# design 1

--- config.mk ---
export PLATFORM = sky130hd
export DESIGN_NAME = izh_spike_synapse
export DESIGN_NICKNAME = d
export VERILOG_FILES = /design/src/rtl/izh_spike_synapse_pkg.sv /design/src/rtl/izh_fp_add.sv /design/src/rtl/izh_spike_fifo.sv /design/src/rtl/izh_spike_synapse.sv
export SDC_FILE = /design/constraint.sdc
export NUM_CORES = 2
export LEC_CHECK = 0
export ABC_AREA = 0
export CAP_MARGIN = 20
export CORE_MARGIN = 2
export CORE_UTILIZATION = 65
export DETAILED_ROUTE_END_ITERATION = 16
export PLACE_DENSITY = 0.94
export SLEW_MARGIN = 20
export SYNTH_ARGS = -nofsm -noshare
export SYNTH_HDL_FRONTEND = slang
export SYNTH_SLANG_ARGS = --single-unit
--- constraint.sdc ---
create_clock -name clk -period 33 [get_ports clk]
set_input_delay 8.25 -clock clk [delete_from_list [all_inputs] [get_ports clk]]
set_output_delay 8.25 -clock clk [all_outputs]
set_load 0.01 [all_outputs]
--- src/rtl/izh_spike_synapse_pkg.sv ---
// Shared float32 field definitions and FSM state encoding for the spike synapse.
package izh_spike_synapse_pkg;

  localparam logic [31:0] FP_ZERO   = 32'h0000_0000;
  localparam int unsigned FP_SIGN   = 31;
  localparam int unsigned FP_EXP_HI = 30;
  localparam int unsigned FP_EXP_LO = 23;
  localparam int unsigned FP_MAN_HI = 22;

  typedef enum logic [1:0] {
    ST_IDLE,
    ST_ACCUM,
    ST_DECAY
  } state_e;

  function automatic logic [7:0] fp_exp(input logic [31:0] f);
    return f[FP_EXP_HI:FP_EXP_LO];
  endfunction

endpackage

--- src/rtl/izh_fp_add.sv ---
// Combinational float32 adder, round-to-nearest-even, denormals flushed to +0.
module izh_fp_add
  import izh_spike_synapse_pkg::*;
(
  input  logic [31:0] a,
  input  logic [31:0] b,
  output logic [31:0] y
);
  logic [31:0] x_big, x_sml;
  logic [7:0]  e_big, e_sml, e_diff;
  logic [26:0] m_big, m_sml, m_shf, norm;
  logic [27:0] sum;
  logic [4:0]  lz;
  logic [9:0]  e_res, e_fin;
  logic [24:0] m_rnd;
  logic        rnd_up;

  always_comb begin
    if (a[30:0] >= b[30:0]) begin
      x_big = a;
      x_sml = b;
    end else begin
      x_big = b;
      x_sml = a;
    end
    e_big  = fp_exp(x_big);
    e_sml  = fp_exp(x_sml);
    m_big  = (e_big == '0) ? '0 : {1'b1, x_big[FP_MAN_HI:0], 3'b000};
    m_sml  = (e_sml == '0) ? '0 : {1'b1, x_sml[FP_MAN_HI:0], 3'b000};
    e_diff = e_big - e_sml;
    // Alignment keeps guard/round bits plus a sticky OR of everything shifted out
    if (e_diff > 8'd26) m_shf = {26'd0, |m_sml};
    else m_shf = (m_sml >> e_diff) | {26'd0, |(m_sml & ((27'd1 << e_diff) - 27'd1))};
    if (x_big[FP_SIGN] != x_sml[FP_SIGN]) sum = {1'b0, m_big} - {1'b0, m_shf};
    else sum = {1'b0, m_big} + {1'b0, m_shf};
    lz = '0;
    for (int unsigned i = 0; i < 27; i++) begin
      if (sum[i]) lz = 5'(26 - i);
    end
    if (sum[27]) begin
      norm  = sum[27:1] | {26'd0, sum[0]};
      e_res = {2'b00, e_big} + 10'd1;
    end else begin
      norm  = sum[26:0] << lz;
      e_res = {2'b00, e_big} - {5'd0, lz};
    end
    rnd_up = norm[2] & (norm[1] | norm[0] | norm[3]);
    m_rnd  = {1'b0, norm[26:3]} + {24'd0, rnd_up};
    e_fin  = e_res + {9'd0, m_rnd[24]};
    if (!(m_rnd[24] | m_rnd[23]) || e_res[9] || e_res == '0) y = FP_ZERO;
    else if (e_fin >= 10'd255) y = {x_big[FP_SIGN], 8'hFF, 23'd0};
    else y = {x_big[FP_SIGN], e_fin[7:0], m_rnd[24] ? 23'd0 : m_rnd[22:0]};
  end

endmodule

--- src/rtl/izh_spike_fifo.sv ---
// Spike event FIFO: power-of-2 depth, wrapping pointers, occupancy output, no bypass.
module izh_spike_fifo #(
  parameter int unsigned DEPTH = 8,
  parameter int unsigned WIDTH = 4
) (
  input  logic                     clk,
  input  logic                     rst,
  input  logic                     push,
  input  logic                     pop,
  input  logic [WIDTH-1:0]         din,
  output logic [WIDTH-1:0]         dout,
  output logic                     full,
  output logic                     empty,
  output logic [$clog2(DEPTH):0]   level
);
  localparam int unsigned AW = $clog2(DEPTH);

  logic [WIDTH-1:0] mem_q [DEPTH];
  logic [AW-1:0]    wr_ptr_q, wr_ptr_d, rd_ptr_q, rd_ptr_d;
  logic [AW:0]      level_q, level_d;
  logic             do_push, do_pop;

  always_comb begin
    full     = level_q == (AW+1)'(DEPTH);
    empty    = level_q == '0;
    do_push  = push && !full;
    do_pop   = pop && !empty;
    wr_ptr_d = wr_ptr_q + AW'(do_push);
    rd_ptr_d = rd_ptr_q + AW'(do_pop);
    level_d  = level_q + (AW+1)'(do_push) - (AW+1)'(do_pop);
  end

  always_ff @(posedge clk or posedge rst) begin
    if (rst) begin
      wr_ptr_q <= '0;
      rd_ptr_q <= '0;
      level_q  <= '0;
    end else begin
      wr_ptr_q <= wr_ptr_d;
      rd_ptr_q <= rd_ptr_d;
      level_q  <= level_d;
    end
  end

  always_ff @(posedge clk) begin
    if (do_push) mem_q[wr_ptr_q] <= din;
  end

  assign dout  = mem_q[rd_ptr_q];
  assign level = level_q;

endmodule

--- src/rtl/izh_spike_synapse.sv ---
// Spike synapse: buffers presynaptic events, looks up float32 weights and accumulates them
// into a decaying synaptic current, one shared float add per cycle.
module izh_spike_synapse
  import izh_spike_synapse_pkg::*;
#(
  parameter int unsigned SRC_W     = 4,
  parameter int unsigned DEPTH     = 8,
  parameter int unsigned TAU_SHIFT = 3
) (
  input  logic                   clk,
  input  logic                   rst,
  input  logic                   spike_valid,
  output logic                   spike_ready,
  input  logic [SRC_W-1:0]       spike_src,
  input  logic                   acc_en,
  input  logic                   w_we,
  input  logic [SRC_W-1:0]       w_addr,
  input  logic [31:0]            w_data,
  input  logic                   step,
  output logic [31:0]            i_syn,
  output logic                   i_upd,
  output logic [$clog2(DEPTH):0] fifo_level
);
  localparam int unsigned N_W = 2**SRC_W;
  typedef logic [$clog2(DEPTH):0] lvl_t;

  logic [31:0]      w_q [N_W];
  state_e           state_q, state_d;
  logic [31:0]      i_syn_q, i_syn_d, add_b, add_y, decay_t;
  logic             i_upd_q, i_upd_d, step_pending_q, step_pending_d;
  logic             fifo_full, fifo_empty, pop, decay_flush;
  logic [SRC_W-1:0] head_src;
  lvl_t             level;

  izh_spike_fifo #(.DEPTH(DEPTH), .WIDTH(SRC_W)) u_fifo (
    .clk(clk), .rst(rst), .push(spike_valid), .pop(pop), .din(spike_src),
    .dout(head_src), .full(fifo_full), .empty(fifo_empty), .level(level)
  );

  izh_fp_add u_add (.a(i_syn_q), .b(add_b), .y(add_y));

  always_comb begin
    // Decay term is -i_syn * 2**-TAU_SHIFT, built by exponent subtraction and sign flip
    decay_flush    = fp_exp(i_syn_q) <= 8'(TAU_SHIFT);
    decay_t        = {~i_syn_q[FP_SIGN], fp_exp(i_syn_q) - 8'(TAU_SHIFT), i_syn_q[FP_MAN_HI:0]};
    add_b          = (state_q == ST_ACCUM) ? w_q[head_src] : decay_t;
    pop            = state_q == ST_ACCUM;
    step_pending_d = step || (step_pending_q && state_q != ST_DECAY);
    i_syn_d        = i_syn_q;
    i_upd_d        = 1'b0;
    state_d        = ST_IDLE;
    unique case (state_q)
      ST_IDLE: begin
        if (step_pending_q) state_d = ST_DECAY;
        else if (acc_en && !fifo_empty) state_d = ST_ACCUM;
      end
      ST_ACCUM: begin
        i_syn_d = add_y;
        i_upd_d = 1'b1;
        if (step_pending_q) state_d = ST_DECAY;
        else if (acc_en && level > lvl_t'(1)) state_d = ST_ACCUM;
      end
      ST_DECAY: begin
        i_syn_d = decay_flush ? FP_ZERO : add_y;
        i_upd_d = 1'b1;
        if (acc_en && !fifo_empty) state_d = ST_ACCUM;
      end
      default: state_d = ST_IDLE;
    endcase
  end

  always_ff @(posedge clk or posedge rst) begin
    if (rst) begin
      for (int unsigned i = 0; i < N_W; i++) w_q[i] <= FP_ZERO;
      state_q        <= ST_IDLE;
      i_syn_q        <= FP_ZERO;
      i_upd_q        <= 1'b0;
      step_pending_q <= 1'b0;
    end else begin
      if (w_we) w_q[w_addr] <= w_data;
      state_q        <= state_d;
      i_syn_q        <= i_syn_d;
      i_upd_q        <= i_upd_d;
      step_pending_q <= step_pending_d;
    end
  end

  assign spike_ready = !fifo_full;
  assign i_syn       = i_syn_q;
  assign i_upd       = i_upd_q;
  assign fifo_level  = level;

endmodule

# design 2

<file path="src/rtl/pipe_ctrl_pkg.sv">
// Shared types and constants for the pipeline hazard/sequencing controller.
package pipe_ctrl_pkg;
    typedef enum logic [1:0] {IDLE, RUN, MD_BUSY} state_e;

    localparam logic [4:0] REG_ZERO       = 5'd0;
    localparam int         MULDIV_LAT_DEF = 4;
endpackage

</file>
<file path="src/rtl/muldiv_timer.sv">
// Loadable down-counter that times the mul/div unit; it parks at zero.
module muldiv_timer #(
    parameter int W = 3
) (
    input  logic         clk_i,
    input  logic         rst_i,
    input  logic         load,
    input  logic [W-1:0] value,
    output logic         zero
);
    logic [W-1:0] cnt;

    always_ff @(posedge clk_i or negedge rst_i) begin
        if (!rst_i)           cnt <= '0;
        else if (load)        cnt <= value;
        else if (cnt != '0)   cnt <= cnt - 1'b1;
    end

    assign zero = (cnt == '0);
endmodule

</file>
<file path="src/rtl/hazard_ctrl.sv">
// Pipeline hazard controller: load-use stall, branch flush, mul/div freeze.
// Optional HAZARD_PERF_EN adds a saturating stall-cycle counter (stall_cnt_o).
module hazard_ctrl
    import pipe_ctrl_pkg::*;
#(
    parameter int MULDIV_LAT = MULDIV_LAT_DEF
) (
    input  logic        clk_i,
    input  logic        rst_i,
    input  logic        start_i,
    input  logic [4:0]  rsaddr_i,
    input  logic [4:0]  rtaddr_i,
    input  logic        idex_memread_i,
    input  logic [4:0]  idex_rtaddr_i,
    input  logic        idex_muldiv_i,
    input  logic        branch_taken_i,
    output logic        pc_write_o,
    output logic        ifid_write_o,
    output logic        ifid_flush_o,
    output logic        idex_write_o,
    output logic        idex_bubble_o,
    output logic        exmem_bubble_o,
    output logic        muldiv_start_o,
    output logic        muldiv_done_o,
    output logic        busy_o
`ifdef HAZARD_PERF_EN
    ,
    output logic [31:0] stall_cnt_o
`endif
);
    localparam int          CW       = $clog2(MULDIV_LAT + 1);
    localparam logic [CW-1:0] LOAD_VAL = CW'(MULDIV_LAT - 1);

    state_e state;
    logic   cnt_zero;
    logic   cnt_load;
    logic   load_use;

    assign load_use = idex_memread_i && (idex_rtaddr_i != REG_ZERO) &&
                      ((idex_rtaddr_i == rsaddr_i) || (idex_rtaddr_i == rtaddr_i));
    assign cnt_load = (state == RUN) && idex_muldiv_i;

    muldiv_timer #(.W(CW)) u_timer (
        .clk_i (clk_i),
        .rst_i (rst_i),
        .load  (cnt_load),
        .value (LOAD_VAL),
        .zero  (cnt_zero)
    );

    always_ff @(posedge clk_i or negedge rst_i) begin
        if (!rst_i) begin
            state <= IDLE;
        end else begin
            case (state)
                IDLE:    if (start_i)       state <= RUN;
                RUN:     if (idex_muldiv_i) state <= MD_BUSY;
                MD_BUSY: if (cnt_zero)      state <= RUN;
                default:                    state <= IDLE;
            endcase
        end
    end

    always_comb begin
        pc_write_o     = 1'b1;
        ifid_write_o   = 1'b1;
        ifid_flush_o   = 1'b0;
        idex_write_o   = 1'b1;
        idex_bubble_o  = 1'b0;
        exmem_bubble_o = 1'b0;
        muldiv_start_o = 1'b0;
        muldiv_done_o  = 1'b0;
        busy_o         = (state == MD_BUSY);
        case (state)
            RUN: begin
                if (idex_muldiv_i) begin
                    muldiv_start_o = 1'b1;
                    pc_write_o     = 1'b0;
                    ifid_write_o   = 1'b0;
                    idex_write_o   = 1'b0;
                    exmem_bubble_o = 1'b1;
                end else if (load_use) begin
                    // branch flush is held off so it re-resolves after the stall
                    pc_write_o    = 1'b0;
                    ifid_write_o  = 1'b0;
                    idex_bubble_o = 1'b1;
                end else if (branch_taken_i) begin
                    ifid_flush_o = 1'b1;
                end
            end
            MD_BUSY: begin
                if (cnt_zero) begin
                    muldiv_done_o = 1'b1;
                end else begin
                    pc_write_o     = 1'b0;
                    ifid_write_o   = 1'b0;
                    idex_write_o   = 1'b0;
                    exmem_bubble_o = 1'b1;
                end
            end
            default: begin
                pc_write_o    = 1'b0;
                ifid_write_o  = 1'b0;
                idex_write_o  = 1'b0;
                idex_bubble_o = 1'b1;
            end
        endcase
    end

`ifdef HAZARD_PERF_EN
    always_ff @(posedge clk_i or negedge rst_i) begin
        if (!rst_i)
            stall_cnt_o <= '0;
        else if ((state != IDLE) && !pc_write_o && (stall_cnt_o != 32'hFFFF_FFFF))
            stall_cnt_o <= stall_cnt_o + 32'd1;
    end
`endif
endmodule

</file>
<file path="config.mk">
export PLATFORM = sky130hd
export DESIGN_NAME = hazard_ctrl
export DESIGN_NICKNAME = d
export VERILOG_FILES = /design/src/rtl/pipe_ctrl_pkg.sv /design/src/rtl/muldiv_timer.sv /design/src/rtl/hazard_ctrl.sv
export SDC_FILE = /design/constraint.sdc
export NUM_CORES = 1
export LEC_CHECK = 0
export CAP_MARGIN = 15
export CELL_PAD_IN_SITES_DETAIL_PLACEMENT = 1
export CELL_PAD_IN_SITES_GLOBAL_PLACEMENT = 1
export CORE_MARGIN = 5
export CORE_UTILIZATION = 26
export DETAILED_ROUTE_END_ITERATION = 10
export PLACE_DENSITY_LB_ADDON = 0.1
export SLEW_MARGIN = 20
export SYNTH_ARGS = -nofsm -noshare
export SYNTH_HDL_FRONTEND = slang
export SYNTH_HIERARCHICAL = 1
export SYNTH_SLANG_ARGS = --single-unit
</file>
<file path="constraint.sdc">
create_clock -name clk_i -period 2.3 [get_ports clk_i]
set_input_delay 0.46 -clock clk_i [delete_from_list [all_inputs] [get_ports clk_i]]
set_output_delay 0.46 -clock clk_i [all_outputs]
set_load 0.01 [all_outputs]
</file>
# design 3

--- config.mk ---
export PLATFORM = sky130hd
export DESIGN_NAME = alu_sequencer
export DESIGN_NICKNAME = d
export VERILOG_FILES = /design/src/rtl/alu_sequencer.sv
export SDC_FILE = /design/constraint.sdc
export NUM_CORES = 1
export LEC_CHECK = 0
export ABC_AREA = 1
export CAP_MARGIN = 30
export CORE_MARGIN = 1
export CORE_UTILIZATION = 53
export CTS_CLUSTER_DIAMETER = 150
export DETAILED_ROUTE_END_ITERATION = 10
export GPL_TIMING_DRIVEN = 0
export PLACE_DENSITY = 0.79
export SLEW_MARGIN = 40
export SYNTH_ARGS = -nofsm -noshare
export SYNTH_HDL_FRONTEND = slang
export SYNTH_SLANG_ARGS = --single-unit
--- constraint.sdc ---
create_clock -name clk -period 1.3 [get_ports clk]
set_input_delay 0.195 -clock clk [delete_from_list [all_inputs] [get_ports clk]]
set_output_delay 0.195 -clock clk [all_outputs]
set_load 0.02 [all_outputs]
--- src/rtl/alu_sequencer.sv ---
// rtl/alu_sequencer.sv - instruction sequencer driving a combinational 4-bit ALU
// Owns the register file, ALU operand/select registers and the READ result channel.
module alu_sequencer #(
  parameter int WIDTH = 4,
  parameter int NREG  = 4
) (
  input  logic                     clk,
  input  logic                     rst_n,
  input  logic                     instr_valid,
  output logic                     instr_ready,
  input  logic [2:0]               instr_op,
  input  logic [$clog2(NREG)-1:0]  instr_rd,
  input  logic [$clog2(NREG)-1:0]  instr_ra,
  input  logic [$clog2(NREG)-1:0]  instr_rb,
  input  logic [WIDTH-1:0]         instr_imm,
  output logic [WIDTH-1:0]         alu_a,
  output logic [WIDTH-1:0]         alu_b,
  output logic                     alu_s2,
  output logic                     alu_s1,
  output logic                     alu_s0,
  input  logic [WIDTH-1:0]         alu_out,
  output logic                     res_valid,
  output logic [WIDTH-1:0]         res_data,
  input  logic                     res_ready,
  output logic                     zero
);

  typedef enum logic [1:0] {
    S_IDLE = 2'd0,
    S_EXEC = 2'd1,
    S_RESP = 2'd2
  } state_t;

  localparam logic [2:0] OP_LOAD = 3'b110;
  localparam logic [2:0] OP_READ = 3'b111;

  state_t                    r_state;
  logic [2:0]                r_op;
  logic [$clog2(NREG)-1:0]   r_rd;
  logic [$clog2(NREG)-1:0]   r_ra;
  logic [WIDTH-1:0]          r_imm;
  logic [WIDTH-1:0]          r_alu_a;
  logic [WIDTH-1:0]          r_alu_b;
  logic [2:0]                r_sel;
  logic                      r_res_valid;
  logic [WIDTH-1:0]          r_res_data;
  logic                      r_zero;
  logic [WIDTH-1:0]          r_regs [NREG];

  always_ff @(posedge clk or negedge rst_n) begin
    if (!rst_n) begin
      r_state     <= S_IDLE;
      r_op        <= '0;
      r_rd        <= '0;
      r_ra        <= '0;
      r_imm       <= '0;
      r_alu_a     <= '0;
      r_alu_b     <= '0;
      r_sel       <= '0;
      r_res_valid <= 1'b0;
      r_res_data  <= '0;
      r_zero      <= 1'b0;
      for (int i = 0; i < NREG; i++) r_regs[i] <= '0;
    end else begin
      case (r_state)
        S_IDLE: begin
          if (instr_valid) begin
            r_op    <= instr_op;
            r_rd    <= instr_rd;
            r_ra    <= instr_ra;
            r_imm   <= instr_imm;
            r_alu_a <= r_regs[instr_ra];
            r_alu_b <= r_regs[instr_rb];
            // LOAD and READ park the ALU select lines on AND
            r_sel   <= (instr_op[2:1] == 2'b11) ? 3'b000 : instr_op;
            r_state <= S_EXEC;
          end
        end
        S_EXEC: begin
          case (r_op)
            OP_LOAD: begin
              r_regs[r_rd] <= r_imm;
              r_zero       <= (r_imm == '0);
              r_state      <= S_IDLE;
            end
            OP_READ: begin
              r_res_data  <= r_regs[r_ra];
              r_res_valid <= 1'b1;
              r_state     <= S_RESP;
            end
            default: begin
              r_regs[r_rd] <= alu_out;
              r_zero       <= (alu_out == '0);
              r_state      <= S_IDLE;
            end
          endcase
        end
        S_RESP: begin
          if (res_ready) begin
            r_res_valid <= 1'b0;
            r_state     <= S_IDLE;
          end
        end
        default: r_state <= S_IDLE;
      endcase
    end
  end

  assign instr_ready = (r_state == S_IDLE);
  assign alu_a       = r_alu_a;
  assign alu_b       = r_alu_b;
  assign alu_s2      = r_sel[2];
  assign alu_s1      = r_sel[1];
  assign alu_s0      = r_sel[0];
  assign res_valid   = r_res_valid;
  assign res_data    = r_res_data;
  assign zero        = r_zero;

endmodule

# design 4

[src/rtl/max_argmax_stream_if.sv]
// Lane-beat stream in, per-frame extremum result out; master drives beats, slave is the reducer.
// No ready path: the producer pushes one beat per cycle and the result is a one-cycle pulse.
interface max_argmax_stream_if #(
    parameter int WIDTH      = 4,
    parameter int NUM_LANES  = 4,
    parameter int BEAT_CNT_W = 8
);
    localparam int LEVELS = $clog2(NUM_LANES);
    localparam int LANE_W = (LEVELS < 1) ? 1 : LEVELS;

    logic                         in_valid;
    logic                         in_last;
    logic                         mode_min;
    logic [NUM_LANES*WIDTH-1:0]   lane_values;

    logic                         out_valid;
    logic [WIDTH-1:0]             out_value;
    logic [LANE_W-1:0]            out_lane;
    logic [BEAT_CNT_W-1:0]        out_beat;
    logic [BEAT_CNT_W-1:0]        out_beats;

    modport master (
        output in_valid, in_last, mode_min, lane_values,
        input  out_valid, out_value, out_lane, out_beat, out_beats
    );

    modport slave (
        input  in_valid, in_last, mode_min, lane_values,
        output out_valid, out_value, out_lane, out_beat, out_beats
    );
endinterface

[src/rtl/max_argmax_stream.sv]
// Per-frame max/min + argmax across lanes and beats; LEVELS+1 cycles from last beat to result.
// Accepts a beat every cycle with no backpressure; result is a one-cycle out_valid pulse.
module max_argmax_stream #(
    parameter int WIDTH      = 4,
    parameter int NUM_LANES  = 4,
    parameter int IS_SIGNED  = 0,
    parameter int BEAT_CNT_W = 8
) (
    input  logic                clk,
    input  logic                reset,
    max_argmax_stream_if.slave  bus
);
    localparam int LEVELS = $clog2(NUM_LANES);
    localparam int LANE_W = (LEVELS < 1) ? 1 : LEVELS;
    localparam logic [BEAT_CNT_W-1:0] CNT_MAX = '1;

    // Strictly better only: equal values never displace the incumbent.
    function automatic logic better(input logic [WIDTH-1:0] a, input logic [WIDTH-1:0] b,
                                    input logic find_min);
        logic gt;
        logic lt;
        if (IS_SIGNED != 0) begin
            gt = $signed(a) > $signed(b);
            lt = $signed(a) < $signed(b);
        end else begin
            gt = a > b;
            lt = a < b;
        end
        return find_min ? lt : gt;
    endfunction

    logic in_frame;
    logic frame_mode;
    logic first_beat;
    logic eff_mode;

    assign first_beat = bus.in_valid & ~in_frame;
    assign eff_mode   = first_beat ? bus.mode_min : frame_mode;

    always_ff @(posedge clk) begin
        if (reset) begin
            in_frame   <= 1'b0;
            frame_mode <= 1'b0;
        end else if (bus.in_valid) begin
            in_frame <= ~bus.in_last;
            if (first_beat) frame_mode <= bus.mode_min;
        end
    end

    // Heap-ordered tree: node k has children 2k, 2k+1; indices >= NUM_LANES are the input lanes.
    logic [WIDTH-1:0]  leaf_v [NUM_LANES];
    logic [LANE_W-1:0] leaf_l [NUM_LANES];
    logic [WIDTH-1:0]  node_v [NUM_LANES];
    logic [LANE_W-1:0] node_l [NUM_LANES];
    logic [WIDTH-1:0]  win_v  [NUM_LANES];
    logic [LANE_W-1:0] win_l  [NUM_LANES];

    logic [LEVELS-1:0] p_vld;
    logic [LEVELS-1:0] p_first;
    logic [LEVELS-1:0] p_last;
    logic [LEVELS-1:0] p_mode;
    logic [LEVELS:0]   stage_mode;

    assign stage_mode = {p_mode, eff_mode};

    always_comb begin
        for (int i = 0; i < NUM_LANES; i++) begin
            leaf_v[i] = bus.lane_values[i*WIDTH +: WIDTH];
            leaf_l[i] = LANE_W'(i);
            win_v[i]  = '0;
            win_l[i]  = '0;
        end
        for (int k = 1; k < NUM_LANES; k++) begin
            int c;
            c = 2 * k;
            // Children of node k belong to pipeline stage LEVELS - clog2(k+1); use that beat's mode.
            if (c >= NUM_LANES) begin
                if (better(leaf_v[(c+1) % NUM_LANES], leaf_v[c % NUM_LANES],
                           stage_mode[LEVELS - $clog2(k+1)])) begin
                    win_v[k] = leaf_v[(c+1) % NUM_LANES];
                    win_l[k] = leaf_l[(c+1) % NUM_LANES];
                end else begin
                    win_v[k] = leaf_v[c % NUM_LANES];
                    win_l[k] = leaf_l[c % NUM_LANES];
                end
            end else begin
                if (better(node_v[(c+1) % NUM_LANES], node_v[c % NUM_LANES],
                           stage_mode[LEVELS - $clog2(k+1)])) begin
                    win_v[k] = node_v[(c+1) % NUM_LANES];
                    win_l[k] = node_l[(c+1) % NUM_LANES];
                end else begin
                    win_v[k] = node_v[c % NUM_LANES];
                    win_l[k] = node_l[c % NUM_LANES];
                end
            end
        end
    end

    always_ff @(posedge clk) begin
        if (reset) begin
            p_vld   <= '0;
            p_first <= '0;
            p_last  <= '0;
            p_mode  <= '0;
            for (int k = 0; k < NUM_LANES; k++) begin
                node_v[k] <= '0;
                node_l[k] <= '0;
            end
        end else begin
            p_vld   <= LEVELS'({p_vld, bus.in_valid});
            p_first <= LEVELS'({p_first, first_beat});
            p_last  <= LEVELS'({p_last, bus.in_last});
            p_mode  <= LEVELS'({p_mode, eff_mode});
            for (int k = 0; k < NUM_LANES; k++) begin
                node_v[k] <= win_v[k];
                node_l[k] <= win_l[k];
            end
        end
    end

    logic t_vld;
    logic t_first;
    logic t_last;
    logic t_mode;

    assign t_vld   = p_vld[LEVELS-1];
    assign t_first = p_first[LEVELS-1];
    assign t_last  = p_last[LEVELS-1];
    assign t_mode  = p_mode[LEVELS-1];

    logic [WIDTH-1:0]      acc_val,  n_val;
    logic [LANE_W-1:0]     acc_lane, n_lane;
    logic [BEAT_CNT_W-1:0] acc_beat, n_beat;
    logic [BEAT_CNT_W-1:0] beat_cnt, n_cnt;

    // beat_cnt holds beats already seen, which is also the index of the arriving beat.
    always_comb begin
        n_val  = acc_val;
        n_lane = acc_lane;
        n_beat = acc_beat;
        n_cnt  = beat_cnt;
        if (t_vld) begin
            if (t_first) begin
                n_val  = node_v[1];
                n_lane = node_l[1];
                n_beat = '0;
                n_cnt  = BEAT_CNT_W'(1);
            end else begin
                if (better(node_v[1], acc_val, t_mode)) begin
                    n_val  = node_v[1];
                    n_lane = node_l[1];
                    n_beat = beat_cnt;
                end
                n_cnt = (beat_cnt == CNT_MAX) ? beat_cnt : beat_cnt + BEAT_CNT_W'(1);
            end
        end
    end

    logic                  res_vld;
    logic [WIDTH-1:0]      res_val;
    logic [LANE_W-1:0]     res_lane;
    logic [BEAT_CNT_W-1:0] res_beat;
    logic [BEAT_CNT_W-1:0] res_beats;

    always_ff @(posedge clk) begin
        if (reset) begin
            acc_val   <= '0;
            acc_lane  <= '0;
            acc_beat  <= '0;
            beat_cnt  <= '0;
            res_vld   <= 1'b0;
            res_val   <= '0;
            res_lane  <= '0;
            res_beat  <= '0;
            res_beats <= '0;
        end else begin
            acc_val  <= n_val;
            acc_lane <= n_lane;
            acc_beat <= n_beat;
            beat_cnt <= n_cnt;
            res_vld  <= t_vld & t_last;
            if (t_vld & t_last) begin
                res_val   <= n_val;
                res_lane  <= n_lane;
                res_beat  <= n_beat;
                res_beats <= n_cnt;
            end
        end
    end

    assign bus.out_valid = res_vld;
    assign bus.out_value = res_val;
    assign bus.out_lane  = res_lane;
    assign bus.out_beat  = res_beat;
    assign bus.out_beats = res_beats;
endmodule

[src/flat_wrapper.sv]
// flat-port wrapper written by rule: the top's interface ports become plain ports
module max_argmax_stream_flat 
#(
    parameter int WIDTH      = 4,
    parameter int NUM_LANES  = 4,
    parameter int IS_SIGNED  = 0,
    parameter int BEAT_CNT_W = 8
)
  (clk, reset, bus_in_valid, bus_in_last, bus_mode_min, bus_lane_values, bus_out_valid, bus_out_value, bus_out_lane, bus_out_beat, bus_out_beats);
  max_argmax_stream_if #(.WIDTH(WIDTH), .NUM_LANES(NUM_LANES), .BEAT_CNT_W(BEAT_CNT_W)) bus_i ();
  input  logic clk;
  input  logic reset;
  input wire logic [$bits(bus_i.in_valid)-1:0] bus_in_valid;
  input wire logic [$bits(bus_i.in_last)-1:0] bus_in_last;
  input wire logic [$bits(bus_i.mode_min)-1:0] bus_mode_min;
  input wire logic [$bits(bus_i.lane_values)-1:0] bus_lane_values;
  output wire logic [$bits(bus_i.out_valid)-1:0] bus_out_valid;
  output wire logic [$bits(bus_i.out_value)-1:0] bus_out_value;
  output wire logic [$bits(bus_i.out_lane)-1:0] bus_out_lane;
  output wire logic [$bits(bus_i.out_beat)-1:0] bus_out_beat;
  output wire logic [$bits(bus_i.out_beats)-1:0] bus_out_beats;
  assign bus_i.in_valid = bus_in_valid;
  assign bus_i.in_last = bus_in_last;
  assign bus_i.mode_min = bus_mode_min;
  assign bus_i.lane_values = bus_lane_values;
  assign bus_out_valid = bus_i.out_valid;
  assign bus_out_value = bus_i.out_value;
  assign bus_out_lane = bus_i.out_lane;
  assign bus_out_beat = bus_i.out_beat;
  assign bus_out_beats = bus_i.out_beats;
  max_argmax_stream #(.WIDTH(WIDTH), .NUM_LANES(NUM_LANES), .IS_SIGNED(IS_SIGNED), .BEAT_CNT_W(BEAT_CNT_W)) u_core (.clk(clk), .reset(reset), .bus(bus_i));
endmodule
[config.mk]
export PLATFORM = sky130hd
export DESIGN_NAME = max_argmax_stream_flat
export DESIGN_NICKNAME = d
export VERILOG_FILES = /design/src/rtl/max_argmax_stream_if.sv /design/src/rtl/max_argmax_stream.sv /design/src/flat_wrapper.sv
export SDC_FILE = /design/constraint.sdc
export NUM_CORES = 1
export LEC_CHECK = 0
export CORE_MARGIN = 5
export CORE_UTILIZATION = 50
export CTS_CLUSTER_SIZE = 10
export DETAILED_ROUTE_END_ITERATION = 8
export PLACE_DENSITY = 0.76
export SLEW_MARGIN = 20
export SYNTH_ARGS = -nofsm -noshare
export SYNTH_HDL_FRONTEND = slang
export SYNTH_SLANG_ARGS = --single-unit
[constraint.sdc]
create_clock -name clk -period 2.4 [get_ports clk]
set_clock_uncertainty 0.15 [all_clocks]
set_input_delay 0.48 -clock clk [delete_from_list [all_inputs] [get_ports clk]]
set_output_delay 0.48 -clock clk [all_outputs]
set_load 0.01 [all_outputs]
Fig. 1: design 3, track usage over the die
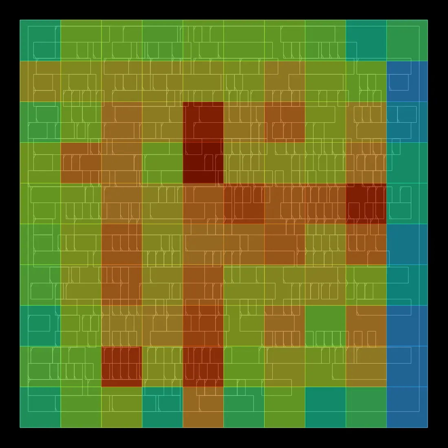
WL per Instance: 12.6 um
Final Util: 0.679
met3 Use GR: 0.0468

==> flow_metrics.tcl, design 3 <==
# collected from the flow reports
set metrics [dict create \
    cap_violations 0 \
    hold_viol 0 \
    logic_gates 254 \
    cts_resized 22 \
    setup_tns_ps 0 \
    slew_violations 0 \
    crit_slowest_cell "dfrtp_2" \
    adder_share 0 \
    ys_sh_aoi 0.0257 \
    clock_tree.buffer_depth 2 \
    drive_above_1_share 0.0987 \
    clock_sinks 46 \
    crit_fanout 4 \
    drc_errors 0 \
    status "finished, final reports clean" \
    wl_um 5520 \
    reg2reg_slack_ps 110 \
    synth_flop_count 46 \
    holdCritPathClass "primary input to asynchronous set/reset pin" \
    ys_types 20 \
    clk_latency_ps 310 \
    crit_chain "nor2_2 -> buf_2" \
    seq_share 0.393 \
    r2r_end "alu_a[3]$_DFFE_PN0P_" \
    clock_skew_ps 9.65 \
    slew_headroom 0.816 \
    min_period_over_period 0.956 \
    mux_share 0 \
    syn_to_final_growth_pct 23.2 \
    grt_pass1_vias 1994 \
    ys_sh_simple 0.423 \
    gp_congestion 0.891 \
    grt_use_total 0.247 \
    inv_count 30 \
    fillers 400 \
    post-place-ws_ps -66.8 \
    endpoint "instr_ready" \
]
==> design 3: per-layer routing <==
layer | vias up | share of wire | GRT usage
li1 | 1116 | - | -
met1 | 1014 | 0.47 | 0.345
met2 | 57 | 0.47 | 0.393
met3 | 9 | 0.048 | 0.0468
met4 | 0 | 0.014 | 0.0771
met5 | - | 0 | 0
==> design 3: cells in the mapped netlist <==
master	number	area, um^2
buf_2	3	15.0
buf_4	3	22.5
nor2_2	8	50.1
o21ai_2	1	8.76
nand2_1	195	732
o21ai_0	6	30.0
nand2_2	1	6.26
nand3_4	1	17.5
o31ai_1	1	7.51
buf_6	1	11.3
nand3_1	27	135
inv_1	27	101
a21oi_1	1	5.00
inv_2	3	11.3
dfrtp_1	46	1150
nand3b_1	3	22.5
nor2_4	1	11.3
nor2_1	6	22.5
nand2_4	1	11.3
o21ai_1	2	10.0
==> design 3: cells by family after synthesis <==
| group | count (synthesis) |
|---|---|
| simple gates | 243 |
| compound gates | 11 |
| buf+inv | 37 |
| flops | 46 |
==> design 3: critical path: cells and delay by family (launching register included) <==
kind                   cells  cell delay, ps
buffers and inverters      1             170
flip-flops                 1             450
AND/OR/NAND/NOR            1             130
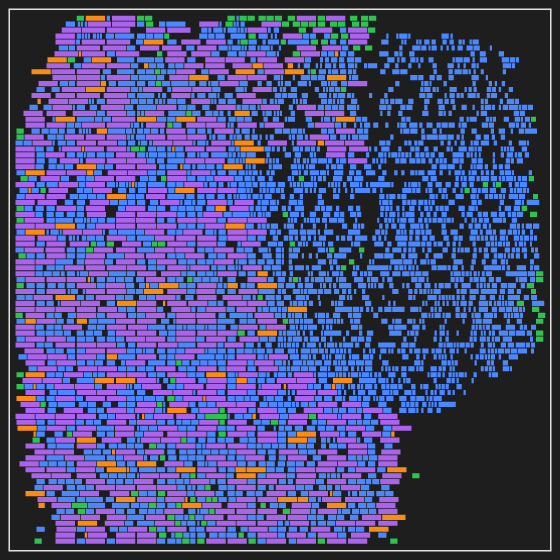
Fig. 2. Cell classes on the final placement (design 1).
- clock drivers and dummy loads: orange (cells 100)
- remaining buffers and delay cells: green (cells 140)
- remaining logic cells: blue (cells 2769)
- registers: purple (cells 590)
flop share of the area: 0.361
Final Util: 0.704
post-route cell area: 41400 um^2

==> flow_metrics.tcl, design 1 <==
# collected from the flow reports
set metrics [dict create \
    status "finished, final reports clean" \
    hold_buffers 0 \
    slew_violations 0 \
    crit_fanout 51 \
    top_cells_by_area "dfrtp_1 36%, mux2_2 16%, mux2i_1 7.2%" \
    taps 773 \
    inv_count 71 \
    regArea_um2 14900 \
    postSynthCellCount 3613 \
    finalSetupViolCount 0 \
    yosys_area_um2 38500 \
    wl_per_cell_um 30.0 \
    grt_pass1_wl_um 198000 \
    avgViaCountPerCell 7.50 \
    synth_flop_count 590 \
    clk_pin_slew_ps 60 \
    ys_types 134 \
    dr_wl_met2_um 58900 \
    common_cells "558 x dfrtp_1, 532 x mux2_2, 278 x mux2i_1, 248 x nand2_1, 231 x nor2_1" \
    drc_errors 0 \
    cts_tree "built" \
    wl_um 131000 \
    syn_avg_cell_area_um2 10.6 \
    n_antenna_cell 7 \
    fillers 3833 \
    clk_latency_ps 660 \
    gp_congestion 1.02 \
    instances_no_fill 4379 \
    dpl-instance-area_um2 39500 \
    core_area_um2 58800 \
    logic_gates 2698 \
    fin_crit_ps 21740 \
    slowest_delay_ps 1000 \
    rsz0062_at_grt "no" \
    io_buffers 83 \
    setup_tns_ps 0 \
]
## design 1: critical path, delay by kind of cell, from the launching register on
family	cells	cell delay, ps
adders and majority gates	7	1930
buffers and inverters	8	3780
and+or+nand+nor	24	6310
muxes	5	2210
DFF	1	320
AOI/OAI and AO/OA	26	6050
xor gates and xnor gates	4	830
## design 1: final timing paths
check	from	end	cells after the start
max	u_fifo.rd_ptr_q[1]$_DFF_PP0_	i_syn[7]$_DFFE_PP0P_	74
min	w_q[104]$_DFFE_PP0P_	w_q[104]$_DFFE_PP0P_	1
max reg2reg	u_fifo.rd_ptr_q[1]$_DFF_PP0_	i_syn[7]$_DFFE_PP0P_	74
min reg2reg	w_q[104]$_DFFE_PP0P_	w_q[104]$_DFFE_PP0P_	1
max in group asynchronous	rst	w_q[435]$_DFFE_PP0P_	4
min in group asynchronous	rst	w_q[232]$_DFFE_PP0P_	2
## design 1: sequential cells by signal (all words and copies together) (netlist names)
register,cells
u_fifo.mem_q,32
state_q,2
u_fifo.rd_ptr_q,3
w_q,512
u_fifo.level,4
step_pending_q,1
i_syn,32
u_fifo.wr_ptr_q,3
i_upd,1
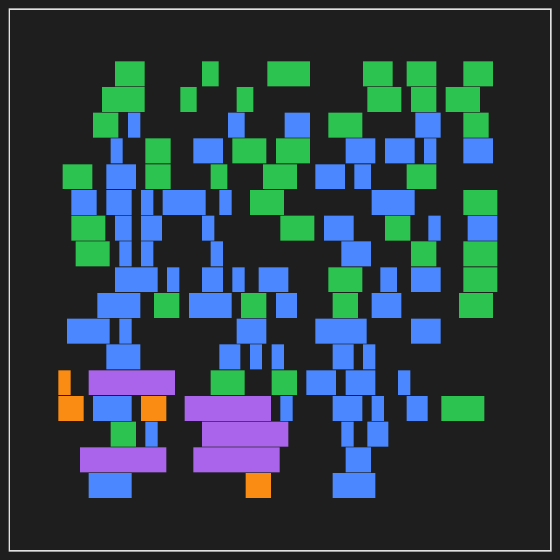
Fig. 3. Cell classes on the final placement (design 2).
- clock drivers and dummy loads: orange (cells 4)
- registers: purple (cells 5)
- remaining buffers and delay cells: green (cells 41)
- remaining logic cells: blue (cells 65)
flop share of the area: 0.124
post-route cell area: 1010 um^2
Rows: 17

Fig. 4: design 2, track usage over the die
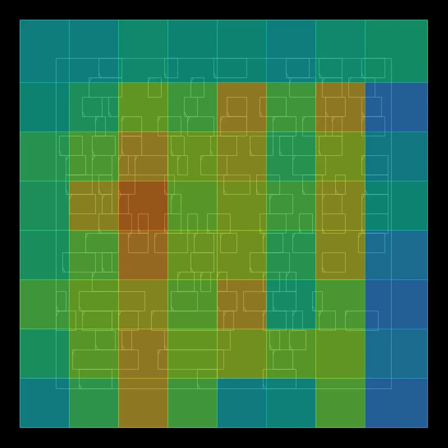
met3 Use GR: 0.0385
global route hottest layer: met2
Final Util: 0.467

==> flow_metrics.tcl, design 2 <==
# collected from the flow reports
set metrics [dict create \
    cts_setup_buffers 0 \
    use_met1 0.112 \
    hold_buffers 0 \
    required_ps 1840 \
    status "finished, final reports clean" \
    nonClkBufAreaFrac 0.356 \
    cap_violations 0 \
    met1_length_um 650 \
    min_period_over_period 0.980 \
    reg2regPathDepth 7 \
    fmax_mhz 444 \
    edf_count 0 \
    hpwl_um 1540 \
    clk_share 0.0260 \
    layout.cells.most_common "clkdlybuf4s50_1" \
    seq_cells 5 \
    most_common_cell "inv_1" \
    clk_pin_slew_ps 40 \
    r2r_end "state[1]$_DFFE_PN0P_" \
    setup_ws_ps 47.1 \
    cts_max_level 1 \
    gp_congestion 0.762 \
    clock_skew_ps 3.20 \
    synth_warnings 6 \
    postSynthCellCount 70 \
    syn_to_final_growth_pct 75.9 \
    hold_viol 0 \
    io_buffers 29 \
    post-place-ws_ps -611 \
    crit_cells 5 \
]
==> design 2: flip-flops by register name, summed over array words and instances (netlist names) <==
| register | cells |
|---|---|
| state | 2 |
| u_timer/cnt | 3 |
==> design 2: cell families (layout without fill, tap and decap cells) <==
family                   Yosys count  in the layout  synth area share
adder cells (fa/ha/maj)            7              7             0.152
flip-flops                         5              5             0.217
buffers and inverters             12             56            0.0848
AND-OR/OR-AND                     12             12             0.143
AND/OR/NAND/NOR                   20             20             0.200
other                              2              3            0.0130
multiplexers                       2              2            0.0370
XOR/XNOR                          10             10             0.152
==> design 2: worst min-delay path by stage <==
stage,from,end,depth (start not counted)
after global placement,state[1]$_DFFE_PN0P_,state[1]$_DFFE_PN0P_,2
after detailed placement,state[1]$_DFFE_PN0P_,state[1]$_DFFE_PN0P_,2
after CTS,rst_i,u_timer/cnt[0]$_DFFE_PN0P_,1
after global routing,rst_i,u_timer/cnt[0]$_DFFE_PN0P_,1
final,rst_i,u_timer/cnt[0]$_DFFE_PN0P_,1
after floorplan,rst_i,state[0]$_DFFE_PN0P_,0
==> design 2: repair_timing <==
item	4_1_cts	5_1_grt
gates resized	25	6
setup endpoints to repair	7	5
pin swaps	3	4
Fig. 5: design 4, cell classes on the final placement
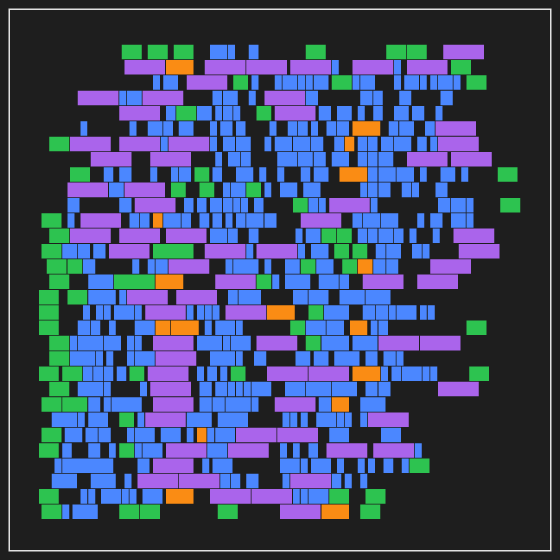
- clock drivers and dummy loads: orange (cells 16)
- registers: purple (cells 72)
- remaining buffers and delay cells: green (cells 67)
- remaining logic cells: blue (cells 346)
core area: 7210 um^2
Final Util: 0.627
flop share of the area: 0.318
Rows: 31

==> flow_metrics.tcl, design 4 <==
# collected from the flow reports
set metrics [dict create \
    status "finished, final reports clean" \
    ys_types 52 \
    instances_no_fill 600 \
    clkbuf_count 9 \
    synth_warnings 0 \
    hold_start "u_core.p_first[0]$_SDFF_PP0_" \
    drc_errors 0 \
    critPathCaptureType "flip-flop" \
    ys_sh_simple 0.246 \
    buffers 67 \
    wl_um 8680 \
    clk_latency_ps 360 \
    grt_pass1_vias 3244 \
    grt_use_met2 0.329 \
    flop_cell "dfxtp_1" \
    synth_flop_count 72 \
    combGateArea_um2 2060 \
    die_w_um 95.8 \
    common_cells "72 x dfxtp_1, 68 x nand2_1, 39 x nor2_1, 29 x nand3_1, 22 x inv_1" \
    hold_buffers 0 \
    fin_crit_ps 2330 \
    slew_headroom 0.462 \
    cts_buffers 9 \
    synthArstFlopShare 0 \
    ys_sh_xor 0.00238 \
    grt.busiest_layer "met2" \
    adder_share 0.0577 \
    reg2reg_slack_ps 90 \
    synth.net_count 484 \
    mux_share 0.0530 \
    syn-cell-area_um2 3680 \
    crit_slowest_cell "clkdlybuf4s50_1" \
    yosys-stat-cells 446 \
    finalSetupViolCount 0 \
    critical_path.startpoint "bus_lane_values[10]" \
    warnings 26 \
]
## design 4: cell usage in the layout (no fill, tap or decap), types with 4 or more instances in the layout
cell	instances
dfxtp_1	72
nand2_1	68
clkdlybuf4s50_1	42
nor2_1	39
nand3_1	28
inv_1	22
buf_4	22
mux2i_1	17
ha_1	16
o21ai_0	15
nor2b_1	14
nand4_1	14
a21oi_1	14
a211oi_1	11
nand2b_1	10
clkbuf_8	9
o211ai_1	8
a311oi_1	8
o311a_1	6
nor3_1	4
## design 4: sequential cells by signal, indices dropped and copies added (netlist names), 4 cells and up
| name | flops |
|---|---|
| u_core.bus.out_beat | 8 |
| u_core.acc_val | 4 |
| u_core.bus.out_value | 4 |
| u_core.node_v | 12 |
| u_core.bus.out_beats | 8 |
| u_core.acc_beat | 8 |
| u_core.node_l | 5 |
| u_core.beat_cnt | 8 |

# design 5

Fig. 6: design 5, track usage over the die
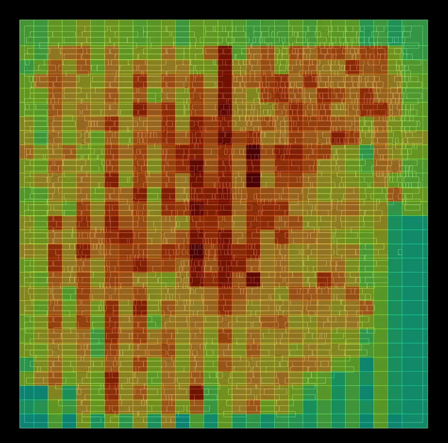

--- src/rtl/uart_frame_pkg.sv ---
// Shared types and constants for the framed UART receiver.
// Optional feature macro: UART_FRAME_RX_CHECKSUM_EN (adds the CSUM byte/state).
package uart_frame_pkg;

  localparam logic [7:0] SOF_DEFAULT = 8'hA5;

  typedef enum logic [2:0] {
    ST_HUNT    = 3'd0,
    ST_LEN     = 3'd1,
    ST_PAYLOAD = 3'd2,
`ifdef UART_FRAME_RX_CHECKSUM_EN
    ST_CSUM    = 3'd3,
`endif
    ST_DRAIN   = 3'd4
  } state_t;

  typedef enum logic [1:0] {
    ERR_CSUM    = 2'd0,
    ERR_LEN     = 2'd1,
    ERR_TIMEOUT = 2'd2,
    ERR_OVERRUN = 2'd3
  } err_code_t;

  // 8-bit wrapping checksum accumulate
  function automatic logic [7:0] csum_add(input logic [7:0] acc, input logic [7:0] b);
    return 8'(acc + b);
  endfunction

endpackage

--- src/rtl/uart_frame_buf.sv ---
// Payload store: DEPTH x 8 registers, one synchronous write, one combinational read.
module uart_frame_buf #(
  parameter int unsigned DEPTH = 64,
  parameter int unsigned AW    = 6
) (
  input  logic          clk,
  input  logic          we,
  input  logic [AW-1:0] waddr,
  input  logic [7:0]    wdata,
  input  logic [AW-1:0] raddr,
  output logic [7:0]    rdata
);

  logic [7:0] mem [DEPTH];

  // Write port; contents are deliberately not reset
  always_ff @(posedge clk) begin
    if (we) mem[waddr] <= wdata;
  end

  assign rdata = mem[raddr];

endmodule

--- src/rtl/uart_frame_rx.sv ---
// Framed UART receiver: hunts for SOF, collects LEN payload bytes (optionally
// checks a trailing checksum), then drains the payload over a valid/ready port.
// Optional feature macro: UART_FRAME_RX_CHECKSUM_EN.
module uart_frame_rx
  import uart_frame_pkg::*;
#(
  parameter logic [7:0]  SOF_BYTE       = SOF_DEFAULT,
  parameter int unsigned MAX_LEN        = 64,
  parameter int unsigned TIMEOUT_CYCLES = 92160
) (
  input  logic       clk,
  input  logic       reset,
  input  logic [7:0] rx_data,
  input  logic       rx_complete,
  output logic [7:0] out_data,
  output logic       out_valid,
  output logic       out_last,
  input  logic       out_ready,
  output logic       frame_ok,
  output logic       frame_err,
  output logic [1:0] err_code,
  output logic       busy
);

  localparam int unsigned AW = (MAX_LEN > 1) ? $clog2(MAX_LEN) : 1;
  localparam int unsigned TW = $clog2(TIMEOUT_CYCLES + 1);

  state_t        state_q, state_d;
  logic [7:0]    len_q, len_d;
  logic [7:0]    wr_ptr_q, wr_ptr_d;
  logic [7:0]    rd_ptr_q, rd_ptr_d;
  logic [7:0]    sum_q, sum_d;
  logic [TW-1:0] tmo_q, tmo_d;
  logic          frame_ok_d, frame_err_d, out_valid_d, out_last_d, busy_d;
  logic [1:0]    err_code_d;
  logic [7:0]    out_data_d;
  logic          start_drain, wr_en_c, tmo_hit_c, fwd_c;
  logic [AW-1:0] rd_addr_c;
  logic [7:0]    rd_data_c;

  assign tmo_hit_c = (tmo_q == TW'(TIMEOUT_CYCLES - 1));

  uart_frame_buf #(.DEPTH(MAX_LEN), .AW(AW)) u_buf (
    .clk   (clk),
    .we    (wr_en_c),
    .waddr (AW'(wr_ptr_q)),
    .wdata (rx_data),
    .raddr (rd_addr_c),
    .rdata (rd_data_c)
  );

  // Next-state and next-output logic
  always_comb begin
    state_d     = state_q;
    len_d       = len_q;
    wr_ptr_d    = wr_ptr_q;
    rd_ptr_d    = rd_ptr_q;
    sum_d       = sum_q;
    tmo_d       = '0;
    frame_ok_d  = 1'b0;
    frame_err_d = 1'b0;
    err_code_d  = err_code;
    out_valid_d = out_valid;
    start_drain = 1'b0;
    wr_en_c     = 1'b0;

    unique case (state_q)
      ST_HUNT: begin
        if (rx_complete && rx_data == SOF_BYTE) state_d = ST_LEN;
      end
      ST_LEN: begin
        if (rx_complete) begin
          if (rx_data == 8'd0 || rx_data > 8'(MAX_LEN)) begin
            frame_err_d = 1'b1;
            err_code_d  = ERR_LEN;
            state_d     = ST_HUNT;
          end else begin
            len_d    = rx_data;
            sum_d    = rx_data;
            wr_ptr_d = 8'd0;
            state_d  = ST_PAYLOAD;
          end
        end else if (tmo_hit_c) begin
          frame_err_d = 1'b1;
          err_code_d  = ERR_TIMEOUT;
          state_d     = ST_HUNT;
        end else begin
          tmo_d = TW'(tmo_q + 1'b1);
        end
      end
      ST_PAYLOAD: begin
        if (rx_complete) begin
          wr_en_c  = 1'b1;
          sum_d    = csum_add(sum_q, rx_data);
          wr_ptr_d = 8'(wr_ptr_q + 8'd1);
          if (wr_ptr_q == 8'(len_q - 8'd1)) begin
`ifdef UART_FRAME_RX_CHECKSUM_EN
            state_d = ST_CSUM;
`else
            start_drain = 1'b1;
`endif
          end
        end else if (tmo_hit_c) begin
          frame_err_d = 1'b1;
          err_code_d  = ERR_TIMEOUT;
          state_d     = ST_HUNT;
        end else begin
          tmo_d = TW'(tmo_q + 1'b1);
        end
      end
`ifdef UART_FRAME_RX_CHECKSUM_EN
      ST_CSUM: begin
        if (rx_complete) begin
          if (csum_add(sum_q, rx_data) == 8'd0) begin
            start_drain = 1'b1;
          end else begin
            frame_err_d = 1'b1;
            err_code_d  = ERR_CSUM;
            state_d     = ST_HUNT;
          end
        end else if (tmo_hit_c) begin
          frame_err_d = 1'b1;
          err_code_d  = ERR_TIMEOUT;
          state_d     = ST_HUNT;
        end else begin
          tmo_d = TW'(tmo_q + 1'b1);
        end
      end
`endif
      ST_DRAIN: begin
        if (rx_complete) begin
          frame_err_d = 1'b1;
          err_code_d  = ERR_OVERRUN;
        end
        if (out_valid && out_ready) begin
          if (rd_ptr_q == 8'(len_q - 8'd1)) begin
            rd_ptr_d    = 8'd0;
            out_valid_d = 1'b0;
            state_d     = ST_HUNT;
          end else begin
            rd_ptr_d = 8'(rd_ptr_q + 8'd1);
          end
        end
      end
      default: state_d = ST_HUNT;
    endcase

    if (start_drain) begin
      state_d     = ST_DRAIN;
      frame_ok_d  = 1'b1;
      out_valid_d = 1'b1;
      rd_ptr_d    = 8'd0;
    end

    // Forward the byte being written when a 1-byte frame starts draining at once
    rd_addr_c  = AW'(rd_ptr_d);
    fwd_c      = wr_en_c && (AW'(wr_ptr_q) == rd_addr_c);
    out_data_d = out_valid_d ? (fwd_c ? rx_data : rd_data_c) : out_data;
    out_last_d = out_valid_d && (rd_ptr_d == 8'(len_d - 8'd1));
    busy_d     = (state_d != ST_HUNT);
  end

  // State and registered outputs
  always_ff @(posedge clk) begin
    if (reset) begin
      state_q   <= ST_HUNT;
      len_q     <= 8'd0;
      wr_ptr_q  <= 8'd0;
      rd_ptr_q  <= 8'd0;
      sum_q     <= 8'd0;
      tmo_q     <= '0;
      out_data  <= 8'h00;
      out_valid <= 1'b0;
      out_last  <= 1'b0;
      frame_ok  <= 1'b0;
      frame_err <= 1'b0;
      err_code  <= 2'd0;
      busy      <= 1'b0;
    end else begin
      state_q   <= state_d;
      len_q     <= len_d;
      wr_ptr_q  <= wr_ptr_d;
      rd_ptr_q  <= rd_ptr_d;
      sum_q     <= sum_d;
      tmo_q     <= tmo_d;
      out_data  <= out_data_d;
      out_valid <= out_valid_d;
      out_last  <= out_last_d;
      frame_ok  <= frame_ok_d;
      frame_err <= frame_err_d;
      err_code  <= err_code_d;
      busy      <= busy_d;
    end
  end

endmodule

--- config.mk ---
export PLATFORM = sky130hd
export DESIGN_NAME = uart_frame_rx
export DESIGN_NICKNAME = d
export VERILOG_FILES = /design/src/rtl/uart_frame_pkg.sv /design/src/rtl/uart_frame_buf.sv /design/src/rtl/uart_frame_rx.sv
export SDC_FILE = /design/constraint.sdc
export NUM_CORES = 1
export LEC_CHECK = 0
export ABC_CLOCK_PERIOD_IN_PS = 6000
export CAP_MARGIN = 20
export CORE_MARGIN = 2
export CORE_UTILIZATION = 63
export CTS_CLUSTER_DIAMETER = 120
export DETAILED_ROUTE_END_ITERATION = 10
export PLACE_DENSITY = 0.8
export SETUP_SLACK_MARGIN = 0.15
export SYNTH_ARGS = -nofsm -noshare
export SYNTH_HDL_FRONTEND = slang
export SYNTH_HIERARCHICAL = 1
export SYNTH_SLANG_ARGS = --single-unit
--- constraint.sdc ---
create_clock -name clk -period 6 [get_ports clk]
set_clock_uncertainty 0.15 [all_clocks]
set_input_delay 0.6 -clock clk [delete_from_list [all_inputs] [get_ports clk]]
set_output_delay 0.6 -clock clk [all_outputs]
set_load 0.02 [all_outputs]
# design 6

$ cat config.mk
export PLATFORM = sky130hd
export DESIGN_NAME = flash_reader
export DESIGN_NICKNAME = d
export VERILOG_FILES = /design/src/rtl/flash_reader.sv
export SDC_FILE = /design/constraint.sdc
export NUM_CORES = 1
export LEC_CHECK = 0
export CAP_MARGIN = 20
export CORE_UTILIZATION = 54
export DETAILED_ROUTE_END_ITERATION = 10
export PLACE_DENSITY_LB_ADDON = 0.2
export SLEW_MARGIN = 20
export SYNTH_ARGS = -nofsm -noshare
export SYNTH_HDL_FRONTEND = slang
export SYNTH_SLANG_ARGS = --single-unit
$ cat constraint.sdc
create_clock -name i_clk -period 5.4 [get_ports i_clk]
set_input_delay 0.54 -clock i_clk [delete_from_list [all_inputs] [get_ports i_clk]]
set_output_delay 0.54 -clock i_clk [all_outputs]
set_load 0.02 [all_outputs]
$ cat src/rtl/flash_reader.sv
// rtl/flash_reader.sv - SB_SPI register-bus sequencer issuing flash READ (0x03) into a byte stream
//
// Optional feature macro: FLASH_WAKE_EN (deep power-down release 0xAB after init,
// followed by a WAKE_CYCLES settle wait; WAKE_CYCLES exists only in that build).
//
// Ports:
//   i_clk, i_rst        clock, asynchronous active-high reset
//   i_start             start a read (sampled only while o_busy=0)
//   i_faddr[23:0]       flash byte address
//   i_count[7:0]        bytes to read, 0 means 256
//   o_busy              init or transaction in progress
//   o_valid, o_byte     data byte stream toward the consumer
//   i_ready             consumer accepts o_byte when o_valid & i_ready
//   o_done              one-cycle pulse after chip select release
//   o_en, o_wr, o_addr, o_wdata   register bus request to the SPI wrapper
//   i_ack, i_rdata      register bus acknowledge and read data

module flash_reader #(
  parameter int         CLK_FREQ   = 48_000_000,
  parameter int         SCLK_FREQ  = 3_000_000,
  parameter logic [7:0] CS_ASSERT  = 8'h0E,
  parameter logic [7:0] CS_RELEASE = 8'h0F
`ifdef FLASH_WAKE_EN
  ,
  parameter int         WAKE_CYCLES = 1_000
`endif
) (
  input  logic        i_clk,
  input  logic        i_rst,
  input  logic        i_start,
  input  logic [23:0] i_faddr,
  input  logic [7:0]  i_count,
  output logic        o_busy,
  output logic        o_valid,
  output logic [7:0]  o_byte,
  input  logic        i_ready,
  output logic        o_done,
  output logic        o_en,
  output logic        o_wr,
  output logic [3:0]  o_addr,
  output logic [7:0]  o_wdata,
  input  logic        i_ack,
  input  logic [7:0]  i_rdata
);

  // SPI baud rate divider programmed into SPIBR.
  localparam logic [7:0] BR = 8'(CLK_FREQ / SCLK_FREQ - 1);

  // SB_SPI register map.
  localparam logic [3:0] A_CR1  = 4'h9;
  localparam logic [3:0] A_CR2  = 4'hA;
  localparam logic [3:0] A_BR   = 4'hB;
  localparam logic [3:0] A_SR   = 4'hC;
  localparam logic [3:0] A_TXDR = 4'hD;
  localparam logic [3:0] A_RXDR = 4'hE;
  localparam logic [3:0] A_CSR  = 4'hF;

  // SPISR bits.
  localparam int SR_TIP  = 7;
  localparam int SR_TRDY = 4;
  localparam int SR_RRDY = 3;

  // Sequencer states. An XFER is the chain TPOLL -> TX -> RPOLL -> RX.
  localparam logic [3:0] ST_INIT  = 4'd0;   // four controller setup writes
  localparam logic [3:0] ST_IDLE  = 4'd1;
  localparam logic [3:0] ST_CSA   = 4'd2;   // assert chip select
  localparam logic [3:0] ST_TPOLL = 4'd3;   // poll SPISR for TRDY
  localparam logic [3:0] ST_TX    = 4'd4;   // write SPITXDR
  localparam logic [3:0] ST_RPOLL = 4'd5;   // poll SPISR for RRDY
  localparam logic [3:0] ST_RX    = 4'd6;   // read SPIRXDR
  localparam logic [3:0] ST_HOLD  = 4'd7;   // byte presented, waiting for consumer
  localparam logic [3:0] ST_EPOLL = 4'd8;   // poll SPISR until TIP clears
  localparam logic [3:0] ST_ECS   = 4'd9;   // release chip select
  localparam logic [3:0] ST_WAIT  = 4'd10;  // post-wake settle time

  // What the current XFER belongs to; decides the TX byte and where RX goes.
  localparam logic [1:0] PH_CMD  = 2'd0;
  localparam logic [1:0] PH_DATA = 2'd1;
  localparam logic [1:0] PH_WAKE = 2'd2;

  logic [3:0]  state;
  logic [1:0]  phase;
  logic [1:0]  idx;        // init write index, or command byte index
  logic [23:0] faddr;
  logic [8:0]  cnt;        // bytes still to deliver, 1..256

`ifdef FLASH_WAKE_EN
  localparam int WAKE_W = (WAKE_CYCLES > 1) ? $clog2(WAKE_CYCLES) : 1;
  logic [WAKE_W-1:0] wake_cnt;
`endif

  // Register access the current state wants to perform.
  logic       acc_req;
  logic       acc_wr;
  logic [3:0] acc_addr;
  logic [7:0] acc_wdata;
  logic [7:0] tx_byte;

  assign o_busy = (state != ST_IDLE);

  always_comb begin
    tx_byte = 8'h00;
    case (phase)
      PH_CMD: begin
        case (idx)
          2'd0:    tx_byte = 8'h03;
          2'd1:    tx_byte = faddr[23:16];
          2'd2:    tx_byte = faddr[15:8];
          default: tx_byte = faddr[7:0];
        endcase
      end
      PH_WAKE: tx_byte = 8'hAB;
      default: tx_byte = 8'h00;
    endcase
  end

  always_comb begin
    acc_req   = 1'b1;
    acc_wr    = 1'b0;
    acc_addr  = A_SR;
    acc_wdata = 8'h00;
    case (state)
      ST_INIT: begin
        acc_wr = 1'b1;
        case (idx)
          2'd0:    begin acc_addr = A_CR1; acc_wdata = 8'h80;      end
          2'd1:    begin acc_addr = A_CR2; acc_wdata = 8'hC0;      end
          2'd2:    begin acc_addr = A_BR;  acc_wdata = BR;         end
          default: begin acc_addr = A_CSR; acc_wdata = CS_RELEASE; end
        endcase
      end
      ST_CSA: begin
        acc_wr    = 1'b1;
        acc_addr  = A_CSR;
        acc_wdata = CS_ASSERT;
      end
      ST_TPOLL, ST_RPOLL, ST_EPOLL: begin
        acc_addr = A_SR;
      end
      ST_TX: begin
        acc_wr    = 1'b1;
        acc_addr  = A_TXDR;
        acc_wdata = tx_byte;
      end
      ST_RX: begin
        acc_addr = A_RXDR;
      end
      ST_ECS: begin
        acc_wr    = 1'b1;
        acc_addr  = A_CSR;
        acc_wdata = CS_RELEASE;
      end
      default: acc_req = 1'b0;
    endcase
  end

  // The bus request registers are loaded only while o_en is low and cleared
  // on the ack edge, so a new request always sees one idle cycle of o_en and
  // the request fields cannot change while an access is outstanding.
  always_ff @(posedge i_clk or posedge i_rst) begin
    if (i_rst) begin
      state   <= ST_INIT;
      phase   <= PH_CMD;
      idx     <= 2'd0;
      faddr   <= 24'h0;
      cnt     <= 9'd0;
      o_valid <= 1'b0;
      o_byte  <= 8'h00;
      o_done  <= 1'b0;
      o_en    <= 1'b0;
      o_wr    <= 1'b0;
      o_addr  <= 4'h0;
      o_wdata <= 8'h00;
`ifdef FLASH_WAKE_EN
      wake_cnt <= '0;
`endif
    end else begin
      o_done <= 1'b0;
      if (o_en) begin
        if (i_ack) begin
          o_en <= 1'b0;
          case (state)
            ST_INIT: begin
              if (idx == 2'd3) begin
                idx <= 2'd0;
`ifdef FLASH_WAKE_EN
                phase <= PH_WAKE;
                state <= ST_CSA;
`else
                state <= ST_IDLE;
`endif
              end else begin
                idx <= idx + 2'd1;
              end
            end
            ST_CSA:   state <= ST_TPOLL;
            ST_TPOLL: if (i_rdata[SR_TRDY]) state <= ST_TX;
            ST_TX:    state <= ST_RPOLL;
            ST_RPOLL: if (i_rdata[SR_RRDY]) state <= ST_RX;
            ST_RX: begin
              case (phase)
                PH_CMD: begin
                  // Command and address echo bytes are read only to drain RXDR.
                  if (idx == 2'd3) begin
                    idx   <= 2'd0;
                    phase <= PH_DATA;
                  end else begin
                    idx <= idx + 2'd1;
                  end
                  state <= ST_TPOLL;
                end
                PH_DATA: begin
                  o_byte  <= i_rdata;
                  o_valid <= 1'b1;
                  state   <= ST_HOLD;
                end
                default: state <= ST_EPOLL;
              endcase
            end
            ST_EPOLL: if (!i_rdata[SR_TIP]) state <= ST_ECS;
            ST_ECS: begin
`ifdef FLASH_WAKE_EN
              if (phase == PH_WAKE) begin
                phase    <= PH_CMD;
                wake_cnt <= '0;
                state    <= ST_WAIT;
              end else begin
                o_done <= 1'b1;
                state  <= ST_IDLE;
              end
`else
              o_done <= 1'b1;
              state  <= ST_IDLE;
`endif
            end
            default: state <= state;
          endcase
        end
      end else if (acc_req) begin
        o_en    <= 1'b1;
        o_wr    <= acc_wr;
        o_addr  <= acc_addr;
        o_wdata <= acc_wdata;
      end else begin
        case (state)
          ST_IDLE: begin
            if (i_start) begin
              faddr <= i_faddr;
              cnt   <= (i_count == 8'd0) ? 9'd256 : {1'b0, i_count};
              phase <= PH_CMD;
              idx   <= 2'd0;
              state <= ST_CSA;
            end
          end
          // No register access is issued from here, so a stalled consumer
          // never lets the controller overrun RXDR.
          ST_HOLD: begin
            if (i_ready) begin
              o_valid <= 1'b0;
              cnt     <= cnt - 9'd1;
              state   <= (cnt == 9'd1) ? ST_EPOLL : ST_TPOLL;
            end
          end
`ifdef FLASH_WAKE_EN
          ST_WAIT: begin
            if (wake_cnt == WAKE_W'(WAKE_CYCLES - 1)) state <= ST_IDLE;
            else wake_cnt <= wake_cnt + 1'b1;
          end
`endif
          default: state <= state;
        endcase
      end
    end
  end

endmodule
# design 7

==> src/rtl/ramio_arbiter.sv <==
// Two-port round-robin arbiter in front of a single RAMIO slave.
// Port 0 is instruction fetch and port 1 is data access. One transaction is
// in flight at a time. Every transaction ends with exactly one done pulse,
// or it is aborted by the WAIT-state timeout.
module ramio_arbiter #(
    parameter int ADDRESS_BITWIDTH = 32,
    parameter int DATA_WIDTH       = 32,
    parameter int TIMEOUT_CYCLES   = 1023
) (
    input  logic                        clk,
    input  logic                        rst,
    // requester 0 (instruction fetch)
    input  logic                        s0_req,
    input  logic [1:0]                  s0_write_type,
    input  logic [2:0]                  s0_read_type,
    input  logic [ADDRESS_BITWIDTH-1:0] s0_address,
    input  logic [DATA_WIDTH-1:0]       s0_data_in,
    output logic [DATA_WIDTH-1:0]       s0_data_out,
    output logic                        s0_done,
    // requester 1 (data access)
    input  logic                        s1_req,
    input  logic [1:0]                  s1_write_type,
    input  logic [2:0]                  s1_read_type,
    input  logic [ADDRESS_BITWIDTH-1:0] s1_address,
    input  logic [DATA_WIDTH-1:0]       s1_data_in,
    output logic [DATA_WIDTH-1:0]       s1_data_out,
    output logic                        s1_done,
    // downstream RAMIO
    output logic                        m_enable,
    output logic [1:0]                  m_write_type,
    output logic [2:0]                  m_read_type,
    output logic [ADDRESS_BITWIDTH-1:0] m_address,
    output logic [DATA_WIDTH-1:0]       m_data_in,
    input  logic [DATA_WIDTH-1:0]       m_data_out,
    input  logic                        m_data_out_ready,
    input  logic                        m_busy,
    output logic                        timeout_err
);

    localparam int CNT_W = $clog2(TIMEOUT_CYCLES + 1);
    localparam logic [CNT_W-1:0] CNT_MAX = CNT_W'(TIMEOUT_CYCLES);

    typedef enum logic [1:0] {
        S_IDLE  = 2'd0,
        S_ISSUE = 2'd1,
        S_WAIT  = 2'd2,
        S_DONE  = 2'd3
    } state_t;

    state_t                      r_state;
    logic                        r_last_grant;
    logic                        r_port;
    logic [CNT_W-1:0]            r_cnt;
    logic                        r_m_enable;
    logic [1:0]                  r_m_write_type;
    logic [2:0]                  r_m_read_type;
    logic [ADDRESS_BITWIDTH-1:0] r_m_address;
    logic [DATA_WIDTH-1:0]       r_m_data_in;
    logic                        r_s0_done;
    logic                        r_s1_done;
    logic [DATA_WIDTH-1:0]       r_s0_data_out;
    logic [DATA_WIDTH-1:0]       r_s1_data_out;
    logic                        r_timeout_err;

    logic                        w_grant_valid;
    logic                        w_grant_port;
    logic [1:0]                  w_sel_write_type;
    logic [2:0]                  w_sel_read_type;
    logic [ADDRESS_BITWIDTH-1:0] w_sel_address;
    logic [DATA_WIDTH-1:0]       w_sel_data_in;
    logic                        w_is_write;
    logic                        w_complete;
    logic [CNT_W-1:0]            w_cnt_next;
    logic                        w_expired;
    logic [DATA_WIDTH-1:0]       w_result;

    // On a tie, the port that was not served last wins. A lone requester always wins.
    assign w_grant_valid    = (s0_req | s1_req) & ~m_busy;
    assign w_grant_port     = (s0_req & s1_req) ? ~r_last_grant : s1_req;
    assign w_sel_write_type = w_grant_port ? s1_write_type : s0_write_type;
    assign w_sel_read_type  = w_grant_port ? s1_read_type  : s0_read_type;
    assign w_sel_address    = w_grant_port ? s1_address    : s0_address;
    assign w_sel_data_in    = w_grant_port ? s1_data_in    : s0_data_in;

    // A write (even one that also carries a read type) completes on !busy alone.
    assign w_is_write = (r_m_write_type != 2'b00);
    assign w_complete = ~m_busy & (w_is_write | m_data_out_ready);
    assign w_cnt_next = r_cnt + 1'b1;
    assign w_expired  = (w_cnt_next == CNT_MAX);
    assign w_result   = w_is_write ? '0 : m_data_out;

    // Arbitration FSM. All outputs are registered.
    always_ff @(posedge clk or posedge rst) begin
        if (rst) begin
            r_state        <= S_IDLE;
            r_last_grant   <= 1'b1;
            r_port         <= 1'b0;
            r_cnt          <= '0;
            r_m_enable     <= 1'b0;
            r_m_write_type <= 2'b00;
            r_m_read_type  <= 3'b000;
            r_m_address    <= '0;
            r_m_data_in    <= '0;
            r_s0_done      <= 1'b0;
            r_s1_done      <= 1'b0;
            r_s0_data_out  <= '0;
            r_s1_data_out  <= '0;
            r_timeout_err  <= 1'b0;
        end else begin
            case (r_state)
                S_IDLE: begin
                    r_m_enable     <= 1'b0;
                    r_m_write_type <= 2'b00;
                    r_m_read_type  <= 3'b000;
                    if (w_grant_valid) begin
                        r_port         <= w_grant_port;
                        r_last_grant   <= w_grant_port;
                        r_m_enable     <= 1'b1;
                        r_m_write_type <= w_sel_write_type;
                        r_m_read_type  <= w_sel_read_type;
                        r_m_address    <= w_sel_address;
                        r_m_data_in    <= w_sel_data_in;
                        r_state        <= S_ISSUE;
                    end
                end
                S_ISSUE: begin
                    r_cnt   <= '0;
                    r_state <= S_WAIT;
                end
                S_WAIT: begin
                    // Completion wins over an expiry in the same cycle.
                    if (w_complete || w_expired) begin
                        r_m_enable     <= 1'b0;
                        r_m_write_type <= 2'b00;
                        r_m_read_type  <= 3'b000;
                        r_timeout_err  <= ~w_complete;
                        if (r_port) begin
                            r_s1_done     <= 1'b1;
                            r_s1_data_out <= w_complete ? w_result : '0;
                        end else begin
                            r_s0_done     <= 1'b1;
                            r_s0_data_out <= w_complete ? w_result : '0;
                        end
                        r_state <= S_DONE;
                    end
                    if (!w_complete) begin
                        r_cnt <= w_cnt_next;
                    end
                end
                S_DONE: begin
                    r_s0_done     <= 1'b0;
                    r_s1_done     <= 1'b0;
                    r_s0_data_out <= '0;
                    r_s1_data_out <= '0;
                    r_timeout_err <= 1'b0;
                    r_state       <= S_IDLE;
                end
                default: r_state <= S_IDLE;
            endcase
        end
    end

    assign m_enable     = r_m_enable;
    assign m_write_type = r_m_write_type;
    assign m_read_type  = r_m_read_type;
    assign m_address    = r_m_address;
    assign m_data_in    = r_m_data_in;
    assign s0_done      = r_s0_done;
    assign s1_done      = r_s1_done;
    assign s0_data_out  = r_s0_data_out;
    assign s1_data_out  = r_s1_data_out;
    assign timeout_err  = r_timeout_err;

endmodule

==> config.mk <==
export PLATFORM = sky130hd
export DESIGN_NAME = ramio_arbiter
export DESIGN_NICKNAME = d
export VERILOG_FILES = /design/src/rtl/ramio_arbiter.sv
export SDC_FILE = /design/constraint.sdc
export NUM_CORES = 1
export LEC_CHECK = 0
export CAP_MARGIN = 20
export CORE_MARGIN = 5
export CORE_UTILIZATION = 45
export DETAILED_ROUTE_END_ITERATION = 10
export PLACE_DENSITY_LB_ADDON = 0.05
export SLEW_MARGIN = 20
export SYNTH_ARGS = -nofsm -noshare
export SYNTH_HDL_FRONTEND = slang
export SYNTH_SLANG_ARGS = --single-unit
==> constraint.sdc <==
create_clock -name clk -period 7.86 [get_ports clk]
set_input_delay 1.572 -clock clk [delete_from_list [all_inputs] [get_ports clk]]
set_output_delay 1.572 -clock clk [all_outputs]
set_load 0.1 [all_outputs]
# design 8

[config.mk]
export PLATFORM = sky130hd
export DESIGN_NAME = pong_sfx_sequencer
export DESIGN_NICKNAME = d
export VERILOG_FILES = /design/src/rtl/pong_sfx_sequencer.sv
export SDC_FILE = /design/constraint.sdc
export NUM_CORES = 1
export LEC_CHECK = 0
export ABC_AREA = 1
export CAP_MARGIN = 20
export CORE_MARGIN = 8
export CORE_UTILIZATION = 56
export CTS_BUF_LIST = sky130_fd_sc_hd__clkbuf_16
export DETAILED_ROUTE_END_ITERATION = 12
export PLACE_DENSITY = 0.76
export SYNTH_ARGS = -nofsm -noshare
export SYNTH_HDL_FRONTEND = slang
export SYNTH_SLANG_ARGS = --single-unit
[constraint.sdc]
create_clock -name clock -period 7.4 [get_ports clock]
set_input_delay 1.48 -clock clock [delete_from_list [all_inputs] [get_ports clock]]
set_output_delay 1.48 -clock clock [all_outputs]
set_load 0.02 [all_outputs]
[src/rtl/pong_sfx_sequencer.sv]
// Prioritised, coalescing sound-effect sequencer: turns game events into timed tone codes.
`timescale 1ns/1ps
module pong_sfx_sequencer #(
    parameter int unsigned NUM_EVENTS = 4,
    parameter int unsigned TONE_WIDTH = 3,
    parameter int unsigned DURATION   = 5_000_000,
    parameter int unsigned GAP        = 500_000,
    parameter int unsigned PREEMPT    = 0
) (
    input  logic                  clock,
    input  logic                  rst_n,
    input  logic                  enable,
    input  logic                  mute,
    input  logic [NUM_EVENTS-1:0] event_in,
    output logic [TONE_WIDTH-1:0] toneSelect,
    output logic                  toneActive,
    output logic                  busy,
    output logic [7:0]            dropCount
);
    localparam int unsigned CNT_MAX = (DURATION > GAP) ? ((DURATION > 2) ? DURATION : 2)
                                                       : ((GAP > 2) ? GAP : 2);
    localparam int unsigned CNT_W = $clog2(CNT_MAX);
    localparam int unsigned IDX_W = (NUM_EVENTS > 1) ? $clog2(NUM_EVENTS) : 1;
    localparam int unsigned ADD_W = $clog2(NUM_EVENTS + 2);
    localparam logic [CNT_W-1:0] DUR_LOAD = CNT_W'(DURATION - 1);
    localparam logic [CNT_W-1:0] GAP_LOAD = CNT_W'((GAP > 0) ? GAP - 1 : 0);

    typedef enum logic [1:0] {
        S_IDLE = 2'd0,
        S_PLAY = 2'd1,
        S_GAP  = 2'd2
    } state_t;

    state_t                state, state_d;
    logic [CNT_W-1:0]      cnt, cnt_d;
    logic [IDX_W-1:0]      cur, cur_d;
    logic [NUM_EVENTS-1:0] pend, pend_d;
    logic [NUM_EVENTS-1:0] event_q;
    logic                  armed;
    logic [TONE_WIDTH-1:0] tone_d;
    logic                  active_d;
    logic                  busy_d;
    logic [7:0]            drop_d;

    logic [NUM_EVENTS-1:0] req;
    logic [NUM_EVENTS-1:0] clr;
    logic [NUM_EVENTS-1:0] coalesce;
    logic [IDX_W-1:0]      sel;
    logic [ADD_W-1:0]      drop_add;
    logic [31:0]           drop_sum;
    logic                  load;
    logic                  preempt;

    // State, bookkeeping and registered outputs; armed suppresses a spurious edge right after reset
    always_ff @(posedge clock or negedge rst_n) begin
        if (!rst_n) begin
            state      <= S_IDLE;
            cnt        <= '0;
            cur        <= '0;
            pend       <= '0;
            event_q    <= '0;
            armed      <= 1'b0;
            toneSelect <= '0;
            toneActive <= 1'b0;
            busy       <= 1'b0;
            dropCount  <= '0;
        end else begin
            state      <= state_d;
            cnt        <= cnt_d;
            cur        <= cur_d;
            pend       <= pend_d;
            event_q    <= event_in;
            armed      <= 1'b1;
            toneSelect <= tone_d;
            toneActive <= active_d;
            busy       <= busy_d;
            dropCount  <= drop_d;
        end
    end

    // Edge detect, arbitration, sequencing and next output values
    always_comb begin
        state_d  = state;
        cnt_d    = cnt;
        cur_d    = cur;
        clr      = '0;
        load     = 1'b0;
        preempt  = 1'b0;
        drop_add = '0;
        sel      = '0;
        req      = armed ? (event_in & ~event_q) : '0;

        for (int unsigned i = 0; i < NUM_EVENTS; i++) begin
            if (pend[i]) sel = IDX_W'(i);
        end

        case (state)
            S_IDLE: begin
                if (pend != '0) load = 1'b1;
            end
            S_PLAY: begin
                if (cnt == '0) begin
                    if (GAP > 0) begin
                        state_d = S_GAP;
                        cnt_d   = GAP_LOAD;
                    end else if (pend != '0) begin
                        load = 1'b1;
                    end else begin
                        state_d = S_IDLE;
                    end
                end else if ((PREEMPT != 0) && (pend != '0) && (sel > cur)) begin
                    load    = 1'b1;
                    preempt = 1'b1;
                end else begin
                    cnt_d = cnt - CNT_W'(1);
                end
            end
            S_GAP: begin
                if (cnt == '0) begin
                    if (pend != '0) load = 1'b1;
                    else            state_d = S_IDLE;
                end else begin
                    cnt_d = cnt - CNT_W'(1);
                end
            end
            default: state_d = S_IDLE;
        endcase

        if (load) begin
            state_d  = S_PLAY;
            cur_d    = sel;
            cnt_d    = DUR_LOAD;
            clr[sel] = 1'b1;
        end

        // A request on a bit cleared by this cycle's load is a fresh request, not a coalesce
        coalesce = req & pend & ~clr;
        pend_d   = (pend & ~clr) | req;
        for (int unsigned i = 0; i < NUM_EVENTS; i++) begin
            drop_add = drop_add + ADD_W'(coalesce[i]);
        end
        drop_add = drop_add + ADD_W'(preempt);

        if (!enable) begin
            state_d  = S_IDLE;
            cnt_d    = '0;
            pend_d   = '0;
            drop_add = '0;
        end

        drop_sum = 32'(dropCount) + 32'(drop_add);
        drop_d   = (drop_sum > 32'd255) ? 8'd255 : drop_sum[7:0];
        tone_d   = ((state_d == S_PLAY) && !mute) ? (TONE_WIDTH'(cur_d) + TONE_WIDTH'(1)) : '0;
        active_d = (state_d == S_PLAY);
        busy_d   = (state_d != S_IDLE) || (pend_d != '0);
    end
endmodule

Fig. 7: design 5, cell area per tile
Bar = 50 um. 20 x 20 tiles, from dark blue (low) to red (high), 0 to 100% covered.
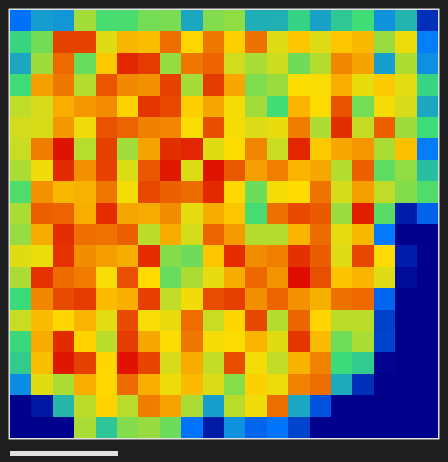
- emptiest ninth of the die: lower right
- tiles over 75% full: 47%
- nearly empty tiles: 7.7%
- fullest tile: 99%
fp util: 0.638
core area: 37500 um^2
Final Util: 0.708

Fig. 8: design 5, routed metal per tile
Bar = 50 um. 40 x 40 tiles, from dark blue (low) to red (high), scaled to the fullest tile. Values are wire area over tile area, all layers added.
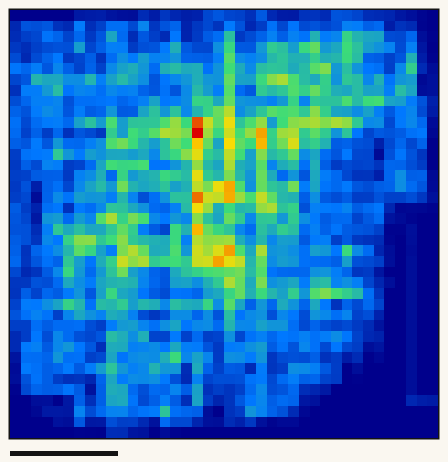
- nearly empty tiles: 12%
- emptiest ninth of the die: lower right
- fullest tile: 0.97
- mean over tiles: 0.25
WL per Instance: 28.7 um
GRT Overall Usage: 0.304
via count: 13600

Notes on Fig. 6 above:
met2 Usage GRT: 0.487
met1 usage: 0.421
met3 Use GR: 0.0588
global route hottest layer: met2

==> flow_metrics.tcl, design 5 <==
# collected from the flow reports
set metrics [dict create \
    ys_sh_simple 0.0739 \
    drtIter0Drc 1511 \
    dr_wl_met2_um 28200 \
    grt_max_degree 70 \
    die_area_um2 39500 \
    cts_setup_buffers 0 \
    top_cell_area_share 0.643 \
    hold_slack_ps 227 \
    nets 1483 \
    synth_flop_count 571 \
    fmax_mhz 190 \
    hold_start "rx_data[7]" \
    instances_no_fill 2017 \
    ys_sh_xor 0.0215 \
    fillers 2306 \
    cts_max_level 2 \
    hold_viol 0 \
    drive_above_1_share 0.201 \
    status "finished, final reports clean" \
    common_cells "512 x edfxtp_1, 158 x nor2_1, 126 x mux4_2, 59 x dfxtp_1, 51 x nand2_1" \
    finalSetupViolCount 0 \
    gp_congestion 0.909 \
    clk_pin_slew_ps 60 \
    hpwl_um 35700 \
    holdCritPathClass "primary input to flip-flop" \
    rsz0062_at_grt "no" \
]
## design 5: registers in the layout, indices dropped and copies added (netlist names)
register   count
u_buf/mem    512
rd_ptr_q       8
state_q        3
busy           1
out_last       1
err_code       2
frame_err      1
out_data       8
len_q          8
wr_ptr_q       8
out_valid      1
tmo_q         17
frame_ok       1
## design 5: worst max-delay path, stage by stage, from the launching register on
cell	delay, ps
dfxtp_1	370
inv_1	90
ha_1	280
nor2b_1	310
o21ai_0	140
a311oi_1	450
nor4_4	70
a32o_2	420
nor2_4	530
buf_12	310
buf_4	240
mux4_2	560
mux4_2	490
nor2_1	100
nor3_1	50
o2bb2ai_1	120
inv_1	60
nor2_1	50
a22oi_1	220
nand2_1	70
## design 5: area by class of cell
| cell class | instances | area share |
|---|---|---|
| Sequential cell | 571 | 0.623 |
| Multi-Input combinational cell | 745 | 0.258 |
| Clock buffer | 64 | 0.0547 |
| Tap cell | 511 | 0.0241 |
| Timing Repair Buffer | 66 | 0.0229 |
| Clock inverter | 33 | 0.0128 |
| Inverter | 27 | 0.00382 |
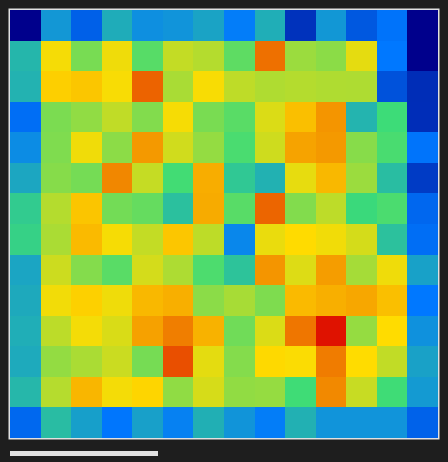
Fig. 9. Cell area per tile (design 7).
Bar = 50 um. 14 x 14 tiles, from dark blue (low) to red (high), 0 to 100% covered.
- emptiest ninth of the die: upper right
- mean over tiles: 57%
- nearly empty tiles: 1.5%
- fullest tile: 98%
core area: 17800 um^2
fp util: 0.454
Final Util: 0.675

==> flow_metrics.tcl, design 7 <==
# collected from the flow reports
set metrics [dict create \
    slew_violations 0 \
    slew_headroom 0.257 \
    met1_length_um 11400 \
    hpwl_um 18800 \
    cp_top_family "buffers and inverters" \
    clock_sinks 151 \
    syn-cell-area_um2 8100 \
    nonClkBufAreaFrac 0.267 \
    synth.net_count 1087 \
    hold_viol 0 \
    drtIter0Drc 638 \
    setup_ws_ps 3830 \
    min_period_over_period 0.513 \
    clk_share 0.0580 \
    yosys-stat-cells 905 \
    clkbuf_count 17 \
    final_cell_mix "312 x clkdlybuf4s50_1, 150 x dfrtp_1, 149 x nand2_1, 135 x nand3_1, 91 x mux2i_1" \
    postSynthCellCount 905 \
    reg2reg_slack_ps 4420 \
    r2r_end "r_state[1]$_DFFE_PP0P_" \
    taps 229 \
    crit_type "primary input to flip-flop" \
    avgViaCountPerCell 5.57 \
    dpl-instance-area_um2 11300 \
    crit_cells 8 \
    die_w_um 144 \
    top_layer_used "met4" \
    status "finished, final reports clean" \
    dr_total_vias 7867 \
    seq_cells 151 \
    critical_path.startpoint "m_data_out_ready" \
    crit_fanout 84 \
    critPathCaptureType "flip-flop" \
]
-- design 7: state kept, by name, indices dropped and copies added, names as in the netlist --
register      cells
m_data_in        32
r_cnt            10
s0_done           1
m_read_type       3
r_port            1
r_state           2
s1_done           1
m_address        32
s0_data_out      32
m_write_type      2
m_enable          1
r_last_grant      1
s1_data_out      32
timeout_err       1
-- design 7: logic make-up after synthesis --
group | synth area share
AND-OR/OR-AND | 0.123
adder cells (fa/ha/maj) | 0.00927
multiplexers | 0.115
buffers and inverters | 0.0420
flip-flops | 0.467
AND/OR/NAND/NOR | 0.241
XOR/XNOR | 0.00325
-- design 7: cell usage after synthesis (all sizes together), types with 3 or more instances --
master	number	share of area
mux2i	91	0.11
inv	8	0.0037
xor2	3	0.0032
a21oi	9	0.0056
dfrtp	150	0.46
ha	6	0.0093
clkbuf	60	0.028
buf	19	0.011
nor3	8	0.0049
a21boi	24	0.022
nand4	45	0.035
nand2	150	0.070
nand3	136	0.085
and3	21	0.016
nor2	14	0.0065
and2	24	0.019
a221oi	22	0.024
a31oi	4	0.0031
o22ai	3	0.0023
o21ai	88	0.054
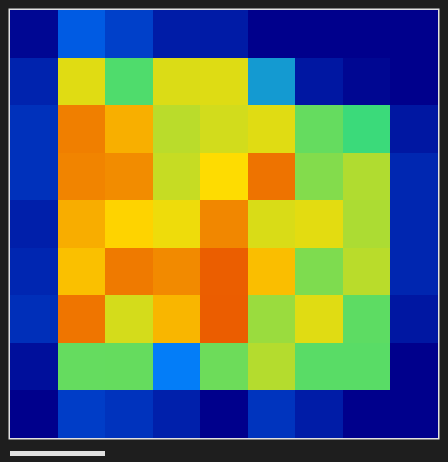
Fig. 10. Cell area per tile (design 8).
Bar = 20 um. 9 x 9 tiles, from dark blue (low) to red (high), 0 to 100% covered.
- nearly empty tiles: 15%
- mean over tiles: 42%
- fullest tile: 89%
- emptiest ninth of the die: upper right
- densest ninth of the die: centre
- tiles over 75% full: 20%
Final Util: 0.649
core area: 5370 um^2
fp util: 0.565

==> flow_metrics.tcl, design 8 <==
# collected from the flow reports
set metrics [dict create \
    gp_congestion 0.853 \
    tightest_slew_ps 932 \
    n_antenna_cell 0 \
    comb_share 0.447 \
    drc_errors 0 \
    logic_gates 266 \
    nonClkBufAreaFrac 0.0617 \
    cts_setup_buffers 0 \
    crit_chain "clkdlybuf4s50_1 -> nand2_1 -> nor2_1 -> nand3_1 -> fa_1 -> inv_1 -> ha_1 -> ha_1 -> nand2_1 -> inv_1 -> fa_1 -> nand2_1 -> inv_1 -> o21ai_0 -> nor2_1 -> nand4_1 -> o21ai_0" \
    layout.cells.most_common "nand2_1" \
    clock_skew_ps 5.26 \
    syn-cell-area_um2 3040 \
    status "finished, final reports clean" \
    syn_to_final_growth_pct 14.8 \
    synth_flop_count 49 \
    io_pins 21 \
    met1_length_um 2660 \
    crit_slowest_cell "fa_1" \
    cap_violations 0 \
    avgViaCountPerCell 5.19 \
    clk_share 0.0492 \
]
-- design 8: path summary, 6_finish.rpt --
path	startpoint	cells past startpoint	slack, ps	endpoint
setup / recovery	event_in[0]	17	2960	dropCount[2]$_DFF_PN0_
hold / removal	cur[1]$_DFF_PN0_	1	500	cur[1]$_DFF_PN0_
setup reg to reg	cnt[0]$_DFFE_PN0P_	23	3260	dropCount[2]$_DFF_PN0_
hold reg to reg	cur[1]$_DFF_PN0_	1	500	cur[1]$_DFF_PN0_
max in group asynchronous	rst_n	2	5680	pend[0]$_DFF_PN0_
min in group asynchronous	rst_n	1	1180	cnt[21]$_DFFE_PN0P_
-- design 8: cell usage after synthesis, drive strengths merged --
cell type	instances	share of area
a21boi	1	0.0025
a21oi	14	0.023
a31oi	2	0.0041
buf	3	0.0078
clkbuf	1	0.0012
conb	1	0.0012
dfrtp	49	0.40
fa	2	0.013
ha	11	0.045
inv	59	0.075
nand2	88	0.13
nand3	25	0.045
nand3b	1	0.0025
nand4	8	0.019
nor2	55	0.099
nor3	6	0.012
nor4	1	0.0021
o21a	1	0.0025
o21ai	29	0.049
o22a	1	0.0029
o22ai	3	0.012
or2	2	0.0041
xnor2	3	0.0087
xor2	12	0.035
Fig. 11: design 6, cell area per tile
Bar = 20 um. 8 x 8 tiles, from dark blue (low) to red (high), 0 to 100% covered.
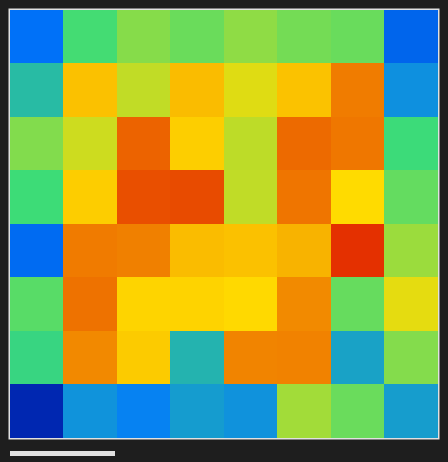
- fullest tile: 95%
- mean over tiles: 63%
- tiles over 75% full: 44%
- densest ninth of the die: centre
core area: 5990 um^2
Final Util: 0.713
fp util: 0.565

==> flow_metrics.tcl, design 6 <==
# collected from the flow reports
set metrics [dict create \
    synthArstFlopShare 1.00 \
    min_period_over_period 0.503 \
    nets 434 \
    combGateArea_um2 1650 \
    hpwl_um 4930 \
    crit_fanout 22 \
    top_cells_by_area "dfrtp_1 47%, mux2_2 6.7%, o21ai_0 4.3%" \
    endpoint "o_busy" \
    common_cells "64 x dfrtp_1, 29 x o21ai_0, 25 x a21oi_1, 25 x nor2_1, 20 x mux2_2" \
    yosys-stat-cells 319 \
    final_cell_mix "69 x clkdlybuf4s50_1, 64 x dfrtp_1, 29 x o21ai_0, 25 x a21oi_1, 25 x nor2_1" \
    die_area_um2 6580 \
    met1_length_um 3370 \
    status "finished, final reports clean" \
    gp_congestion 0.801 \
    io_buffers 69 \
    drtIter0Drc 177 \
    grt_pass1_wl_um 11700 \
    hold_slack_ps 467 \
]
-- design 6: logic make-up after synthesis --
logic type               count (synthesis)  share of synthesized area
AND-OR/OR-AND                           94                      0.179
adder cells (fa/ha/maj)                  7                     0.0259
buffers and inverters                   28                     0.0388
flip-flops                              64                      0.474
multiplexers                            36                      0.123
AND/OR/NAND/NOR                         90                      0.160
-- design 6: cell type report --
class                           count  area share
Multi-Input combinational cell    227       0.387
Sequential cell                    64       0.375
Timing Repair Buffer               70       0.164
Clock buffer                       14      0.0404
Tap cell                           75      0.0220
Inverter                           10     0.00879
Clock inverter                      2     0.00293
-- design 6: worst max-delay path: stages (launching register included) --
cell and delay, ps:
dfrtp_1 630, or4b_4 650, clkdlybuf4s50_1 560

# design 9

Fig. 12: design 9, track usage over the die
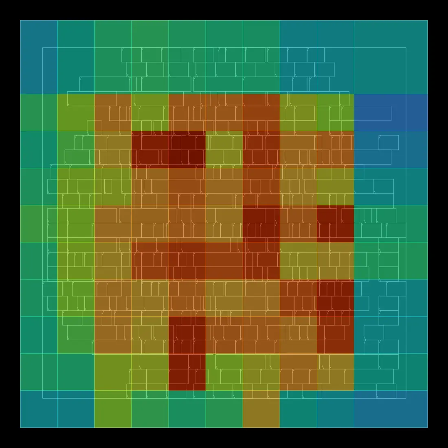

[src/rtl/rgb_out_if.sv]
// rtl/rgb_out_if.sv - pixel bus between the pixel generator and the DAC output stage
interface rgb_out_if #(
    parameter int CH   = 3,
    parameter int BITS = 8
);
    logic                     ena;
    logic                     blank;
    logic                     frame;
    logic [1:0]               mode;
    logic [CH-1:0]            chan_en;
    logic [CH*(BITS+2)-1:0]   din;
    logic [CH*BITS-1:0]       dout;

    modport master (
        output ena, blank, frame, mode, chan_en, din,
        input  dout
    );

    modport slave (
        input  ena, blank, frame, mode, chan_en, din,
        output dout
    );
endinterface

[src/rtl/rgb_out_stage.sv]
// rtl/rgb_out_stage.sv - registered DAC colour drive with blanking, dithering, test ramp and freeze
module rgb_out_stage #(
    parameter int CH   = 3,
    parameter int BITS = 8,
    parameter int PIPE = 1
) (
    input  logic     clk,
    input  logic     rst_n,
    rgb_out_if.slave bus
);
    localparam int W  = CH * BITS;
    localparam int DW = BITS + 2;

    typedef enum logic [1:0] {
        M_PASS   = 2'b00,
        M_DITHER = 2'b01,
        M_TEST   = 2'b10,
        M_HOLD   = 2'b11
    } mode_t;

    mode_t           mode;
    logic            x_par;
    logic [BITS-1:0] ramp;
    logic [1:0]      fcnt;
    logic [1:0]      thr;
    logic            advance;
    logic [W-1:0]    s1_d;
    logic [W-1:0]    stage_q [PIPE];

    assign mode    = mode_t'(bus.mode);
    assign advance = bus.ena && (mode != M_HOLD);

    // Ordered 2x2 threshold so the bump alternates in both pixel and frame
    always_comb begin
        thr = 2'd0;
        case ({x_par, fcnt[0]})
            2'b00:   thr = 2'd0;
            2'b01:   thr = 2'd2;
            2'b10:   thr = 2'd3;
            default: thr = 2'd1;
        endcase
    end

    for (genvar k = 0; k < CH; k++) begin : g_ch
        logic [BITS-1:0] ival;
        logic [BITS-1:0] chv;
        logic [1:0]      frac;
        logic            bump;

        assign ival = bus.din[k*DW+2 +: BITS];
        assign frac = bus.din[k*DW +: 2];
        // Suppressing the bump at full scale gives saturation without a wide adder
        assign bump = (frac > thr) && !(&ival);

        always_comb begin
            chv = '0;
            if (!bus.blank && bus.chan_en[k]) begin
                case (mode)
                    M_PASS:   chv = ival;
                    M_DITHER: chv = ival + BITS'(bump);
                    M_TEST:   chv = (k % 2 == 0) ? ramp : ~ramp;
                    default:  chv = '0;
                endcase
            end
        end

        assign s1_d[k*BITS +: BITS] = chv;
    end

    always_ff @(posedge clk or negedge rst_n) begin
        if (!rst_n) begin
            x_par <= 1'b0;
            ramp  <= '0;
            fcnt  <= 2'd0;
            for (int i = 0; i < PIPE; i++) begin
                stage_q[i] <= '0;
            end
        end else begin
            if (bus.frame) begin
                fcnt <= fcnt + 2'd1;
            end
            if (advance) begin
                stage_q[0] <= s1_d;
                for (int i = 1; i < PIPE; i++) begin
                    stage_q[i] <= stage_q[i-1];
                end
                if (bus.blank) begin
                    x_par <= 1'b0;
                    ramp  <= '0;
                end else begin
                    x_par <= ~x_par;
                    ramp  <= ramp + BITS'(1);
                end
            end
        end
    end

    assign bus.dout = stage_q[PIPE-1];
endmodule

[src/flat_wrapper.sv]
// flat-port wrapper written by rule: the top's interface ports become plain ports
module rgb_out_stage_flat 
#(
    parameter int CH   = 3,
    parameter int BITS = 8,
    parameter int PIPE = 1
)
  (clk, rst_n, bus_ena, bus_blank, bus_frame, bus_mode, bus_chan_en, bus_din, bus_dout);
  rgb_out_if #(.CH(CH), .BITS(BITS)) bus_i ();
  input  logic clk;
  input  logic rst_n;
  input wire logic [$bits(bus_i.ena)-1:0] bus_ena;
  input wire logic [$bits(bus_i.blank)-1:0] bus_blank;
  input wire logic [$bits(bus_i.frame)-1:0] bus_frame;
  input wire logic [$bits(bus_i.mode)-1:0] bus_mode;
  input wire logic [$bits(bus_i.chan_en)-1:0] bus_chan_en;
  input wire logic [$bits(bus_i.din)-1:0] bus_din;
  output wire logic [$bits(bus_i.dout)-1:0] bus_dout;
  assign bus_i.ena = bus_ena;
  assign bus_i.blank = bus_blank;
  assign bus_i.frame = bus_frame;
  assign bus_i.mode = bus_mode;
  assign bus_i.chan_en = bus_chan_en;
  assign bus_i.din = bus_din;
  assign bus_dout = bus_i.dout;
  rgb_out_stage #(.CH(CH), .BITS(BITS), .PIPE(PIPE)) u_core (.clk(clk), .rst_n(rst_n), .bus(bus_i));
endmodule
[config.mk]
export PLATFORM = sky130hd
export DESIGN_NAME = rgb_out_stage_flat
export DESIGN_NICKNAME = d
export VERILOG_FILES = /design/src/rtl/rgb_out_if.sv /design/src/rtl/rgb_out_stage.sv /design/src/flat_wrapper.sv
export SDC_FILE = /design/constraint.sdc
export NUM_CORES = 1
export LEC_CHECK = 0
export CORE_MARGIN = 4
export CORE_UTILIZATION = 53
export CTS_CLUSTER_SIZE = 20
export DETAILED_ROUTE_END_ITERATION = 12
export PLACE_DENSITY = 0.95
export SLEW_MARGIN = 30
export SYNTH_ARGS = -nofsm -noshare
export SYNTH_HDL_FRONTEND = slang
export SYNTH_SLANG_ARGS = --single-unit
[constraint.sdc]
create_clock -name clk -period 6.5 [get_ports clk]
set_input_delay 0.65 -clock clk [delete_from_list [all_inputs] [get_ports clk]]
set_output_delay 0.65 -clock clk [all_outputs]
set_load 0.02 [all_outputs]
# design 10

### config.mk
export PLATFORM = sky130hd
export DESIGN_NAME = approx_err_monitor
export DESIGN_NICKNAME = d
export VERILOG_FILES = /design/src/rtl/approx_err_monitor.sv
export SDC_FILE = /design/constraint.sdc
export NUM_CORES = 1
export LEC_CHECK = 0
export CORE_MARGIN = 1.5
export CORE_UTILIZATION = 65
export DETAILED_ROUTE_END_ITERATION = 8
export PLACE_DENSITY = 0.87
export SLEW_MARGIN = 10
export SYNTH_ARGS = -nofsm -noshare
export SYNTH_HDL_FRONTEND = slang
export SYNTH_SLANG_ARGS = --single-unit
### constraint.sdc
create_clock -name clk -period 18 [get_ports clk]
set_clock_uncertainty 0.2 [all_clocks]
set_input_delay 4.5 -clock clk [delete_from_list [all_inputs] [get_ports clk]]
set_output_delay 4.5 -clock clk [all_outputs]
set_load 0.01 [all_outputs]
### src/rtl/approx_err_monitor.sv
// Measures error statistics of an approximate 16x16 multiplier against the exact product.
// Optional max-error tracking is enabled with macro APPROX_ERR_MONITOR_MAX_EN.
module approx_err_monitor #(
  parameter int N_SAMPLES = 1000000,
  parameter int CNT_W     = 20
) (
  input  logic                clk,
  input  logic                rst,
  input  logic                start,
  input  logic                in_valid,
  output logic                in_ready,
  input  logic [15:0]         A,
  input  logic [15:0]         B,
  input  logic [31:0]         R,
  output logic                busy,
  output logic                done,
  output logic [CNT_W-1:0]    sample_cnt,
  output logic [CNT_W-1:0]    err_cnt,
  output logic [32+CNT_W-1:0] sum_ed
`ifdef APPROX_ERR_MONITOR_MAX_EN
  ,
  output logic [31:0]         max_ed,
  output logic [15:0]         max_a,
  output logic [15:0]         max_b
`endif
);

  typedef enum logic [1:0] {IDLE, RUN, DRAIN, DONE} state_t;

  state_t             state, state_n;
  logic               clear;
  logic               accept;
  logic [CNT_W-1:0]   acc_cnt;
  logic [1:0]         drain_cnt;

  logic               v1, v2, v3;
  logic [15:0]        a1, b1;
  logic [31:0]        r1, r2, exact2, ed3;

  assign accept = in_valid & in_ready;

  always_comb begin
    state_n  = state;
    in_ready = 1'b0;
    busy     = 1'b0;
    done     = 1'b0;
    clear    = 1'b0;
    case (state)
      IDLE: begin
        if (start) begin
          state_n = RUN;
          clear   = 1'b1;
        end
      end
      RUN: begin
        in_ready = 1'b1;
        busy     = 1'b1;
        if (in_valid && acc_cnt == CNT_W'(N_SAMPLES - 1)) state_n = DRAIN;
      end
      DRAIN: begin
        busy = 1'b1;
        // Three drain cycles let the last accepted sample reach the accumulators.
        if (drain_cnt == 2'd2) state_n = DONE;
      end
      DONE: begin
        done = 1'b1;
        if (start) begin
          state_n = RUN;
          clear   = 1'b1;
        end
      end
      default: state_n = IDLE;
    endcase
  end

  always_ff @(posedge clk or posedge rst) begin
    if (rst) begin
      state     <= IDLE;
      acc_cnt   <= '0;
      drain_cnt <= '0;
    end else begin
      state     <= state_n;
      drain_cnt <= (state == DRAIN) ? drain_cnt + 2'd1 : 2'd0;
      if (clear)       acc_cnt <= '0;
      else if (accept) acc_cnt <= acc_cnt + 1'b1;
    end
  end

  always_ff @(posedge clk or posedge rst) begin
    if (rst) begin
      v1     <= 1'b0;
      v2     <= 1'b0;
      v3     <= 1'b0;
      a1     <= '0;
      b1     <= '0;
      r1     <= '0;
      r2     <= '0;
      exact2 <= '0;
      ed3    <= '0;
    end else begin
      v1 <= accept & ~clear;
      v2 <= v1 & ~clear;
      v3 <= v2 & ~clear;
      if (accept) begin
        a1 <= A;
        b1 <= B;
        r1 <= R;
      end
      if (v1) begin
        exact2 <= {16'd0, a1} * {16'd0, b1};
        r2     <= r1;
      end
      if (v2) ed3 <= (exact2 >= r2) ? (exact2 - r2) : (r2 - exact2);
    end
  end

  always_ff @(posedge clk or posedge rst) begin
    if (rst) begin
      sample_cnt <= '0;
      err_cnt    <= '0;
      sum_ed     <= '0;
    end else if (clear) begin
      sample_cnt <= '0;
      err_cnt    <= '0;
      sum_ed     <= '0;
    end else if (v3) begin
      sample_cnt <= sample_cnt + 1'b1;
      if (ed3 != 32'd0) err_cnt <= err_cnt + 1'b1;
      sum_ed <= sum_ed + {{CNT_W{1'b0}}, ed3};
    end
  end

`ifdef APPROX_ERR_MONITOR_MAX_EN
  logic [15:0] a2, b2, a3, b3;

  always_ff @(posedge clk or posedge rst) begin
    if (rst) begin
      a2 <= '0;
      b2 <= '0;
      a3 <= '0;
      b3 <= '0;
    end else begin
      if (v1) begin
        a2 <= a1;
        b2 <= b1;
      end
      if (v2) begin
        a3 <= a2;
        b3 <= b2;
      end
    end
  end

  // Strict compare keeps the operands of the first sample that hit the maximum.
  always_ff @(posedge clk or posedge rst) begin
    if (rst) begin
      max_ed <= '0;
      max_a  <= '0;
      max_b  <= '0;
    end else if (clear) begin
      max_ed <= '0;
      max_a  <= '0;
      max_b  <= '0;
    end else if (v3 && ed3 > max_ed) begin
      max_ed <= ed3;
      max_a  <= a3;
      max_b  <= b3;
    end
  end
`endif

endmodule


==> notes/layouts.md <==
Pictures saved along the way, in no particular order.

Cell sizes after repair.
image #1
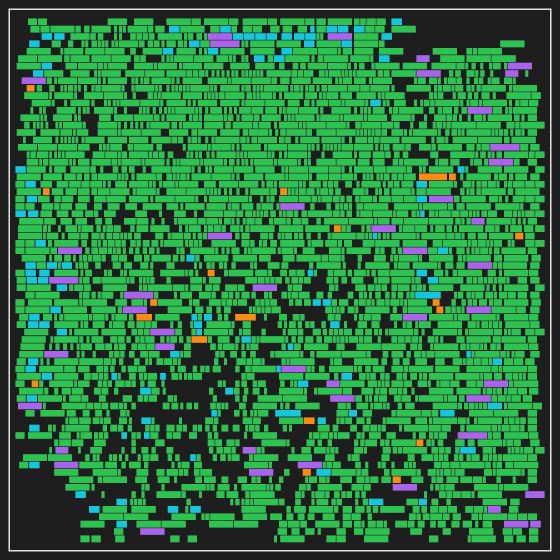
image #2
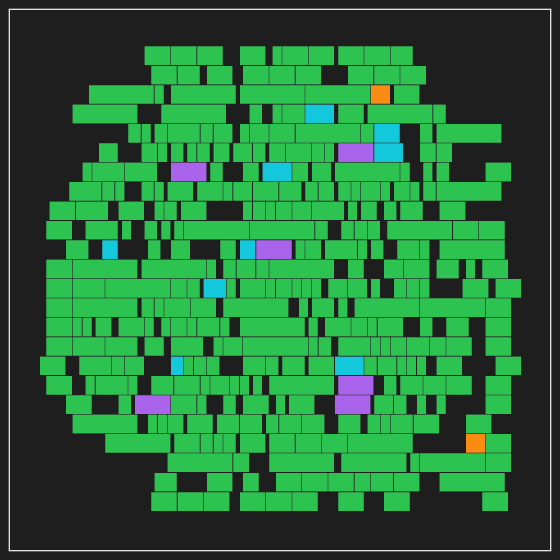
- image #1 = design 10
- image #2 = design 9

Fig. 13: design 9, routed metal per tile
Bar = 20 um. 15 x 15 tiles, from dark blue (low) to red (high), scaled to the fullest tile. Values are wire area over tile area, all layers added.
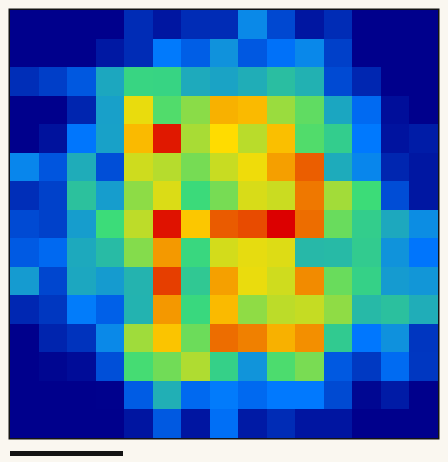
- tiles over half the peak: 29%
- fullest tile: 0.59
- mean over tiles: 0.20
- densest ninth of the die: centre
- nearly empty tiles: 16%
GRT Overall Usage: 0.258
via count: 2422
WL final: 6980 um

About Fig. 12:
met3 Use GR: 0.0580
met2 Usage GRT: 0.424
met1 usage: 0.335
WL per Instance: 17.8 um
global route hottest layer: met2

==> flow_metrics.tcl, design 9 <==
# collected from the flow reports
set metrics [dict create \
    setup_tns_ps 0 \
    postSynthCellCount 279 \
    drtPass1Iterations 5 \
    buffers 65 \
    clk_pin_slew_ps 70 \
    clkbuf_count 7 \
    crit_type "flip-flop to flip-flop" \
    seq_share 0.268 \
    nonClkBufAreaFrac 0.203 \
    status "finished, final reports clean" \
    hold-path-endpoint "u_core.bus.dout[22]$_DFFE_PN0P_" \
    synth.net_count 334 \
    required_ps 6740 \
    layout.cells.most_common "clkdlybuf4s50_1" \
    regArea_um2 851 \
    slew_headroom 0.506 \
    warnings 28 \
    finalSetupViolCount 0 \
    grt_max_degree 40 \
    r2r_end "u_core.bus.dout[21]$_DFFE_PN0P_" \
    io_pins 64 \
    seq_cells 34 \
    hold_slack_ps 493 \
    hold_buffers 0 \
    overflow 0 \
    hold_viol 0 \
    clock_tree.buffer_depth 2 \
    crit_fanout 4 \
    synth_warnings 0 \
    endpoint "u_core.bus.dout[21]$_DFFE_PN0P_" \
    fin_crit_ps 2940 \
    cts_tree "built" \
    final_cell_mix "63 x clkdlybuf4s50_1, 34 x dfrtp_1, 31 x nand2_1, 29 x o21ai_0, 21 x mux2i_1" \
]
## design 9: sequential cells by signal (all words and copies together), names as in the netlist
signal and flops:
u_core.fcnt 1, u_core.ramp 8, u_core.bus.dout 24, u_core.x_par 1
## design 9: critical path: cells and delay by family, from the launching register on
kind,cells,cell delay [ps]
AOI/OAI and AO/OA,4,700
adders and majority gates,3,690
buffers and inverters,1,60
DFF,1,390
and+or+nand+nor,4,1050
## design 9: layer usage
layer / wire (um) / vias up / global-route usage
met4: 140 / 0 / 0.0854
li1: - / 1138 / -
met3: 637 / 14 / 0.0580
met5: 0 / - / 0
met1: 2750 / 1150 / 0.335
met2: 3460 / 120 / 0.424
## design 9: cells by family (layout without fill, tap and decap cells)
group	Yosys count	in the layout	synth area share
XOR/XNOR	10	10	0.0360
AND-OR/OR-AND	73	73	0.194
AND/OR/NAND/NOR	93	93	0.188
adder cells (fa/ha/maj)	15	15	0.0771
buffers and inverters	29	91	0.0514
multiplexers	25	25	0.105
flip-flops	34	34	0.349
Fig. 14: design 10, track usage over the die
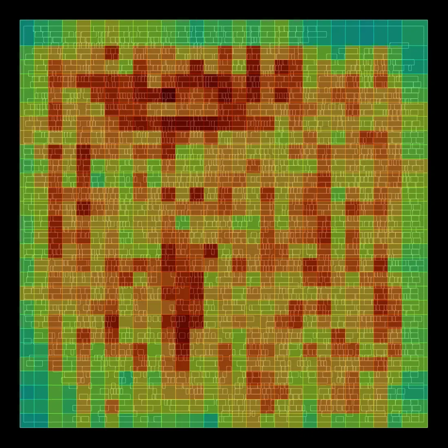
met3 Use GR: 0.0363
met2 Usage GRT: 0.546
global route hottest layer: met2
met1 usage: 0.438
Final Util: 0.742

==> flow_metrics.tcl, design 10 <==
# collected from the flow reports
set metrics [dict create \
    top_layer_used "met4" \
    rsz0062_at_grt "no" \
    crit_slowest_cell "dfrtp_1" \
    cts_buffers 31 \
    io_pins 163 \
    crit_chain "nand2_1 -> fa_1 -> fa_1 -> fa_1 -> fa_1 -> inv_1 -> fa_1 -> inv_1 -> fa_1 -> inv_1 -> ha_1 -> o21a_1 -> o21ai_0 -> o21ai_0 -> o21ai_0 -> a21oi_1 -> nor2_1 -> o311ai_0 -> o21ai_0 -> o31ai_1 -> a41o_1" \
    synth_warnings 0 \
    gp_congestion 0.950 \
    cts_setup_buffers 0 \
    r2r_end "exact2[30]$_DFFE_PP0P_" \
    critPathMostFrequentCell "fa_1" \
    largest_area_cell "dfrtp_1" \
    postSynthCellCount 2734 \
    setup_tns_ps 0 \
    slowest_delay_ps 790 \
    io_buffers 162 \
    hold-path-endpoint "drain_cnt[0]$_DFF_PP0_" \
    ys_sh_simple 0.163 \
    dr_wl_met2_um 30300 \
    n_antenna_cell 0 \
    min_period_over_period 0.408 \
    status "finished, final reports clean" \
    clock_tree.buffer_depth 3 \
    rows 71 \
    drtIter0Drc 1434 \
    cts_max_level 1 \
    layout.cells.most_common "inv_1" \
    cap_violations 0 \
]
## design 10: flip-flops by register name (all words and copies together), names as in the netlist
| name | count |
|---|---|
| acc_cnt | 20 |
| sum_ed | 52 |
| r2 | 32 |
| r1 | 32 |
| b1 | 16 |
| state | 2 |
| sample_cnt | 20 |
| ed3 | 32 |
| a1 | 16 |
| err_cnt | 20 |
| v3 | 1 |
| v1 | 1 |
| drain_cnt | 2 |
| exact2 | 32 |
| v2 | 1 |
## design 10: area by class of cell
cell class                      count  area share
Clock buffer                       41      0.0316
Clock inverter                     17     0.00873
Sequential cell                   279       0.250
Multi-Input combinational cell   2019       0.583
Timing Repair Buffer              170      0.0606
Inverter                          321      0.0434
Tap cell                          511      0.0229
## design 10: stage by stage
step           utilization  hold slack [ps]  std cells
2_1_floorplan            -              202       2734
3_3_place_gp         0.712              213       3300
3_5_place_dp         0.712              228       3300
4_1_cts              0.742              237       3358
5_1_grt              0.742              241       3358
6_report             0.742              231       3358

# design 11

Fig. 15: design 11, close-up of the layout
Window x 8 to 33, y 0 to 25 um. Cells in grey, sequential cells in the stronger grey; small squares are vias.
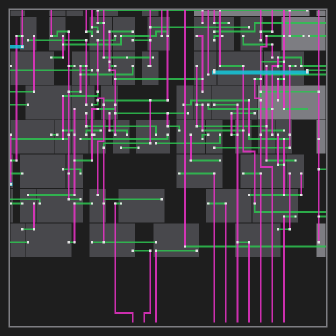

### config.mk
export PLATFORM = sky130hd
export DESIGN_NAME = flag_unit
export DESIGN_NICKNAME = d
export VERILOG_FILES = /design/src/rtl/flag_unit.sv
export SDC_FILE = /design/constraint.sdc
export NUM_CORES = 1
export LEC_CHECK = 0
export ABC_AREA = 1
export CORE_ASPECT_RATIO = 0.5
export CORE_MARGIN = 4
export CORE_UTILIZATION = 50
export CTS_CLUSTER_SIZE = 40
export DETAILED_ROUTE_END_ITERATION = 12
export PLACE_DENSITY = 0.85
export REMOVE_ABC_BUFFERS = 1
export SLEW_MARGIN = 5
export SYNTH_ARGS = -nofsm -noshare
export SYNTH_HDL_FRONTEND = slang
export SYNTH_SLANG_ARGS = --single-unit
export TNS_END_PERCENT = 10
### constraint.sdc
create_clock -name clk -period 2.5 [get_ports clk]
set_input_delay 0.25 -clock clk [delete_from_list [all_inputs] [get_ports clk]]
set_output_delay 0.25 -clock clk [all_outputs]
set_load 0.05 [all_outputs]
### src/rtl/flag_unit.sv
// CPU status flag register with masked ALU update, bus load,
// a LIFO save/restore stack and a branch-condition decoder.
module flag_unit #(
    parameter int WIDTH = 8,
    parameter int DEPTH = 4
) (
    input  logic                       clk,
    input  logic                       bReset,
    input  logic [WIDTH-1:0]           alu_result,
    input  logic                       carry_in,
    input  logic                       overflow_in,
    input  logic                       write_enable,
    input  logic [3:0]                 write_mask,
    input  logic                       load_enable,
    input  logic [3:0]                 flags_in,
    input  logic                       push,
    input  logic                       pop,
    input  logic [2:0]                 cond_sel,
    output logic [3:0]                 flags_out,
    output logic                       carry_out,
    output logic                       zero_out,
    output logic                       negative_out,
    output logic                       overflow_out,
    output logic                       cond_true,
    output logic [$clog2(DEPTH+1)-1:0] stack_depth,
    output logic                       stack_full,
    output logic                       stack_empty,
    output logic                       stack_error
);

    localparam int DW = $clog2(DEPTH + 1);
    localparam int AW = (DEPTH > 1) ? $clog2(DEPTH) : 1;
    localparam logic [DW-1:0] FULL = DW'(DEPTH);

    logic [3:0]    flags_q, flags_d;
    logic [DW-1:0] depth_q, depth_d;
    logic          err_q, err_d;
    logic [3:0]    stack_q [DEPTH];

    logic          full, empty;
    logic          push_ok, pop_ok;
    logic [3:0]    alu_flags;
    logic [AW-1:0] wr_idx, rd_idx;

    assign full    = (depth_q == FULL);
    assign empty   = (depth_q == '0);
    assign push_ok = push && !pop && !full;
    assign pop_ok  = pop && !push && !empty;
    assign wr_idx  = AW'(depth_q);
    assign rd_idx  = AW'(depth_q - DW'(1));

    assign alu_flags = {overflow_in, alu_result[WIDTH-1],
                        (alu_result == '0), carry_in};

    always_comb begin
        flags_d = flags_q;
        depth_d = depth_q;
        err_d   = err_q;
        if ((push && pop) || (push && full) || (pop && empty))
            err_d = 1'b1;
        // Only one source wins; a losing write mask never merges in.
        if (pop_ok)
            flags_d = stack_q[rd_idx];
        else if (load_enable)
            flags_d = flags_in;
        else if (write_enable)
            flags_d = (flags_q & ~write_mask) | (alu_flags & write_mask);
        if (push_ok)
            depth_d = depth_q + DW'(1);
        else if (pop_ok)
            depth_d = depth_q - DW'(1);
    end

    always_ff @(posedge clk or posedge bReset) begin
        if (bReset) begin
            flags_q <= '0;
            depth_q <= '0;
            err_q   <= 1'b0;
        end else begin
            flags_q <= flags_d;
            depth_q <= depth_d;
            err_q   <= err_d;
        end
    end

    // Contents need no reset: an entry is read only after being pushed.
    always_ff @(posedge clk) begin
        if (push_ok)
            stack_q[wr_idx] <= flags_q;
    end

    always_comb begin
        cond_true = 1'b1;
        unique case (cond_sel)
            3'd0: cond_true = 1'b1;
            3'd1: cond_true = flags_q[0];
            3'd2: cond_true = flags_q[1];
            3'd3: cond_true = flags_q[2];
            3'd4: cond_true = flags_q[3];
            3'd5: cond_true = !flags_q[0];
            3'd6: cond_true = !flags_q[1];
            3'd7: cond_true = flags_q[2] ^ flags_q[3];
        endcase
    end

    assign flags_out    = flags_q;
    assign carry_out    = flags_q[0];
    assign zero_out     = flags_q[1];
    assign negative_out = flags_q[2];
    assign overflow_out = flags_q[3];
    assign stack_depth  = depth_q;
    assign stack_full   = full;
    assign stack_empty  = empty;
    assign stack_error  = err_q;

endmodule

# design 12

File: src/rtl/adc_scan_scheduler.sv
// Periodic ADC channel scanner: walks the set bits of a channel mask, issues one
// conversion per channel, and hands each result to a one-entry output buffer.
module adc_scan_scheduler #(
  parameter int ADDR_SETTLE    = 2,
  parameter int TIMEOUT_CYCLES = 1024
) (
  input  logic        clock_i,
  input  logic        reset_i,
  input  logic        enable_i,
  input  logic [7:0]  chan_mask_i,
  input  logic [15:0] period_i,
  input  logic        clear_status_i,
  output logic [2:0]  conv_addr_o,
  output logic        conv_start_o,
  input  logic        conv_done_i,
  input  logic [7:0]  conv_data_i,
  output logic        tx_valid_o,
  output logic [10:0] tx_data_o,
  input  logic        tx_ready_i,
  output logic        busy_o,
  output logic [2:0]  status_o
);

  localparam int TW = $clog2(TIMEOUT_CYCLES + 1);

  typedef enum logic [1:0] {IDLE, SETTLE, START, CONVERT} state_t;

  state_t        state_q, state_d;
  logic [15:0]   per_cnt_q, per_cnt_d;
  logic [TW-1:0] tmo_q, tmo_d;
  logic [3:0]    set_cnt_q, set_cnt_d;
  logic [7:0]    scan_mask_q, scan_mask_d;
  logic [2:0]    addr_q, addr_d;
  logic          tx_valid_q, tx_valid_d;
  logic [10:0]   tx_data_q, tx_data_d;
  logic [2:0]    status_q, status_d;
  logic          tick, wr, to_hit;
  logic [3:0]    nxt;

  // Returns {found, index} of the lowest set bit at or above floor.
  function automatic logic [3:0] next_chan(input logic [7:0] mask, input logic [3:0] floor);
    logic [3:0] r;
    r = 4'b0;
    for (int i = 7; i >= 0; i--) begin
      if (mask[i] && (i >= int'(floor))) r = {1'b1, 3'(i)};
    end
    return r;
  endfunction

  assign tick      = enable_i && ((period_i <= 16'd1) || (per_cnt_q >= (period_i - 16'd1)));
  assign per_cnt_d = (!enable_i || tick) ? 16'd0 : per_cnt_q + 16'd1;

  always_comb begin
    state_d     = state_q;
    tmo_d       = tmo_q;
    set_cnt_d   = set_cnt_q;
    scan_mask_d = scan_mask_q;
    addr_d      = addr_q;
    wr          = 1'b0;
    to_hit      = 1'b0;
    nxt         = 4'b0;
    case (state_q)
      IDLE: begin
        if (tick && (chan_mask_i != 8'h00)) begin
          nxt         = next_chan(chan_mask_i, 4'd0);
          scan_mask_d = chan_mask_i;
          addr_d      = nxt[2:0];
          set_cnt_d   = 4'd0;
          state_d     = SETTLE;
        end
      end
      SETTLE: begin
        if (set_cnt_q == 4'(ADDR_SETTLE - 1)) state_d = START;
        else set_cnt_d = set_cnt_q + 4'd1;
      end
      START: begin
        tmo_d   = '0;
        state_d = CONVERT;
      end
      CONVERT: begin
        if (conv_done_i) wr = 1'b1;
        else if (tmo_q == TW'(TIMEOUT_CYCLES - 1)) to_hit = 1'b1;
        else tmo_d = tmo_q + TW'(1);
        if (wr || to_hit) begin
          // A dropped enable lets the current conversion finish but stops the walk.
          nxt = next_chan(scan_mask_q, {1'b0, addr_q} + 4'd1);
          if (enable_i && nxt[3]) begin
            addr_d    = nxt[2:0];
            set_cnt_d = 4'd0;
            state_d   = SETTLE;
          end else begin
            state_d = IDLE;
          end
        end
      end
      default: state_d = IDLE;
    endcase
  end

  always_comb begin
    tx_valid_d = tx_valid_q;
    tx_data_d  = tx_data_q;
    if (wr) begin
      tx_valid_d = 1'b1;
      tx_data_d  = {addr_q, conv_data_i};
    end else if (tx_valid_q && tx_ready_i) begin
      tx_valid_d = 1'b0;
    end
    // Newly raised flags take priority over a same-cycle clear.
    status_d = clear_status_i ? 3'b000 : status_q;
    status_d = status_d | {to_hit, tick && (state_q != IDLE), wr && tx_valid_q && !tx_ready_i};
  end

  always_ff @(posedge clock_i) begin
    if (reset_i) begin
      state_q     <= IDLE;
      per_cnt_q   <= '0;
      tmo_q       <= '0;
      set_cnt_q   <= '0;
      scan_mask_q <= '0;
      addr_q      <= '0;
      tx_valid_q  <= 1'b0;
      tx_data_q   <= '0;
      status_q    <= '0;
    end else begin
      state_q     <= state_d;
      per_cnt_q   <= per_cnt_d;
      tmo_q       <= tmo_d;
      set_cnt_q   <= set_cnt_d;
      scan_mask_q <= scan_mask_d;
      addr_q      <= addr_d;
      tx_valid_q  <= tx_valid_d;
      tx_data_q   <= tx_data_d;
      status_q    <= status_d;
    end
  end

  assign conv_addr_o  = addr_q;
  assign conv_start_o = (state_q == START);
  assign busy_o       = (state_q != IDLE);
  assign tx_valid_o   = tx_valid_q;
  assign tx_data_o    = tx_data_q;
  assign status_o     = status_q;

endmodule
File: config.mk
export PLATFORM = sky130hd
export DESIGN_NAME = adc_scan_scheduler
export DESIGN_NICKNAME = d
export VERILOG_FILES = /design/src/rtl/adc_scan_scheduler.sv
export SDC_FILE = /design/constraint.sdc
export NUM_CORES = 1
export LEC_CHECK = 0
export CELL_PAD_IN_SITES_DETAIL_PLACEMENT = 1
export CELL_PAD_IN_SITES_GLOBAL_PLACEMENT = 2
export CORE_MARGIN = 4
export CORE_UTILIZATION = 34
export DETAILED_ROUTE_END_ITERATION = 6
export GPL_TIMING_DRIVEN = 1
export PLACE_DENSITY_LB_ADDON = 0.1
export SLEW_MARGIN = 5
export SYNTH_ARGS = -nofsm -noshare
export SYNTH_HDL_FRONTEND = slang
export SYNTH_SLANG_ARGS = --single-unit
File: constraint.sdc
create_clock -name clock_i -period 6.9 [get_ports clock_i]
set_input_delay 0.69 -clock clock_i [delete_from_list [all_inputs] [get_ports clock_i]]
set_output_delay 0.69 -clock clock_i [all_outputs]
set_load 0.005 [all_outputs]
# design 13

### src/rtl/mdr_sequencer.sv
// mdr_sequencer: control FSM for the shared multiply/divide/sqrt iterative
// datapaths. It issues an operand-load strobe, counts the iterations and
// raises a final-iteration strobe. It then waits for the unit to finish and
// returns a ready pulse, or an error pulse on a reserved op or a timeout.
// Every output comes straight from a flop.
module mdr_sequencer #(
  parameter int DW  = 16,
  parameter int CW  = $clog2(DW) + 1,
  parameter int TMO = 8
) (
  input  logic          clk,
  input  logic          rst,
  input  logic          i_start,
  input  logic [1:0]    i_op,
  input  logic          i_clear,
  input  logic          i_unit_ready,
  output logic [2:0]    o_sel,
  output logic          o_enable,
  output logic [CW-1:0] o_count,
  output logic          o_done,
  output logic          o_busy,
  output logic          o_ready,
  output logic          o_error
);

  // Wide enough to count up to TMO-1 WAIT cycles.
  localparam int WW = $clog2(TMO + 1);

  typedef enum logic [2:0] {
    S_IDLE = 3'd0,
    S_LOAD = 3'd1,
    S_RUN  = 3'd2,
    S_DONE = 3'd3,
    S_WAIT = 3'd4
  } state_t;

  state_t        state, state_next;
  logic [CW-1:0] limit, limit_next;
  logic [WW-1:0] wait_cnt, wait_next;
  logic [2:0]    sel_next;
  logic [CW-1:0] count_next;
  logic          enable_next, done_next, busy_next, ready_next, error_next;
  logic          timeout;

  // The last WAIT cycle that may pass without i_unit_ready.
  assign timeout = (state == S_WAIT) && !i_unit_ready && (wait_cnt == WW'(TMO - 1));

  // State and output registers. Reset clears everything without any pulse.
  always_ff @(posedge clk or negedge rst) begin
    if (!rst) begin
      state    <= S_IDLE;
      limit    <= '0;
      wait_cnt <= '0;
      o_sel    <= 3'b000;
      o_enable <= 1'b0;
      o_count  <= '0;
      o_done   <= 1'b0;
      o_busy   <= 1'b0;
      o_ready  <= 1'b0;
      o_error  <= 1'b0;
    end else begin
      state    <= state_next;
      limit    <= limit_next;
      wait_cnt <= wait_next;
      o_sel    <= sel_next;
      o_enable <= enable_next;
      o_count  <= count_next;
      o_done   <= done_next;
      o_busy   <= busy_next;
      o_ready  <= ready_next;
      o_error  <= error_next;
    end
  end

  // Next-state logic. i_clear overrides every transition, including a start.
  always_comb begin
    state_next = state;
    case (state)
      S_IDLE: if (i_start && (i_op != 2'b11)) state_next = S_LOAD;
      S_LOAD: state_next = S_RUN;
      S_RUN:  if (o_count == limit) state_next = S_DONE;
      S_DONE: state_next = S_WAIT;
      S_WAIT: if (i_unit_ready || timeout) state_next = S_IDLE;
      default: state_next = S_IDLE;
    endcase
    if (i_clear) state_next = S_IDLE;
  end

  // Output and datapath values for the next cycle, derived from the
  // transition being taken so that every output lines up with its state.
  always_comb begin
    limit_next  = limit;
    sel_next    = o_sel;
    count_next  = '0;
    wait_next   = '0;
    enable_next = (state_next == S_LOAD);
    done_next   = (state_next == S_DONE);
    busy_next   = (state_next != S_IDLE);
    ready_next  = !i_clear && (state == S_WAIT) && i_unit_ready;
    error_next  = !i_clear &&
                  (((state == S_IDLE) && i_start && (i_op == 2'b11)) || timeout);

    // Latch the unit select and the iteration limit when an op is accepted.
    if ((state == S_IDLE) && (state_next == S_LOAD)) begin
      sel_next   = 3'b001 << i_op;
      limit_next = (i_op == 2'b10) ? CW'(DW / 2) : CW'(DW);
    end

    case (state_next)
      S_IDLE:  sel_next   = 3'b000;
      S_RUN:   count_next = o_count + CW'(1);
      S_DONE:  count_next = o_count;
      S_WAIT:  count_next = o_count;
      default: count_next = '0;
    endcase

    // Count WAIT cycles from zero on each entry into WAIT.
    if ((state == S_WAIT) && (state_next == S_WAIT)) wait_next = wait_cnt + WW'(1);
  end

endmodule

### config.mk
export PLATFORM = sky130hd
export DESIGN_NAME = mdr_sequencer
export DESIGN_NICKNAME = d
export VERILOG_FILES = /design/src/rtl/mdr_sequencer.sv
export SDC_FILE = /design/constraint.sdc
export NUM_CORES = 1
export LEC_CHECK = 0
export ABC_AREA = 1
export CAP_MARGIN = 25
export CORE_MARGIN = 4
export CORE_UTILIZATION = 45
export DETAILED_ROUTE_END_ITERATION = 10
export HOLD_SLACK_MARGIN = 0.06
export PLACE_DENSITY = 0.71
export SLEW_MARGIN = 40
export SYNTH_ARGS = -nofsm -noshare
export SYNTH_HDL_FRONTEND = slang
export SYNTH_SLANG_ARGS = --single-unit
### constraint.sdc
create_clock -name clk -period 1.4 [get_ports clk]
set_clock_uncertainty 0.1 [all_clocks]
set_input_delay 0.28 -clock clk [delete_from_list [all_inputs] [get_ports clk]]
set_output_delay 0.28 -clock clk [all_outputs]
set_load 0.005 [all_outputs]
# design 14

$ cat config.mk
export PLATFORM = sky130hd
export DESIGN_NAME = font_rom_arbiter
export DESIGN_NICKNAME = d
export VERILOG_FILES = /design/src/rtl/font_rom_arbiter.sv
export SDC_FILE = /design/constraint.sdc
export NUM_CORES = 1
export LEC_CHECK = 0
export ABC_AREA = 1
export CAP_MARGIN = 20
export CORE_ASPECT_RATIO = 1.5
export CORE_MARGIN = 2
export CORE_UTILIZATION = 25
export CTS_BUF_LIST = sky130_fd_sc_hd__clkbuf_16
export CTS_CLUSTER_DIAMETER = 80
export CTS_CLUSTER_SIZE = 30
export DETAILED_ROUTE_END_ITERATION = 12
export PLACE_DENSITY = 0.56
export SYNTH_ARGS = -nofsm -noshare
export SYNTH_HDL_FRONTEND = slang
export SYNTH_SLANG_ARGS = --single-unit
$ cat constraint.sdc
create_clock -name clk -period 1.4 [get_ports clk]
set_clock_uncertainty 0.1 [all_clocks]
set_input_delay 0.14 -clock clk [delete_from_list [all_inputs] [get_ports clk]]
set_output_delay 0.14 -clock clk [all_outputs]
set_load 0.005 [all_outputs]
$ cat src/rtl/font_rom_arbiter.sv
// font_rom_arbiter: display-priority font ROM arbiter with tagged read return; FONT_ARB_STATS_EN adds bg_stall_cnt
module font_rom_arbiter #(
  parameter int ADDR_SIZE = 9,
  parameter int FNT_W     = 4,
  parameter int ROM_LAT   = 1
) (
  input  logic                 clk,
  input  logic                 rst,
  input  logic                 disp_req,
  input  logic [ADDR_SIZE-1:0] disp_addr,
  output logic                 disp_valid,
  output logic [FNT_W-1:0]     disp_data,
  input  logic                 bg_req,
  input  logic [ADDR_SIZE-1:0] bg_addr,
  output logic                 bg_gnt,
  output logic                 bg_valid,
  output logic [FNT_W-1:0]     bg_data,
  output logic                 rom_clk,
  output logic [ADDR_SIZE-1:0] rom_addr,
  input  logic [FNT_W-1:0]     rom_q
`ifdef FONT_ARB_STATS_EN
  ,
  output logic [15:0]          bg_stall_cnt
`endif
);
  typedef enum logic [1:0] {IDLE, DISP, BG} state_t;
  state_t state, state_nxt;
  logic [ROM_LAT-1:0] pipe_v, pipe_o;
  logic [ROM_LAT:0] tag_v, tag_o;
  assign rom_clk = clk;
  assign bg_gnt = ~rst & bg_req & ~disp_req;
  // the owner state register doubles as stage 0 of the return tag pipe
  assign tag_v = {pipe_v, state != IDLE};
  assign tag_o = {pipe_o, state == BG};
  always_comb begin
    state_nxt = disp_req ? DISP : bg_req ? BG : IDLE;
  end
  always_ff @(posedge clk or posedge rst) begin
    if (rst) begin
      state      <= IDLE;
      rom_addr   <= '0;
      pipe_v     <= '0;
      pipe_o     <= '0;
      disp_valid <= 1'b0;
      bg_valid   <= 1'b0;
      disp_data  <= '0;
      bg_data    <= '0;
    end else begin
      state      <= state_nxt;
      rom_addr   <= state_nxt == DISP ? disp_addr : state_nxt == BG ? bg_addr : rom_addr;
      pipe_v     <= tag_v[ROM_LAT-1:0];
      pipe_o     <= tag_o[ROM_LAT-1:0];
      disp_valid <= tag_v[ROM_LAT] & ~tag_o[ROM_LAT];
      bg_valid   <= tag_v[ROM_LAT] & tag_o[ROM_LAT];
      if (tag_v[ROM_LAT] & ~tag_o[ROM_LAT]) disp_data <= rom_q;
      if (tag_v[ROM_LAT] & tag_o[ROM_LAT]) bg_data <= rom_q;
    end
  end
`ifdef FONT_ARB_STATS_EN
  always_ff @(posedge clk or posedge rst) begin
    if (rst) bg_stall_cnt <= '0;
    else if (bg_req & ~bg_gnt & (bg_stall_cnt != 16'hFFFF)) bg_stall_cnt <= bg_stall_cnt + 16'd1;
  end
`endif
endmodule


==> layout pictures side by side <==
Track usage over the die.
shot_01.png
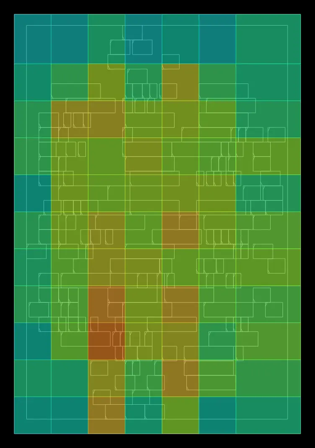
shot_02.png
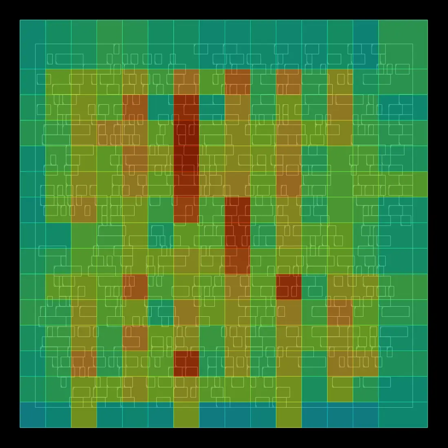
shot_03.png
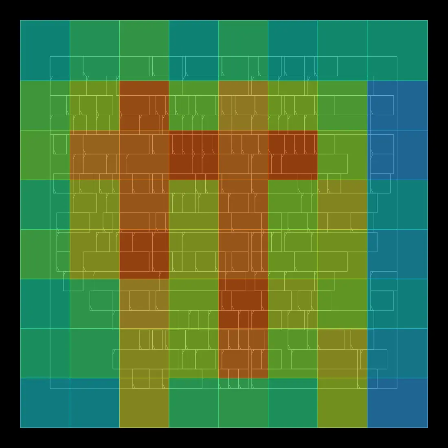
shot_04.png
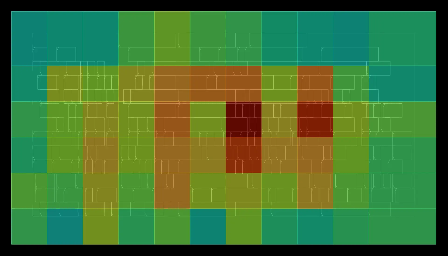
Design 14 is shot_01.png.
Design 11 is shot_04.png.
Design 12 is shot_02.png.
Design 13 is shot_03.png.

Fig. 16: design 14, cell classes on the final placement
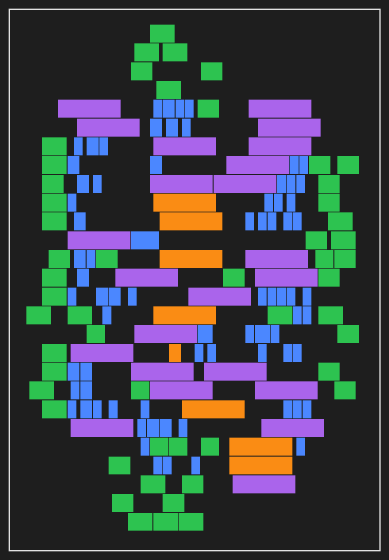
- registers: purple (cells 23)
- remaining buffers and delay cells: green (cells 51)
- clock drivers and dummy loads: orange (cells 8)
- remaining logic cells: blue (cells 75)
flop share of the area: 0.361
post-route cell area: 1600 um^2
Rows: 27
Final Util: 0.445
core area: 3580 um^2

==> flow_metrics.tcl, design 14 <==
# collected from the flow reports
set metrics [dict create \
    status "finished, final reports clean" \
    synth_flop_count 23 \
    synth.net_count 127 \
    drtPass1Iterations 4 \
    flop_cell "dfrtp_1" \
    grt_pass1_vias 949 \
    adder_share 0 \
    taps 43 \
    crit_fanout 2 \
    ys_sh_simple 0.316 \
    io_pins 47 \
    edf_count 0 \
    comb_share 0.182 \
    yosys_area_um2 918 \
    antenna_found_initial 0 \
    drc_errors 0 \
    tightest_slew_ps 291 \
    p_switching_w 0.000455 \
    common_cells "45 x nand2_1, 23 x dfrtp_1, 18 x nand3_1, 6 x inv_1" \
    internal_power_w 0.00178 \
    regArea_um2 576 \
    nonClkBufAreaFrac 0.294 \
    crit_slowest_cell "clkbuf_16" \
    yosys-stat-cells 101 \
    power_switching_share 0.204 \
    wl_um 2220 \
    cts_resized 23 \
    drtIter0Drc 14 \
    slew_headroom 0.806 \
    required_ps 1160 \
    dpl.cell_count 192 \
    use_met1 0.123 \
    clk_share 0.113 \
]
## design 14: state kept, by name (all words and copies together) (netlist names)
signal      cells
bg_data         4
bg_valid        1
disp_data       4
disp_valid      1
pipe_v          1
rom_addr        9
pipe_o          1
state           2
## design 14: worst paths after layout
check,from,end,slack [ps],cells past startpoint
max,clk,rom_clk,80,3
min,rst,disp_data[3]$_DFFE_PP0P_,50,3
max reg2reg,pipe_o$_DFF_PP0_,bg_data[3]$_DFFE_PP0P_,430,4
min reg2reg,state[0]$_DFF_PP0_,pipe_o$_DFF_PP0_,310,1
max in group asynchronous,rst,bg_data[1]$_DFFE_PP0P_,920,3
min in group clk,bg_req,state[1]$_DFF_PP0_,190,4
## design 14: worst max-delay path, delay by kind of cell
family                 cells  cell delay (ps)
buffers and inverters      3              380
## design 14: metal layers
metal  part of all wire  routed length, um
met2               0.54               1200
met4              0.016                 36
met1               0.37                819
met3              0.076                169
met5                  0                  0
## design 14: cells in the final DEF (no fill, tap or decap)
master            n
dlygate4sd2_1    21
nand2_1          45
clkdlybuf4s50_1  24
clkinv_2          1
inv_2             1
dfrtp_1          23
nand3_1          18
nor2_2            1
nor2_1            2
buf_4             6
nor2_4            1
inv_1             6
clkbuf_16         7
or2_2             1
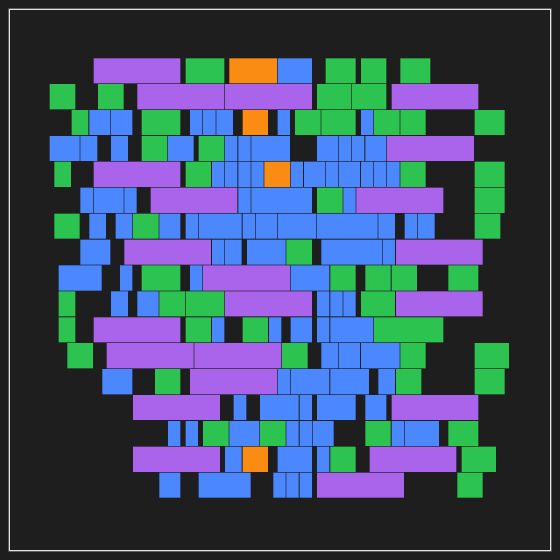
Fig. 17. Cell classes on the final placement (design 13).
- remaining buffers and delay cells: green (cells 54)
- clock drivers and dummy loads: orange (cells 4)
- remaining logic cells: blue (cells 97)
- registers: purple (cells 22)
Final Util: 0.751
flop share of the area: 0.328
core area: 2230 um^2
Rows: 17
post-route cell area: 1680 um^2

Fig. 18: design 13, cell area per tile
Bar = 20 um. 11 x 11 tiles, from dark blue (low) to red (high), 0 to 100% covered.
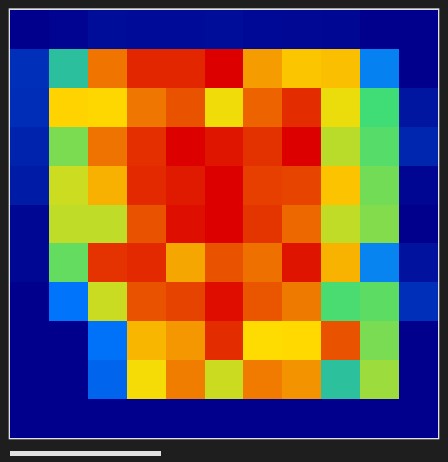
- mean over tiles: 51%
- densest ninth of the die: centre
- nearly empty tiles: 25%
fp util: 0.478

==> flow_metrics.tcl, design 13 <==
# collected from the flow reports
set metrics [dict create \
    status "finished, violations left" \
    violations "setup timing" \
    finalSetupViolCount 12 \
    power_switching_share 0.286 \
    power_clock_w 0.000361 \
    slew_violations 0 \
    clk_share 0.0216 \
    ys_sh_simple 0.311 \
    fin_crit_ps 1470 \
    slew_headroom 0.818 \
    mux_share 0 \
    grt_use_met2 0.285 \
    fillers 166 \
    endpoint "o_sel[2]$_DFFE_PN0P_" \
    overflow 0 \
    hold_slack_ps 194 \
    drtIter0Drc 18 \
    hpwl_um 1650 \
    final_antenna_net_count 0 \
    power_frac_clock 0.265 \
    rsz0062_at_grt "yes" \
    setup_tns_ps -358 \
    ys_sh_xor 0.0328 \
    p_switching_w 0.000390 \
    avgViaCountPerCell 4.87 \
    die_area_um2 3210 \
    r2r_end "o_sel[2]$_DFFE_PN0P_" \
    critPathMostFrequentCell "nand2_1" \
    cap_violations 0 \
    cts-root-buf "clkbuf_4" \
    required_ps 1560 \
    grtUsageMet3 0.0322 \
    yosys-stat-cells 119 \
    use_met1 0.200 \
    synth.net_count 129 \
    r2r-start "o_count[3]$_DFFE_PN0N_" \
    taps 28 \
    holdCritPathClass "primary input to asynchronous set/reset pin" \
    warnings 29 \
    setup_ws_ps -70.2 \
    postSynthCellCount 119 \
]
## design 13: metrics by stage
step | std cells | setup slack (ps)
6_report | 205 | -70.2
5_1_grt | 205 | -182
4_1_cts | 201 | -65.0
3_5_place_dp | 182 | -227
3_3_place_gp | 182 | -217
2_1_floorplan | 119 | 9.95
## design 13: per-layer routing
layer  share of wire  routed length (um)
met1            0.43                1100
met2            0.51                1320
met3           0.040                 103
met4           0.016                  40
met5               0                   0
## design 13: flip-flops by register name, summed over array words and instances (netlist names)
name      count
limit         2
o_count       5
o_enable      1
o_sel         3
o_done        1
o_busy        1
o_error       1
o_ready       1
wait_cnt      4
state         3
## design 13: cells in the mapped netlist
library cell  count  area, um^2
nand3_2           4        40.0
dfrtp_1          22         551
nor3_2            1        10.0
xor2_1            3        26.3
inv_1            14        52.6
nor2_1           11        41.3
nand4_2           1        12.5
nor4_1            1        6.26
nand3_1           8        40.0
a21oi_1           1        5.00
o21ai_0           1        5.00
nand4_1           3        18.8
nand2_1          26        97.6
o21a_1            1        7.51
nand2_4           1        11.3
o21ai_1           4        20.0
xnor2_1           1        8.76
ha_1              3        37.5
nor2_4            2        22.5
nand2_2           5        31.3
inv_2             6        22.5
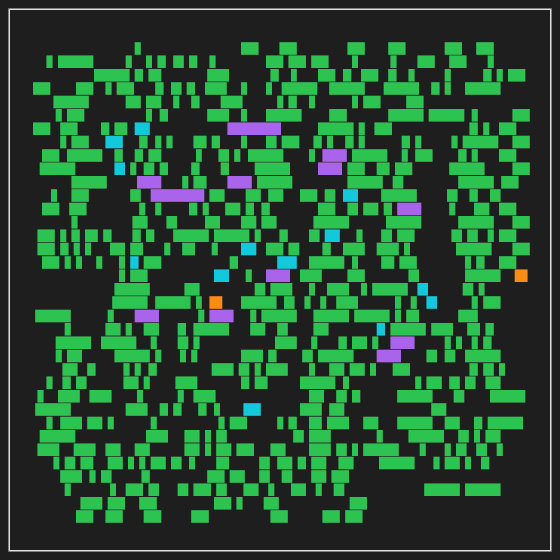
Fig. 19. Cell sizes after repair (design 12).
- x2: cyan (cells 13)
- x6 and larger: purple (cells 12)
- x3 and x4: orange (cells 2)
- x1 and smaller: green (cells 467)
post-route cell area: 4440 um^2
Synth-to-Final Area Change: 25.8%
Non-clk bufs: 58
min setup slack post-route: 2420 ps

==> flow_metrics.tcl, design 12 <==
# collected from the flow reports
set metrics [dict create \
    cts_tree "built" \
    cp_top_family "simple AND/OR/NAND/NOR gates" \
    n_antenna_cell 0 \
    ys_sh_aoi 0.136 \
    crit_chain "clkdlybuf4s50_1 -> or3_1 -> nor3_1 -> nand2b_1 -> nand2b_1 -> nor3_1 -> xnor2_1 -> ha_1 -> nand4_1 -> or4_1 -> o32a_1 -> nand3_2 -> a21oi_2 -> or3_1 -> mux2i_1" \
    adder_share 0.106 \
    rows 36 \
    hold_viol 0 \
    status "finished, final reports clean" \
    ir_drop_v 0.000107 \
    fin_crit_ps 4480 \
    post-place-ws_ps 2050 \
    slowest_delay_ps 550 \
    r2r-start "conv_addr_o[1]$_SDFFE_PP0P_" \
    r2r_end "set_cnt_q[3]$_SDFFE_PP0P_" \
    crit_slowest_cell "or4_1" \
    crit_type "primary input to flip-flop" \
    required_ps 7120 \
    p_total_w 0.000777 \
    worst-path-buf-inv 1 \
    avgViaCountPerCell 5.02 \
    hold-path-endpoint "tx_data_o[4]$_SDFFE_PP0P_" \
    slew_headroom 0.530 \
    largest_class "combinational gates" \
]
design 12: cells in the mapped netlist (10+ instances only):
cell      instances
mux2i_1          14
nand2b_1         12
a21oi_1          30
xnor2_1          18
ha_1             30
dfxtp_1          59
nor2_1           64
o21ai_0          12
nand3_1          10
inv_1            17
xor2_1           18
nand2_1          48
nand4_1          10
design 12: power by group:
group | internal (W) | leakage (nW) | switching (W) | total [W]
registers | 0.000343 | 0.475 | 0.00000338 | 0.000346
clock network | 0.000210 | 0.108 | 0.000137 | 0.000346
logic | 0.0000427 | 1.10 | 0.0000422 | 0.0000850
design 12: per-layer routing:
layer / GRT usage / wire [um]
met3: 0.0423 / 308
met1: 0.192 / 4180
met4: 0.0347 / 79
met2: 0.268 / 4330
met5: 0 / 0
design 12: registers in the layout, indices dropped and copies added, names as in the netlist:
register     flops
conv_addr_o      3
per_cnt_q       16
scan_mask_q      8
set_cnt_q        4
state_q          2
status_o         3
tmo_q           11
tx_data_o       11
tx_valid_o       1
Fig. 20: design 11, cell sizes after repair
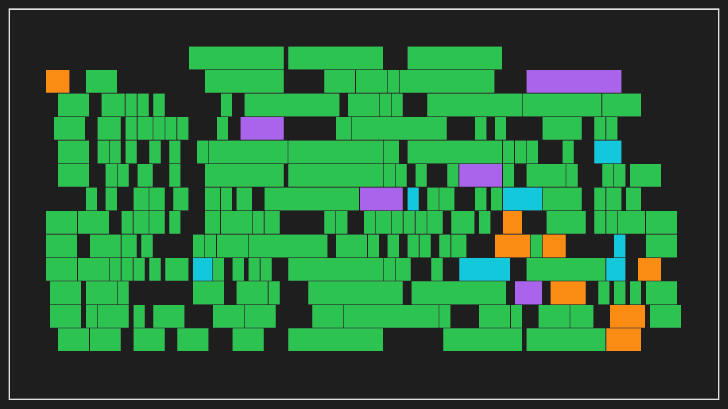
- x1 and smaller: green (cells 179)
- x3 and x4: orange (cells 8)
- x6 and larger: purple (cells 5)
- x2: cyan (cells 7)
Synth-to-Final Area Change: 35.7%
min setup slack post-route: 278 ps
post-route cell area: 1860 um^2
Non-clk bufs: 42

## Picture notes: Fig. 15
- M2: magenta
- M1: green
- M3: cyan
- sequential cells in the window: 1
- cells with their middle in the window: 50
- most frequent: clkdlybuf4s50_1 (16), nand2_1 (13)

==> flow_metrics.tcl, design 11 <==
# collected from the flow reports
set metrics [dict create \
    syn-cell-area_um2 1370 \
    drc_errors 0 \
    min_period_over_period 0.889 \
    status "finished, final reports clean" \
    cp_top_family "buffers and inverters" \
    largest_area_cell "edfxtp_1" \
    top_cell_area_share 0.351 \
    grt_use_met2 0.334 \
    die_y_um 45.0 \
    top_cells_by_area "edfxtp_1 35%, dfrtp_1 15%, nand2_1 13%" \
    nets 232 \
    syn_avg_cell_area_um2 8.66 \
    cts_tree "built" \
    adder_share 0.0457 \
    cts-root-buf "clkbuf_8" \
    most_common_cell "nand2_1" \
    common_cells "47 x nand2_1, 19 x nor2_1, 18 x inv_1, 16 x edfxtp_1, 8 x dfrtp_1" \
    slew_violations 0 \
    final_antenna_net_count 0 \
    required_ps 2250 \
    crit_chain "inv_1 -> ha_1 -> nand2_1 -> inv_2 -> clkdlybuf4s50_1" \
    n_antenna_cell 0 \
    initial_core_util 0.526 \
    core_area_um2 2600 \
    ys_sh_aoi 0.0941 \
    worst-path-buf-inv 3 \
    grt_use_total 0.184 \
    setup_tns_ps 0 \
    dr_wl_met2_um 1550 \
    powerDensity_nw_per_um2 1140 \
    ys_sh_simple 0.249 \
    clock_skew_ps 2.16 \
    cap_violations 0 \
    clk_latency_ps 270 \
    hpwl_um 2430 \
]
design 11: worst paths after layout:
kind	to	slack (ps)
worst max-delay path	stack_full	280
worst min-delay path	stack_depth[0]$_DFFE_PP0P_	240
worst max register to register	stack_q[0][3]$_DFFE_PP_	790
worst min register to register	stack_error$_DFFE_PP0P_	480
max in group asynchronous	asynchronous set/reset pin	2000
min in group clk	stack_error$_DFFE_PP0P_	480
design 11: logic make-up (layout without fill, tap and decap cells):
family / Yosys count / after routing
simple gates: 79 / 79
xor+xnor: 2 / 2
buf+inv: 27 / 68
compound gates: 21 / 21
fa+ha+maj: 5 / 5
flops: 24 / 24
design 11: where the power goes:
group / switching (W) / internal, W / total, W
clock network: 0.000120 / 0.000214 / 0.000334
registers: 0.0000990 / 0.000536 / 0.000635
logic: 0.000766 / 0.000387 / 0.00115
total: 0.000985 / 0.00114 / 0.00212
design 11: final cells by class:
class / count / share of cell area
clock buffers: 3 / 0.0222
well taps: 37 / 0.0249
repair buffers: 42 / 0.222
clock inverters: 1 / 0.0162
inverters: 22 / 0.0485
multi-input cells: 107 / 0.300
flip-flops and latches: 24 / 0.366

# design 15

Fig. 21: design 15, routed metal per tile
Bar = 50 um. 33 x 33 tiles, from dark blue (low) to red (high), scaled to the fullest tile. Values are wire area over tile area, all layers added.
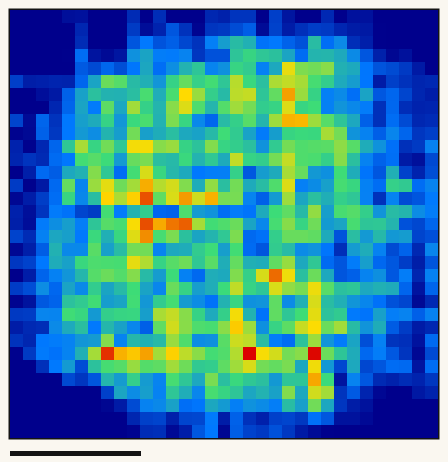

$ cat config.mk
export PLATFORM = sky130hd
export DESIGN_NAME = multicycle_alu
export DESIGN_NICKNAME = d
export VERILOG_FILES = /design/src/rtl/alu_pkg.sv /design/src/rtl/alu_comb_core.sv /design/src/rtl/multicycle_alu.sv
export SDC_FILE = /design/constraint.sdc
export NUM_CORES = 1
export LEC_CHECK = 0
export CAP_MARGIN = 10
export CELL_PAD_IN_SITES_DETAIL_PLACEMENT = 1
export CELL_PAD_IN_SITES_GLOBAL_PLACEMENT = 2
export CORE_MARGIN = 2
export CORE_UTILIZATION = 37
export CTS_BUF_LIST = sky130_fd_sc_hd__clkbuf_4 sky130_fd_sc_hd__clkbuf_8
export DETAILED_ROUTE_END_ITERATION = 7
export PLACE_DENSITY = 0.89
export SYNTH_ARGS = -nofsm -noshare
export SYNTH_HDL_FRONTEND = slang
export SYNTH_SLANG_ARGS = --single-unit
$ cat constraint.sdc
create_clock -name clk -period 7.91 [get_ports clk]
set_input_delay 2.373 -clock clk [delete_from_list [all_inputs] [get_ports clk]]
set_output_delay 2.373 -clock clk [all_outputs]
set_load 0.01 [all_outputs]
$ cat src/rtl/alu_pkg.sv
// Opcode encodings and control-FSM state type shared by the multicycle ALU files.
package alu_pkg;

    typedef enum logic [2:0] {
        OP_AND   = 3'b000,
        OP_OR    = 3'b001,
        OP_ADD   = 3'b010,
        OP_SRL   = 3'b011,
        OP_ADDIU = 3'b100,
        OP_MUL   = 3'b101,
        OP_SUB   = 3'b110,
        OP_SLT   = 3'b111
    } op_t;

    typedef enum logic [1:0] {
        IDLE = 2'd0,
        ITER = 2'd1,
        DONE = 2'd2
    } state_t;

endpackage

$ cat src/rtl/alu_comb_core.sv
// Combinational datapath for the single-cycle opcodes: result, carry-out and signed overflow.
// Latency 0 (pure logic); no flow control. SRL yields a unshifted, MUL yields 0.
module alu_comb_core
    import alu_pkg::*;
#(
    parameter int WIDTH = 32
) (
    input  op_t              op,
    input  logic [WIDTH-1:0] a,
    input  logic [WIDTH-1:0] b,
    output logic [WIDTH-1:0] result,
    output logic             cout,
    output logic             overflow
);

    logic [WIDTH:0] sum;
    logic [WIDTH:0] diff;
    logic           sum_ovf;
    logic           diff_ovf;

    assign sum      = {1'b0, a} + {1'b0, b};
    assign diff     = {1'b0, a} + {1'b0, ~b} + {{WIDTH{1'b0}}, 1'b1};
    assign sum_ovf  = (a[WIDTH-1] == b[WIDTH-1]) && (sum[WIDTH-1] != a[WIDTH-1]);
    assign diff_ovf = (a[WIDTH-1] != b[WIDTH-1]) && (diff[WIDTH-1] != a[WIDTH-1]);

    always_comb begin
        result   = '0;
        cout     = 1'b0;
        overflow = 1'b0;
        case (op)
            OP_AND:   result = a & b;
            OP_OR:    result = a | b;
            OP_ADD: begin
                result   = sum[WIDTH-1:0];
                cout     = sum[WIDTH];
                overflow = sum_ovf;
            end
            OP_ADDIU: begin
                result = sum[WIDTH-1:0];
                cout   = sum[WIDTH];
            end
            OP_SUB: begin
                result   = diff[WIDTH-1:0];
                cout     = diff[WIDTH];
                overflow = diff_ovf;
            end
            // Signed less-than: sign of a-b corrected by its overflow.
            OP_SLT:   result = {{(WIDTH-1){1'b0}}, diff[WIDTH-1] ^ diff_ovf};
            OP_SRL:   result = a;
            default:  result = '0;
        endcase
    end

endmodule

$ cat src/rtl/multicycle_alu.sv
// Multicycle ALU: 1-cycle logic/arith ops, iterative SRL, shift-add MUL when MULTICYCLE_ALU_MUL_EN is defined.
// Latency 1 cycle; SRL shamt+1 (1 if shamt=0); MUL WIDTH+1.
// Result held in DONE until out_ready; a new op may be accepted in the handshake cycle.
module multicycle_alu
    import alu_pkg::*;
#(
    parameter  int WIDTH   = 32,
    localparam int SHAMT_W = $clog2(WIDTH)
) (
    input  logic               clk,
    input  logic               rst,
    input  logic               in_valid,
    output logic               in_ready,
    input  logic [2:0]         signal,
    input  logic [WIDTH-1:0]   a,
    input  logic [WIDTH-1:0]   b,
    input  logic [SHAMT_W-1:0] shamt,
    output logic               out_valid,
    input  logic               out_ready,
    output logic [WIDTH-1:0]   result,
    output logic               cout,
    output logic               overflow,
    output logic               zero,
    output logic               busy
);

    localparam int CNT_W = $clog2(WIDTH + 1);

    state_t           state_q, state_d;
    logic             accept;
    logic             start_iter;
    logic             last_iter;
    logic [CNT_W-1:0] cnt_q;
    logic [CNT_W-1:0] cnt_load;
    logic [WIDTH-1:0] opa_q;
    logic [WIDTH-1:0] opa_shift;
    logic [WIDTH-1:0] iter_result;
    logic [WIDTH-1:0] core_result;
    logic             core_cout;
    logic             core_ovf;

    assign in_ready  = (state_q == IDLE) || ((state_q == DONE) && out_ready);
    assign accept    = in_valid && in_ready;
    assign out_valid = (state_q == DONE);
    assign busy      = (state_q == ITER);
    assign last_iter = (cnt_q == CNT_W'(1));

    alu_comb_core #(.WIDTH(WIDTH)) u_core (
        .op       (op_t'(signal)),
        .a        (a),
        .b        (b),
        .result   (core_result),
        .cout     (core_cout),
        .overflow (core_ovf)
    );

`ifdef MULTICYCLE_ALU_MUL_EN
    logic             mul_q;
    logic [WIDTH-1:0] opb_q;
    logic [WIDTH-1:0] acc_q;
    logic [WIDTH-1:0] acc_next;

    assign start_iter  = ((signal == OP_SRL) && (shamt != '0)) || (signal == OP_MUL);
    assign cnt_load    = (signal == OP_MUL) ? CNT_W'(WIDTH) : CNT_W'(shamt);
    // opa is the shifted multiplicand for MUL, the shifted operand for SRL.
    assign acc_next    = acc_q + (opb_q[0] ? opa_q : '0);
    assign opa_shift   = mul_q ? (opa_q << 1) : (opa_q >> 1);
    assign iter_result = mul_q ? acc_next : opa_shift;

    always_ff @(posedge clk or posedge rst) begin
        if (rst) begin
            mul_q <= 1'b0;
            opb_q <= '0;
            acc_q <= '0;
        end else if (accept) begin
            mul_q <= (signal == OP_MUL);
            opb_q <= b;
            acc_q <= '0;
        end else if (state_q == ITER) begin
            opb_q <= opb_q >> 1;
            acc_q <= acc_next;
        end
    end
`else
    assign start_iter  = (signal == OP_SRL) && (shamt != '0);
    assign cnt_load    = CNT_W'(shamt);
    assign opa_shift   = opa_q >> 1;
    assign iter_result = opa_shift;
`endif

    always_ff @(posedge clk or posedge rst) begin
        if (rst) state_q <= IDLE;
        else     state_q <= state_d;
    end

    always_comb begin
        state_d = state_q;
        case (state_q)
            IDLE: if (accept) state_d = start_iter ? ITER : DONE;
            ITER: if (last_iter) state_d = DONE;
            DONE: begin
                if (accept)         state_d = start_iter ? ITER : DONE;
                else if (out_ready) state_d = IDLE;
            end
            default: state_d = IDLE;
        endcase
    end

    always_ff @(posedge clk or posedge rst) begin
        if (rst) begin
            result   <= '0;
            cout     <= 1'b0;
            overflow <= 1'b0;
            zero     <= 1'b0;
            opa_q    <= '0;
            cnt_q    <= '0;
        end else if (accept) begin
            if (start_iter) begin
                opa_q <= a;
                cnt_q <= cnt_load;
            end else begin
                result   <= core_result;
                cout     <= core_cout;
                overflow <= core_ovf;
                zero     <= (core_result == '0);
            end
        end else if (state_q == ITER) begin
            opa_q <= opa_shift;
            cnt_q <= cnt_q - CNT_W'(1);
            if (last_iter) begin
                result   <= iter_result;
                cout     <= 1'b0;
                overflow <= 1'b0;
                zero     <= (iter_result == '0);
            end
        end
    end

endmodule

# design 16

$ cat src/rtl/pc_unit.sv
//==============================================================================
// Module   : pc_unit
// Purpose  : Program-counter stage: next-PC selection, BOOT/RUN/HALT sequencing,
//            sticky misaligned-jr flag. Optional retired-instruction counter is
//            built only when PC_RETIRE_CNT_EN is defined.
// Revision : 1.0 - initial release
//==============================================================================
`default_nettype none

module pc_unit #(
  parameter logic [31:0] RESET_PC = 32'h0000_0000
) (
  input  logic        CLK,
  input  logic        Reset,
  input  logic        PCWre,
  input  logic [1:0]  PCSrc,
  input  logic [1:0]  branchOp,
  input  logic [31:0] immExt,
  input  logic [25:0] jAddr,
  input  logic [31:0] rsData,
  input  logic        Zero,
  input  logic        Sign,
  input  logic        halt,
  output logic [31:0] curPC,
  output logic [31:0] PC4,
  output logic        halted,
  output logic        misaligned,
  output logic [31:0] retired
);

  typedef enum logic [1:0] {
    ST_BOOT = 2'd0,
    ST_RUN  = 2'd1,
    ST_HALT = 2'd2
  } state_t;

  state_t      r_state;
  logic [31:0] r_pc;
  logic        r_halted;
  logic        r_misaligned;
  logic [31:0] w_pc4;
  logic [31:0] w_next_pc;
  logic        w_taken;
  logic        w_run;
  logic        w_retire;

  assign w_pc4 = r_pc + 32'd4;
  assign w_run = (r_state == ST_RUN);

  // A halt retires even when PCWre is low, since halt has priority.
  assign w_retire = w_run && (halt || PCWre);

  always_comb begin
    w_taken = 1'b0;
    case (branchOp)
      2'b00:   w_taken = Zero;
      2'b01:   w_taken = ~Zero;
      2'b10:   w_taken = Sign;
      default: w_taken = 1'b0;
    endcase
  end

  always_comb begin
    w_next_pc = w_pc4;
    case (PCSrc)
      2'b00:   w_next_pc = w_pc4;
      2'b01:   w_next_pc = w_taken ? (w_pc4 + {immExt[29:0], 2'b00}) : w_pc4;
      2'b10:   w_next_pc = {w_pc4[31:28], jAddr, 2'b00};
      default: w_next_pc = {rsData[31:2], 2'b00};
    endcase
  end

  always_ff @(posedge CLK or negedge Reset) begin
    if (!Reset) begin
      r_state      <= ST_BOOT;
      r_pc         <= RESET_PC;
      r_halted     <= 1'b0;
      r_misaligned <= 1'b0;
    end else begin
      case (r_state)
        ST_BOOT: begin
          r_state <= ST_RUN;
        end
        ST_RUN: begin
          if (halt) begin
            r_state  <= ST_HALT;
            r_halted <= 1'b1;
          end else if (PCWre) begin
            r_pc <= w_next_pc;
            if ((PCSrc == 2'b11) && (rsData[1:0] != 2'b00)) begin
              r_misaligned <= 1'b1;
            end
          end
        end
        ST_HALT: begin
          r_state <= ST_HALT;
        end
        default: begin
          r_state <= ST_BOOT;
        end
      endcase
    end
  end

`ifdef PC_RETIRE_CNT_EN
  logic [31:0] r_retired;

  always_ff @(posedge CLK or negedge Reset) begin
    if (!Reset) begin
      r_retired <= 32'd0;
    end else if (w_retire) begin
      r_retired <= r_retired + 32'd1;
    end
  end

  assign retired = r_retired;
`else
  logic w_unused_retire;
  assign w_unused_retire = w_retire;
  assign retired         = 32'd0;
`endif

  assign curPC      = r_pc;
  assign PC4        = w_pc4;
  assign halted     = r_halted;
  assign misaligned = r_misaligned;

endmodule

`default_nettype wire

$ cat config.mk
export PLATFORM = sky130hd
export DESIGN_NAME = pc_unit
export DESIGN_NICKNAME = d
export VERILOG_FILES = /design/src/rtl/pc_unit.sv
export SDC_FILE = /design/constraint.sdc
export NUM_CORES = 1
export LEC_CHECK = 0
export ABC_AREA = 1
export CORE_UTILIZATION = 52
export CTS_CLUSTER_DIAMETER = 200
export CTS_CLUSTER_SIZE = 16
export DETAILED_ROUTE_END_ITERATION = 8
export PLACE_DENSITY = 0.91
export SLEW_MARGIN = 25
export SYNTH_ARGS = -nofsm -noshare
export SYNTH_HDL_FRONTEND = slang
export SYNTH_SLANG_ARGS = --single-unit
$ cat constraint.sdc
create_clock -name CLK -period 6.8 [get_ports CLK]
set_input_delay 1.02 -clock CLK [delete_from_list [all_inputs] [get_ports CLK]]
set_output_delay 1.02 -clock CLK [all_outputs]
set_load 0.01 [all_outputs]
# design 17

**config.mk**
```make
export PLATFORM = sky130hd
export DESIGN_NAME = calc_seq_ctrl
export DESIGN_NICKNAME = d
export VERILOG_FILES = /design/src/rtl/calc_pkg.sv /design/src/rtl/bcd_entry_reg.sv /design/src/rtl/calc_seq_ctrl.sv
export SDC_FILE = /design/constraint.sdc
export NUM_CORES = 1
export LEC_CHECK = 0
export CAP_MARGIN = 20
export CORE_MARGIN = 5
export CORE_UTILIZATION = 30
export DETAILED_ROUTE_END_ITERATION = 8
export PLACE_DENSITY = 0.53
export SKIP_LAST_GASP = 1
export SYNTH_ARGS = -nofsm -noshare
export SYNTH_HDL_FRONTEND = slang
export SYNTH_HIERARCHICAL = 1
export SYNTH_SLANG_ARGS = --single-unit
export TNS_END_PERCENT = 1
```
**constraint.sdc**
```tcl
create_clock -name clk -period 4.61 [get_ports clk]
set_clock_uncertainty 0.1 [all_clocks]
set_input_delay 1.383 -clock clk [delete_from_list [all_inputs] [get_ports clk]]
set_output_delay 1.383 -clock clk [all_outputs]
set_load 0.02 [all_outputs]
```
**src/rtl/calc_pkg.sv**
```systemverilog
// Shared constants for the calculator sequencer: key codes, state encoding,
// operand size and the default ALU latency.
package calc_pkg;

  localparam logic [3:0] KEY_ADD = 4'hA;
  localparam logic [3:0] KEY_SUB = 4'hB;
  localparam logic [3:0] KEY_MUL = 4'hC;
  localparam logic [3:0] KEY_DIV = 4'hD;
  localparam logic [3:0] KEY_EQ  = 4'hE;
  localparam logic [3:0] KEY_CLR = 4'hF;

  localparam int NDIG        = 4;
  localparam int ALU_LAT_DEF = 2;

  typedef enum logic [2:0] {
    ST_N1   = 3'd0,
    ST_OPW  = 3'd1,
    ST_N2   = 3'd2,
    ST_EXEC = 3'd3,
    ST_SHOW = 3'd4
  } calc_state_e;

  // True for the four arithmetic operator keys.
  function automatic logic is_op_key(input logic [3:0] k);
    return (k >= KEY_ADD) && (k <= KEY_DIV);
  endfunction

endpackage

```
**src/rtl/bcd_entry_reg.sv**
```systemverilog
// One 4-digit BCD operand register. Digits shift in from the right, a
// counter stops entry after NDIG digits, and leading zeros are not counted.
// A clear and a digit in the same cycle give "clear, then enter the digit".
// The next-state value is exported so the display can follow it on the same
// edge.
module bcd_entry_reg
  import calc_pkg::*;
(
  input  logic        clk,
  input  logic        rst,
  input  logic        clr_i,
  input  logic        load_i,
  input  logic [15:0] load_val_i,
  input  logic        dig_vld_i,
  input  logic [3:0]  dig_i,
  output logic [15:0] value_o,
  output logic [15:0] nxt_o
);

  localparam logic [2:0] CNT_MAX = 3'(NDIG);

  logic [15:0] value_q, value_d;
  logic [2:0]  cnt_q, cnt_d;
  logic [15:0] base_val;
  logic [2:0]  base_cnt;

  // Next value: load wins, otherwise optional clear followed by digit entry.
  always_comb begin
    base_val = clr_i ? 16'h0000 : value_q;
    base_cnt = clr_i ? 3'd0 : cnt_q;
    value_d  = base_val;
    cnt_d    = base_cnt;
    if (load_i) begin
      value_d = load_val_i;
      cnt_d   = 3'd0;
    end else if (dig_vld_i && (base_cnt != CNT_MAX) &&
                 !((base_val == 16'h0000) && (dig_i == 4'h0))) begin
      value_d = {base_val[11:0], dig_i};
      cnt_d   = base_cnt + 3'd1;
    end
  end

  // Operand and digit-count registers.
  always_ff @(posedge clk or posedge rst) begin
    if (rst) begin
      value_q <= 16'h0000;
      cnt_q   <= 3'd0;
    end else begin
      value_q <= value_d;
      cnt_q   <= cnt_d;
    end
  end

  assign value_o = value_q;
  assign nxt_o   = value_d;

endmodule

```
**src/rtl/calc_seq_ctrl.sv**
```systemverilog
// Calculator sequencer: turns key events into two BCD operands and an
// operator, launches the ALU, waits its fixed latency, captures the result
// and chooses what the display shows. Handshake: key_valid is a one-cycle
// strobe with no back-pressure; a key that arrives while the sequencer cannot
// use it (EXEC, or a meaningless key for the state) is dropped, never queued.
module calc_seq_ctrl
  import calc_pkg::*;
#(
  parameter int ALU_LAT = ALU_LAT_DEF
) (
  input  logic        clk,
  input  logic        reset,
  input  logic        key_valid,
  input  logic [3:0]  key_code,
  output logic [15:0] alu_num1,
  output logic [15:0] alu_num2,
  output logic [3:0]  alu_op,
  input  logic [15:0] alu_res,
  output logic [15:0] display,
  output logic        busy,
  output logic [2:0]  state_dbg
);

  localparam logic [3:0] LAT_LAST = 4'(ALU_LAT - 1);

  calc_state_e state_q, state_d;
  logic [3:0]  op_q, op_d;
  logic [3:0]  pend_op_q, pend_op_d;
  logic        pend_eq_q, pend_eq_d;
  logic [15:0] result_q, result_d;
  logic [15:0] display_q, display_d;
  logic [3:0]  lat_q, lat_d;

  logic        n1_clr, n1_dig, n1_load;
  logic [15:0] n1_load_val, n1_val, n1_nxt;
  logic        n2_clr, n2_dig;
  logic [15:0] n2_val, n2_nxt;
  logic        is_digit, is_op;

  assign is_digit = key_code <= 4'h9;
  assign is_op    = is_op_key(key_code);

  bcd_entry_reg u_num1 (
    .clk        (clk),
    .rst        (reset),
    .clr_i      (n1_clr),
    .load_i     (n1_load),
    .load_val_i (n1_load_val),
    .dig_vld_i  (n1_dig),
    .dig_i      (key_code),
    .value_o    (n1_val),
    .nxt_o      (n1_nxt)
  );

  bcd_entry_reg u_num2 (
    .clk        (clk),
    .rst        (reset),
    .clr_i      (n2_clr),
    .load_i     (1'b0),
    .load_val_i (16'h0000),
    .dig_vld_i  (n2_dig),
    .dig_i      (key_code),
    .value_o    (n2_val),
    .nxt_o      (n2_nxt)
  );

  // Next-state, operand-register control and result capture.
  always_comb begin
    state_d     = state_q;
    op_d        = op_q;
    pend_op_d   = pend_op_q;
    pend_eq_d   = pend_eq_q;
    result_d    = result_q;
    lat_d       = lat_q;
    n1_clr      = 1'b0;
    n1_dig      = 1'b0;
    n1_load     = 1'b0;
    n1_load_val = result_q;
    n2_clr      = 1'b0;
    n2_dig      = 1'b0;
    if (key_valid && (key_code == KEY_CLR)) begin
      // Clear beats everything, including a completing ALU result.
      state_d   = ST_N1;
      op_d      = KEY_ADD;
      pend_op_d = KEY_ADD;
      pend_eq_d = 1'b0;
      result_d  = 16'h0000;
      lat_d     = 4'd0;
      n1_clr    = 1'b1;
      n2_clr    = 1'b1;
    end else begin
      case (state_q)
        ST_N1: begin
          if (key_valid && is_digit) begin
            n1_dig = 1'b1;
          end else if (key_valid && is_op) begin
            op_d    = key_code;
            state_d = ST_OPW;
          end
        end
        ST_OPW: begin
          if (key_valid && is_digit) begin
            n2_clr  = 1'b1;
            n2_dig  = 1'b1;
            state_d = ST_N2;
          end else if (key_valid && is_op) begin
            op_d = key_code;
          end
        end
        ST_N2: begin
          if (key_valid && is_digit) begin
            n2_dig = 1'b1;
          end else if (key_valid && is_op) begin
            pend_op_d = key_code;
            pend_eq_d = 1'b0;
            lat_d     = 4'd0;
            state_d   = ST_EXEC;
          end else if (key_valid && (key_code == KEY_EQ)) begin
            pend_eq_d = 1'b1;
            lat_d     = 4'd0;
            state_d   = ST_EXEC;
          end
        end
        ST_EXEC: begin
          if (lat_q == LAT_LAST) begin
            result_d = alu_res;
            lat_d    = 4'd0;
            if (pend_eq_q) begin
              state_d = ST_SHOW;
            end else begin
              // Chained operator: result becomes operand 1 of the next op.
              n1_load     = 1'b1;
              n1_load_val = alu_res;
              n2_clr      = 1'b1;
              op_d        = pend_op_q;
              state_d     = ST_OPW;
            end
          end else begin
            lat_d = lat_q + 4'd1;
          end
        end
        ST_SHOW: begin
          if (key_valid && is_op) begin
            n1_load = 1'b1;
            op_d    = key_code;
            state_d = ST_OPW;
          end else if (key_valid && (key_code == KEY_EQ)) begin
            // Repeat-equals: previous result with the same op and operand 2.
            n1_load   = 1'b1;
            pend_eq_d = 1'b1;
            lat_d     = 4'd0;
            state_d   = ST_EXEC;
          end
        end
        default: state_d = ST_N1;
      endcase
    end
  end

  // Display follows the source selected by the next state, on the same edge.
  always_comb begin
    case (state_d)
      ST_N1, ST_OPW: display_d = n1_nxt;
      ST_N2:         display_d = n2_nxt;
      ST_SHOW:       display_d = result_d;
      default:       display_d = display_q;
    endcase
  end

  // Sequencer state registers.
  always_ff @(posedge clk or posedge reset) begin
    if (reset) begin
      state_q   <= ST_N1;
      op_q      <= KEY_ADD;
      pend_op_q <= KEY_ADD;
      pend_eq_q <= 1'b0;
      result_q  <= 16'h0000;
      display_q <= 16'h0000;
      lat_q     <= 4'd0;
    end else begin
      state_q   <= state_d;
      op_q      <= op_d;
      pend_op_q <= pend_op_d;
      pend_eq_q <= pend_eq_d;
      result_q  <= result_d;
      display_q <= display_d;
      lat_q     <= lat_d;
    end
  end

  assign alu_num1  = n1_val;
  assign alu_num2  = n2_val;
  assign alu_op    = op_q;
  assign display   = display_q;
  assign busy      = (state_q == ST_EXEC);
  assign state_dbg = state_q;

endmodule

```
Fig. 22: design 17, track usage over the die
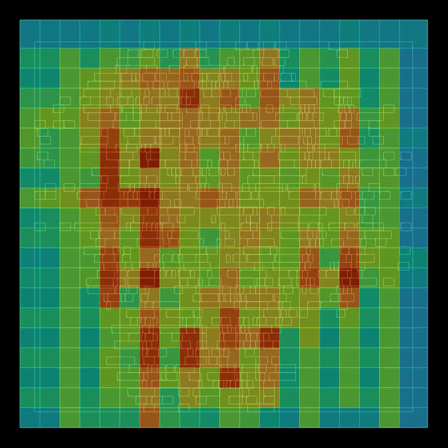
Final Util: 0.402
met2 Usage GRT: 0.243
WL per Instance: 18.7 um

Fig. 23: design 17, cell sizes after repair
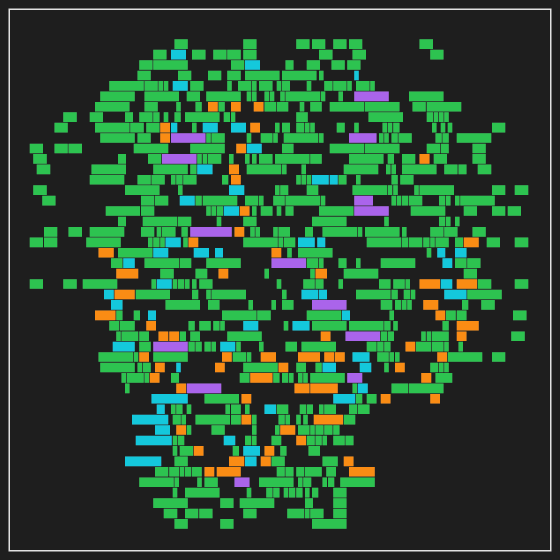
- x2: cyan (cells 53)
- x3 and x4: orange (cells 65)
- x6 and larger: purple (cells 14)
- x1 and smaller: green (cells 517)
Non-clk bufs: 122
post-route cell area: 6710 um^2

==> flow_metrics.tcl, design 17 <==
# collected from the flow reports
set metrics [dict create \
    status "finished, final reports clean" \
    min_period_over_period 0.919 \
    crit_cells 14 \
    setup_ws_ps 373 \
    instances_no_fill 869 \
    slew_headroom 0.446 \
    endpoint "display[15]$_DFFE_PP0P_" \
    synth_warnings 6 \
    clk_pin_slew_ps 70 \
    reg2regPathDepth 16 \
    crit_slowest_cell "clkdlybuf4s50_1" \
    comb_share 0.413 \
    io_buffers 78 \
    clk_share 0.0460 \
    yosys_area_um2 5130 \
    power_frac_comb 0.499 \
    crit_type "primary input to flip-flop" \
    cap_violations 0 \
    post-place-ws_ps -132 \
    most_common_cell "dfrtp_1" \
    synth_flop_count 86 \
    cp_top_family "simple AND/OR/NAND/NOR gates" \
    wl_um 16300 \
    hold_slack_ps 422 \
    cts_buffers 9 \
    grt_pass1_vias 4470 \
    drive_above_1_share 0.203 \
    crit_chain "clkdlybuf4s50_1 -> and3_4 -> nand3_4 -> o211ai_1 -> inv_1 -> nand2_1 -> ha_1 -> nand3b_1 -> nand2_4 -> buf_4 -> mux2i_1 -> o21ai_0 -> a221oi_1 -> a31oi_1" \
    p_leak_nw 3.04 \
    ys_sh_simple 0.192 \
    r2r_end "display[15]$_DFFE_PP0P_" \
    hpwl_um 12100 \
    mux_share 0.129 \
    clk_latency_ps 340 \
    critical_path.startpoint "key_code[3]" \
]
-- design 17: sequential cells by signal (all words and copies together) (netlist names) --
| register | flops |
|---|---|
| display | 16 |
| result_q | 16 |
| u_num1/value_o | 16 |
| u_num2/value_o | 16 |
| alu_op | 4 |
| lat_q | 4 |
| pend_op_q | 4 |
| state_dbg | 3 |
| u_num1/cnt_q | 3 |
| u_num2/cnt_q | 3 |
| pend_eq_q | 1 |
-- design 17: layout by cell type, fill, tap and decap left out, types with 16 or more instances in the layout --
cell type        Yosys  layout
a221oi_1            16      16
buf_4                5      43
clkdlybuf4s50_1      0      77
conb_1               1      17
dfrtp_1             82      82
mux2_2              17      17
mux2i_1             42      42
nand2_1             62      62
nor2_1              65      65
o21ai_0             33      33
-- design 17: metal layers --
layer / part of all wire / vias up / global-route usage
li1: - / 2122 / -
met1: 0.48 / 2236 / 0.244
met2: 0.45 / 142 / 0.243
met3: 0.054 / 14 / 0.0271
met4: 0.013 / 0 / 0.0469
met5: 0 / - / 0
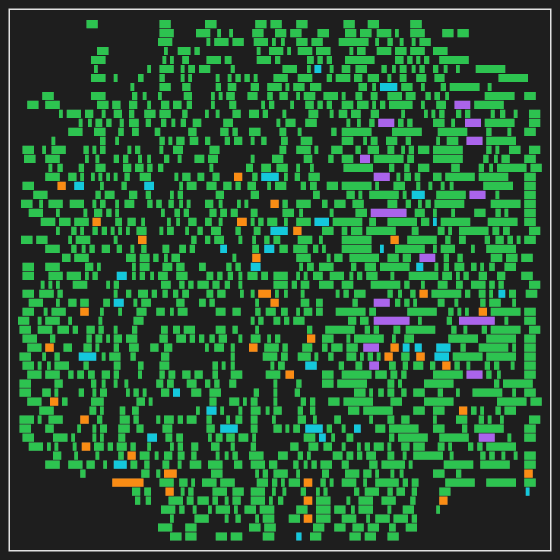
Fig. 24. Cell sizes after repair (design 15).
- x3 and x4: orange (cells 35)
- x6 and larger: purple (cells 16)
- x1 and smaller: green (cells 1251)
- x2: cyan (cells 33)
Non-clk bufs: 144
post-route cell area: 11100 um^2

## Picture notes: Fig. 21
- densest ninth of the die: centre
- nearly empty tiles: 13%
- tiles over half the peak: 22%
- fullest tile: 0.75
WL final: 38800 um
WL per Instance: 23.3 um
GRT Overall Usage: 0.290

==> flow_metrics.tcl, design 15 <==
# collected from the flow reports
set metrics [dict create \
    status "finished, final reports clean" \
    io_buffers 113 \
    antenna_found_initial 1 \
    initial_core_util 0.375 \
    dpl.cell_count 1649 \
    postSynthCellCount 1257 \
    fillers 3144 \
    hpwl_um 30000 \
    top_layer_used "met4" \
    largest-register "result" \
    final_cell_mix "115 x inv_1, 113 x nor2_1, 112 x clkdlybuf4s50_1, 107 x ha_1, 102 x nand2_1" \
    powerDensity_nw_per_um2 194 \
    grt_pass1_wl_um 59600 \
    p_leak_nw 4.87 \
    flop_cell "dfrtp_1" \
    cts_max_level 3 \
    ys_types 89 \
    synth_flop_count 74 \
    grt_max_degree 75 \
    top_regs "result: 32 flops, opa_q: 31 flops, cnt_q: 6 flops" \
    crit_fanout 5 \
    clk_latency_ps 370 \
    syn_avg_cell_area_um2 7.48 \
    die_y_um 163 \
    power_switching_share 0.420 \
    syn_to_final_growth_pct 18.0 \
    clock_skew_ps 8.16 \
    clock_sinks 74 \
    clock_tree.buffer_depth 2 \
    nets 1516 \
    crit_slowest_cell "clkdlybuf4s50_1" \
    fmax_mhz 135 \
]
## design 15: synth_stat cells, types with 12 or more instances
library cell,n,area (um^2)
nand4_1,12,75.1
o31ai_1,15,113
nand3_1,17,85.1
a21oi_1,89,445
buf_2,17,85.1
a22oi_1,22,165
nor4_1,15,93.8
nand2_1,103,387
a31oi_1,13,81.3
a221o_1,36,360
ha_1,107,1340
a21o_1,22,165
o21ai_0,86,430
nor3_1,60,300
inv_1,116,435
nor2_1,115,432
mux2i_1,29,290
nor2b_1,17,106
nand2b_1,12,75.1
clkbuf_1,55,206
dfrtp_1,74,1850
o22ai_1,16,100
a211oi_1,18,135
## design 15: cell type report
cell class                 count  share of cell area
multi-input combinational    981               0.609
tap                          330              0.0372
sequential                    74               0.167
timing repair buffer         144               0.123
clock buffer                  11              0.0137
inverter                     120              0.0406
clock inverter                 5             0.00971
antenna                        1            0.000226
## design 15: power by group through the flow
stage,clock [W],sequential [W],combinational [W]
after global placement,0,0.000700,0.00102
after CTS,0.000385,0.000701,0.00105
final,0.000383,0.000704,0.00106
after global routing,0.000402,0.000726,0.00116
after detailed placement,0,0.000707,0.00104
after floorplan,0,0.000692,0.000592
Fig. 25: design 16, cell area per tile
Bar = 20 um. 11 x 11 tiles, from dark blue (low) to red (high), 0 to 100% covered.
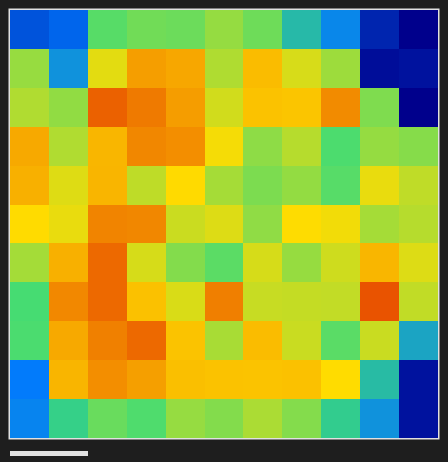
- mean over tiles: 63%
- emptiest ninth of the die: upper right
- fullest tile: 91%
fp util: 0.541
core area: 11000 um^2
Final Util: 0.695

==> flow_metrics.tcl, design 16 <==
# collected from the flow reports
set metrics [dict create \
    mux_share 0 \
    io_pins 198 \
    synth_warnings 0 \
    holdCritPathClass "flip-flop to flip-flop" \
    grt_pass1_wl_um 32100 \
    grtUsageMet3 0.0317 \
    power_frac_clock 0.084 \
    use_met1 0.464 \
    hold_slack_ps 469 \
    die_area_um2 11900 \
    hpwl_um 16700 \
    top_cell_area_share 0.239 \
    layout.cells.most_common "nand2_1" \
    clock_tree.buffer_depth 2 \
    crit_slowest_cell "clkdlybuf4s50_1" \
    status "finished, final reports clean" \
    wl_per_cell_um 15.1 \
    clock_skew_ps 4.88 \
    die_w_um 109 \
    combGateArea_um2 4280 \
    crit_fanout 24 \
    fillers 994 \
    endpoint "curPC[3]$_DFFE_PN0P_" \
    postSynthSeqShare 0.143 \
    slowest_delay_ps 1010 \
    top_cells_by_area "nand2_1 24%, dfrtp_1 14%, inv_1 9.7%" \
    p_total_w 0.00279 \
    hold_buffers 0 \
    rows 38 \
    drtPass1Iterations 8 \
    logic_family "simple AND/OR/NAND/NOR gates" \
]
==> design 16: registers in the layout, indices dropped and copies added, names as in the netlist <==
name,cells
r_state,2
misaligned,1
halted,1
curPC,30
==> design 16: power groups by stage <==
stage | combinational [W] | clock (W) | sequential (W)
final | 0.00210 | 0.000234 | 0.000458
after CTS | 0.00206 | 0.000233 | 0.000451
after global routing | 0.00231 | 0.000245 | 0.000472
after detailed placement | 0.00205 | 0 | 0.000450
after floorplan | 0.00124 | 0 | 0.000451
after global placement | 0.00201 | 0 | 0.000445
==> design 16: stage by stage <==
stage                     cell area, um^2  utilization  instances
after floorplan                      6100            -       1115
after global placement               7520        0.682       1358
after detailed placement             7520        0.682       1358
after CTS                            7670        0.695       1366
after global routing                 7670        0.695       1366
final                                7670        0.695       1366
==> design 16: area by class of cell <==
type / count / share of cell area
multi-input cells: 861 / 0.558
repair buffers: 161 / 0.210
flip-flops and latches: 34 / 0.111
inverters: 162 / 0.0793
well taps: 140 / 0.0228
clock buffers: 7 / 0.0186
clock inverters: 1 / 0.000653

# design 18

Fig. 26: design 18, routed metal per tile
Bar = 50 um. 30 x 30 tiles, from dark blue (low) to red (high), scaled to the fullest tile. Values are wire area over tile area, all layers added.
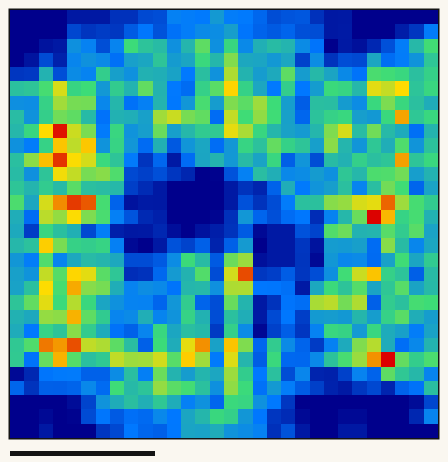

### config.mk
export PLATFORM = sky130hd
export DESIGN_NAME = nr_recip_ctrl
export DESIGN_NICKNAME = d
export VERILOG_FILES = /design/src/rtl/nr_recip_ctrl.sv
export SDC_FILE = /design/constraint.sdc
export NUM_CORES = 1
export LEC_CHECK = 0
export CORE_MARGIN = 4
export CORE_UTILIZATION = 40
export CTS_BUF_LIST = sky130_fd_sc_hd__clkbuf_8 sky130_fd_sc_hd__clkbuf_16
export CTS_CLUSTER_DIAMETER = 120
export DETAILED_ROUTE_END_ITERATION = 8
export GPL_ROUTABILITY_DRIVEN = 0
export PLACE_DENSITY = 0.75
export SLEW_MARGIN = 5
export SYNTH_ARGS = -nofsm -noshare
export SYNTH_HDL_FRONTEND = slang
export SYNTH_SLANG_ARGS = --single-unit
### constraint.sdc
create_clock -name clk -period 7.13 [get_ports clk]
set_input_delay 1.0695 -clock clk [delete_from_list [all_inputs] [get_ports clk]]
set_output_delay 1.0695 -clock clk [all_outputs]
set_load 0.01 [all_outputs]
### src/rtl/nr_recip_ctrl.sv
// Newton-Raphson reciprocal sequencer: x <- x * (2 - d*x), ITER times.
// All FP math runs in an external combinational multiplier and adder.
module nr_recip_ctrl #(
  parameter int ITER = 3
) (
  input  logic        clk,
  input  logic        rst,
  input  logic        start,
  input  logic [31:0] d_in,
  input  logic [31:0] x0_in,
  output logic [31:0] mul_a,
  output logic [31:0] mul_b,
  input  logic [31:0] mul_out,
  output logic [31:0] add_a,
  output logic [31:0] add_b,
  input  logic [31:0] add_out,
  output logic [31:0] result,
  output logic        busy,
  output logic        done
);

  localparam logic [31:0] FP_TWO   = 32'h4000_0000;
  localparam logic [2:0]  CNT_LAST = 3'(ITER - 1);

  typedef enum logic [2:0] {
    IDLE = 3'd0,
    MUL1 = 3'd1,
    SUB  = 3'd2,
    MUL2 = 3'd3,
    DONE = 3'd4
  } state_t;

  state_t      state, state_nxt;
  logic [2:0]  cnt;
  logic [31:0] d_reg, x_reg, t_reg, u_reg, result_r;
  logic        d_zero, last_iter, accept;

  assign d_zero    = (d_in[30:0] == 31'h0);
  assign last_iter = (cnt == CNT_LAST);
  assign accept    = (state == IDLE) && start;

  always_ff @(posedge clk or posedge rst) begin
    if (rst) state <= IDLE;
    else     state <= state_nxt;
  end

  // Next state and operand steering; unused operand ports stay at zero.
  always_comb begin
    state_nxt = state;
    mul_a     = 32'h0;
    mul_b     = 32'h0;
    add_a     = 32'h0;
    add_b     = 32'h0;
    case (state)
      IDLE: if (start) state_nxt = d_zero ? DONE : MUL1;
      MUL1: begin
        mul_a     = d_reg;
        mul_b     = x_reg;
        state_nxt = SUB;
      end
      SUB: begin
        add_a     = FP_TWO;
        add_b     = {~t_reg[31], t_reg[30:0]};
        state_nxt = MUL2;
      end
      MUL2: begin
        mul_a     = x_reg;
        mul_b     = u_reg;
        state_nxt = last_iter ? DONE : MUL1;
      end
      DONE:    state_nxt = IDLE;
      default: state_nxt = IDLE;
    endcase
  end

  always_ff @(posedge clk or posedge rst) begin
    if (rst) begin
      cnt      <= 3'd0;
      d_reg    <= 32'h0;
      x_reg    <= 32'h0;
      t_reg    <= 32'h0;
      u_reg    <= 32'h0;
      result_r <= 32'h0;
    end else begin
      if (accept) begin
        d_reg <= d_in;
        x_reg <= x0_in;
        cnt   <= 3'd0;
        // zero divisor skips the iterations and returns signed infinity
        if (d_zero) result_r <= {d_in[31], 8'hFF, 23'h0};
      end
      if (state == MUL1) t_reg <= mul_out;
      if (state == SUB)  u_reg <= add_out;
      if (state == MUL2) begin
        x_reg <= mul_out;
        if (last_iter) result_r <= mul_out;
        else           cnt      <= cnt + 3'd1;
      end
    end
  end

  assign result = result_r;
  assign busy   = (state != IDLE);
  assign done   = (state == DONE);

endmodule
# design 19

<file path="src/rtl/id_ex_ctrl_stage.sv">
// id_ex_ctrl_stage
//   Registered decode stage for an RV64I/Zba pipeline. A 32-bit instruction
//   from IF/ID is decoded into datapath controls and captured in the ID/EX
//   pipeline register. Both sides use a valid/ready handshake. The stage
//   also detects load-use hazards and inserts a single bubble for each one.
//   It supports a pipeline flush, flags encodings that are illegal for the
//   configured XLEN/Zba mode, and keeps a saturating count of stall bubbles.
//
// Parameters
//   XLEN    32 or 64; with 32, word ops and 64-bit-only loads/stores are illegal
//   ZBA_EN  0 makes every Zba encoding illegal
//   CNT_W   width of the stall bubble counter
//
// Ports
//   clk, rst_n          clock (rising edge), asynchronous active-low reset
//   instr, in_valid     incoming instruction and its valid
//   in_ready            stage accepts instr this cycle (combinational)
//   flush               kill ID/EX contents and refuse input this cycle
//   out_ready           EX consumes the registered instruction this cycle
//   out_valid           ID/EX holds a real instruction
//   ResultSrc ... Jump  registered datapath controls
//   ImmSrc, ALUControl  immediate format and ALU operation
//   rd, rs1, rs2        registered register fields
//   funct3              registered instr[14:12]
//   illegal             registered instruction is an unsupported encoding
//   stall_count         saturating count of load-use bubbles

module id_ex_ctrl_stage #(
  parameter int XLEN   = 64,
  parameter bit ZBA_EN = 1'b1,
  parameter int CNT_W  = 16
) (
  input  logic             clk,
  input  logic             rst_n,
  input  logic [31:0]      instr,
  input  logic             in_valid,
  output logic             in_ready,
  input  logic             flush,
  input  logic             out_ready,
  output logic             out_valid,
  output logic [1:0]       ResultSrc,
  output logic             MemWrite,
  output logic             ALUSrc,
  output logic             RegWrite,
  output logic             Branch,
  output logic             Jump,
  output logic [2:0]       ImmSrc,
  output logic [4:0]       ALUControl,
  output logic [4:0]       rd,
  output logic [4:0]       rs1,
  output logic [4:0]       rs2,
  output logic [2:0]       funct3,
  output logic             illegal,
  output logic [CNT_W-1:0] stall_count
);

  localparam bit IS_RV64 = (XLEN == 64);

  // Major opcodes
  localparam logic [6:0] OPC_LOAD      = 7'b0000011;
  localparam logic [6:0] OPC_STORE     = 7'b0100011;
  localparam logic [6:0] OPC_OP        = 7'b0110011;
  localparam logic [6:0] OPC_OP_IMM    = 7'b0010011;
  localparam logic [6:0] OPC_OP_32     = 7'b0111011;
  localparam logic [6:0] OPC_OP_IMM_32 = 7'b0011011;
  localparam logic [6:0] OPC_LUI       = 7'b0110111;
  localparam logic [6:0] OPC_BRANCH    = 7'b1100011;
  localparam logic [6:0] OPC_JAL       = 7'b1101111;

  // funct7 groups
  localparam logic [6:0] F7_BASE = 7'b0000000;
  localparam logic [6:0] F7_ALT  = 7'b0100000;
  localparam logic [6:0] F7_SHN  = 7'b0010000;
  localparam logic [6:0] F7_UW   = 7'b0000100;

  // ALU operation codes
  localparam logic [4:0] ALU_ADD      = 5'b00000;
  localparam logic [4:0] ALU_SUB      = 5'b00001;
  localparam logic [4:0] ALU_AND      = 5'b00010;
  localparam logic [4:0] ALU_OR       = 5'b00011;
  localparam logic [4:0] ALU_XOR      = 5'b00100;
  localparam logic [4:0] ALU_ADDW     = 5'b01000;
  localparam logic [4:0] ALU_SUBW     = 5'b01001;
  localparam logic [4:0] ALU_SH1ADD   = 5'b10000;
  localparam logic [4:0] ALU_SH2ADD   = 5'b10001;
  localparam logic [4:0] ALU_SH3ADD   = 5'b10010;
  localparam logic [4:0] ALU_ADDUW    = 5'b10011;
  localparam logic [4:0] ALU_SH1ADDUW = 5'b10100;
  localparam logic [4:0] ALU_SH2ADDUW = 5'b10101;
  localparam logic [4:0] ALU_SH3ADDUW = 5'b10110;

  // Result mux and immediate format selects
  localparam logic [1:0] RES_ALU = 2'b00;
  localparam logic [1:0] RES_MEM = 2'b01;
  localparam logic [1:0] RES_PC4 = 2'b10;
  localparam logic [1:0] RES_IMM = 2'b11;

  localparam logic [2:0] IMM_I = 3'b000;
  localparam logic [2:0] IMM_S = 3'b001;
  localparam logic [2:0] IMM_B = 3'b010;
  localparam logic [2:0] IMM_U = 3'b011;
  localparam logic [2:0] IMM_J = 3'b100;

  typedef struct packed {
    logic [1:0] result_src;
    logic       mem_write;
    logic       alu_src;
    logic       reg_write;
    logic       branch;
    logic       jump;
    logic [2:0] imm_src;
    logic [4:0] alu_control;
    logic       illegal;
  } ctrl_t;

  // Incoming instruction fields
  logic [6:0] in_opcode;
  logic [2:0] in_funct3;
  logic [6:0] in_funct7;
  logic [4:0] in_rd;
  logic [4:0] in_rs1;
  logic [4:0] in_rs2;

  assign in_opcode = instr[6:0];
  assign in_rd     = instr[11:7];
  assign in_funct3 = instr[14:12];
  assign in_rs1    = instr[19:15];
  assign in_rs2    = instr[24:20];
  assign in_funct7 = instr[31:25];

  ctrl_t dec_raw;
  ctrl_t dec;
  logic  dec_legal;

  // ID/EX pipeline register contents
  ctrl_t           ex_ctrl;
  logic [4:0]      ex_rd;
  logic [4:0]      ex_rs1;
  logic [4:0]      ex_rs2;
  logic [2:0]      ex_funct3;
  logic            ex_is_load;
  logic            out_valid_q;
  logic [CNT_W-1:0] stall_count_q;

  logic uses_rs1;
  logic uses_rs2;
  logic hazard;
  logic accept;
  logic stall_event;

  // Opcode/funct decode. dec_legal starts low so that anything not matched
  // below (unknown opcode or unlisted funct combination) comes out illegal.
  always_comb begin
    dec_raw             = '0;
    dec_raw.alu_control = ALU_ADD;
    dec_legal           = 1'b0;
    case (in_opcode)
      OPC_LOAD: begin
        dec_raw.reg_write  = 1'b1;
        dec_raw.alu_src    = 1'b1;
        dec_raw.result_src = RES_MEM;
        dec_raw.imm_src    = IMM_I;
        // LD and LWU only exist on RV64
        dec_legal = (in_funct3 != 3'b111) &&
                    (IS_RV64 || ((in_funct3 != 3'b011) && (in_funct3 != 3'b110)));
      end
      OPC_STORE: begin
        dec_raw.mem_write = 1'b1;
        dec_raw.alu_src   = 1'b1;
        dec_raw.imm_src   = IMM_S;
        // SB/SH/SW always, SD only on RV64
        dec_legal = (in_funct3 < 3'b011) || (IS_RV64 && (in_funct3 == 3'b011));
      end
      OPC_OP: begin
        dec_raw.reg_write = 1'b1;
        case ({in_funct7, in_funct3})
          {F7_BASE, 3'b000}: begin dec_raw.alu_control = ALU_ADD; dec_legal = 1'b1; end
          {F7_BASE, 3'b111}: begin dec_raw.alu_control = ALU_AND; dec_legal = 1'b1; end
          {F7_BASE, 3'b110}: begin dec_raw.alu_control = ALU_OR;  dec_legal = 1'b1; end
          {F7_BASE, 3'b100}: begin dec_raw.alu_control = ALU_XOR; dec_legal = 1'b1; end
          {F7_ALT,  3'b000}: begin dec_raw.alu_control = ALU_SUB; dec_legal = 1'b1; end
          {F7_SHN,  3'b010}: begin dec_raw.alu_control = ALU_SH1ADD; dec_legal = ZBA_EN; end
          {F7_SHN,  3'b100}: begin dec_raw.alu_control = ALU_SH2ADD; dec_legal = ZBA_EN; end
          {F7_SHN,  3'b110}: begin dec_raw.alu_control = ALU_SH3ADD; dec_legal = ZBA_EN; end
          default: dec_legal = 1'b0;
        endcase
      end
      OPC_OP_IMM: begin
        dec_raw.reg_write = 1'b1;
        dec_raw.alu_src   = 1'b1;
        dec_raw.imm_src   = IMM_I;
        case (in_funct3)
          3'b000: begin dec_raw.alu_control = ALU_ADD; dec_legal = 1'b1; end
          3'b100: begin dec_raw.alu_control = ALU_XOR; dec_legal = 1'b1; end
          3'b110: begin dec_raw.alu_control = ALU_OR;  dec_legal = 1'b1; end
          3'b111: begin dec_raw.alu_control = ALU_AND; dec_legal = 1'b1; end
          default: dec_legal = 1'b0;
        endcase
      end
      OPC_OP_32: begin
        dec_raw.reg_write = 1'b1;
        case ({in_funct7, in_funct3})
          {F7_BASE, 3'b000}: begin dec_raw.alu_control = ALU_ADDW;     dec_legal = IS_RV64; end
          {F7_ALT,  3'b000}: begin dec_raw.alu_control = ALU_SUBW;     dec_legal = IS_RV64; end
          {F7_UW,   3'b000}: begin dec_raw.alu_control = ALU_ADDUW;    dec_legal = IS_RV64 && ZBA_EN; end
          {F7_SHN,  3'b010}: begin dec_raw.alu_control = ALU_SH1ADDUW; dec_legal = IS_RV64 && ZBA_EN; end
          {F7_SHN,  3'b100}: begin dec_raw.alu_control = ALU_SH2ADDUW; dec_legal = IS_RV64 && ZBA_EN; end
          {F7_SHN,  3'b110}: begin dec_raw.alu_control = ALU_SH3ADDUW; dec_legal = IS_RV64 && ZBA_EN; end
          default: dec_legal = 1'b0;
        endcase
      end
      OPC_OP_IMM_32: begin
        dec_raw.reg_write   = 1'b1;
        dec_raw.alu_src     = 1'b1;
        dec_raw.imm_src     = IMM_I;
        dec_raw.alu_control = ALU_ADDW;
        dec_legal = IS_RV64 && (in_funct3 == 3'b000);
      end
      OPC_LUI: begin
        dec_raw.reg_write  = 1'b1;
        dec_raw.alu_src    = 1'b1;
        dec_raw.imm_src    = IMM_U;
        dec_raw.result_src = RES_IMM;
        dec_legal = 1'b1;
      end
      OPC_BRANCH: begin
        dec_raw.branch      = 1'b1;
        dec_raw.imm_src     = IMM_B;
        dec_raw.alu_control = ALU_SUB;
        dec_legal = (in_funct3 != 3'b010) && (in_funct3 != 3'b011);
      end
      OPC_JAL: begin
        dec_raw.jump       = 1'b1;
        dec_raw.reg_write  = 1'b1;
        dec_raw.imm_src    = IMM_J;
        dec_raw.result_src = RES_PC4;
        dec_legal = 1'b1;
      end
      default: dec_legal = 1'b0;
    endcase
  end

  // An illegal instruction still flows down the pipe so EX can trap on it,
  // but it must not write state or redirect the PC.
  always_comb begin
    dec         = dec_raw;
    dec.illegal = !dec_legal;
    if (!dec_legal) begin
      dec.reg_write = 1'b0;
      dec.mem_write = 1'b0;
      dec.branch    = 1'b0;
      dec.jump      = 1'b0;
    end
  end

  // Source-register usage is by opcode alone, so even an illegal or unknown
  // opcode is treated as reading rs1 (conservative).
  always_comb begin
    uses_rs1 = (in_opcode != OPC_LUI) && (in_opcode != OPC_JAL);
    uses_rs2 = (in_opcode == OPC_OP)    || (in_opcode == OPC_OP_32) ||
               (in_opcode == OPC_STORE) || (in_opcode == OPC_BRANCH);
  end

  // Load-use: the load sitting in ID/EX produces its data one cycle too late
  // for a dependent instruction entering EX right behind it.
  always_comb begin
    hazard = out_valid_q && ex_is_load && (ex_rd != 5'd0) && in_valid &&
             ((uses_rs1 && (in_rs1 == ex_rd)) || (uses_rs2 && (in_rs2 == ex_rd)));
    in_ready    = !flush && !hazard && (!out_valid_q || out_ready);
    accept      = in_valid && in_ready;
    stall_event = hazard && out_ready && !flush;
  end

  // ID/EX register. Priority: flush, then a new transfer, then hold while EX
  // stalls; otherwise the slot drains into a zeroed bubble.
  always_ff @(posedge clk or negedge rst_n) begin
    if (!rst_n) begin
      out_valid_q <= 1'b0;
      ex_ctrl     <= '0;
      ex_rd       <= '0;
      ex_rs1      <= '0;
      ex_rs2      <= '0;
      ex_funct3   <= '0;
      ex_is_load  <= 1'b0;
    end else if (flush) begin
      out_valid_q <= 1'b0;
      ex_ctrl     <= '0;
      ex_rd       <= '0;
      ex_rs1      <= '0;
      ex_rs2      <= '0;
      ex_funct3   <= '0;
      ex_is_load  <= 1'b0;
    end else if (accept) begin
      out_valid_q <= 1'b1;
      ex_ctrl     <= dec;
      ex_rd       <= in_rd;
      ex_rs1      <= in_rs1;
      ex_rs2      <= in_rs2;
      ex_funct3   <= in_funct3;
      ex_is_load  <= (in_opcode == OPC_LOAD);
    end else if (!(out_valid_q && !out_ready)) begin
      out_valid_q <= 1'b0;
      ex_ctrl     <= '0;
      ex_rd       <= '0;
      ex_rs1      <= '0;
      ex_rs2      <= '0;
      ex_funct3   <= '0;
      ex_is_load  <= 1'b0;
    end
  end

  // Bubble counter sticks at all-ones rather than wrapping.
  always_ff @(posedge clk or negedge rst_n) begin
    if (!rst_n) begin
      stall_count_q <= '0;
    end else if (stall_event && (stall_count_q != {CNT_W{1'b1}})) begin
      stall_count_q <= stall_count_q + CNT_W'(1);
    end
  end

  assign out_valid   = out_valid_q;
  assign ResultSrc   = ex_ctrl.result_src;
  assign MemWrite    = ex_ctrl.mem_write;
  assign ALUSrc      = ex_ctrl.alu_src;
  assign RegWrite    = ex_ctrl.reg_write;
  assign Branch      = ex_ctrl.branch;
  assign Jump        = ex_ctrl.jump;
  assign ImmSrc      = ex_ctrl.imm_src;
  assign ALUControl  = ex_ctrl.alu_control;
  assign illegal     = ex_ctrl.illegal;
  assign rd          = ex_rd;
  assign rs1         = ex_rs1;
  assign rs2         = ex_rs2;
  assign funct3      = ex_funct3;
  assign stall_count = stall_count_q;

endmodule

</file>
<file path="config.mk">
export PLATFORM = sky130hd
export DESIGN_NAME = id_ex_ctrl_stage
export DESIGN_NICKNAME = d
export VERILOG_FILES = /design/src/rtl/id_ex_ctrl_stage.sv
export SDC_FILE = /design/constraint.sdc
export NUM_CORES = 1
export LEC_CHECK = 0
export CAP_MARGIN = 10
export CORE_AREA = 2 2 90 92
export DETAILED_ROUTE_END_ITERATION = 10
export DIE_AREA = 0 0 92 94
export GPL_TIMING_DRIVEN = 0
export PLACE_DENSITY_LB_ADDON = 0.05
export SLEW_MARGIN = 20
export SYNTH_ARGS = -nofsm -noshare
export SYNTH_HDL_FRONTEND = slang
export SYNTH_SLANG_ARGS = --single-unit
</file>
<file path="constraint.sdc">
create_clock -name clk -period 5.2 [get_ports clk]
set_input_delay 1.04 -clock clk [delete_from_list [all_inputs] [get_ports clk]]
set_output_delay 1.04 -clock clk [all_outputs]
set_load 0.01 [all_outputs]
</file>
# design 20

==> src/rtl/game_flow_ctrl.sv <==
// rtl/game_flow_ctrl.sv - game sequencer: flap button debounce, IDLE/PLAY/DEAD FSM, best score.
// Optional: GAME_FLOW_AUTO_RESTART_EN leaves DEAD automatically once the hold time expires.

module game_flow_ctrl #(
  parameter int TICK_DIV     = 50000,
  parameter int DEBOUNCE_MS  = 20,
  parameter int DEAD_HOLD_MS = 1000
) (
  input  logic       clk,
  input  logic       rst,
  input  logic       btn_raw,
  input  logic       isDead,
  input  logic [7:0] score,
  output logic [1:0] state,
  output logic       up_button,
  output logic       flap_pulse,
  output logic [7:0] best_score,
  output logic       new_best
);

  localparam int TW = (TICK_DIV > 1) ? $clog2(TICK_DIV) : 1;
  localparam int DW = $clog2(DEBOUNCE_MS + 1);
  localparam int HW = $clog2(DEAD_HOLD_MS + 1);
  localparam logic [TW-1:0] TICK_LAST = TW'(TICK_DIV - 1);
  localparam logic [DW-1:0] DB_LAST   = DW'(DEBOUNCE_MS - 1);
  localparam logic [HW-1:0] HOLD_MAX  = HW'(DEAD_HOLD_MS);

  typedef enum logic [1:0] {
    ST_IDLE = 2'd0,
    ST_PLAY = 2'd1,
    ST_DEAD = 2'd2,
    ST_BAD  = 2'd3
  } state_t;

  state_t          st_q;
  logic            btn_meta;
  logic            btn_s;
  logic [TW-1:0]   tick_cnt;
  logic            tick;
  logic [DW-1:0]   db_cnt;
  logic            up_button_q;
  logic            press;
  logic [HW-1:0]   hold_cnt;
  logic            hold_done;

  assign state     = st_q;
  assign tick      = (tick_cnt == TICK_LAST);
  assign press     = up_button & ~up_button_q;
  assign hold_done = (hold_cnt == HOLD_MAX);

  always_ff @(posedge clk) begin
    if (rst) begin
      btn_meta <= 1'b0;
      btn_s    <= 1'b0;
    end else begin
      btn_meta <= btn_raw;
      btn_s    <= btn_meta;
    end
  end

  always_ff @(posedge clk) begin
    if (rst || tick) begin
      tick_cnt <= '0;
    end else begin
      tick_cnt <= tick_cnt + TW'(1);
    end
  end

  // A new level is accepted only after DEBOUNCE_MS consecutive mismatched ticks.
  always_ff @(posedge clk) begin
    if (rst) begin
      db_cnt      <= '0;
      up_button   <= 1'b0;
      up_button_q <= 1'b0;
    end else begin
      up_button_q <= up_button;
      if (tick) begin
        if (btn_s != up_button) begin
          if (db_cnt == DB_LAST) begin
            up_button <= btn_s;
            db_cnt    <= '0;
          end else begin
            db_cnt <= db_cnt + DW'(1);
          end
        end else begin
          db_cnt <= '0;
        end
      end
    end
  end

  always_ff @(posedge clk) begin
    if (rst) begin
      st_q       <= ST_IDLE;
      flap_pulse <= 1'b0;
      best_score <= 8'd0;
      new_best   <= 1'b0;
      hold_cnt   <= '0;
    end else begin
      flap_pulse <= 1'b0;
      case (st_q)
        ST_IDLE: begin
          if (press) begin
            st_q       <= ST_PLAY;
            flap_pulse <= 1'b1;
            new_best   <= 1'b0;
          end
        end
        ST_PLAY: begin
          // Death takes priority over a coincident press.
          if (isDead) begin
            st_q     <= ST_DEAD;
            hold_cnt <= '0;
            if (score > best_score) begin
              best_score <= score;
              new_best   <= 1'b1;
            end else begin
              new_best <= 1'b0;
            end
          end else if (press) begin
            flap_pulse <= 1'b1;
          end
        end
        ST_DEAD: begin
          if (tick && !hold_done) begin
            hold_cnt <= hold_cnt + HW'(1);
          end
`ifdef GAME_FLOW_AUTO_RESTART_EN
          if (hold_done) begin
            st_q     <= ST_IDLE;
            new_best <= 1'b0;
          end
`else
          if (hold_done && press) begin
            st_q     <= ST_IDLE;
            new_best <= 1'b0;
          end
`endif
        end
        default: begin
          st_q <= ST_IDLE;
        end
      endcase
    end
  end

endmodule

==> config.mk <==
export PLATFORM = sky130hd
export DESIGN_NAME = game_flow_ctrl
export DESIGN_NICKNAME = d
export VERILOG_FILES = /design/src/rtl/game_flow_ctrl.sv
export SDC_FILE = /design/constraint.sdc
export NUM_CORES = 1
export LEC_CHECK = 0
export CORE_AREA = 2 2 95 88
export CTS_BUF_LIST = sky130_fd_sc_hd__clkbuf_4 sky130_fd_sc_hd__clkbuf_8 sky130_fd_sc_hd__clkbuf_16
export DETAILED_ROUTE_END_ITERATION = 6
export DIE_AREA = 0 0 97 90
export PLACE_DENSITY_LB_ADDON = 0.2
export RECOVER_POWER = 100
export SYNTH_ARGS = -nofsm -noshare
export SYNTH_HDL_FRONTEND = slang
export SYNTH_SLANG_ARGS = --single-unit
export TNS_END_PERCENT = 50
==> constraint.sdc <==
create_clock -name clk -period 3.2 [get_ports clk]
set_input_delay 0.96 -clock clk [delete_from_list [all_inputs] [get_ports clk]]
set_output_delay 0.96 -clock clk [all_outputs]
set_load 0.03 [all_outputs]
# design 21

--- src/rtl/spi_cmd_parser_if.sv ---
// spi_cmd_parser_if
//   Byte-level link between the upstream SPI slave front end and the command parser.
//   rxd_data : byte received in the frame just closed (valid while rxd_flag=1)
//   rxd_flag : one-cycle pulse at the end of each CS_N frame
//   txd_flag : one-cycle pulse marking completion of a transmit frame
//   txd_data : byte the SPI slave shifts out in the next frame
//   master   : SPI slave front end side
//   slave    : command parser side
interface spi_cmd_parser_if;
  logic [7:0] rxd_data;
  logic       rxd_flag;
  logic       txd_flag;
  logic [7:0] txd_data;

  modport master (
    output rxd_data,
    output rxd_flag,
    output txd_flag,
    input  txd_data
  );

  modport slave (
    input  rxd_data,
    input  rxd_flag,
    input  txd_flag,
    output txd_data
  );
endinterface

--- src/rtl/spi_cmd_parser.sv ---
// spi_cmd_parser
//   Decodes one-byte SPI frames into register reads/writes. A command byte
//   (bit7=1 write, bit7=0 read, bits[6:0] address) is followed by a data frame
//   (write) or a dummy frame during which the read value is shifted out.
//   An inter-frame timeout returns the FSM to IDLE with an error strobe.
// Ports
//   sys_clk, rst_n   : clock, asynchronous active-low reset
//   spi              : byte link to the SPI slave (rxd_data/rxd_flag/txd_flag in, txd_data out)
//   status_in        : live acquisition status, readable at 0x05
//   ctrl_run, trig_edge, single_shot : CTRL bits 0..2
//   trig_level       : trigger threshold
//   timebase_div     : sample-clock divider, never 0
//   ch_sel           : channel select
//   arm_pulse        : one-cycle strobe on a write to 0x07
//   cmd_err          : one-cycle strobe on illegal access or timeout
//   busy             : high whenever the FSM is not IDLE
module spi_cmd_parser #(
  parameter int unsigned TIMEOUT_CYCLES = 1000000,
  parameter logic [7:0]  DEV_ID         = 8'hA5
) (
  input  logic                   sys_clk,
  input  logic                   rst_n,
  spi_cmd_parser_if.slave        spi,
  input  logic [7:0]             status_in,
  output logic                   ctrl_run,
  output logic                   trig_edge,
  output logic                   single_shot,
  output logic [7:0]             trig_level,
  output logic [7:0]             timebase_div,
  output logic [1:0]             ch_sel,
  output logic                   arm_pulse,
  output logic                   cmd_err,
  output logic                   busy
);

  typedef enum logic [1:0] {
    IDLE      = 2'd0,
    WAIT_DATA = 2'd1,
    READ_PEND = 2'd2
  } state_t;

  localparam logic [19:0] CNT_LAST = 20'(TIMEOUT_CYCLES - 1);

  state_t      state_q, state_d;
  logic [19:0] cnt_q, cnt_d;
  logic [6:0]  addr_q, addr_d;
  logic [7:0]  txd_q, txd_d;
  logic [2:0]  ctrl_q, ctrl_d;
  logic [7:0]  trig_q, trig_d;
  logic [7:0]  tdiv_q, tdiv_d;
  logic [1:0]  ch_q, ch_d;
  logic [7:0]  scratch_q, scratch_d;
  logic        arm_q, arm_d;
  logic        err_q, err_d;

  logic [7:0]  rd_val;
  logic        rd_bad;
  logic        timeout;

  // Read mux is addressed by the incoming command byte so STATUS is
  // captured at the moment the read command is decoded.
  always_comb begin
    rd_val = '0;
    rd_bad = 1'b0;
    case (spi.rxd_data[6:0])
      7'h00:   rd_val = DEV_ID;
      7'h01:   rd_val = {5'b0, ctrl_q};
      7'h02:   rd_val = trig_q;
      7'h03:   rd_val = tdiv_q;
      7'h04:   rd_val = {6'b0, ch_q};
      7'h05:   rd_val = status_in;
      7'h06:   rd_val = scratch_q;
      7'h07:   rd_val = '0;
      default: rd_bad = 1'b1;
    endcase
  end

  assign timeout = (cnt_q == CNT_LAST);

  always_comb begin
    state_d   = state_q;
    cnt_d     = cnt_q + 20'd1;
    addr_d    = addr_q;
    txd_d     = txd_q;
    ctrl_d    = ctrl_q;
    trig_d    = trig_q;
    tdiv_d    = tdiv_q;
    ch_d      = ch_q;
    scratch_d = scratch_q;
    arm_d     = 1'b0;
    err_d     = 1'b0;

    case (state_q)
      IDLE: begin
        // Counter held at zero here so it starts from 0 on entry to a busy state.
        cnt_d = '0;
        if (spi.rxd_flag) begin
          addr_d = spi.rxd_data[6:0];
          if (spi.rxd_data[7]) begin
            state_d = WAIT_DATA;
          end else begin
            txd_d   = rd_val;
            err_d   = rd_bad;
            state_d = READ_PEND;
          end
        end
      end

      WAIT_DATA: begin
        // A received frame takes priority over a simultaneous timeout.
        if (spi.rxd_flag) begin
          state_d = IDLE;
          cnt_d   = '0;
          case (addr_q)
            7'h01:   ctrl_d    = spi.rxd_data[2:0];
            7'h02:   trig_d    = spi.rxd_data;
            7'h03:   tdiv_d    = (spi.rxd_data == 8'h00) ? 8'h01 : spi.rxd_data;
            7'h04:   ch_d      = spi.rxd_data[1:0];
            7'h06:   scratch_d = spi.rxd_data;
            7'h07:   arm_d     = 1'b1;
            default: err_d     = 1'b1;
          endcase
        end else if (timeout) begin
          state_d = IDLE;
          cnt_d   = '0;
          txd_d   = '0;
          err_d   = 1'b1;
        end
      end

      READ_PEND: begin
        // rxd_flag and txd_flag together close a single frame.
        if (spi.rxd_flag || spi.txd_flag) begin
          state_d = IDLE;
          cnt_d   = '0;
          txd_d   = '0;
        end else if (timeout) begin
          state_d = IDLE;
          cnt_d   = '0;
          txd_d   = '0;
          err_d   = 1'b1;
        end
      end

      default: begin
        state_d = IDLE;
        cnt_d   = '0;
      end
    endcase
  end

  always_ff @(posedge sys_clk or negedge rst_n) begin
    if (!rst_n) begin
      state_q   <= IDLE;
      cnt_q     <= '0;
      addr_q    <= '0;
      txd_q     <= '0;
      ctrl_q    <= '0;
      trig_q    <= 8'h80;
      tdiv_q    <= 8'h01;
      ch_q      <= '0;
      scratch_q <= '0;
      arm_q     <= 1'b0;
      err_q     <= 1'b0;
    end else begin
      state_q   <= state_d;
      cnt_q     <= cnt_d;
      addr_q    <= addr_d;
      txd_q     <= txd_d;
      ctrl_q    <= ctrl_d;
      trig_q    <= trig_d;
      tdiv_q    <= tdiv_d;
      ch_q      <= ch_d;
      scratch_q <= scratch_d;
      arm_q     <= arm_d;
      err_q     <= err_d;
    end
  end

  assign spi.txd_data  = txd_q;
  assign ctrl_run      = ctrl_q[0];
  assign trig_edge     = ctrl_q[1];
  assign single_shot   = ctrl_q[2];
  assign trig_level    = trig_q;
  assign timebase_div  = tdiv_q;
  assign ch_sel        = ch_q;
  assign arm_pulse     = arm_q;
  assign cmd_err       = err_q;
  assign busy          = (state_q != IDLE);

endmodule

--- src/flat_wrapper.sv ---
// flat-port wrapper written by rule: the top's interface ports become plain ports
module spi_cmd_parser_flat 
#(
  parameter int unsigned TIMEOUT_CYCLES = 1000000,
  parameter logic [7:0]  DEV_ID         = 8'hA5
)
  (sys_clk, rst_n, status_in, ctrl_run, trig_edge, single_shot, trig_level, timebase_div, ch_sel, arm_pulse, cmd_err, busy, spi_rxd_data, spi_rxd_flag, spi_txd_flag, spi_txd_data);
  spi_cmd_parser_if spi_i ();
  input  logic sys_clk;
  input  logic rst_n;
  input  logic [7:0] status_in;
  output logic ctrl_run;
  output logic trig_edge;
  output logic single_shot;
  output logic [7:0] trig_level;
  output logic [7:0] timebase_div;
  output logic [1:0] ch_sel;
  output logic arm_pulse;
  output logic cmd_err;
  output logic busy;
  input wire logic [$bits(spi_i.rxd_data)-1:0] spi_rxd_data;
  input wire logic [$bits(spi_i.rxd_flag)-1:0] spi_rxd_flag;
  input wire logic [$bits(spi_i.txd_flag)-1:0] spi_txd_flag;
  output wire logic [$bits(spi_i.txd_data)-1:0] spi_txd_data;
  assign spi_i.rxd_data = spi_rxd_data;
  assign spi_i.rxd_flag = spi_rxd_flag;
  assign spi_i.txd_flag = spi_txd_flag;
  assign spi_txd_data = spi_i.txd_data;
  spi_cmd_parser #(.TIMEOUT_CYCLES(TIMEOUT_CYCLES), .DEV_ID(DEV_ID)) u_core (.sys_clk(sys_clk), .rst_n(rst_n), .spi(spi_i), .status_in(status_in), .ctrl_run(ctrl_run), .trig_edge(trig_edge), .single_shot(single_shot), .trig_level(trig_level), .timebase_div(timebase_div), .ch_sel(ch_sel), .arm_pulse(arm_pulse), .cmd_err(cmd_err), .busy(busy));
endmodule
--- config.mk ---
export PLATFORM = sky130hd
export DESIGN_NAME = spi_cmd_parser_flat
export DESIGN_NICKNAME = d
export VERILOG_FILES = /design/src/rtl/spi_cmd_parser_if.sv /design/src/rtl/spi_cmd_parser.sv /design/src/flat_wrapper.sv
export SDC_FILE = /design/constraint.sdc
export NUM_CORES = 1
export LEC_CHECK = 0
export CORE_MARGIN = 2
export CORE_UTILIZATION = 40
export DETAILED_ROUTE_END_ITERATION = 8
export GPL_TIMING_DRIVEN = 0
export HOLD_SLACK_MARGIN = 0.03
export SKIP_CTS_REPAIR_TIMING = 1
export SYNTH_ARGS = -nofsm -noshare
export SYNTH_HDL_FRONTEND = slang
export SYNTH_SLANG_ARGS = --single-unit
--- constraint.sdc ---
create_clock -name sys_clk -period 2.2 [get_ports sys_clk]
set_input_delay 0.44 -clock sys_clk [delete_from_list [all_inputs] [get_ports sys_clk]]
set_output_delay 0.44 -clock sys_clk [all_outputs]
set_load 0.005 [all_outputs]

==> layout pictures side by side <==
Cell classes on the final placement.
panel A
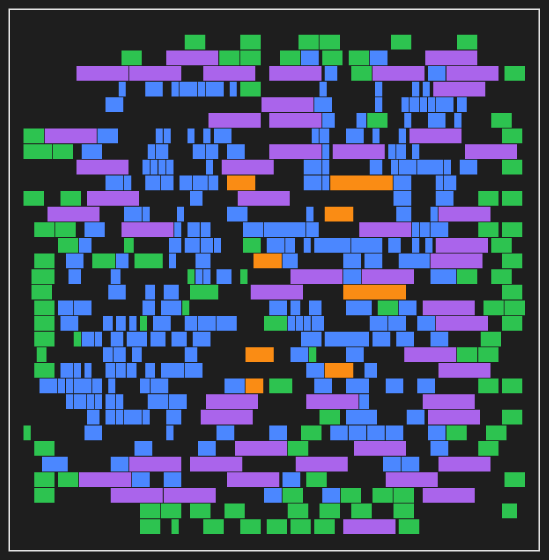
panel B
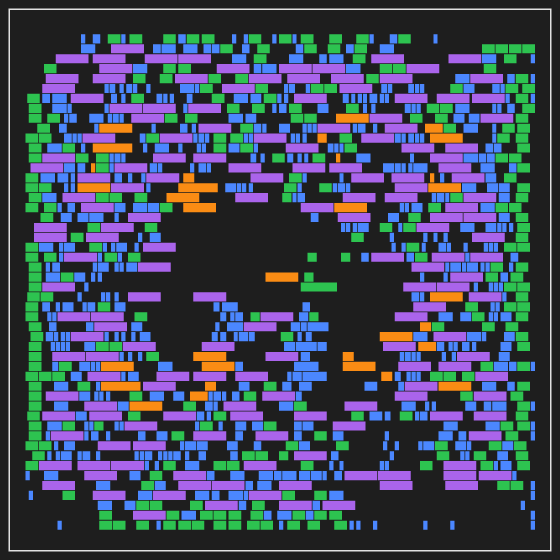
panel C
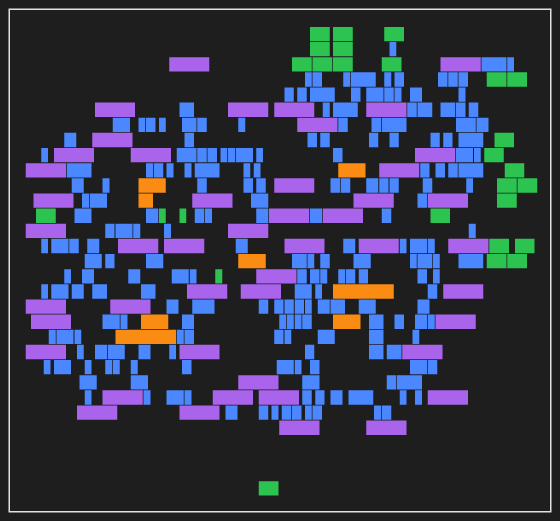
panel D
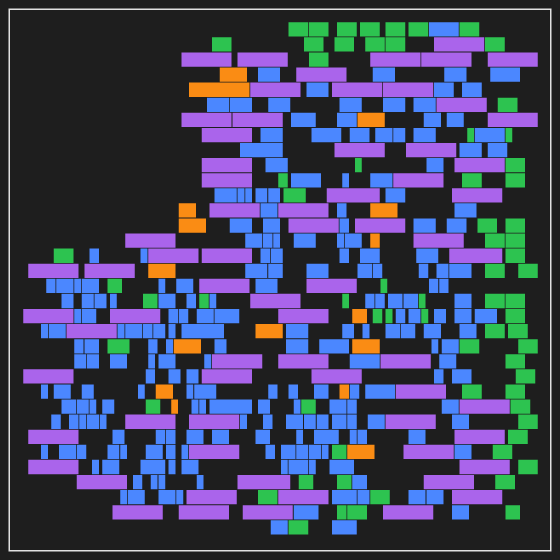
panel B -> design 18
panel A -> design 19
panel C -> design 20
panel D -> design 21
The one with the most cells is panel B.
The one with the fewest cells is panel C.

Fig. 27: design 19, cell area per tile
Bar = 20 um. 9 x 9 tiles, from dark blue (low) to red (high), 0 to 100% covered.
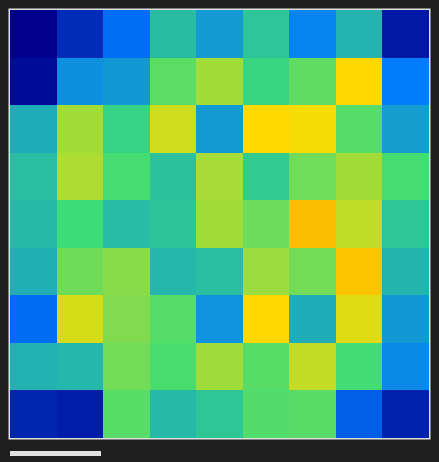
- nearly empty tiles: 1.2%
- emptiest ninth of the die: upper left
- tiles over 75% full: 6.2%
core area: 7610 um^2
fp util: 0.397
Final Util: 0.541

==> flow_metrics.tcl, design 19 <==
# collected from the flow reports
set metrics [dict create \
    grt.busiest_layer "met2" \
    power_clock_w 0.000332 \
    cts_buffers 5 \
    postSynthCellCount 300 \
    crit_slowest_cell "clkdlybuf4s50_1" \
    io_pins 89 \
    critical_path.startpoint "instr[4]" \
    critPathArrivalTime_ps 3360 \
    top_cell_area_share 0.431 \
    ys_sh_simple 0.245 \
    syn_to_final_growth_pct 36.2 \
    hold-path-endpoint "ResultSrc[0]$_DFFE_PN0P_" \
    p_seq_w 0.000419 \
    clk_pin_slew_ps 100 \
    slowest_delay_ps 560 \
    overflow 0 \
    status "finished, final reports clean" \
    min_period_over_period 0.846 \
    whs_path_depth 2 \
    wl_per_cell_um 15.9 \
]
-- design 19: metrics by stage --
step / hold WS, ps / power, W / util / cells / setup WS, ps
floorplan: 494 / 0.000492 / - / 300 / 1910
global placement: 471 / 0.000562 / 0.523 / 485 / 777
detailed placement: 472 / 0.000562 / 0.523 / 485 / 766
CTS: 497 / 0.000897 / 0.541 / 493 / 759
global route: 511 / 0.000924 / 0.541 / 493 / 662
finish: 491 / 0.000886 / 0.541 / 493 / 800
-- design 19: area by class of cell --
type,count,area (um^2),share of cell area
Buffer,18,135,0.0328
Clock buffer,5,68.8,0.0167
Clock inverter,3,68.8,0.0167
Sequential cell,52,1300,0.316
Multi-Input combinational cell,225,1570,0.381
Tap cell,102,128,0.0310
Timing Repair Buffer,83,828,0.201
Inverter,5,18.8,0.00456
-- design 19: sequential cells by signal (all words and copies together) (netlist names) --
signal       cells
illegal          1
ALUControl       5
stall_count     16
rd               5
ResultSrc        2
ImmSrc           3
RegWrite         1
funct3           3
ALUSrc           1
MemWrite         1
rs2              5
Branch           1
ex_is_load       1
out_valid        1
rs1              5
Jump             1
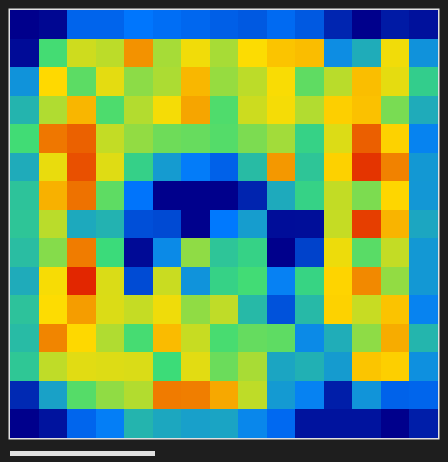
Fig. 28. Cell area per tile (design 18).
Bar = 50 um. 15 x 15 tiles, from dark blue (low) to red (high), 0 to 100% covered.
- mean over tiles: 49%
- nearly empty tiles: 4.4%
- emptiest ninth of the die: centre
- fullest tile: 96%
fp util: 0.412
core area: 19000 um^2
Final Util: 0.582

Fig. 29: design 18, track usage over the die
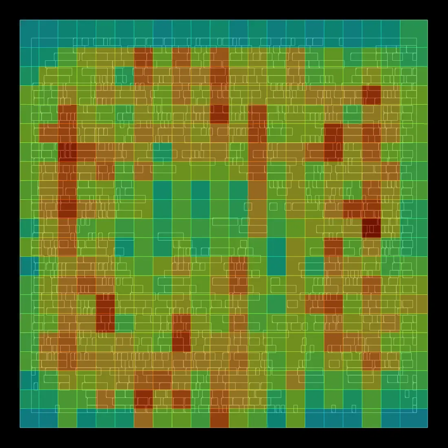
WL per Instance: 19.1 um
GRT Overall Usage: 0.217
met3 Use GR: 0.0779
global route hottest layer: met2
met2 Usage GRT: 0.358

Notes on Fig. 26 above:
- nearly empty tiles: 8.9%
- emptiest ninth of the die: centre
- mean over tiles: 0.18
- tiles over half the peak: 19%
WL final: 24400 um
via count: 6520

==> flow_metrics.tcl, design 18 <==
# collected from the flow reports
set metrics [dict create \
    status "finished, final reports clean" \
    buffers 270 \
    tightest_slew_ps 1040 \
    internal_power_w 0.00340 \
    hold_buffers 0 \
    synth_warnings 0 \
    instances_no_fill 1274 \
    critPathArrivalTime_ps 3270 \
    combGateArea_um2 3260 \
    r2r_end "result[31]$_DFF_PP0_" \
    synth_flop_count 166 \
    seq_cells 166 \
    p_leak_nw 4.78 \
    p_seq_frac 0.327 \
    yosys_area_um2 7840 \
    seq_share 0.375 \
    flop_cell "dfrtp_1" \
    adder_share 0.00319 \
    drc_errors 0 \
    p_switching_w 0.00192 \
    top_layer_used "met4" \
    logic_family "simple AND/OR/NAND/NOR gates" \
    clk_pin_slew_ps 60 \
    rsz0062_at_grt "no" \
    dr_wl_met2_um 11800 \
    hpwl_um 16800 \
    nonClkBufAreaFrac 0.244 \
    dpl-instance-area_um2 10400 \
    worst-path-buf-inv 2 \
    setup_ws_ps 2790 \
    endpoint "add_b[5]" \
]
-- design 18: Yosys cell counts, types with 7 or more instances --
library cell,n
nor2_1,33
or3_1,8
clkbuf_1,15
a31oi_1,32
a22o_1,64
and2_1,32
dfrtp_1,166
o21ai_0,18
buf_2,30
buf_4,40
o31a_1,8
nor4_1,7
mux2_2,64
o21ai_1,8
nand2_1,208
-- design 18: worst min-delay path by stage --
stage	start	endpoint	slack (ps)
floorplan	cnt[2]$_DFF_PP0_	cnt[2]$_DFF_PP0_	440
global route	d_reg[22]$_DFFE_PP0P_	d_reg[22]$_DFFE_PP0P_	500
finish	d_reg[28]$_DFFE_PP0P_	d_reg[28]$_DFFE_PP0P_	480
CTS	d_reg[9]$_DFFE_PP0P_	d_reg[9]$_DFFE_PP0P_	480
global placement	d_reg[6]$_DFFE_PP0P_	d_reg[6]$_DFFE_PP0P_	460
detailed placement	d_reg[9]$_DFFE_PP0P_	d_reg[9]$_DFFE_PP0P_	460
-- design 18: worst reg2reg max path, cell delays in order, from the launching register on --
cell and delay [ps]:
dfrtp_1 520, nand3b_1 840, nor2_4 1010, mux2i_1 280, mux2i_1 90
Fig. 30: design 20, track usage over the die
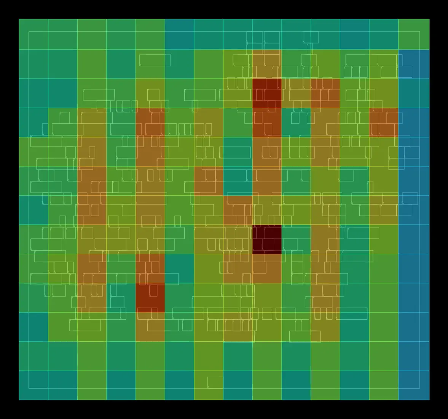
met1 usage: 0.163
WL per Instance: 12.6 um
GRT Overall Usage: 0.123

==> flow_metrics.tcl, design 20 <==
# collected from the flow reports
set metrics [dict create \
    status "finished, final reports clean" \
    hpwl_um 3570 \
    warnings 27 \
    inv_count 12 \
    fmax_mhz 358 \
    combGateArea_um2 1230 \
    core_area_um2 7800 \
    power_frac_comb 0.039 \
    hold_buffers 0 \
    yosys_area_um2 2270 \
    regArea_um2 941 \
    gp_congestion 0.740 \
    postSynthCellCount 271 \
    r2r_end "db_cnt[2]$_SDFFE_PP0N_" \
    grtUsageMet3 0.0288 \
    cp-start-kind "primary input" \
    io_pins 25 \
    seq_share 0.344 \
    finalSetupViolCount 0 \
    critical_path.startpoint "score[1]" \
]
## design 20: worst register-to-register path, cell delays in order (launching register included)
cell and delay [ps]:
dfxtp_1 340, or4_1 540, or4_1 610, nand2b_1 120, clkbuf_1 520, o21ai_0 190
a21o_1 210
## design 20: cell families after synthesis
family          Yosys count  synth area share
compound gates           60             0.159
xor+xnor                 15            0.0578
fa+ha+maj                12            0.0661
buf+inv                  18            0.0297
flops                    47             0.414
simple gates            119             0.274
## design 20: power groups by stage
stage / clock network, W / logic, W / registers (W)
floorplan: 0 / 0.0000238 / 0.000605
finish: 0.000528 / 0.0000458 / 0.000592
global route: 0.000571 / 0.0000529 / 0.000593
CTS: 0.000544 / 0.0000485 / 0.000592
global placement: 0 / 0.0000480 / 0.000606
detailed placement: 0 / 0.0000484 / 0.000606
## design 20: sequential cells by signal, summed over array words and instances, names as in the netlist
name	cells
tick_cnt	16
btn_meta	1
hold_cnt	10
up_button	1
best_score	8
flap_pulse	1
db_cnt	5
btn_s	1
state	2
new_best	1
up_button_q	1
## design 20: metal layers
metal  up-vias  wire (um)
met5         -          0
met4         0         97
met3         9        200
met2        31       2220
met1       871       2510
li1       1014          -
Fig. 31: design 21, cell sizes after repair
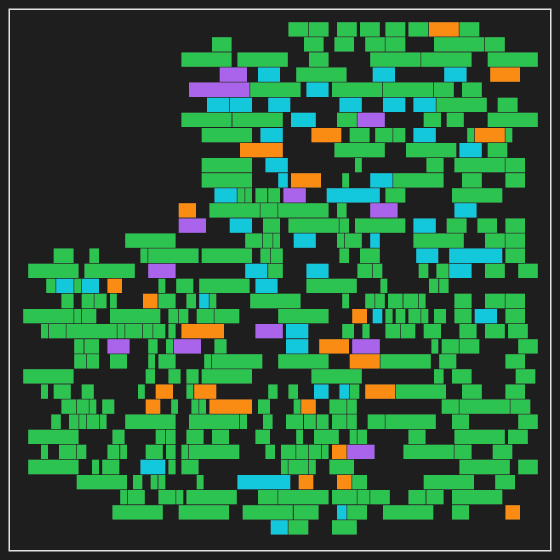
- x1 and smaller: green (cells 300)
- x6 and larger: purple (cells 12)
- x2: cyan (cells 43)
- x3 and x4: orange (cells 23)
Non-clk bufs: 69
min setup slack post-route: 49.5 ps
post-route cell area: 4360 um^2
Synth-to-Final Area Change: 25.1%

==> flow_metrics.tcl, design 21 <==
# collected from the flow reports
set metrics [dict create \
    crit_chain "inv_1 -> ha_1 -> inv_1 -> clkdlybuf4s50_1" \
    n_antenna_cell 0 \
    largest_register_ffs 20 \
    pg_comb_w 0.000906 \
    holdCritPathClass "primary input to asynchronous set/reset pin" \
    seq_cells 68 \
    internal_power_w 0.00247 \
    regArea_um2 1710 \
    wl_per_cell_um 16.8 \
    slew_headroom 0.429 \
    p_leak_nw 1.81 \
    layout.cells.most_common "dfrtp_1" \
    slew_violations 0 \
    final_antenna_net_count 0 \
    yosys_area_um2 3480 \
    use_met1 0.239 \
    cp-start-kind "flip-flop" \
    endpoint "busy" \
    adder_share 0.0215 \
    status "finished, final reports clean" \
    met1_length_um 3880 \
    hpwl_um 5780 \
    reg2regPathDepth 6 \
    dpl-instance-area_um2 4100 \
    wl_um 8170 \
    clkbuf_count 10 \
    yosys-stat-cells 307 \
    grtUsageMet3 0.0468 \
]
design 21: cells in the mapped netlist (all sizes together) (2+ instances only):
library cell  number  share of area
a211oi             3         0.0065
a21boi             2         0.0043
a21oi             12          0.017
a22o               2         0.0050
a31o               3         0.0075
a32oi              3         0.0075
and2               2         0.0036
and3               2         0.0036
buf                5          0.011
clkbuf             9          0.010
dfrtp             66           0.47
dfstp              2          0.015
ha                 6          0.022
inv               13          0.014
mux2              36           0.12
mux2i              9          0.026
nand2             12          0.013
nand2b             2         0.0036
nand3             11          0.016
nand4              9          0.020
nor2              19          0.020
nor2b              6          0.011
nor3               8          0.011
nor3b              4         0.0086
nor4               9          0.020
nor4b              2         0.0050
o21ai              6         0.0086
o2bb2ai           12          0.030
o31ai              2         0.0043
or3                2         0.0036
or4                2         0.0054
xnor2             12          0.030
xor2               3         0.0075
design 21: per-stage QoR:
step                setup TNS (ps)  std cells  power (W)
floorplan                        0        307    0.00210
global placement           -115270        463    0.00247
detailed placement           -1980        463    0.00250
CTS                           -455        479    0.00352
global route                     0        486    0.00373
finish                           0        486    0.00355
design 21: critical path, delay by kind of cell, from the launching register on:
kind,cells,cell delay [ps]
DFF,1,390
adders and majority gates,1,240
buffers and inverters,3,720


==> layout pictures side by side <==
Cell sizes after repair.
picture 1
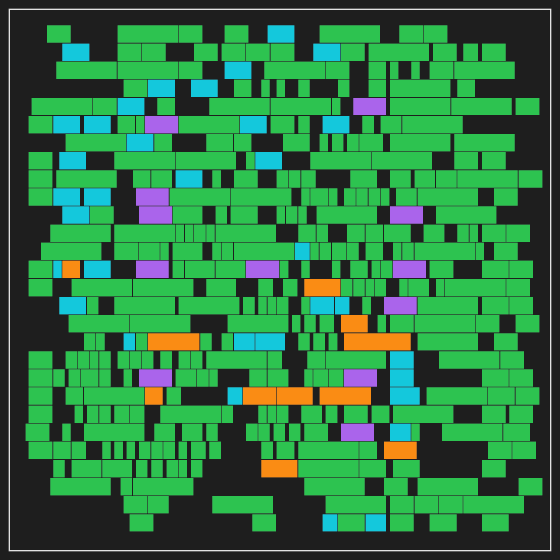
picture 2
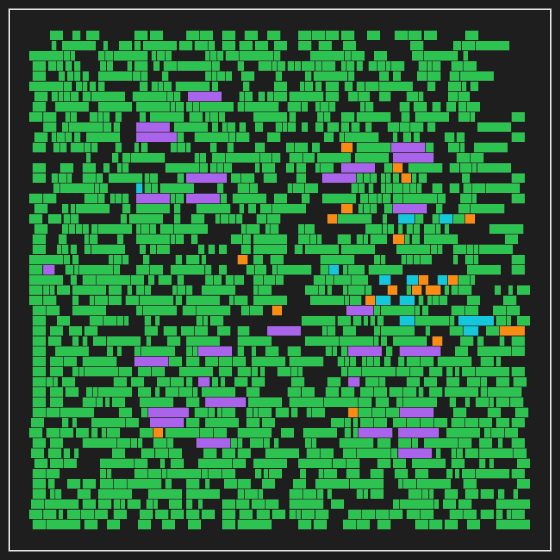
picture 3
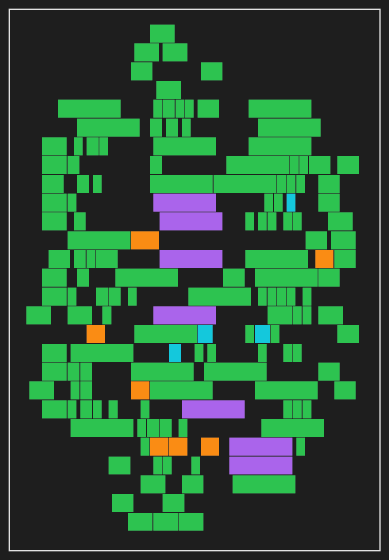
picture 4
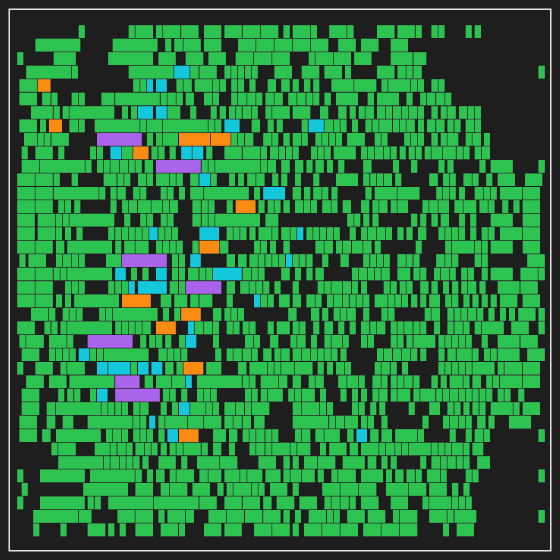
picture 5
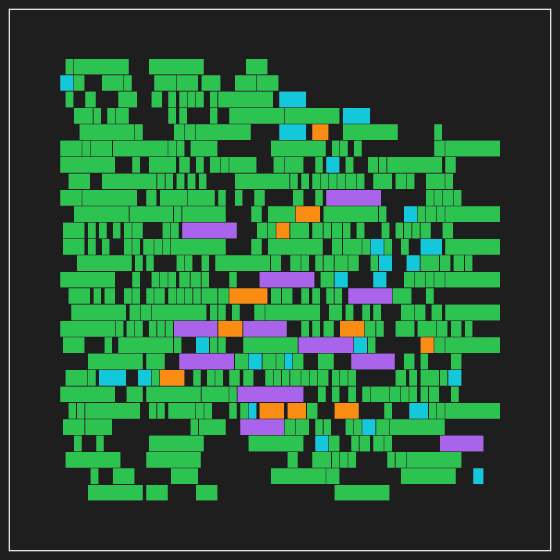
picture 6
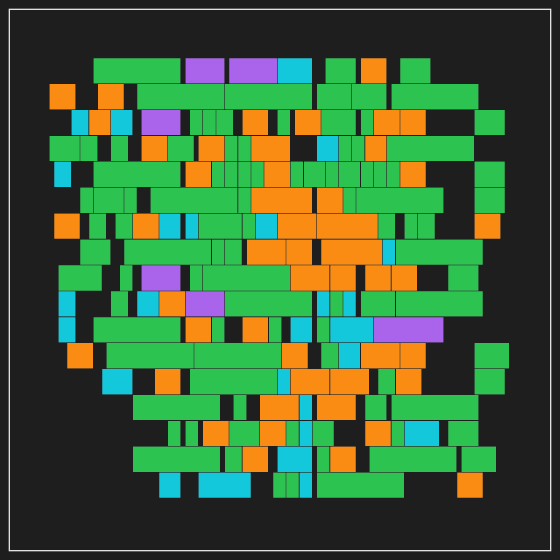
picture 3: design 14
picture 1: design 6
picture 4: design 16
picture 5: design 8
picture 2: design 7
picture 6: design 13

Key to picture 3:
- x1 and smaller: green (cells 139)
- x2: cyan (cells 4)
- x3 and x4: orange (cells 7)
- x6 and larger: purple (cells 7)


==> layout pictures side by side <==
Cell classes on the final placement.
(a)
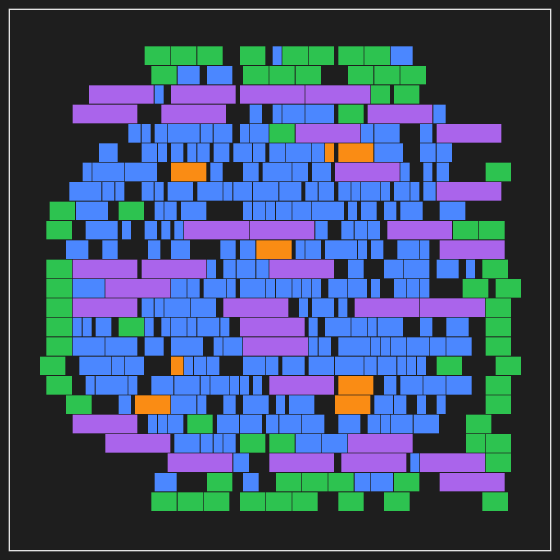
(b)
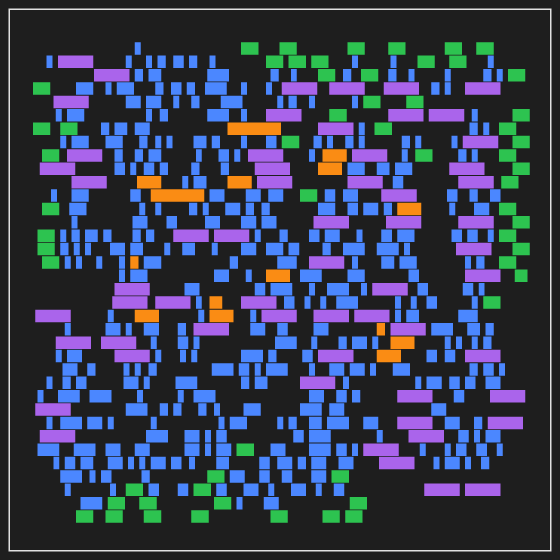
(c)
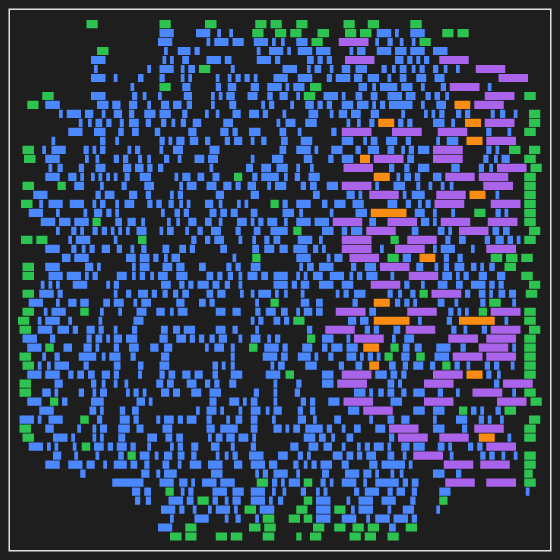
(d)
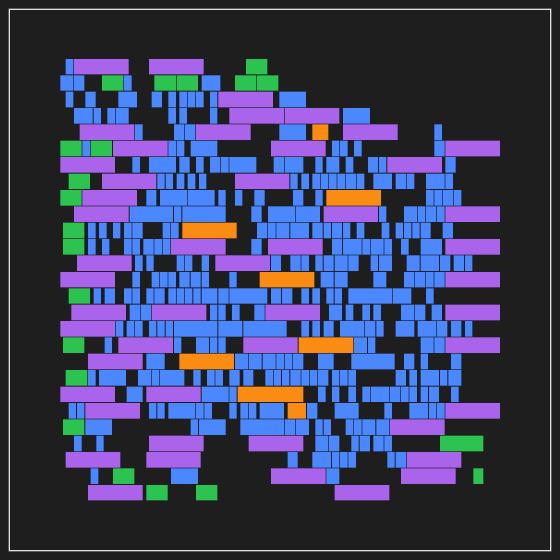
(e)
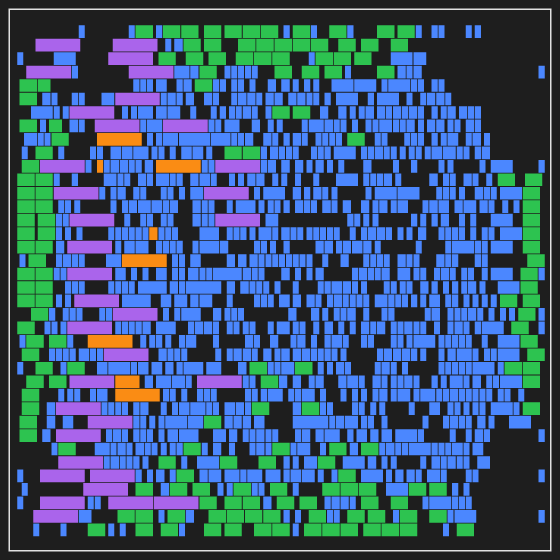
(f)
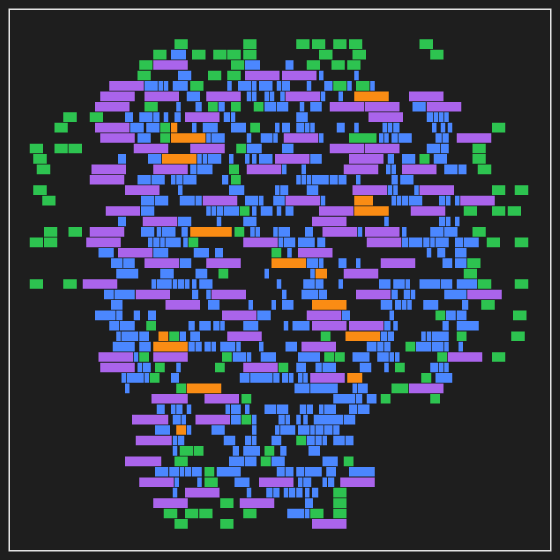
- (f) = design 17
- (e) = design 16
- (d) = design 8
- (a) = design 9
- (b) = design 12
- (c) = design 15
- fewest cells: (a)
- most cells: (c)

Power figures rest on the tool's default switching activity, not on a simulated workload.
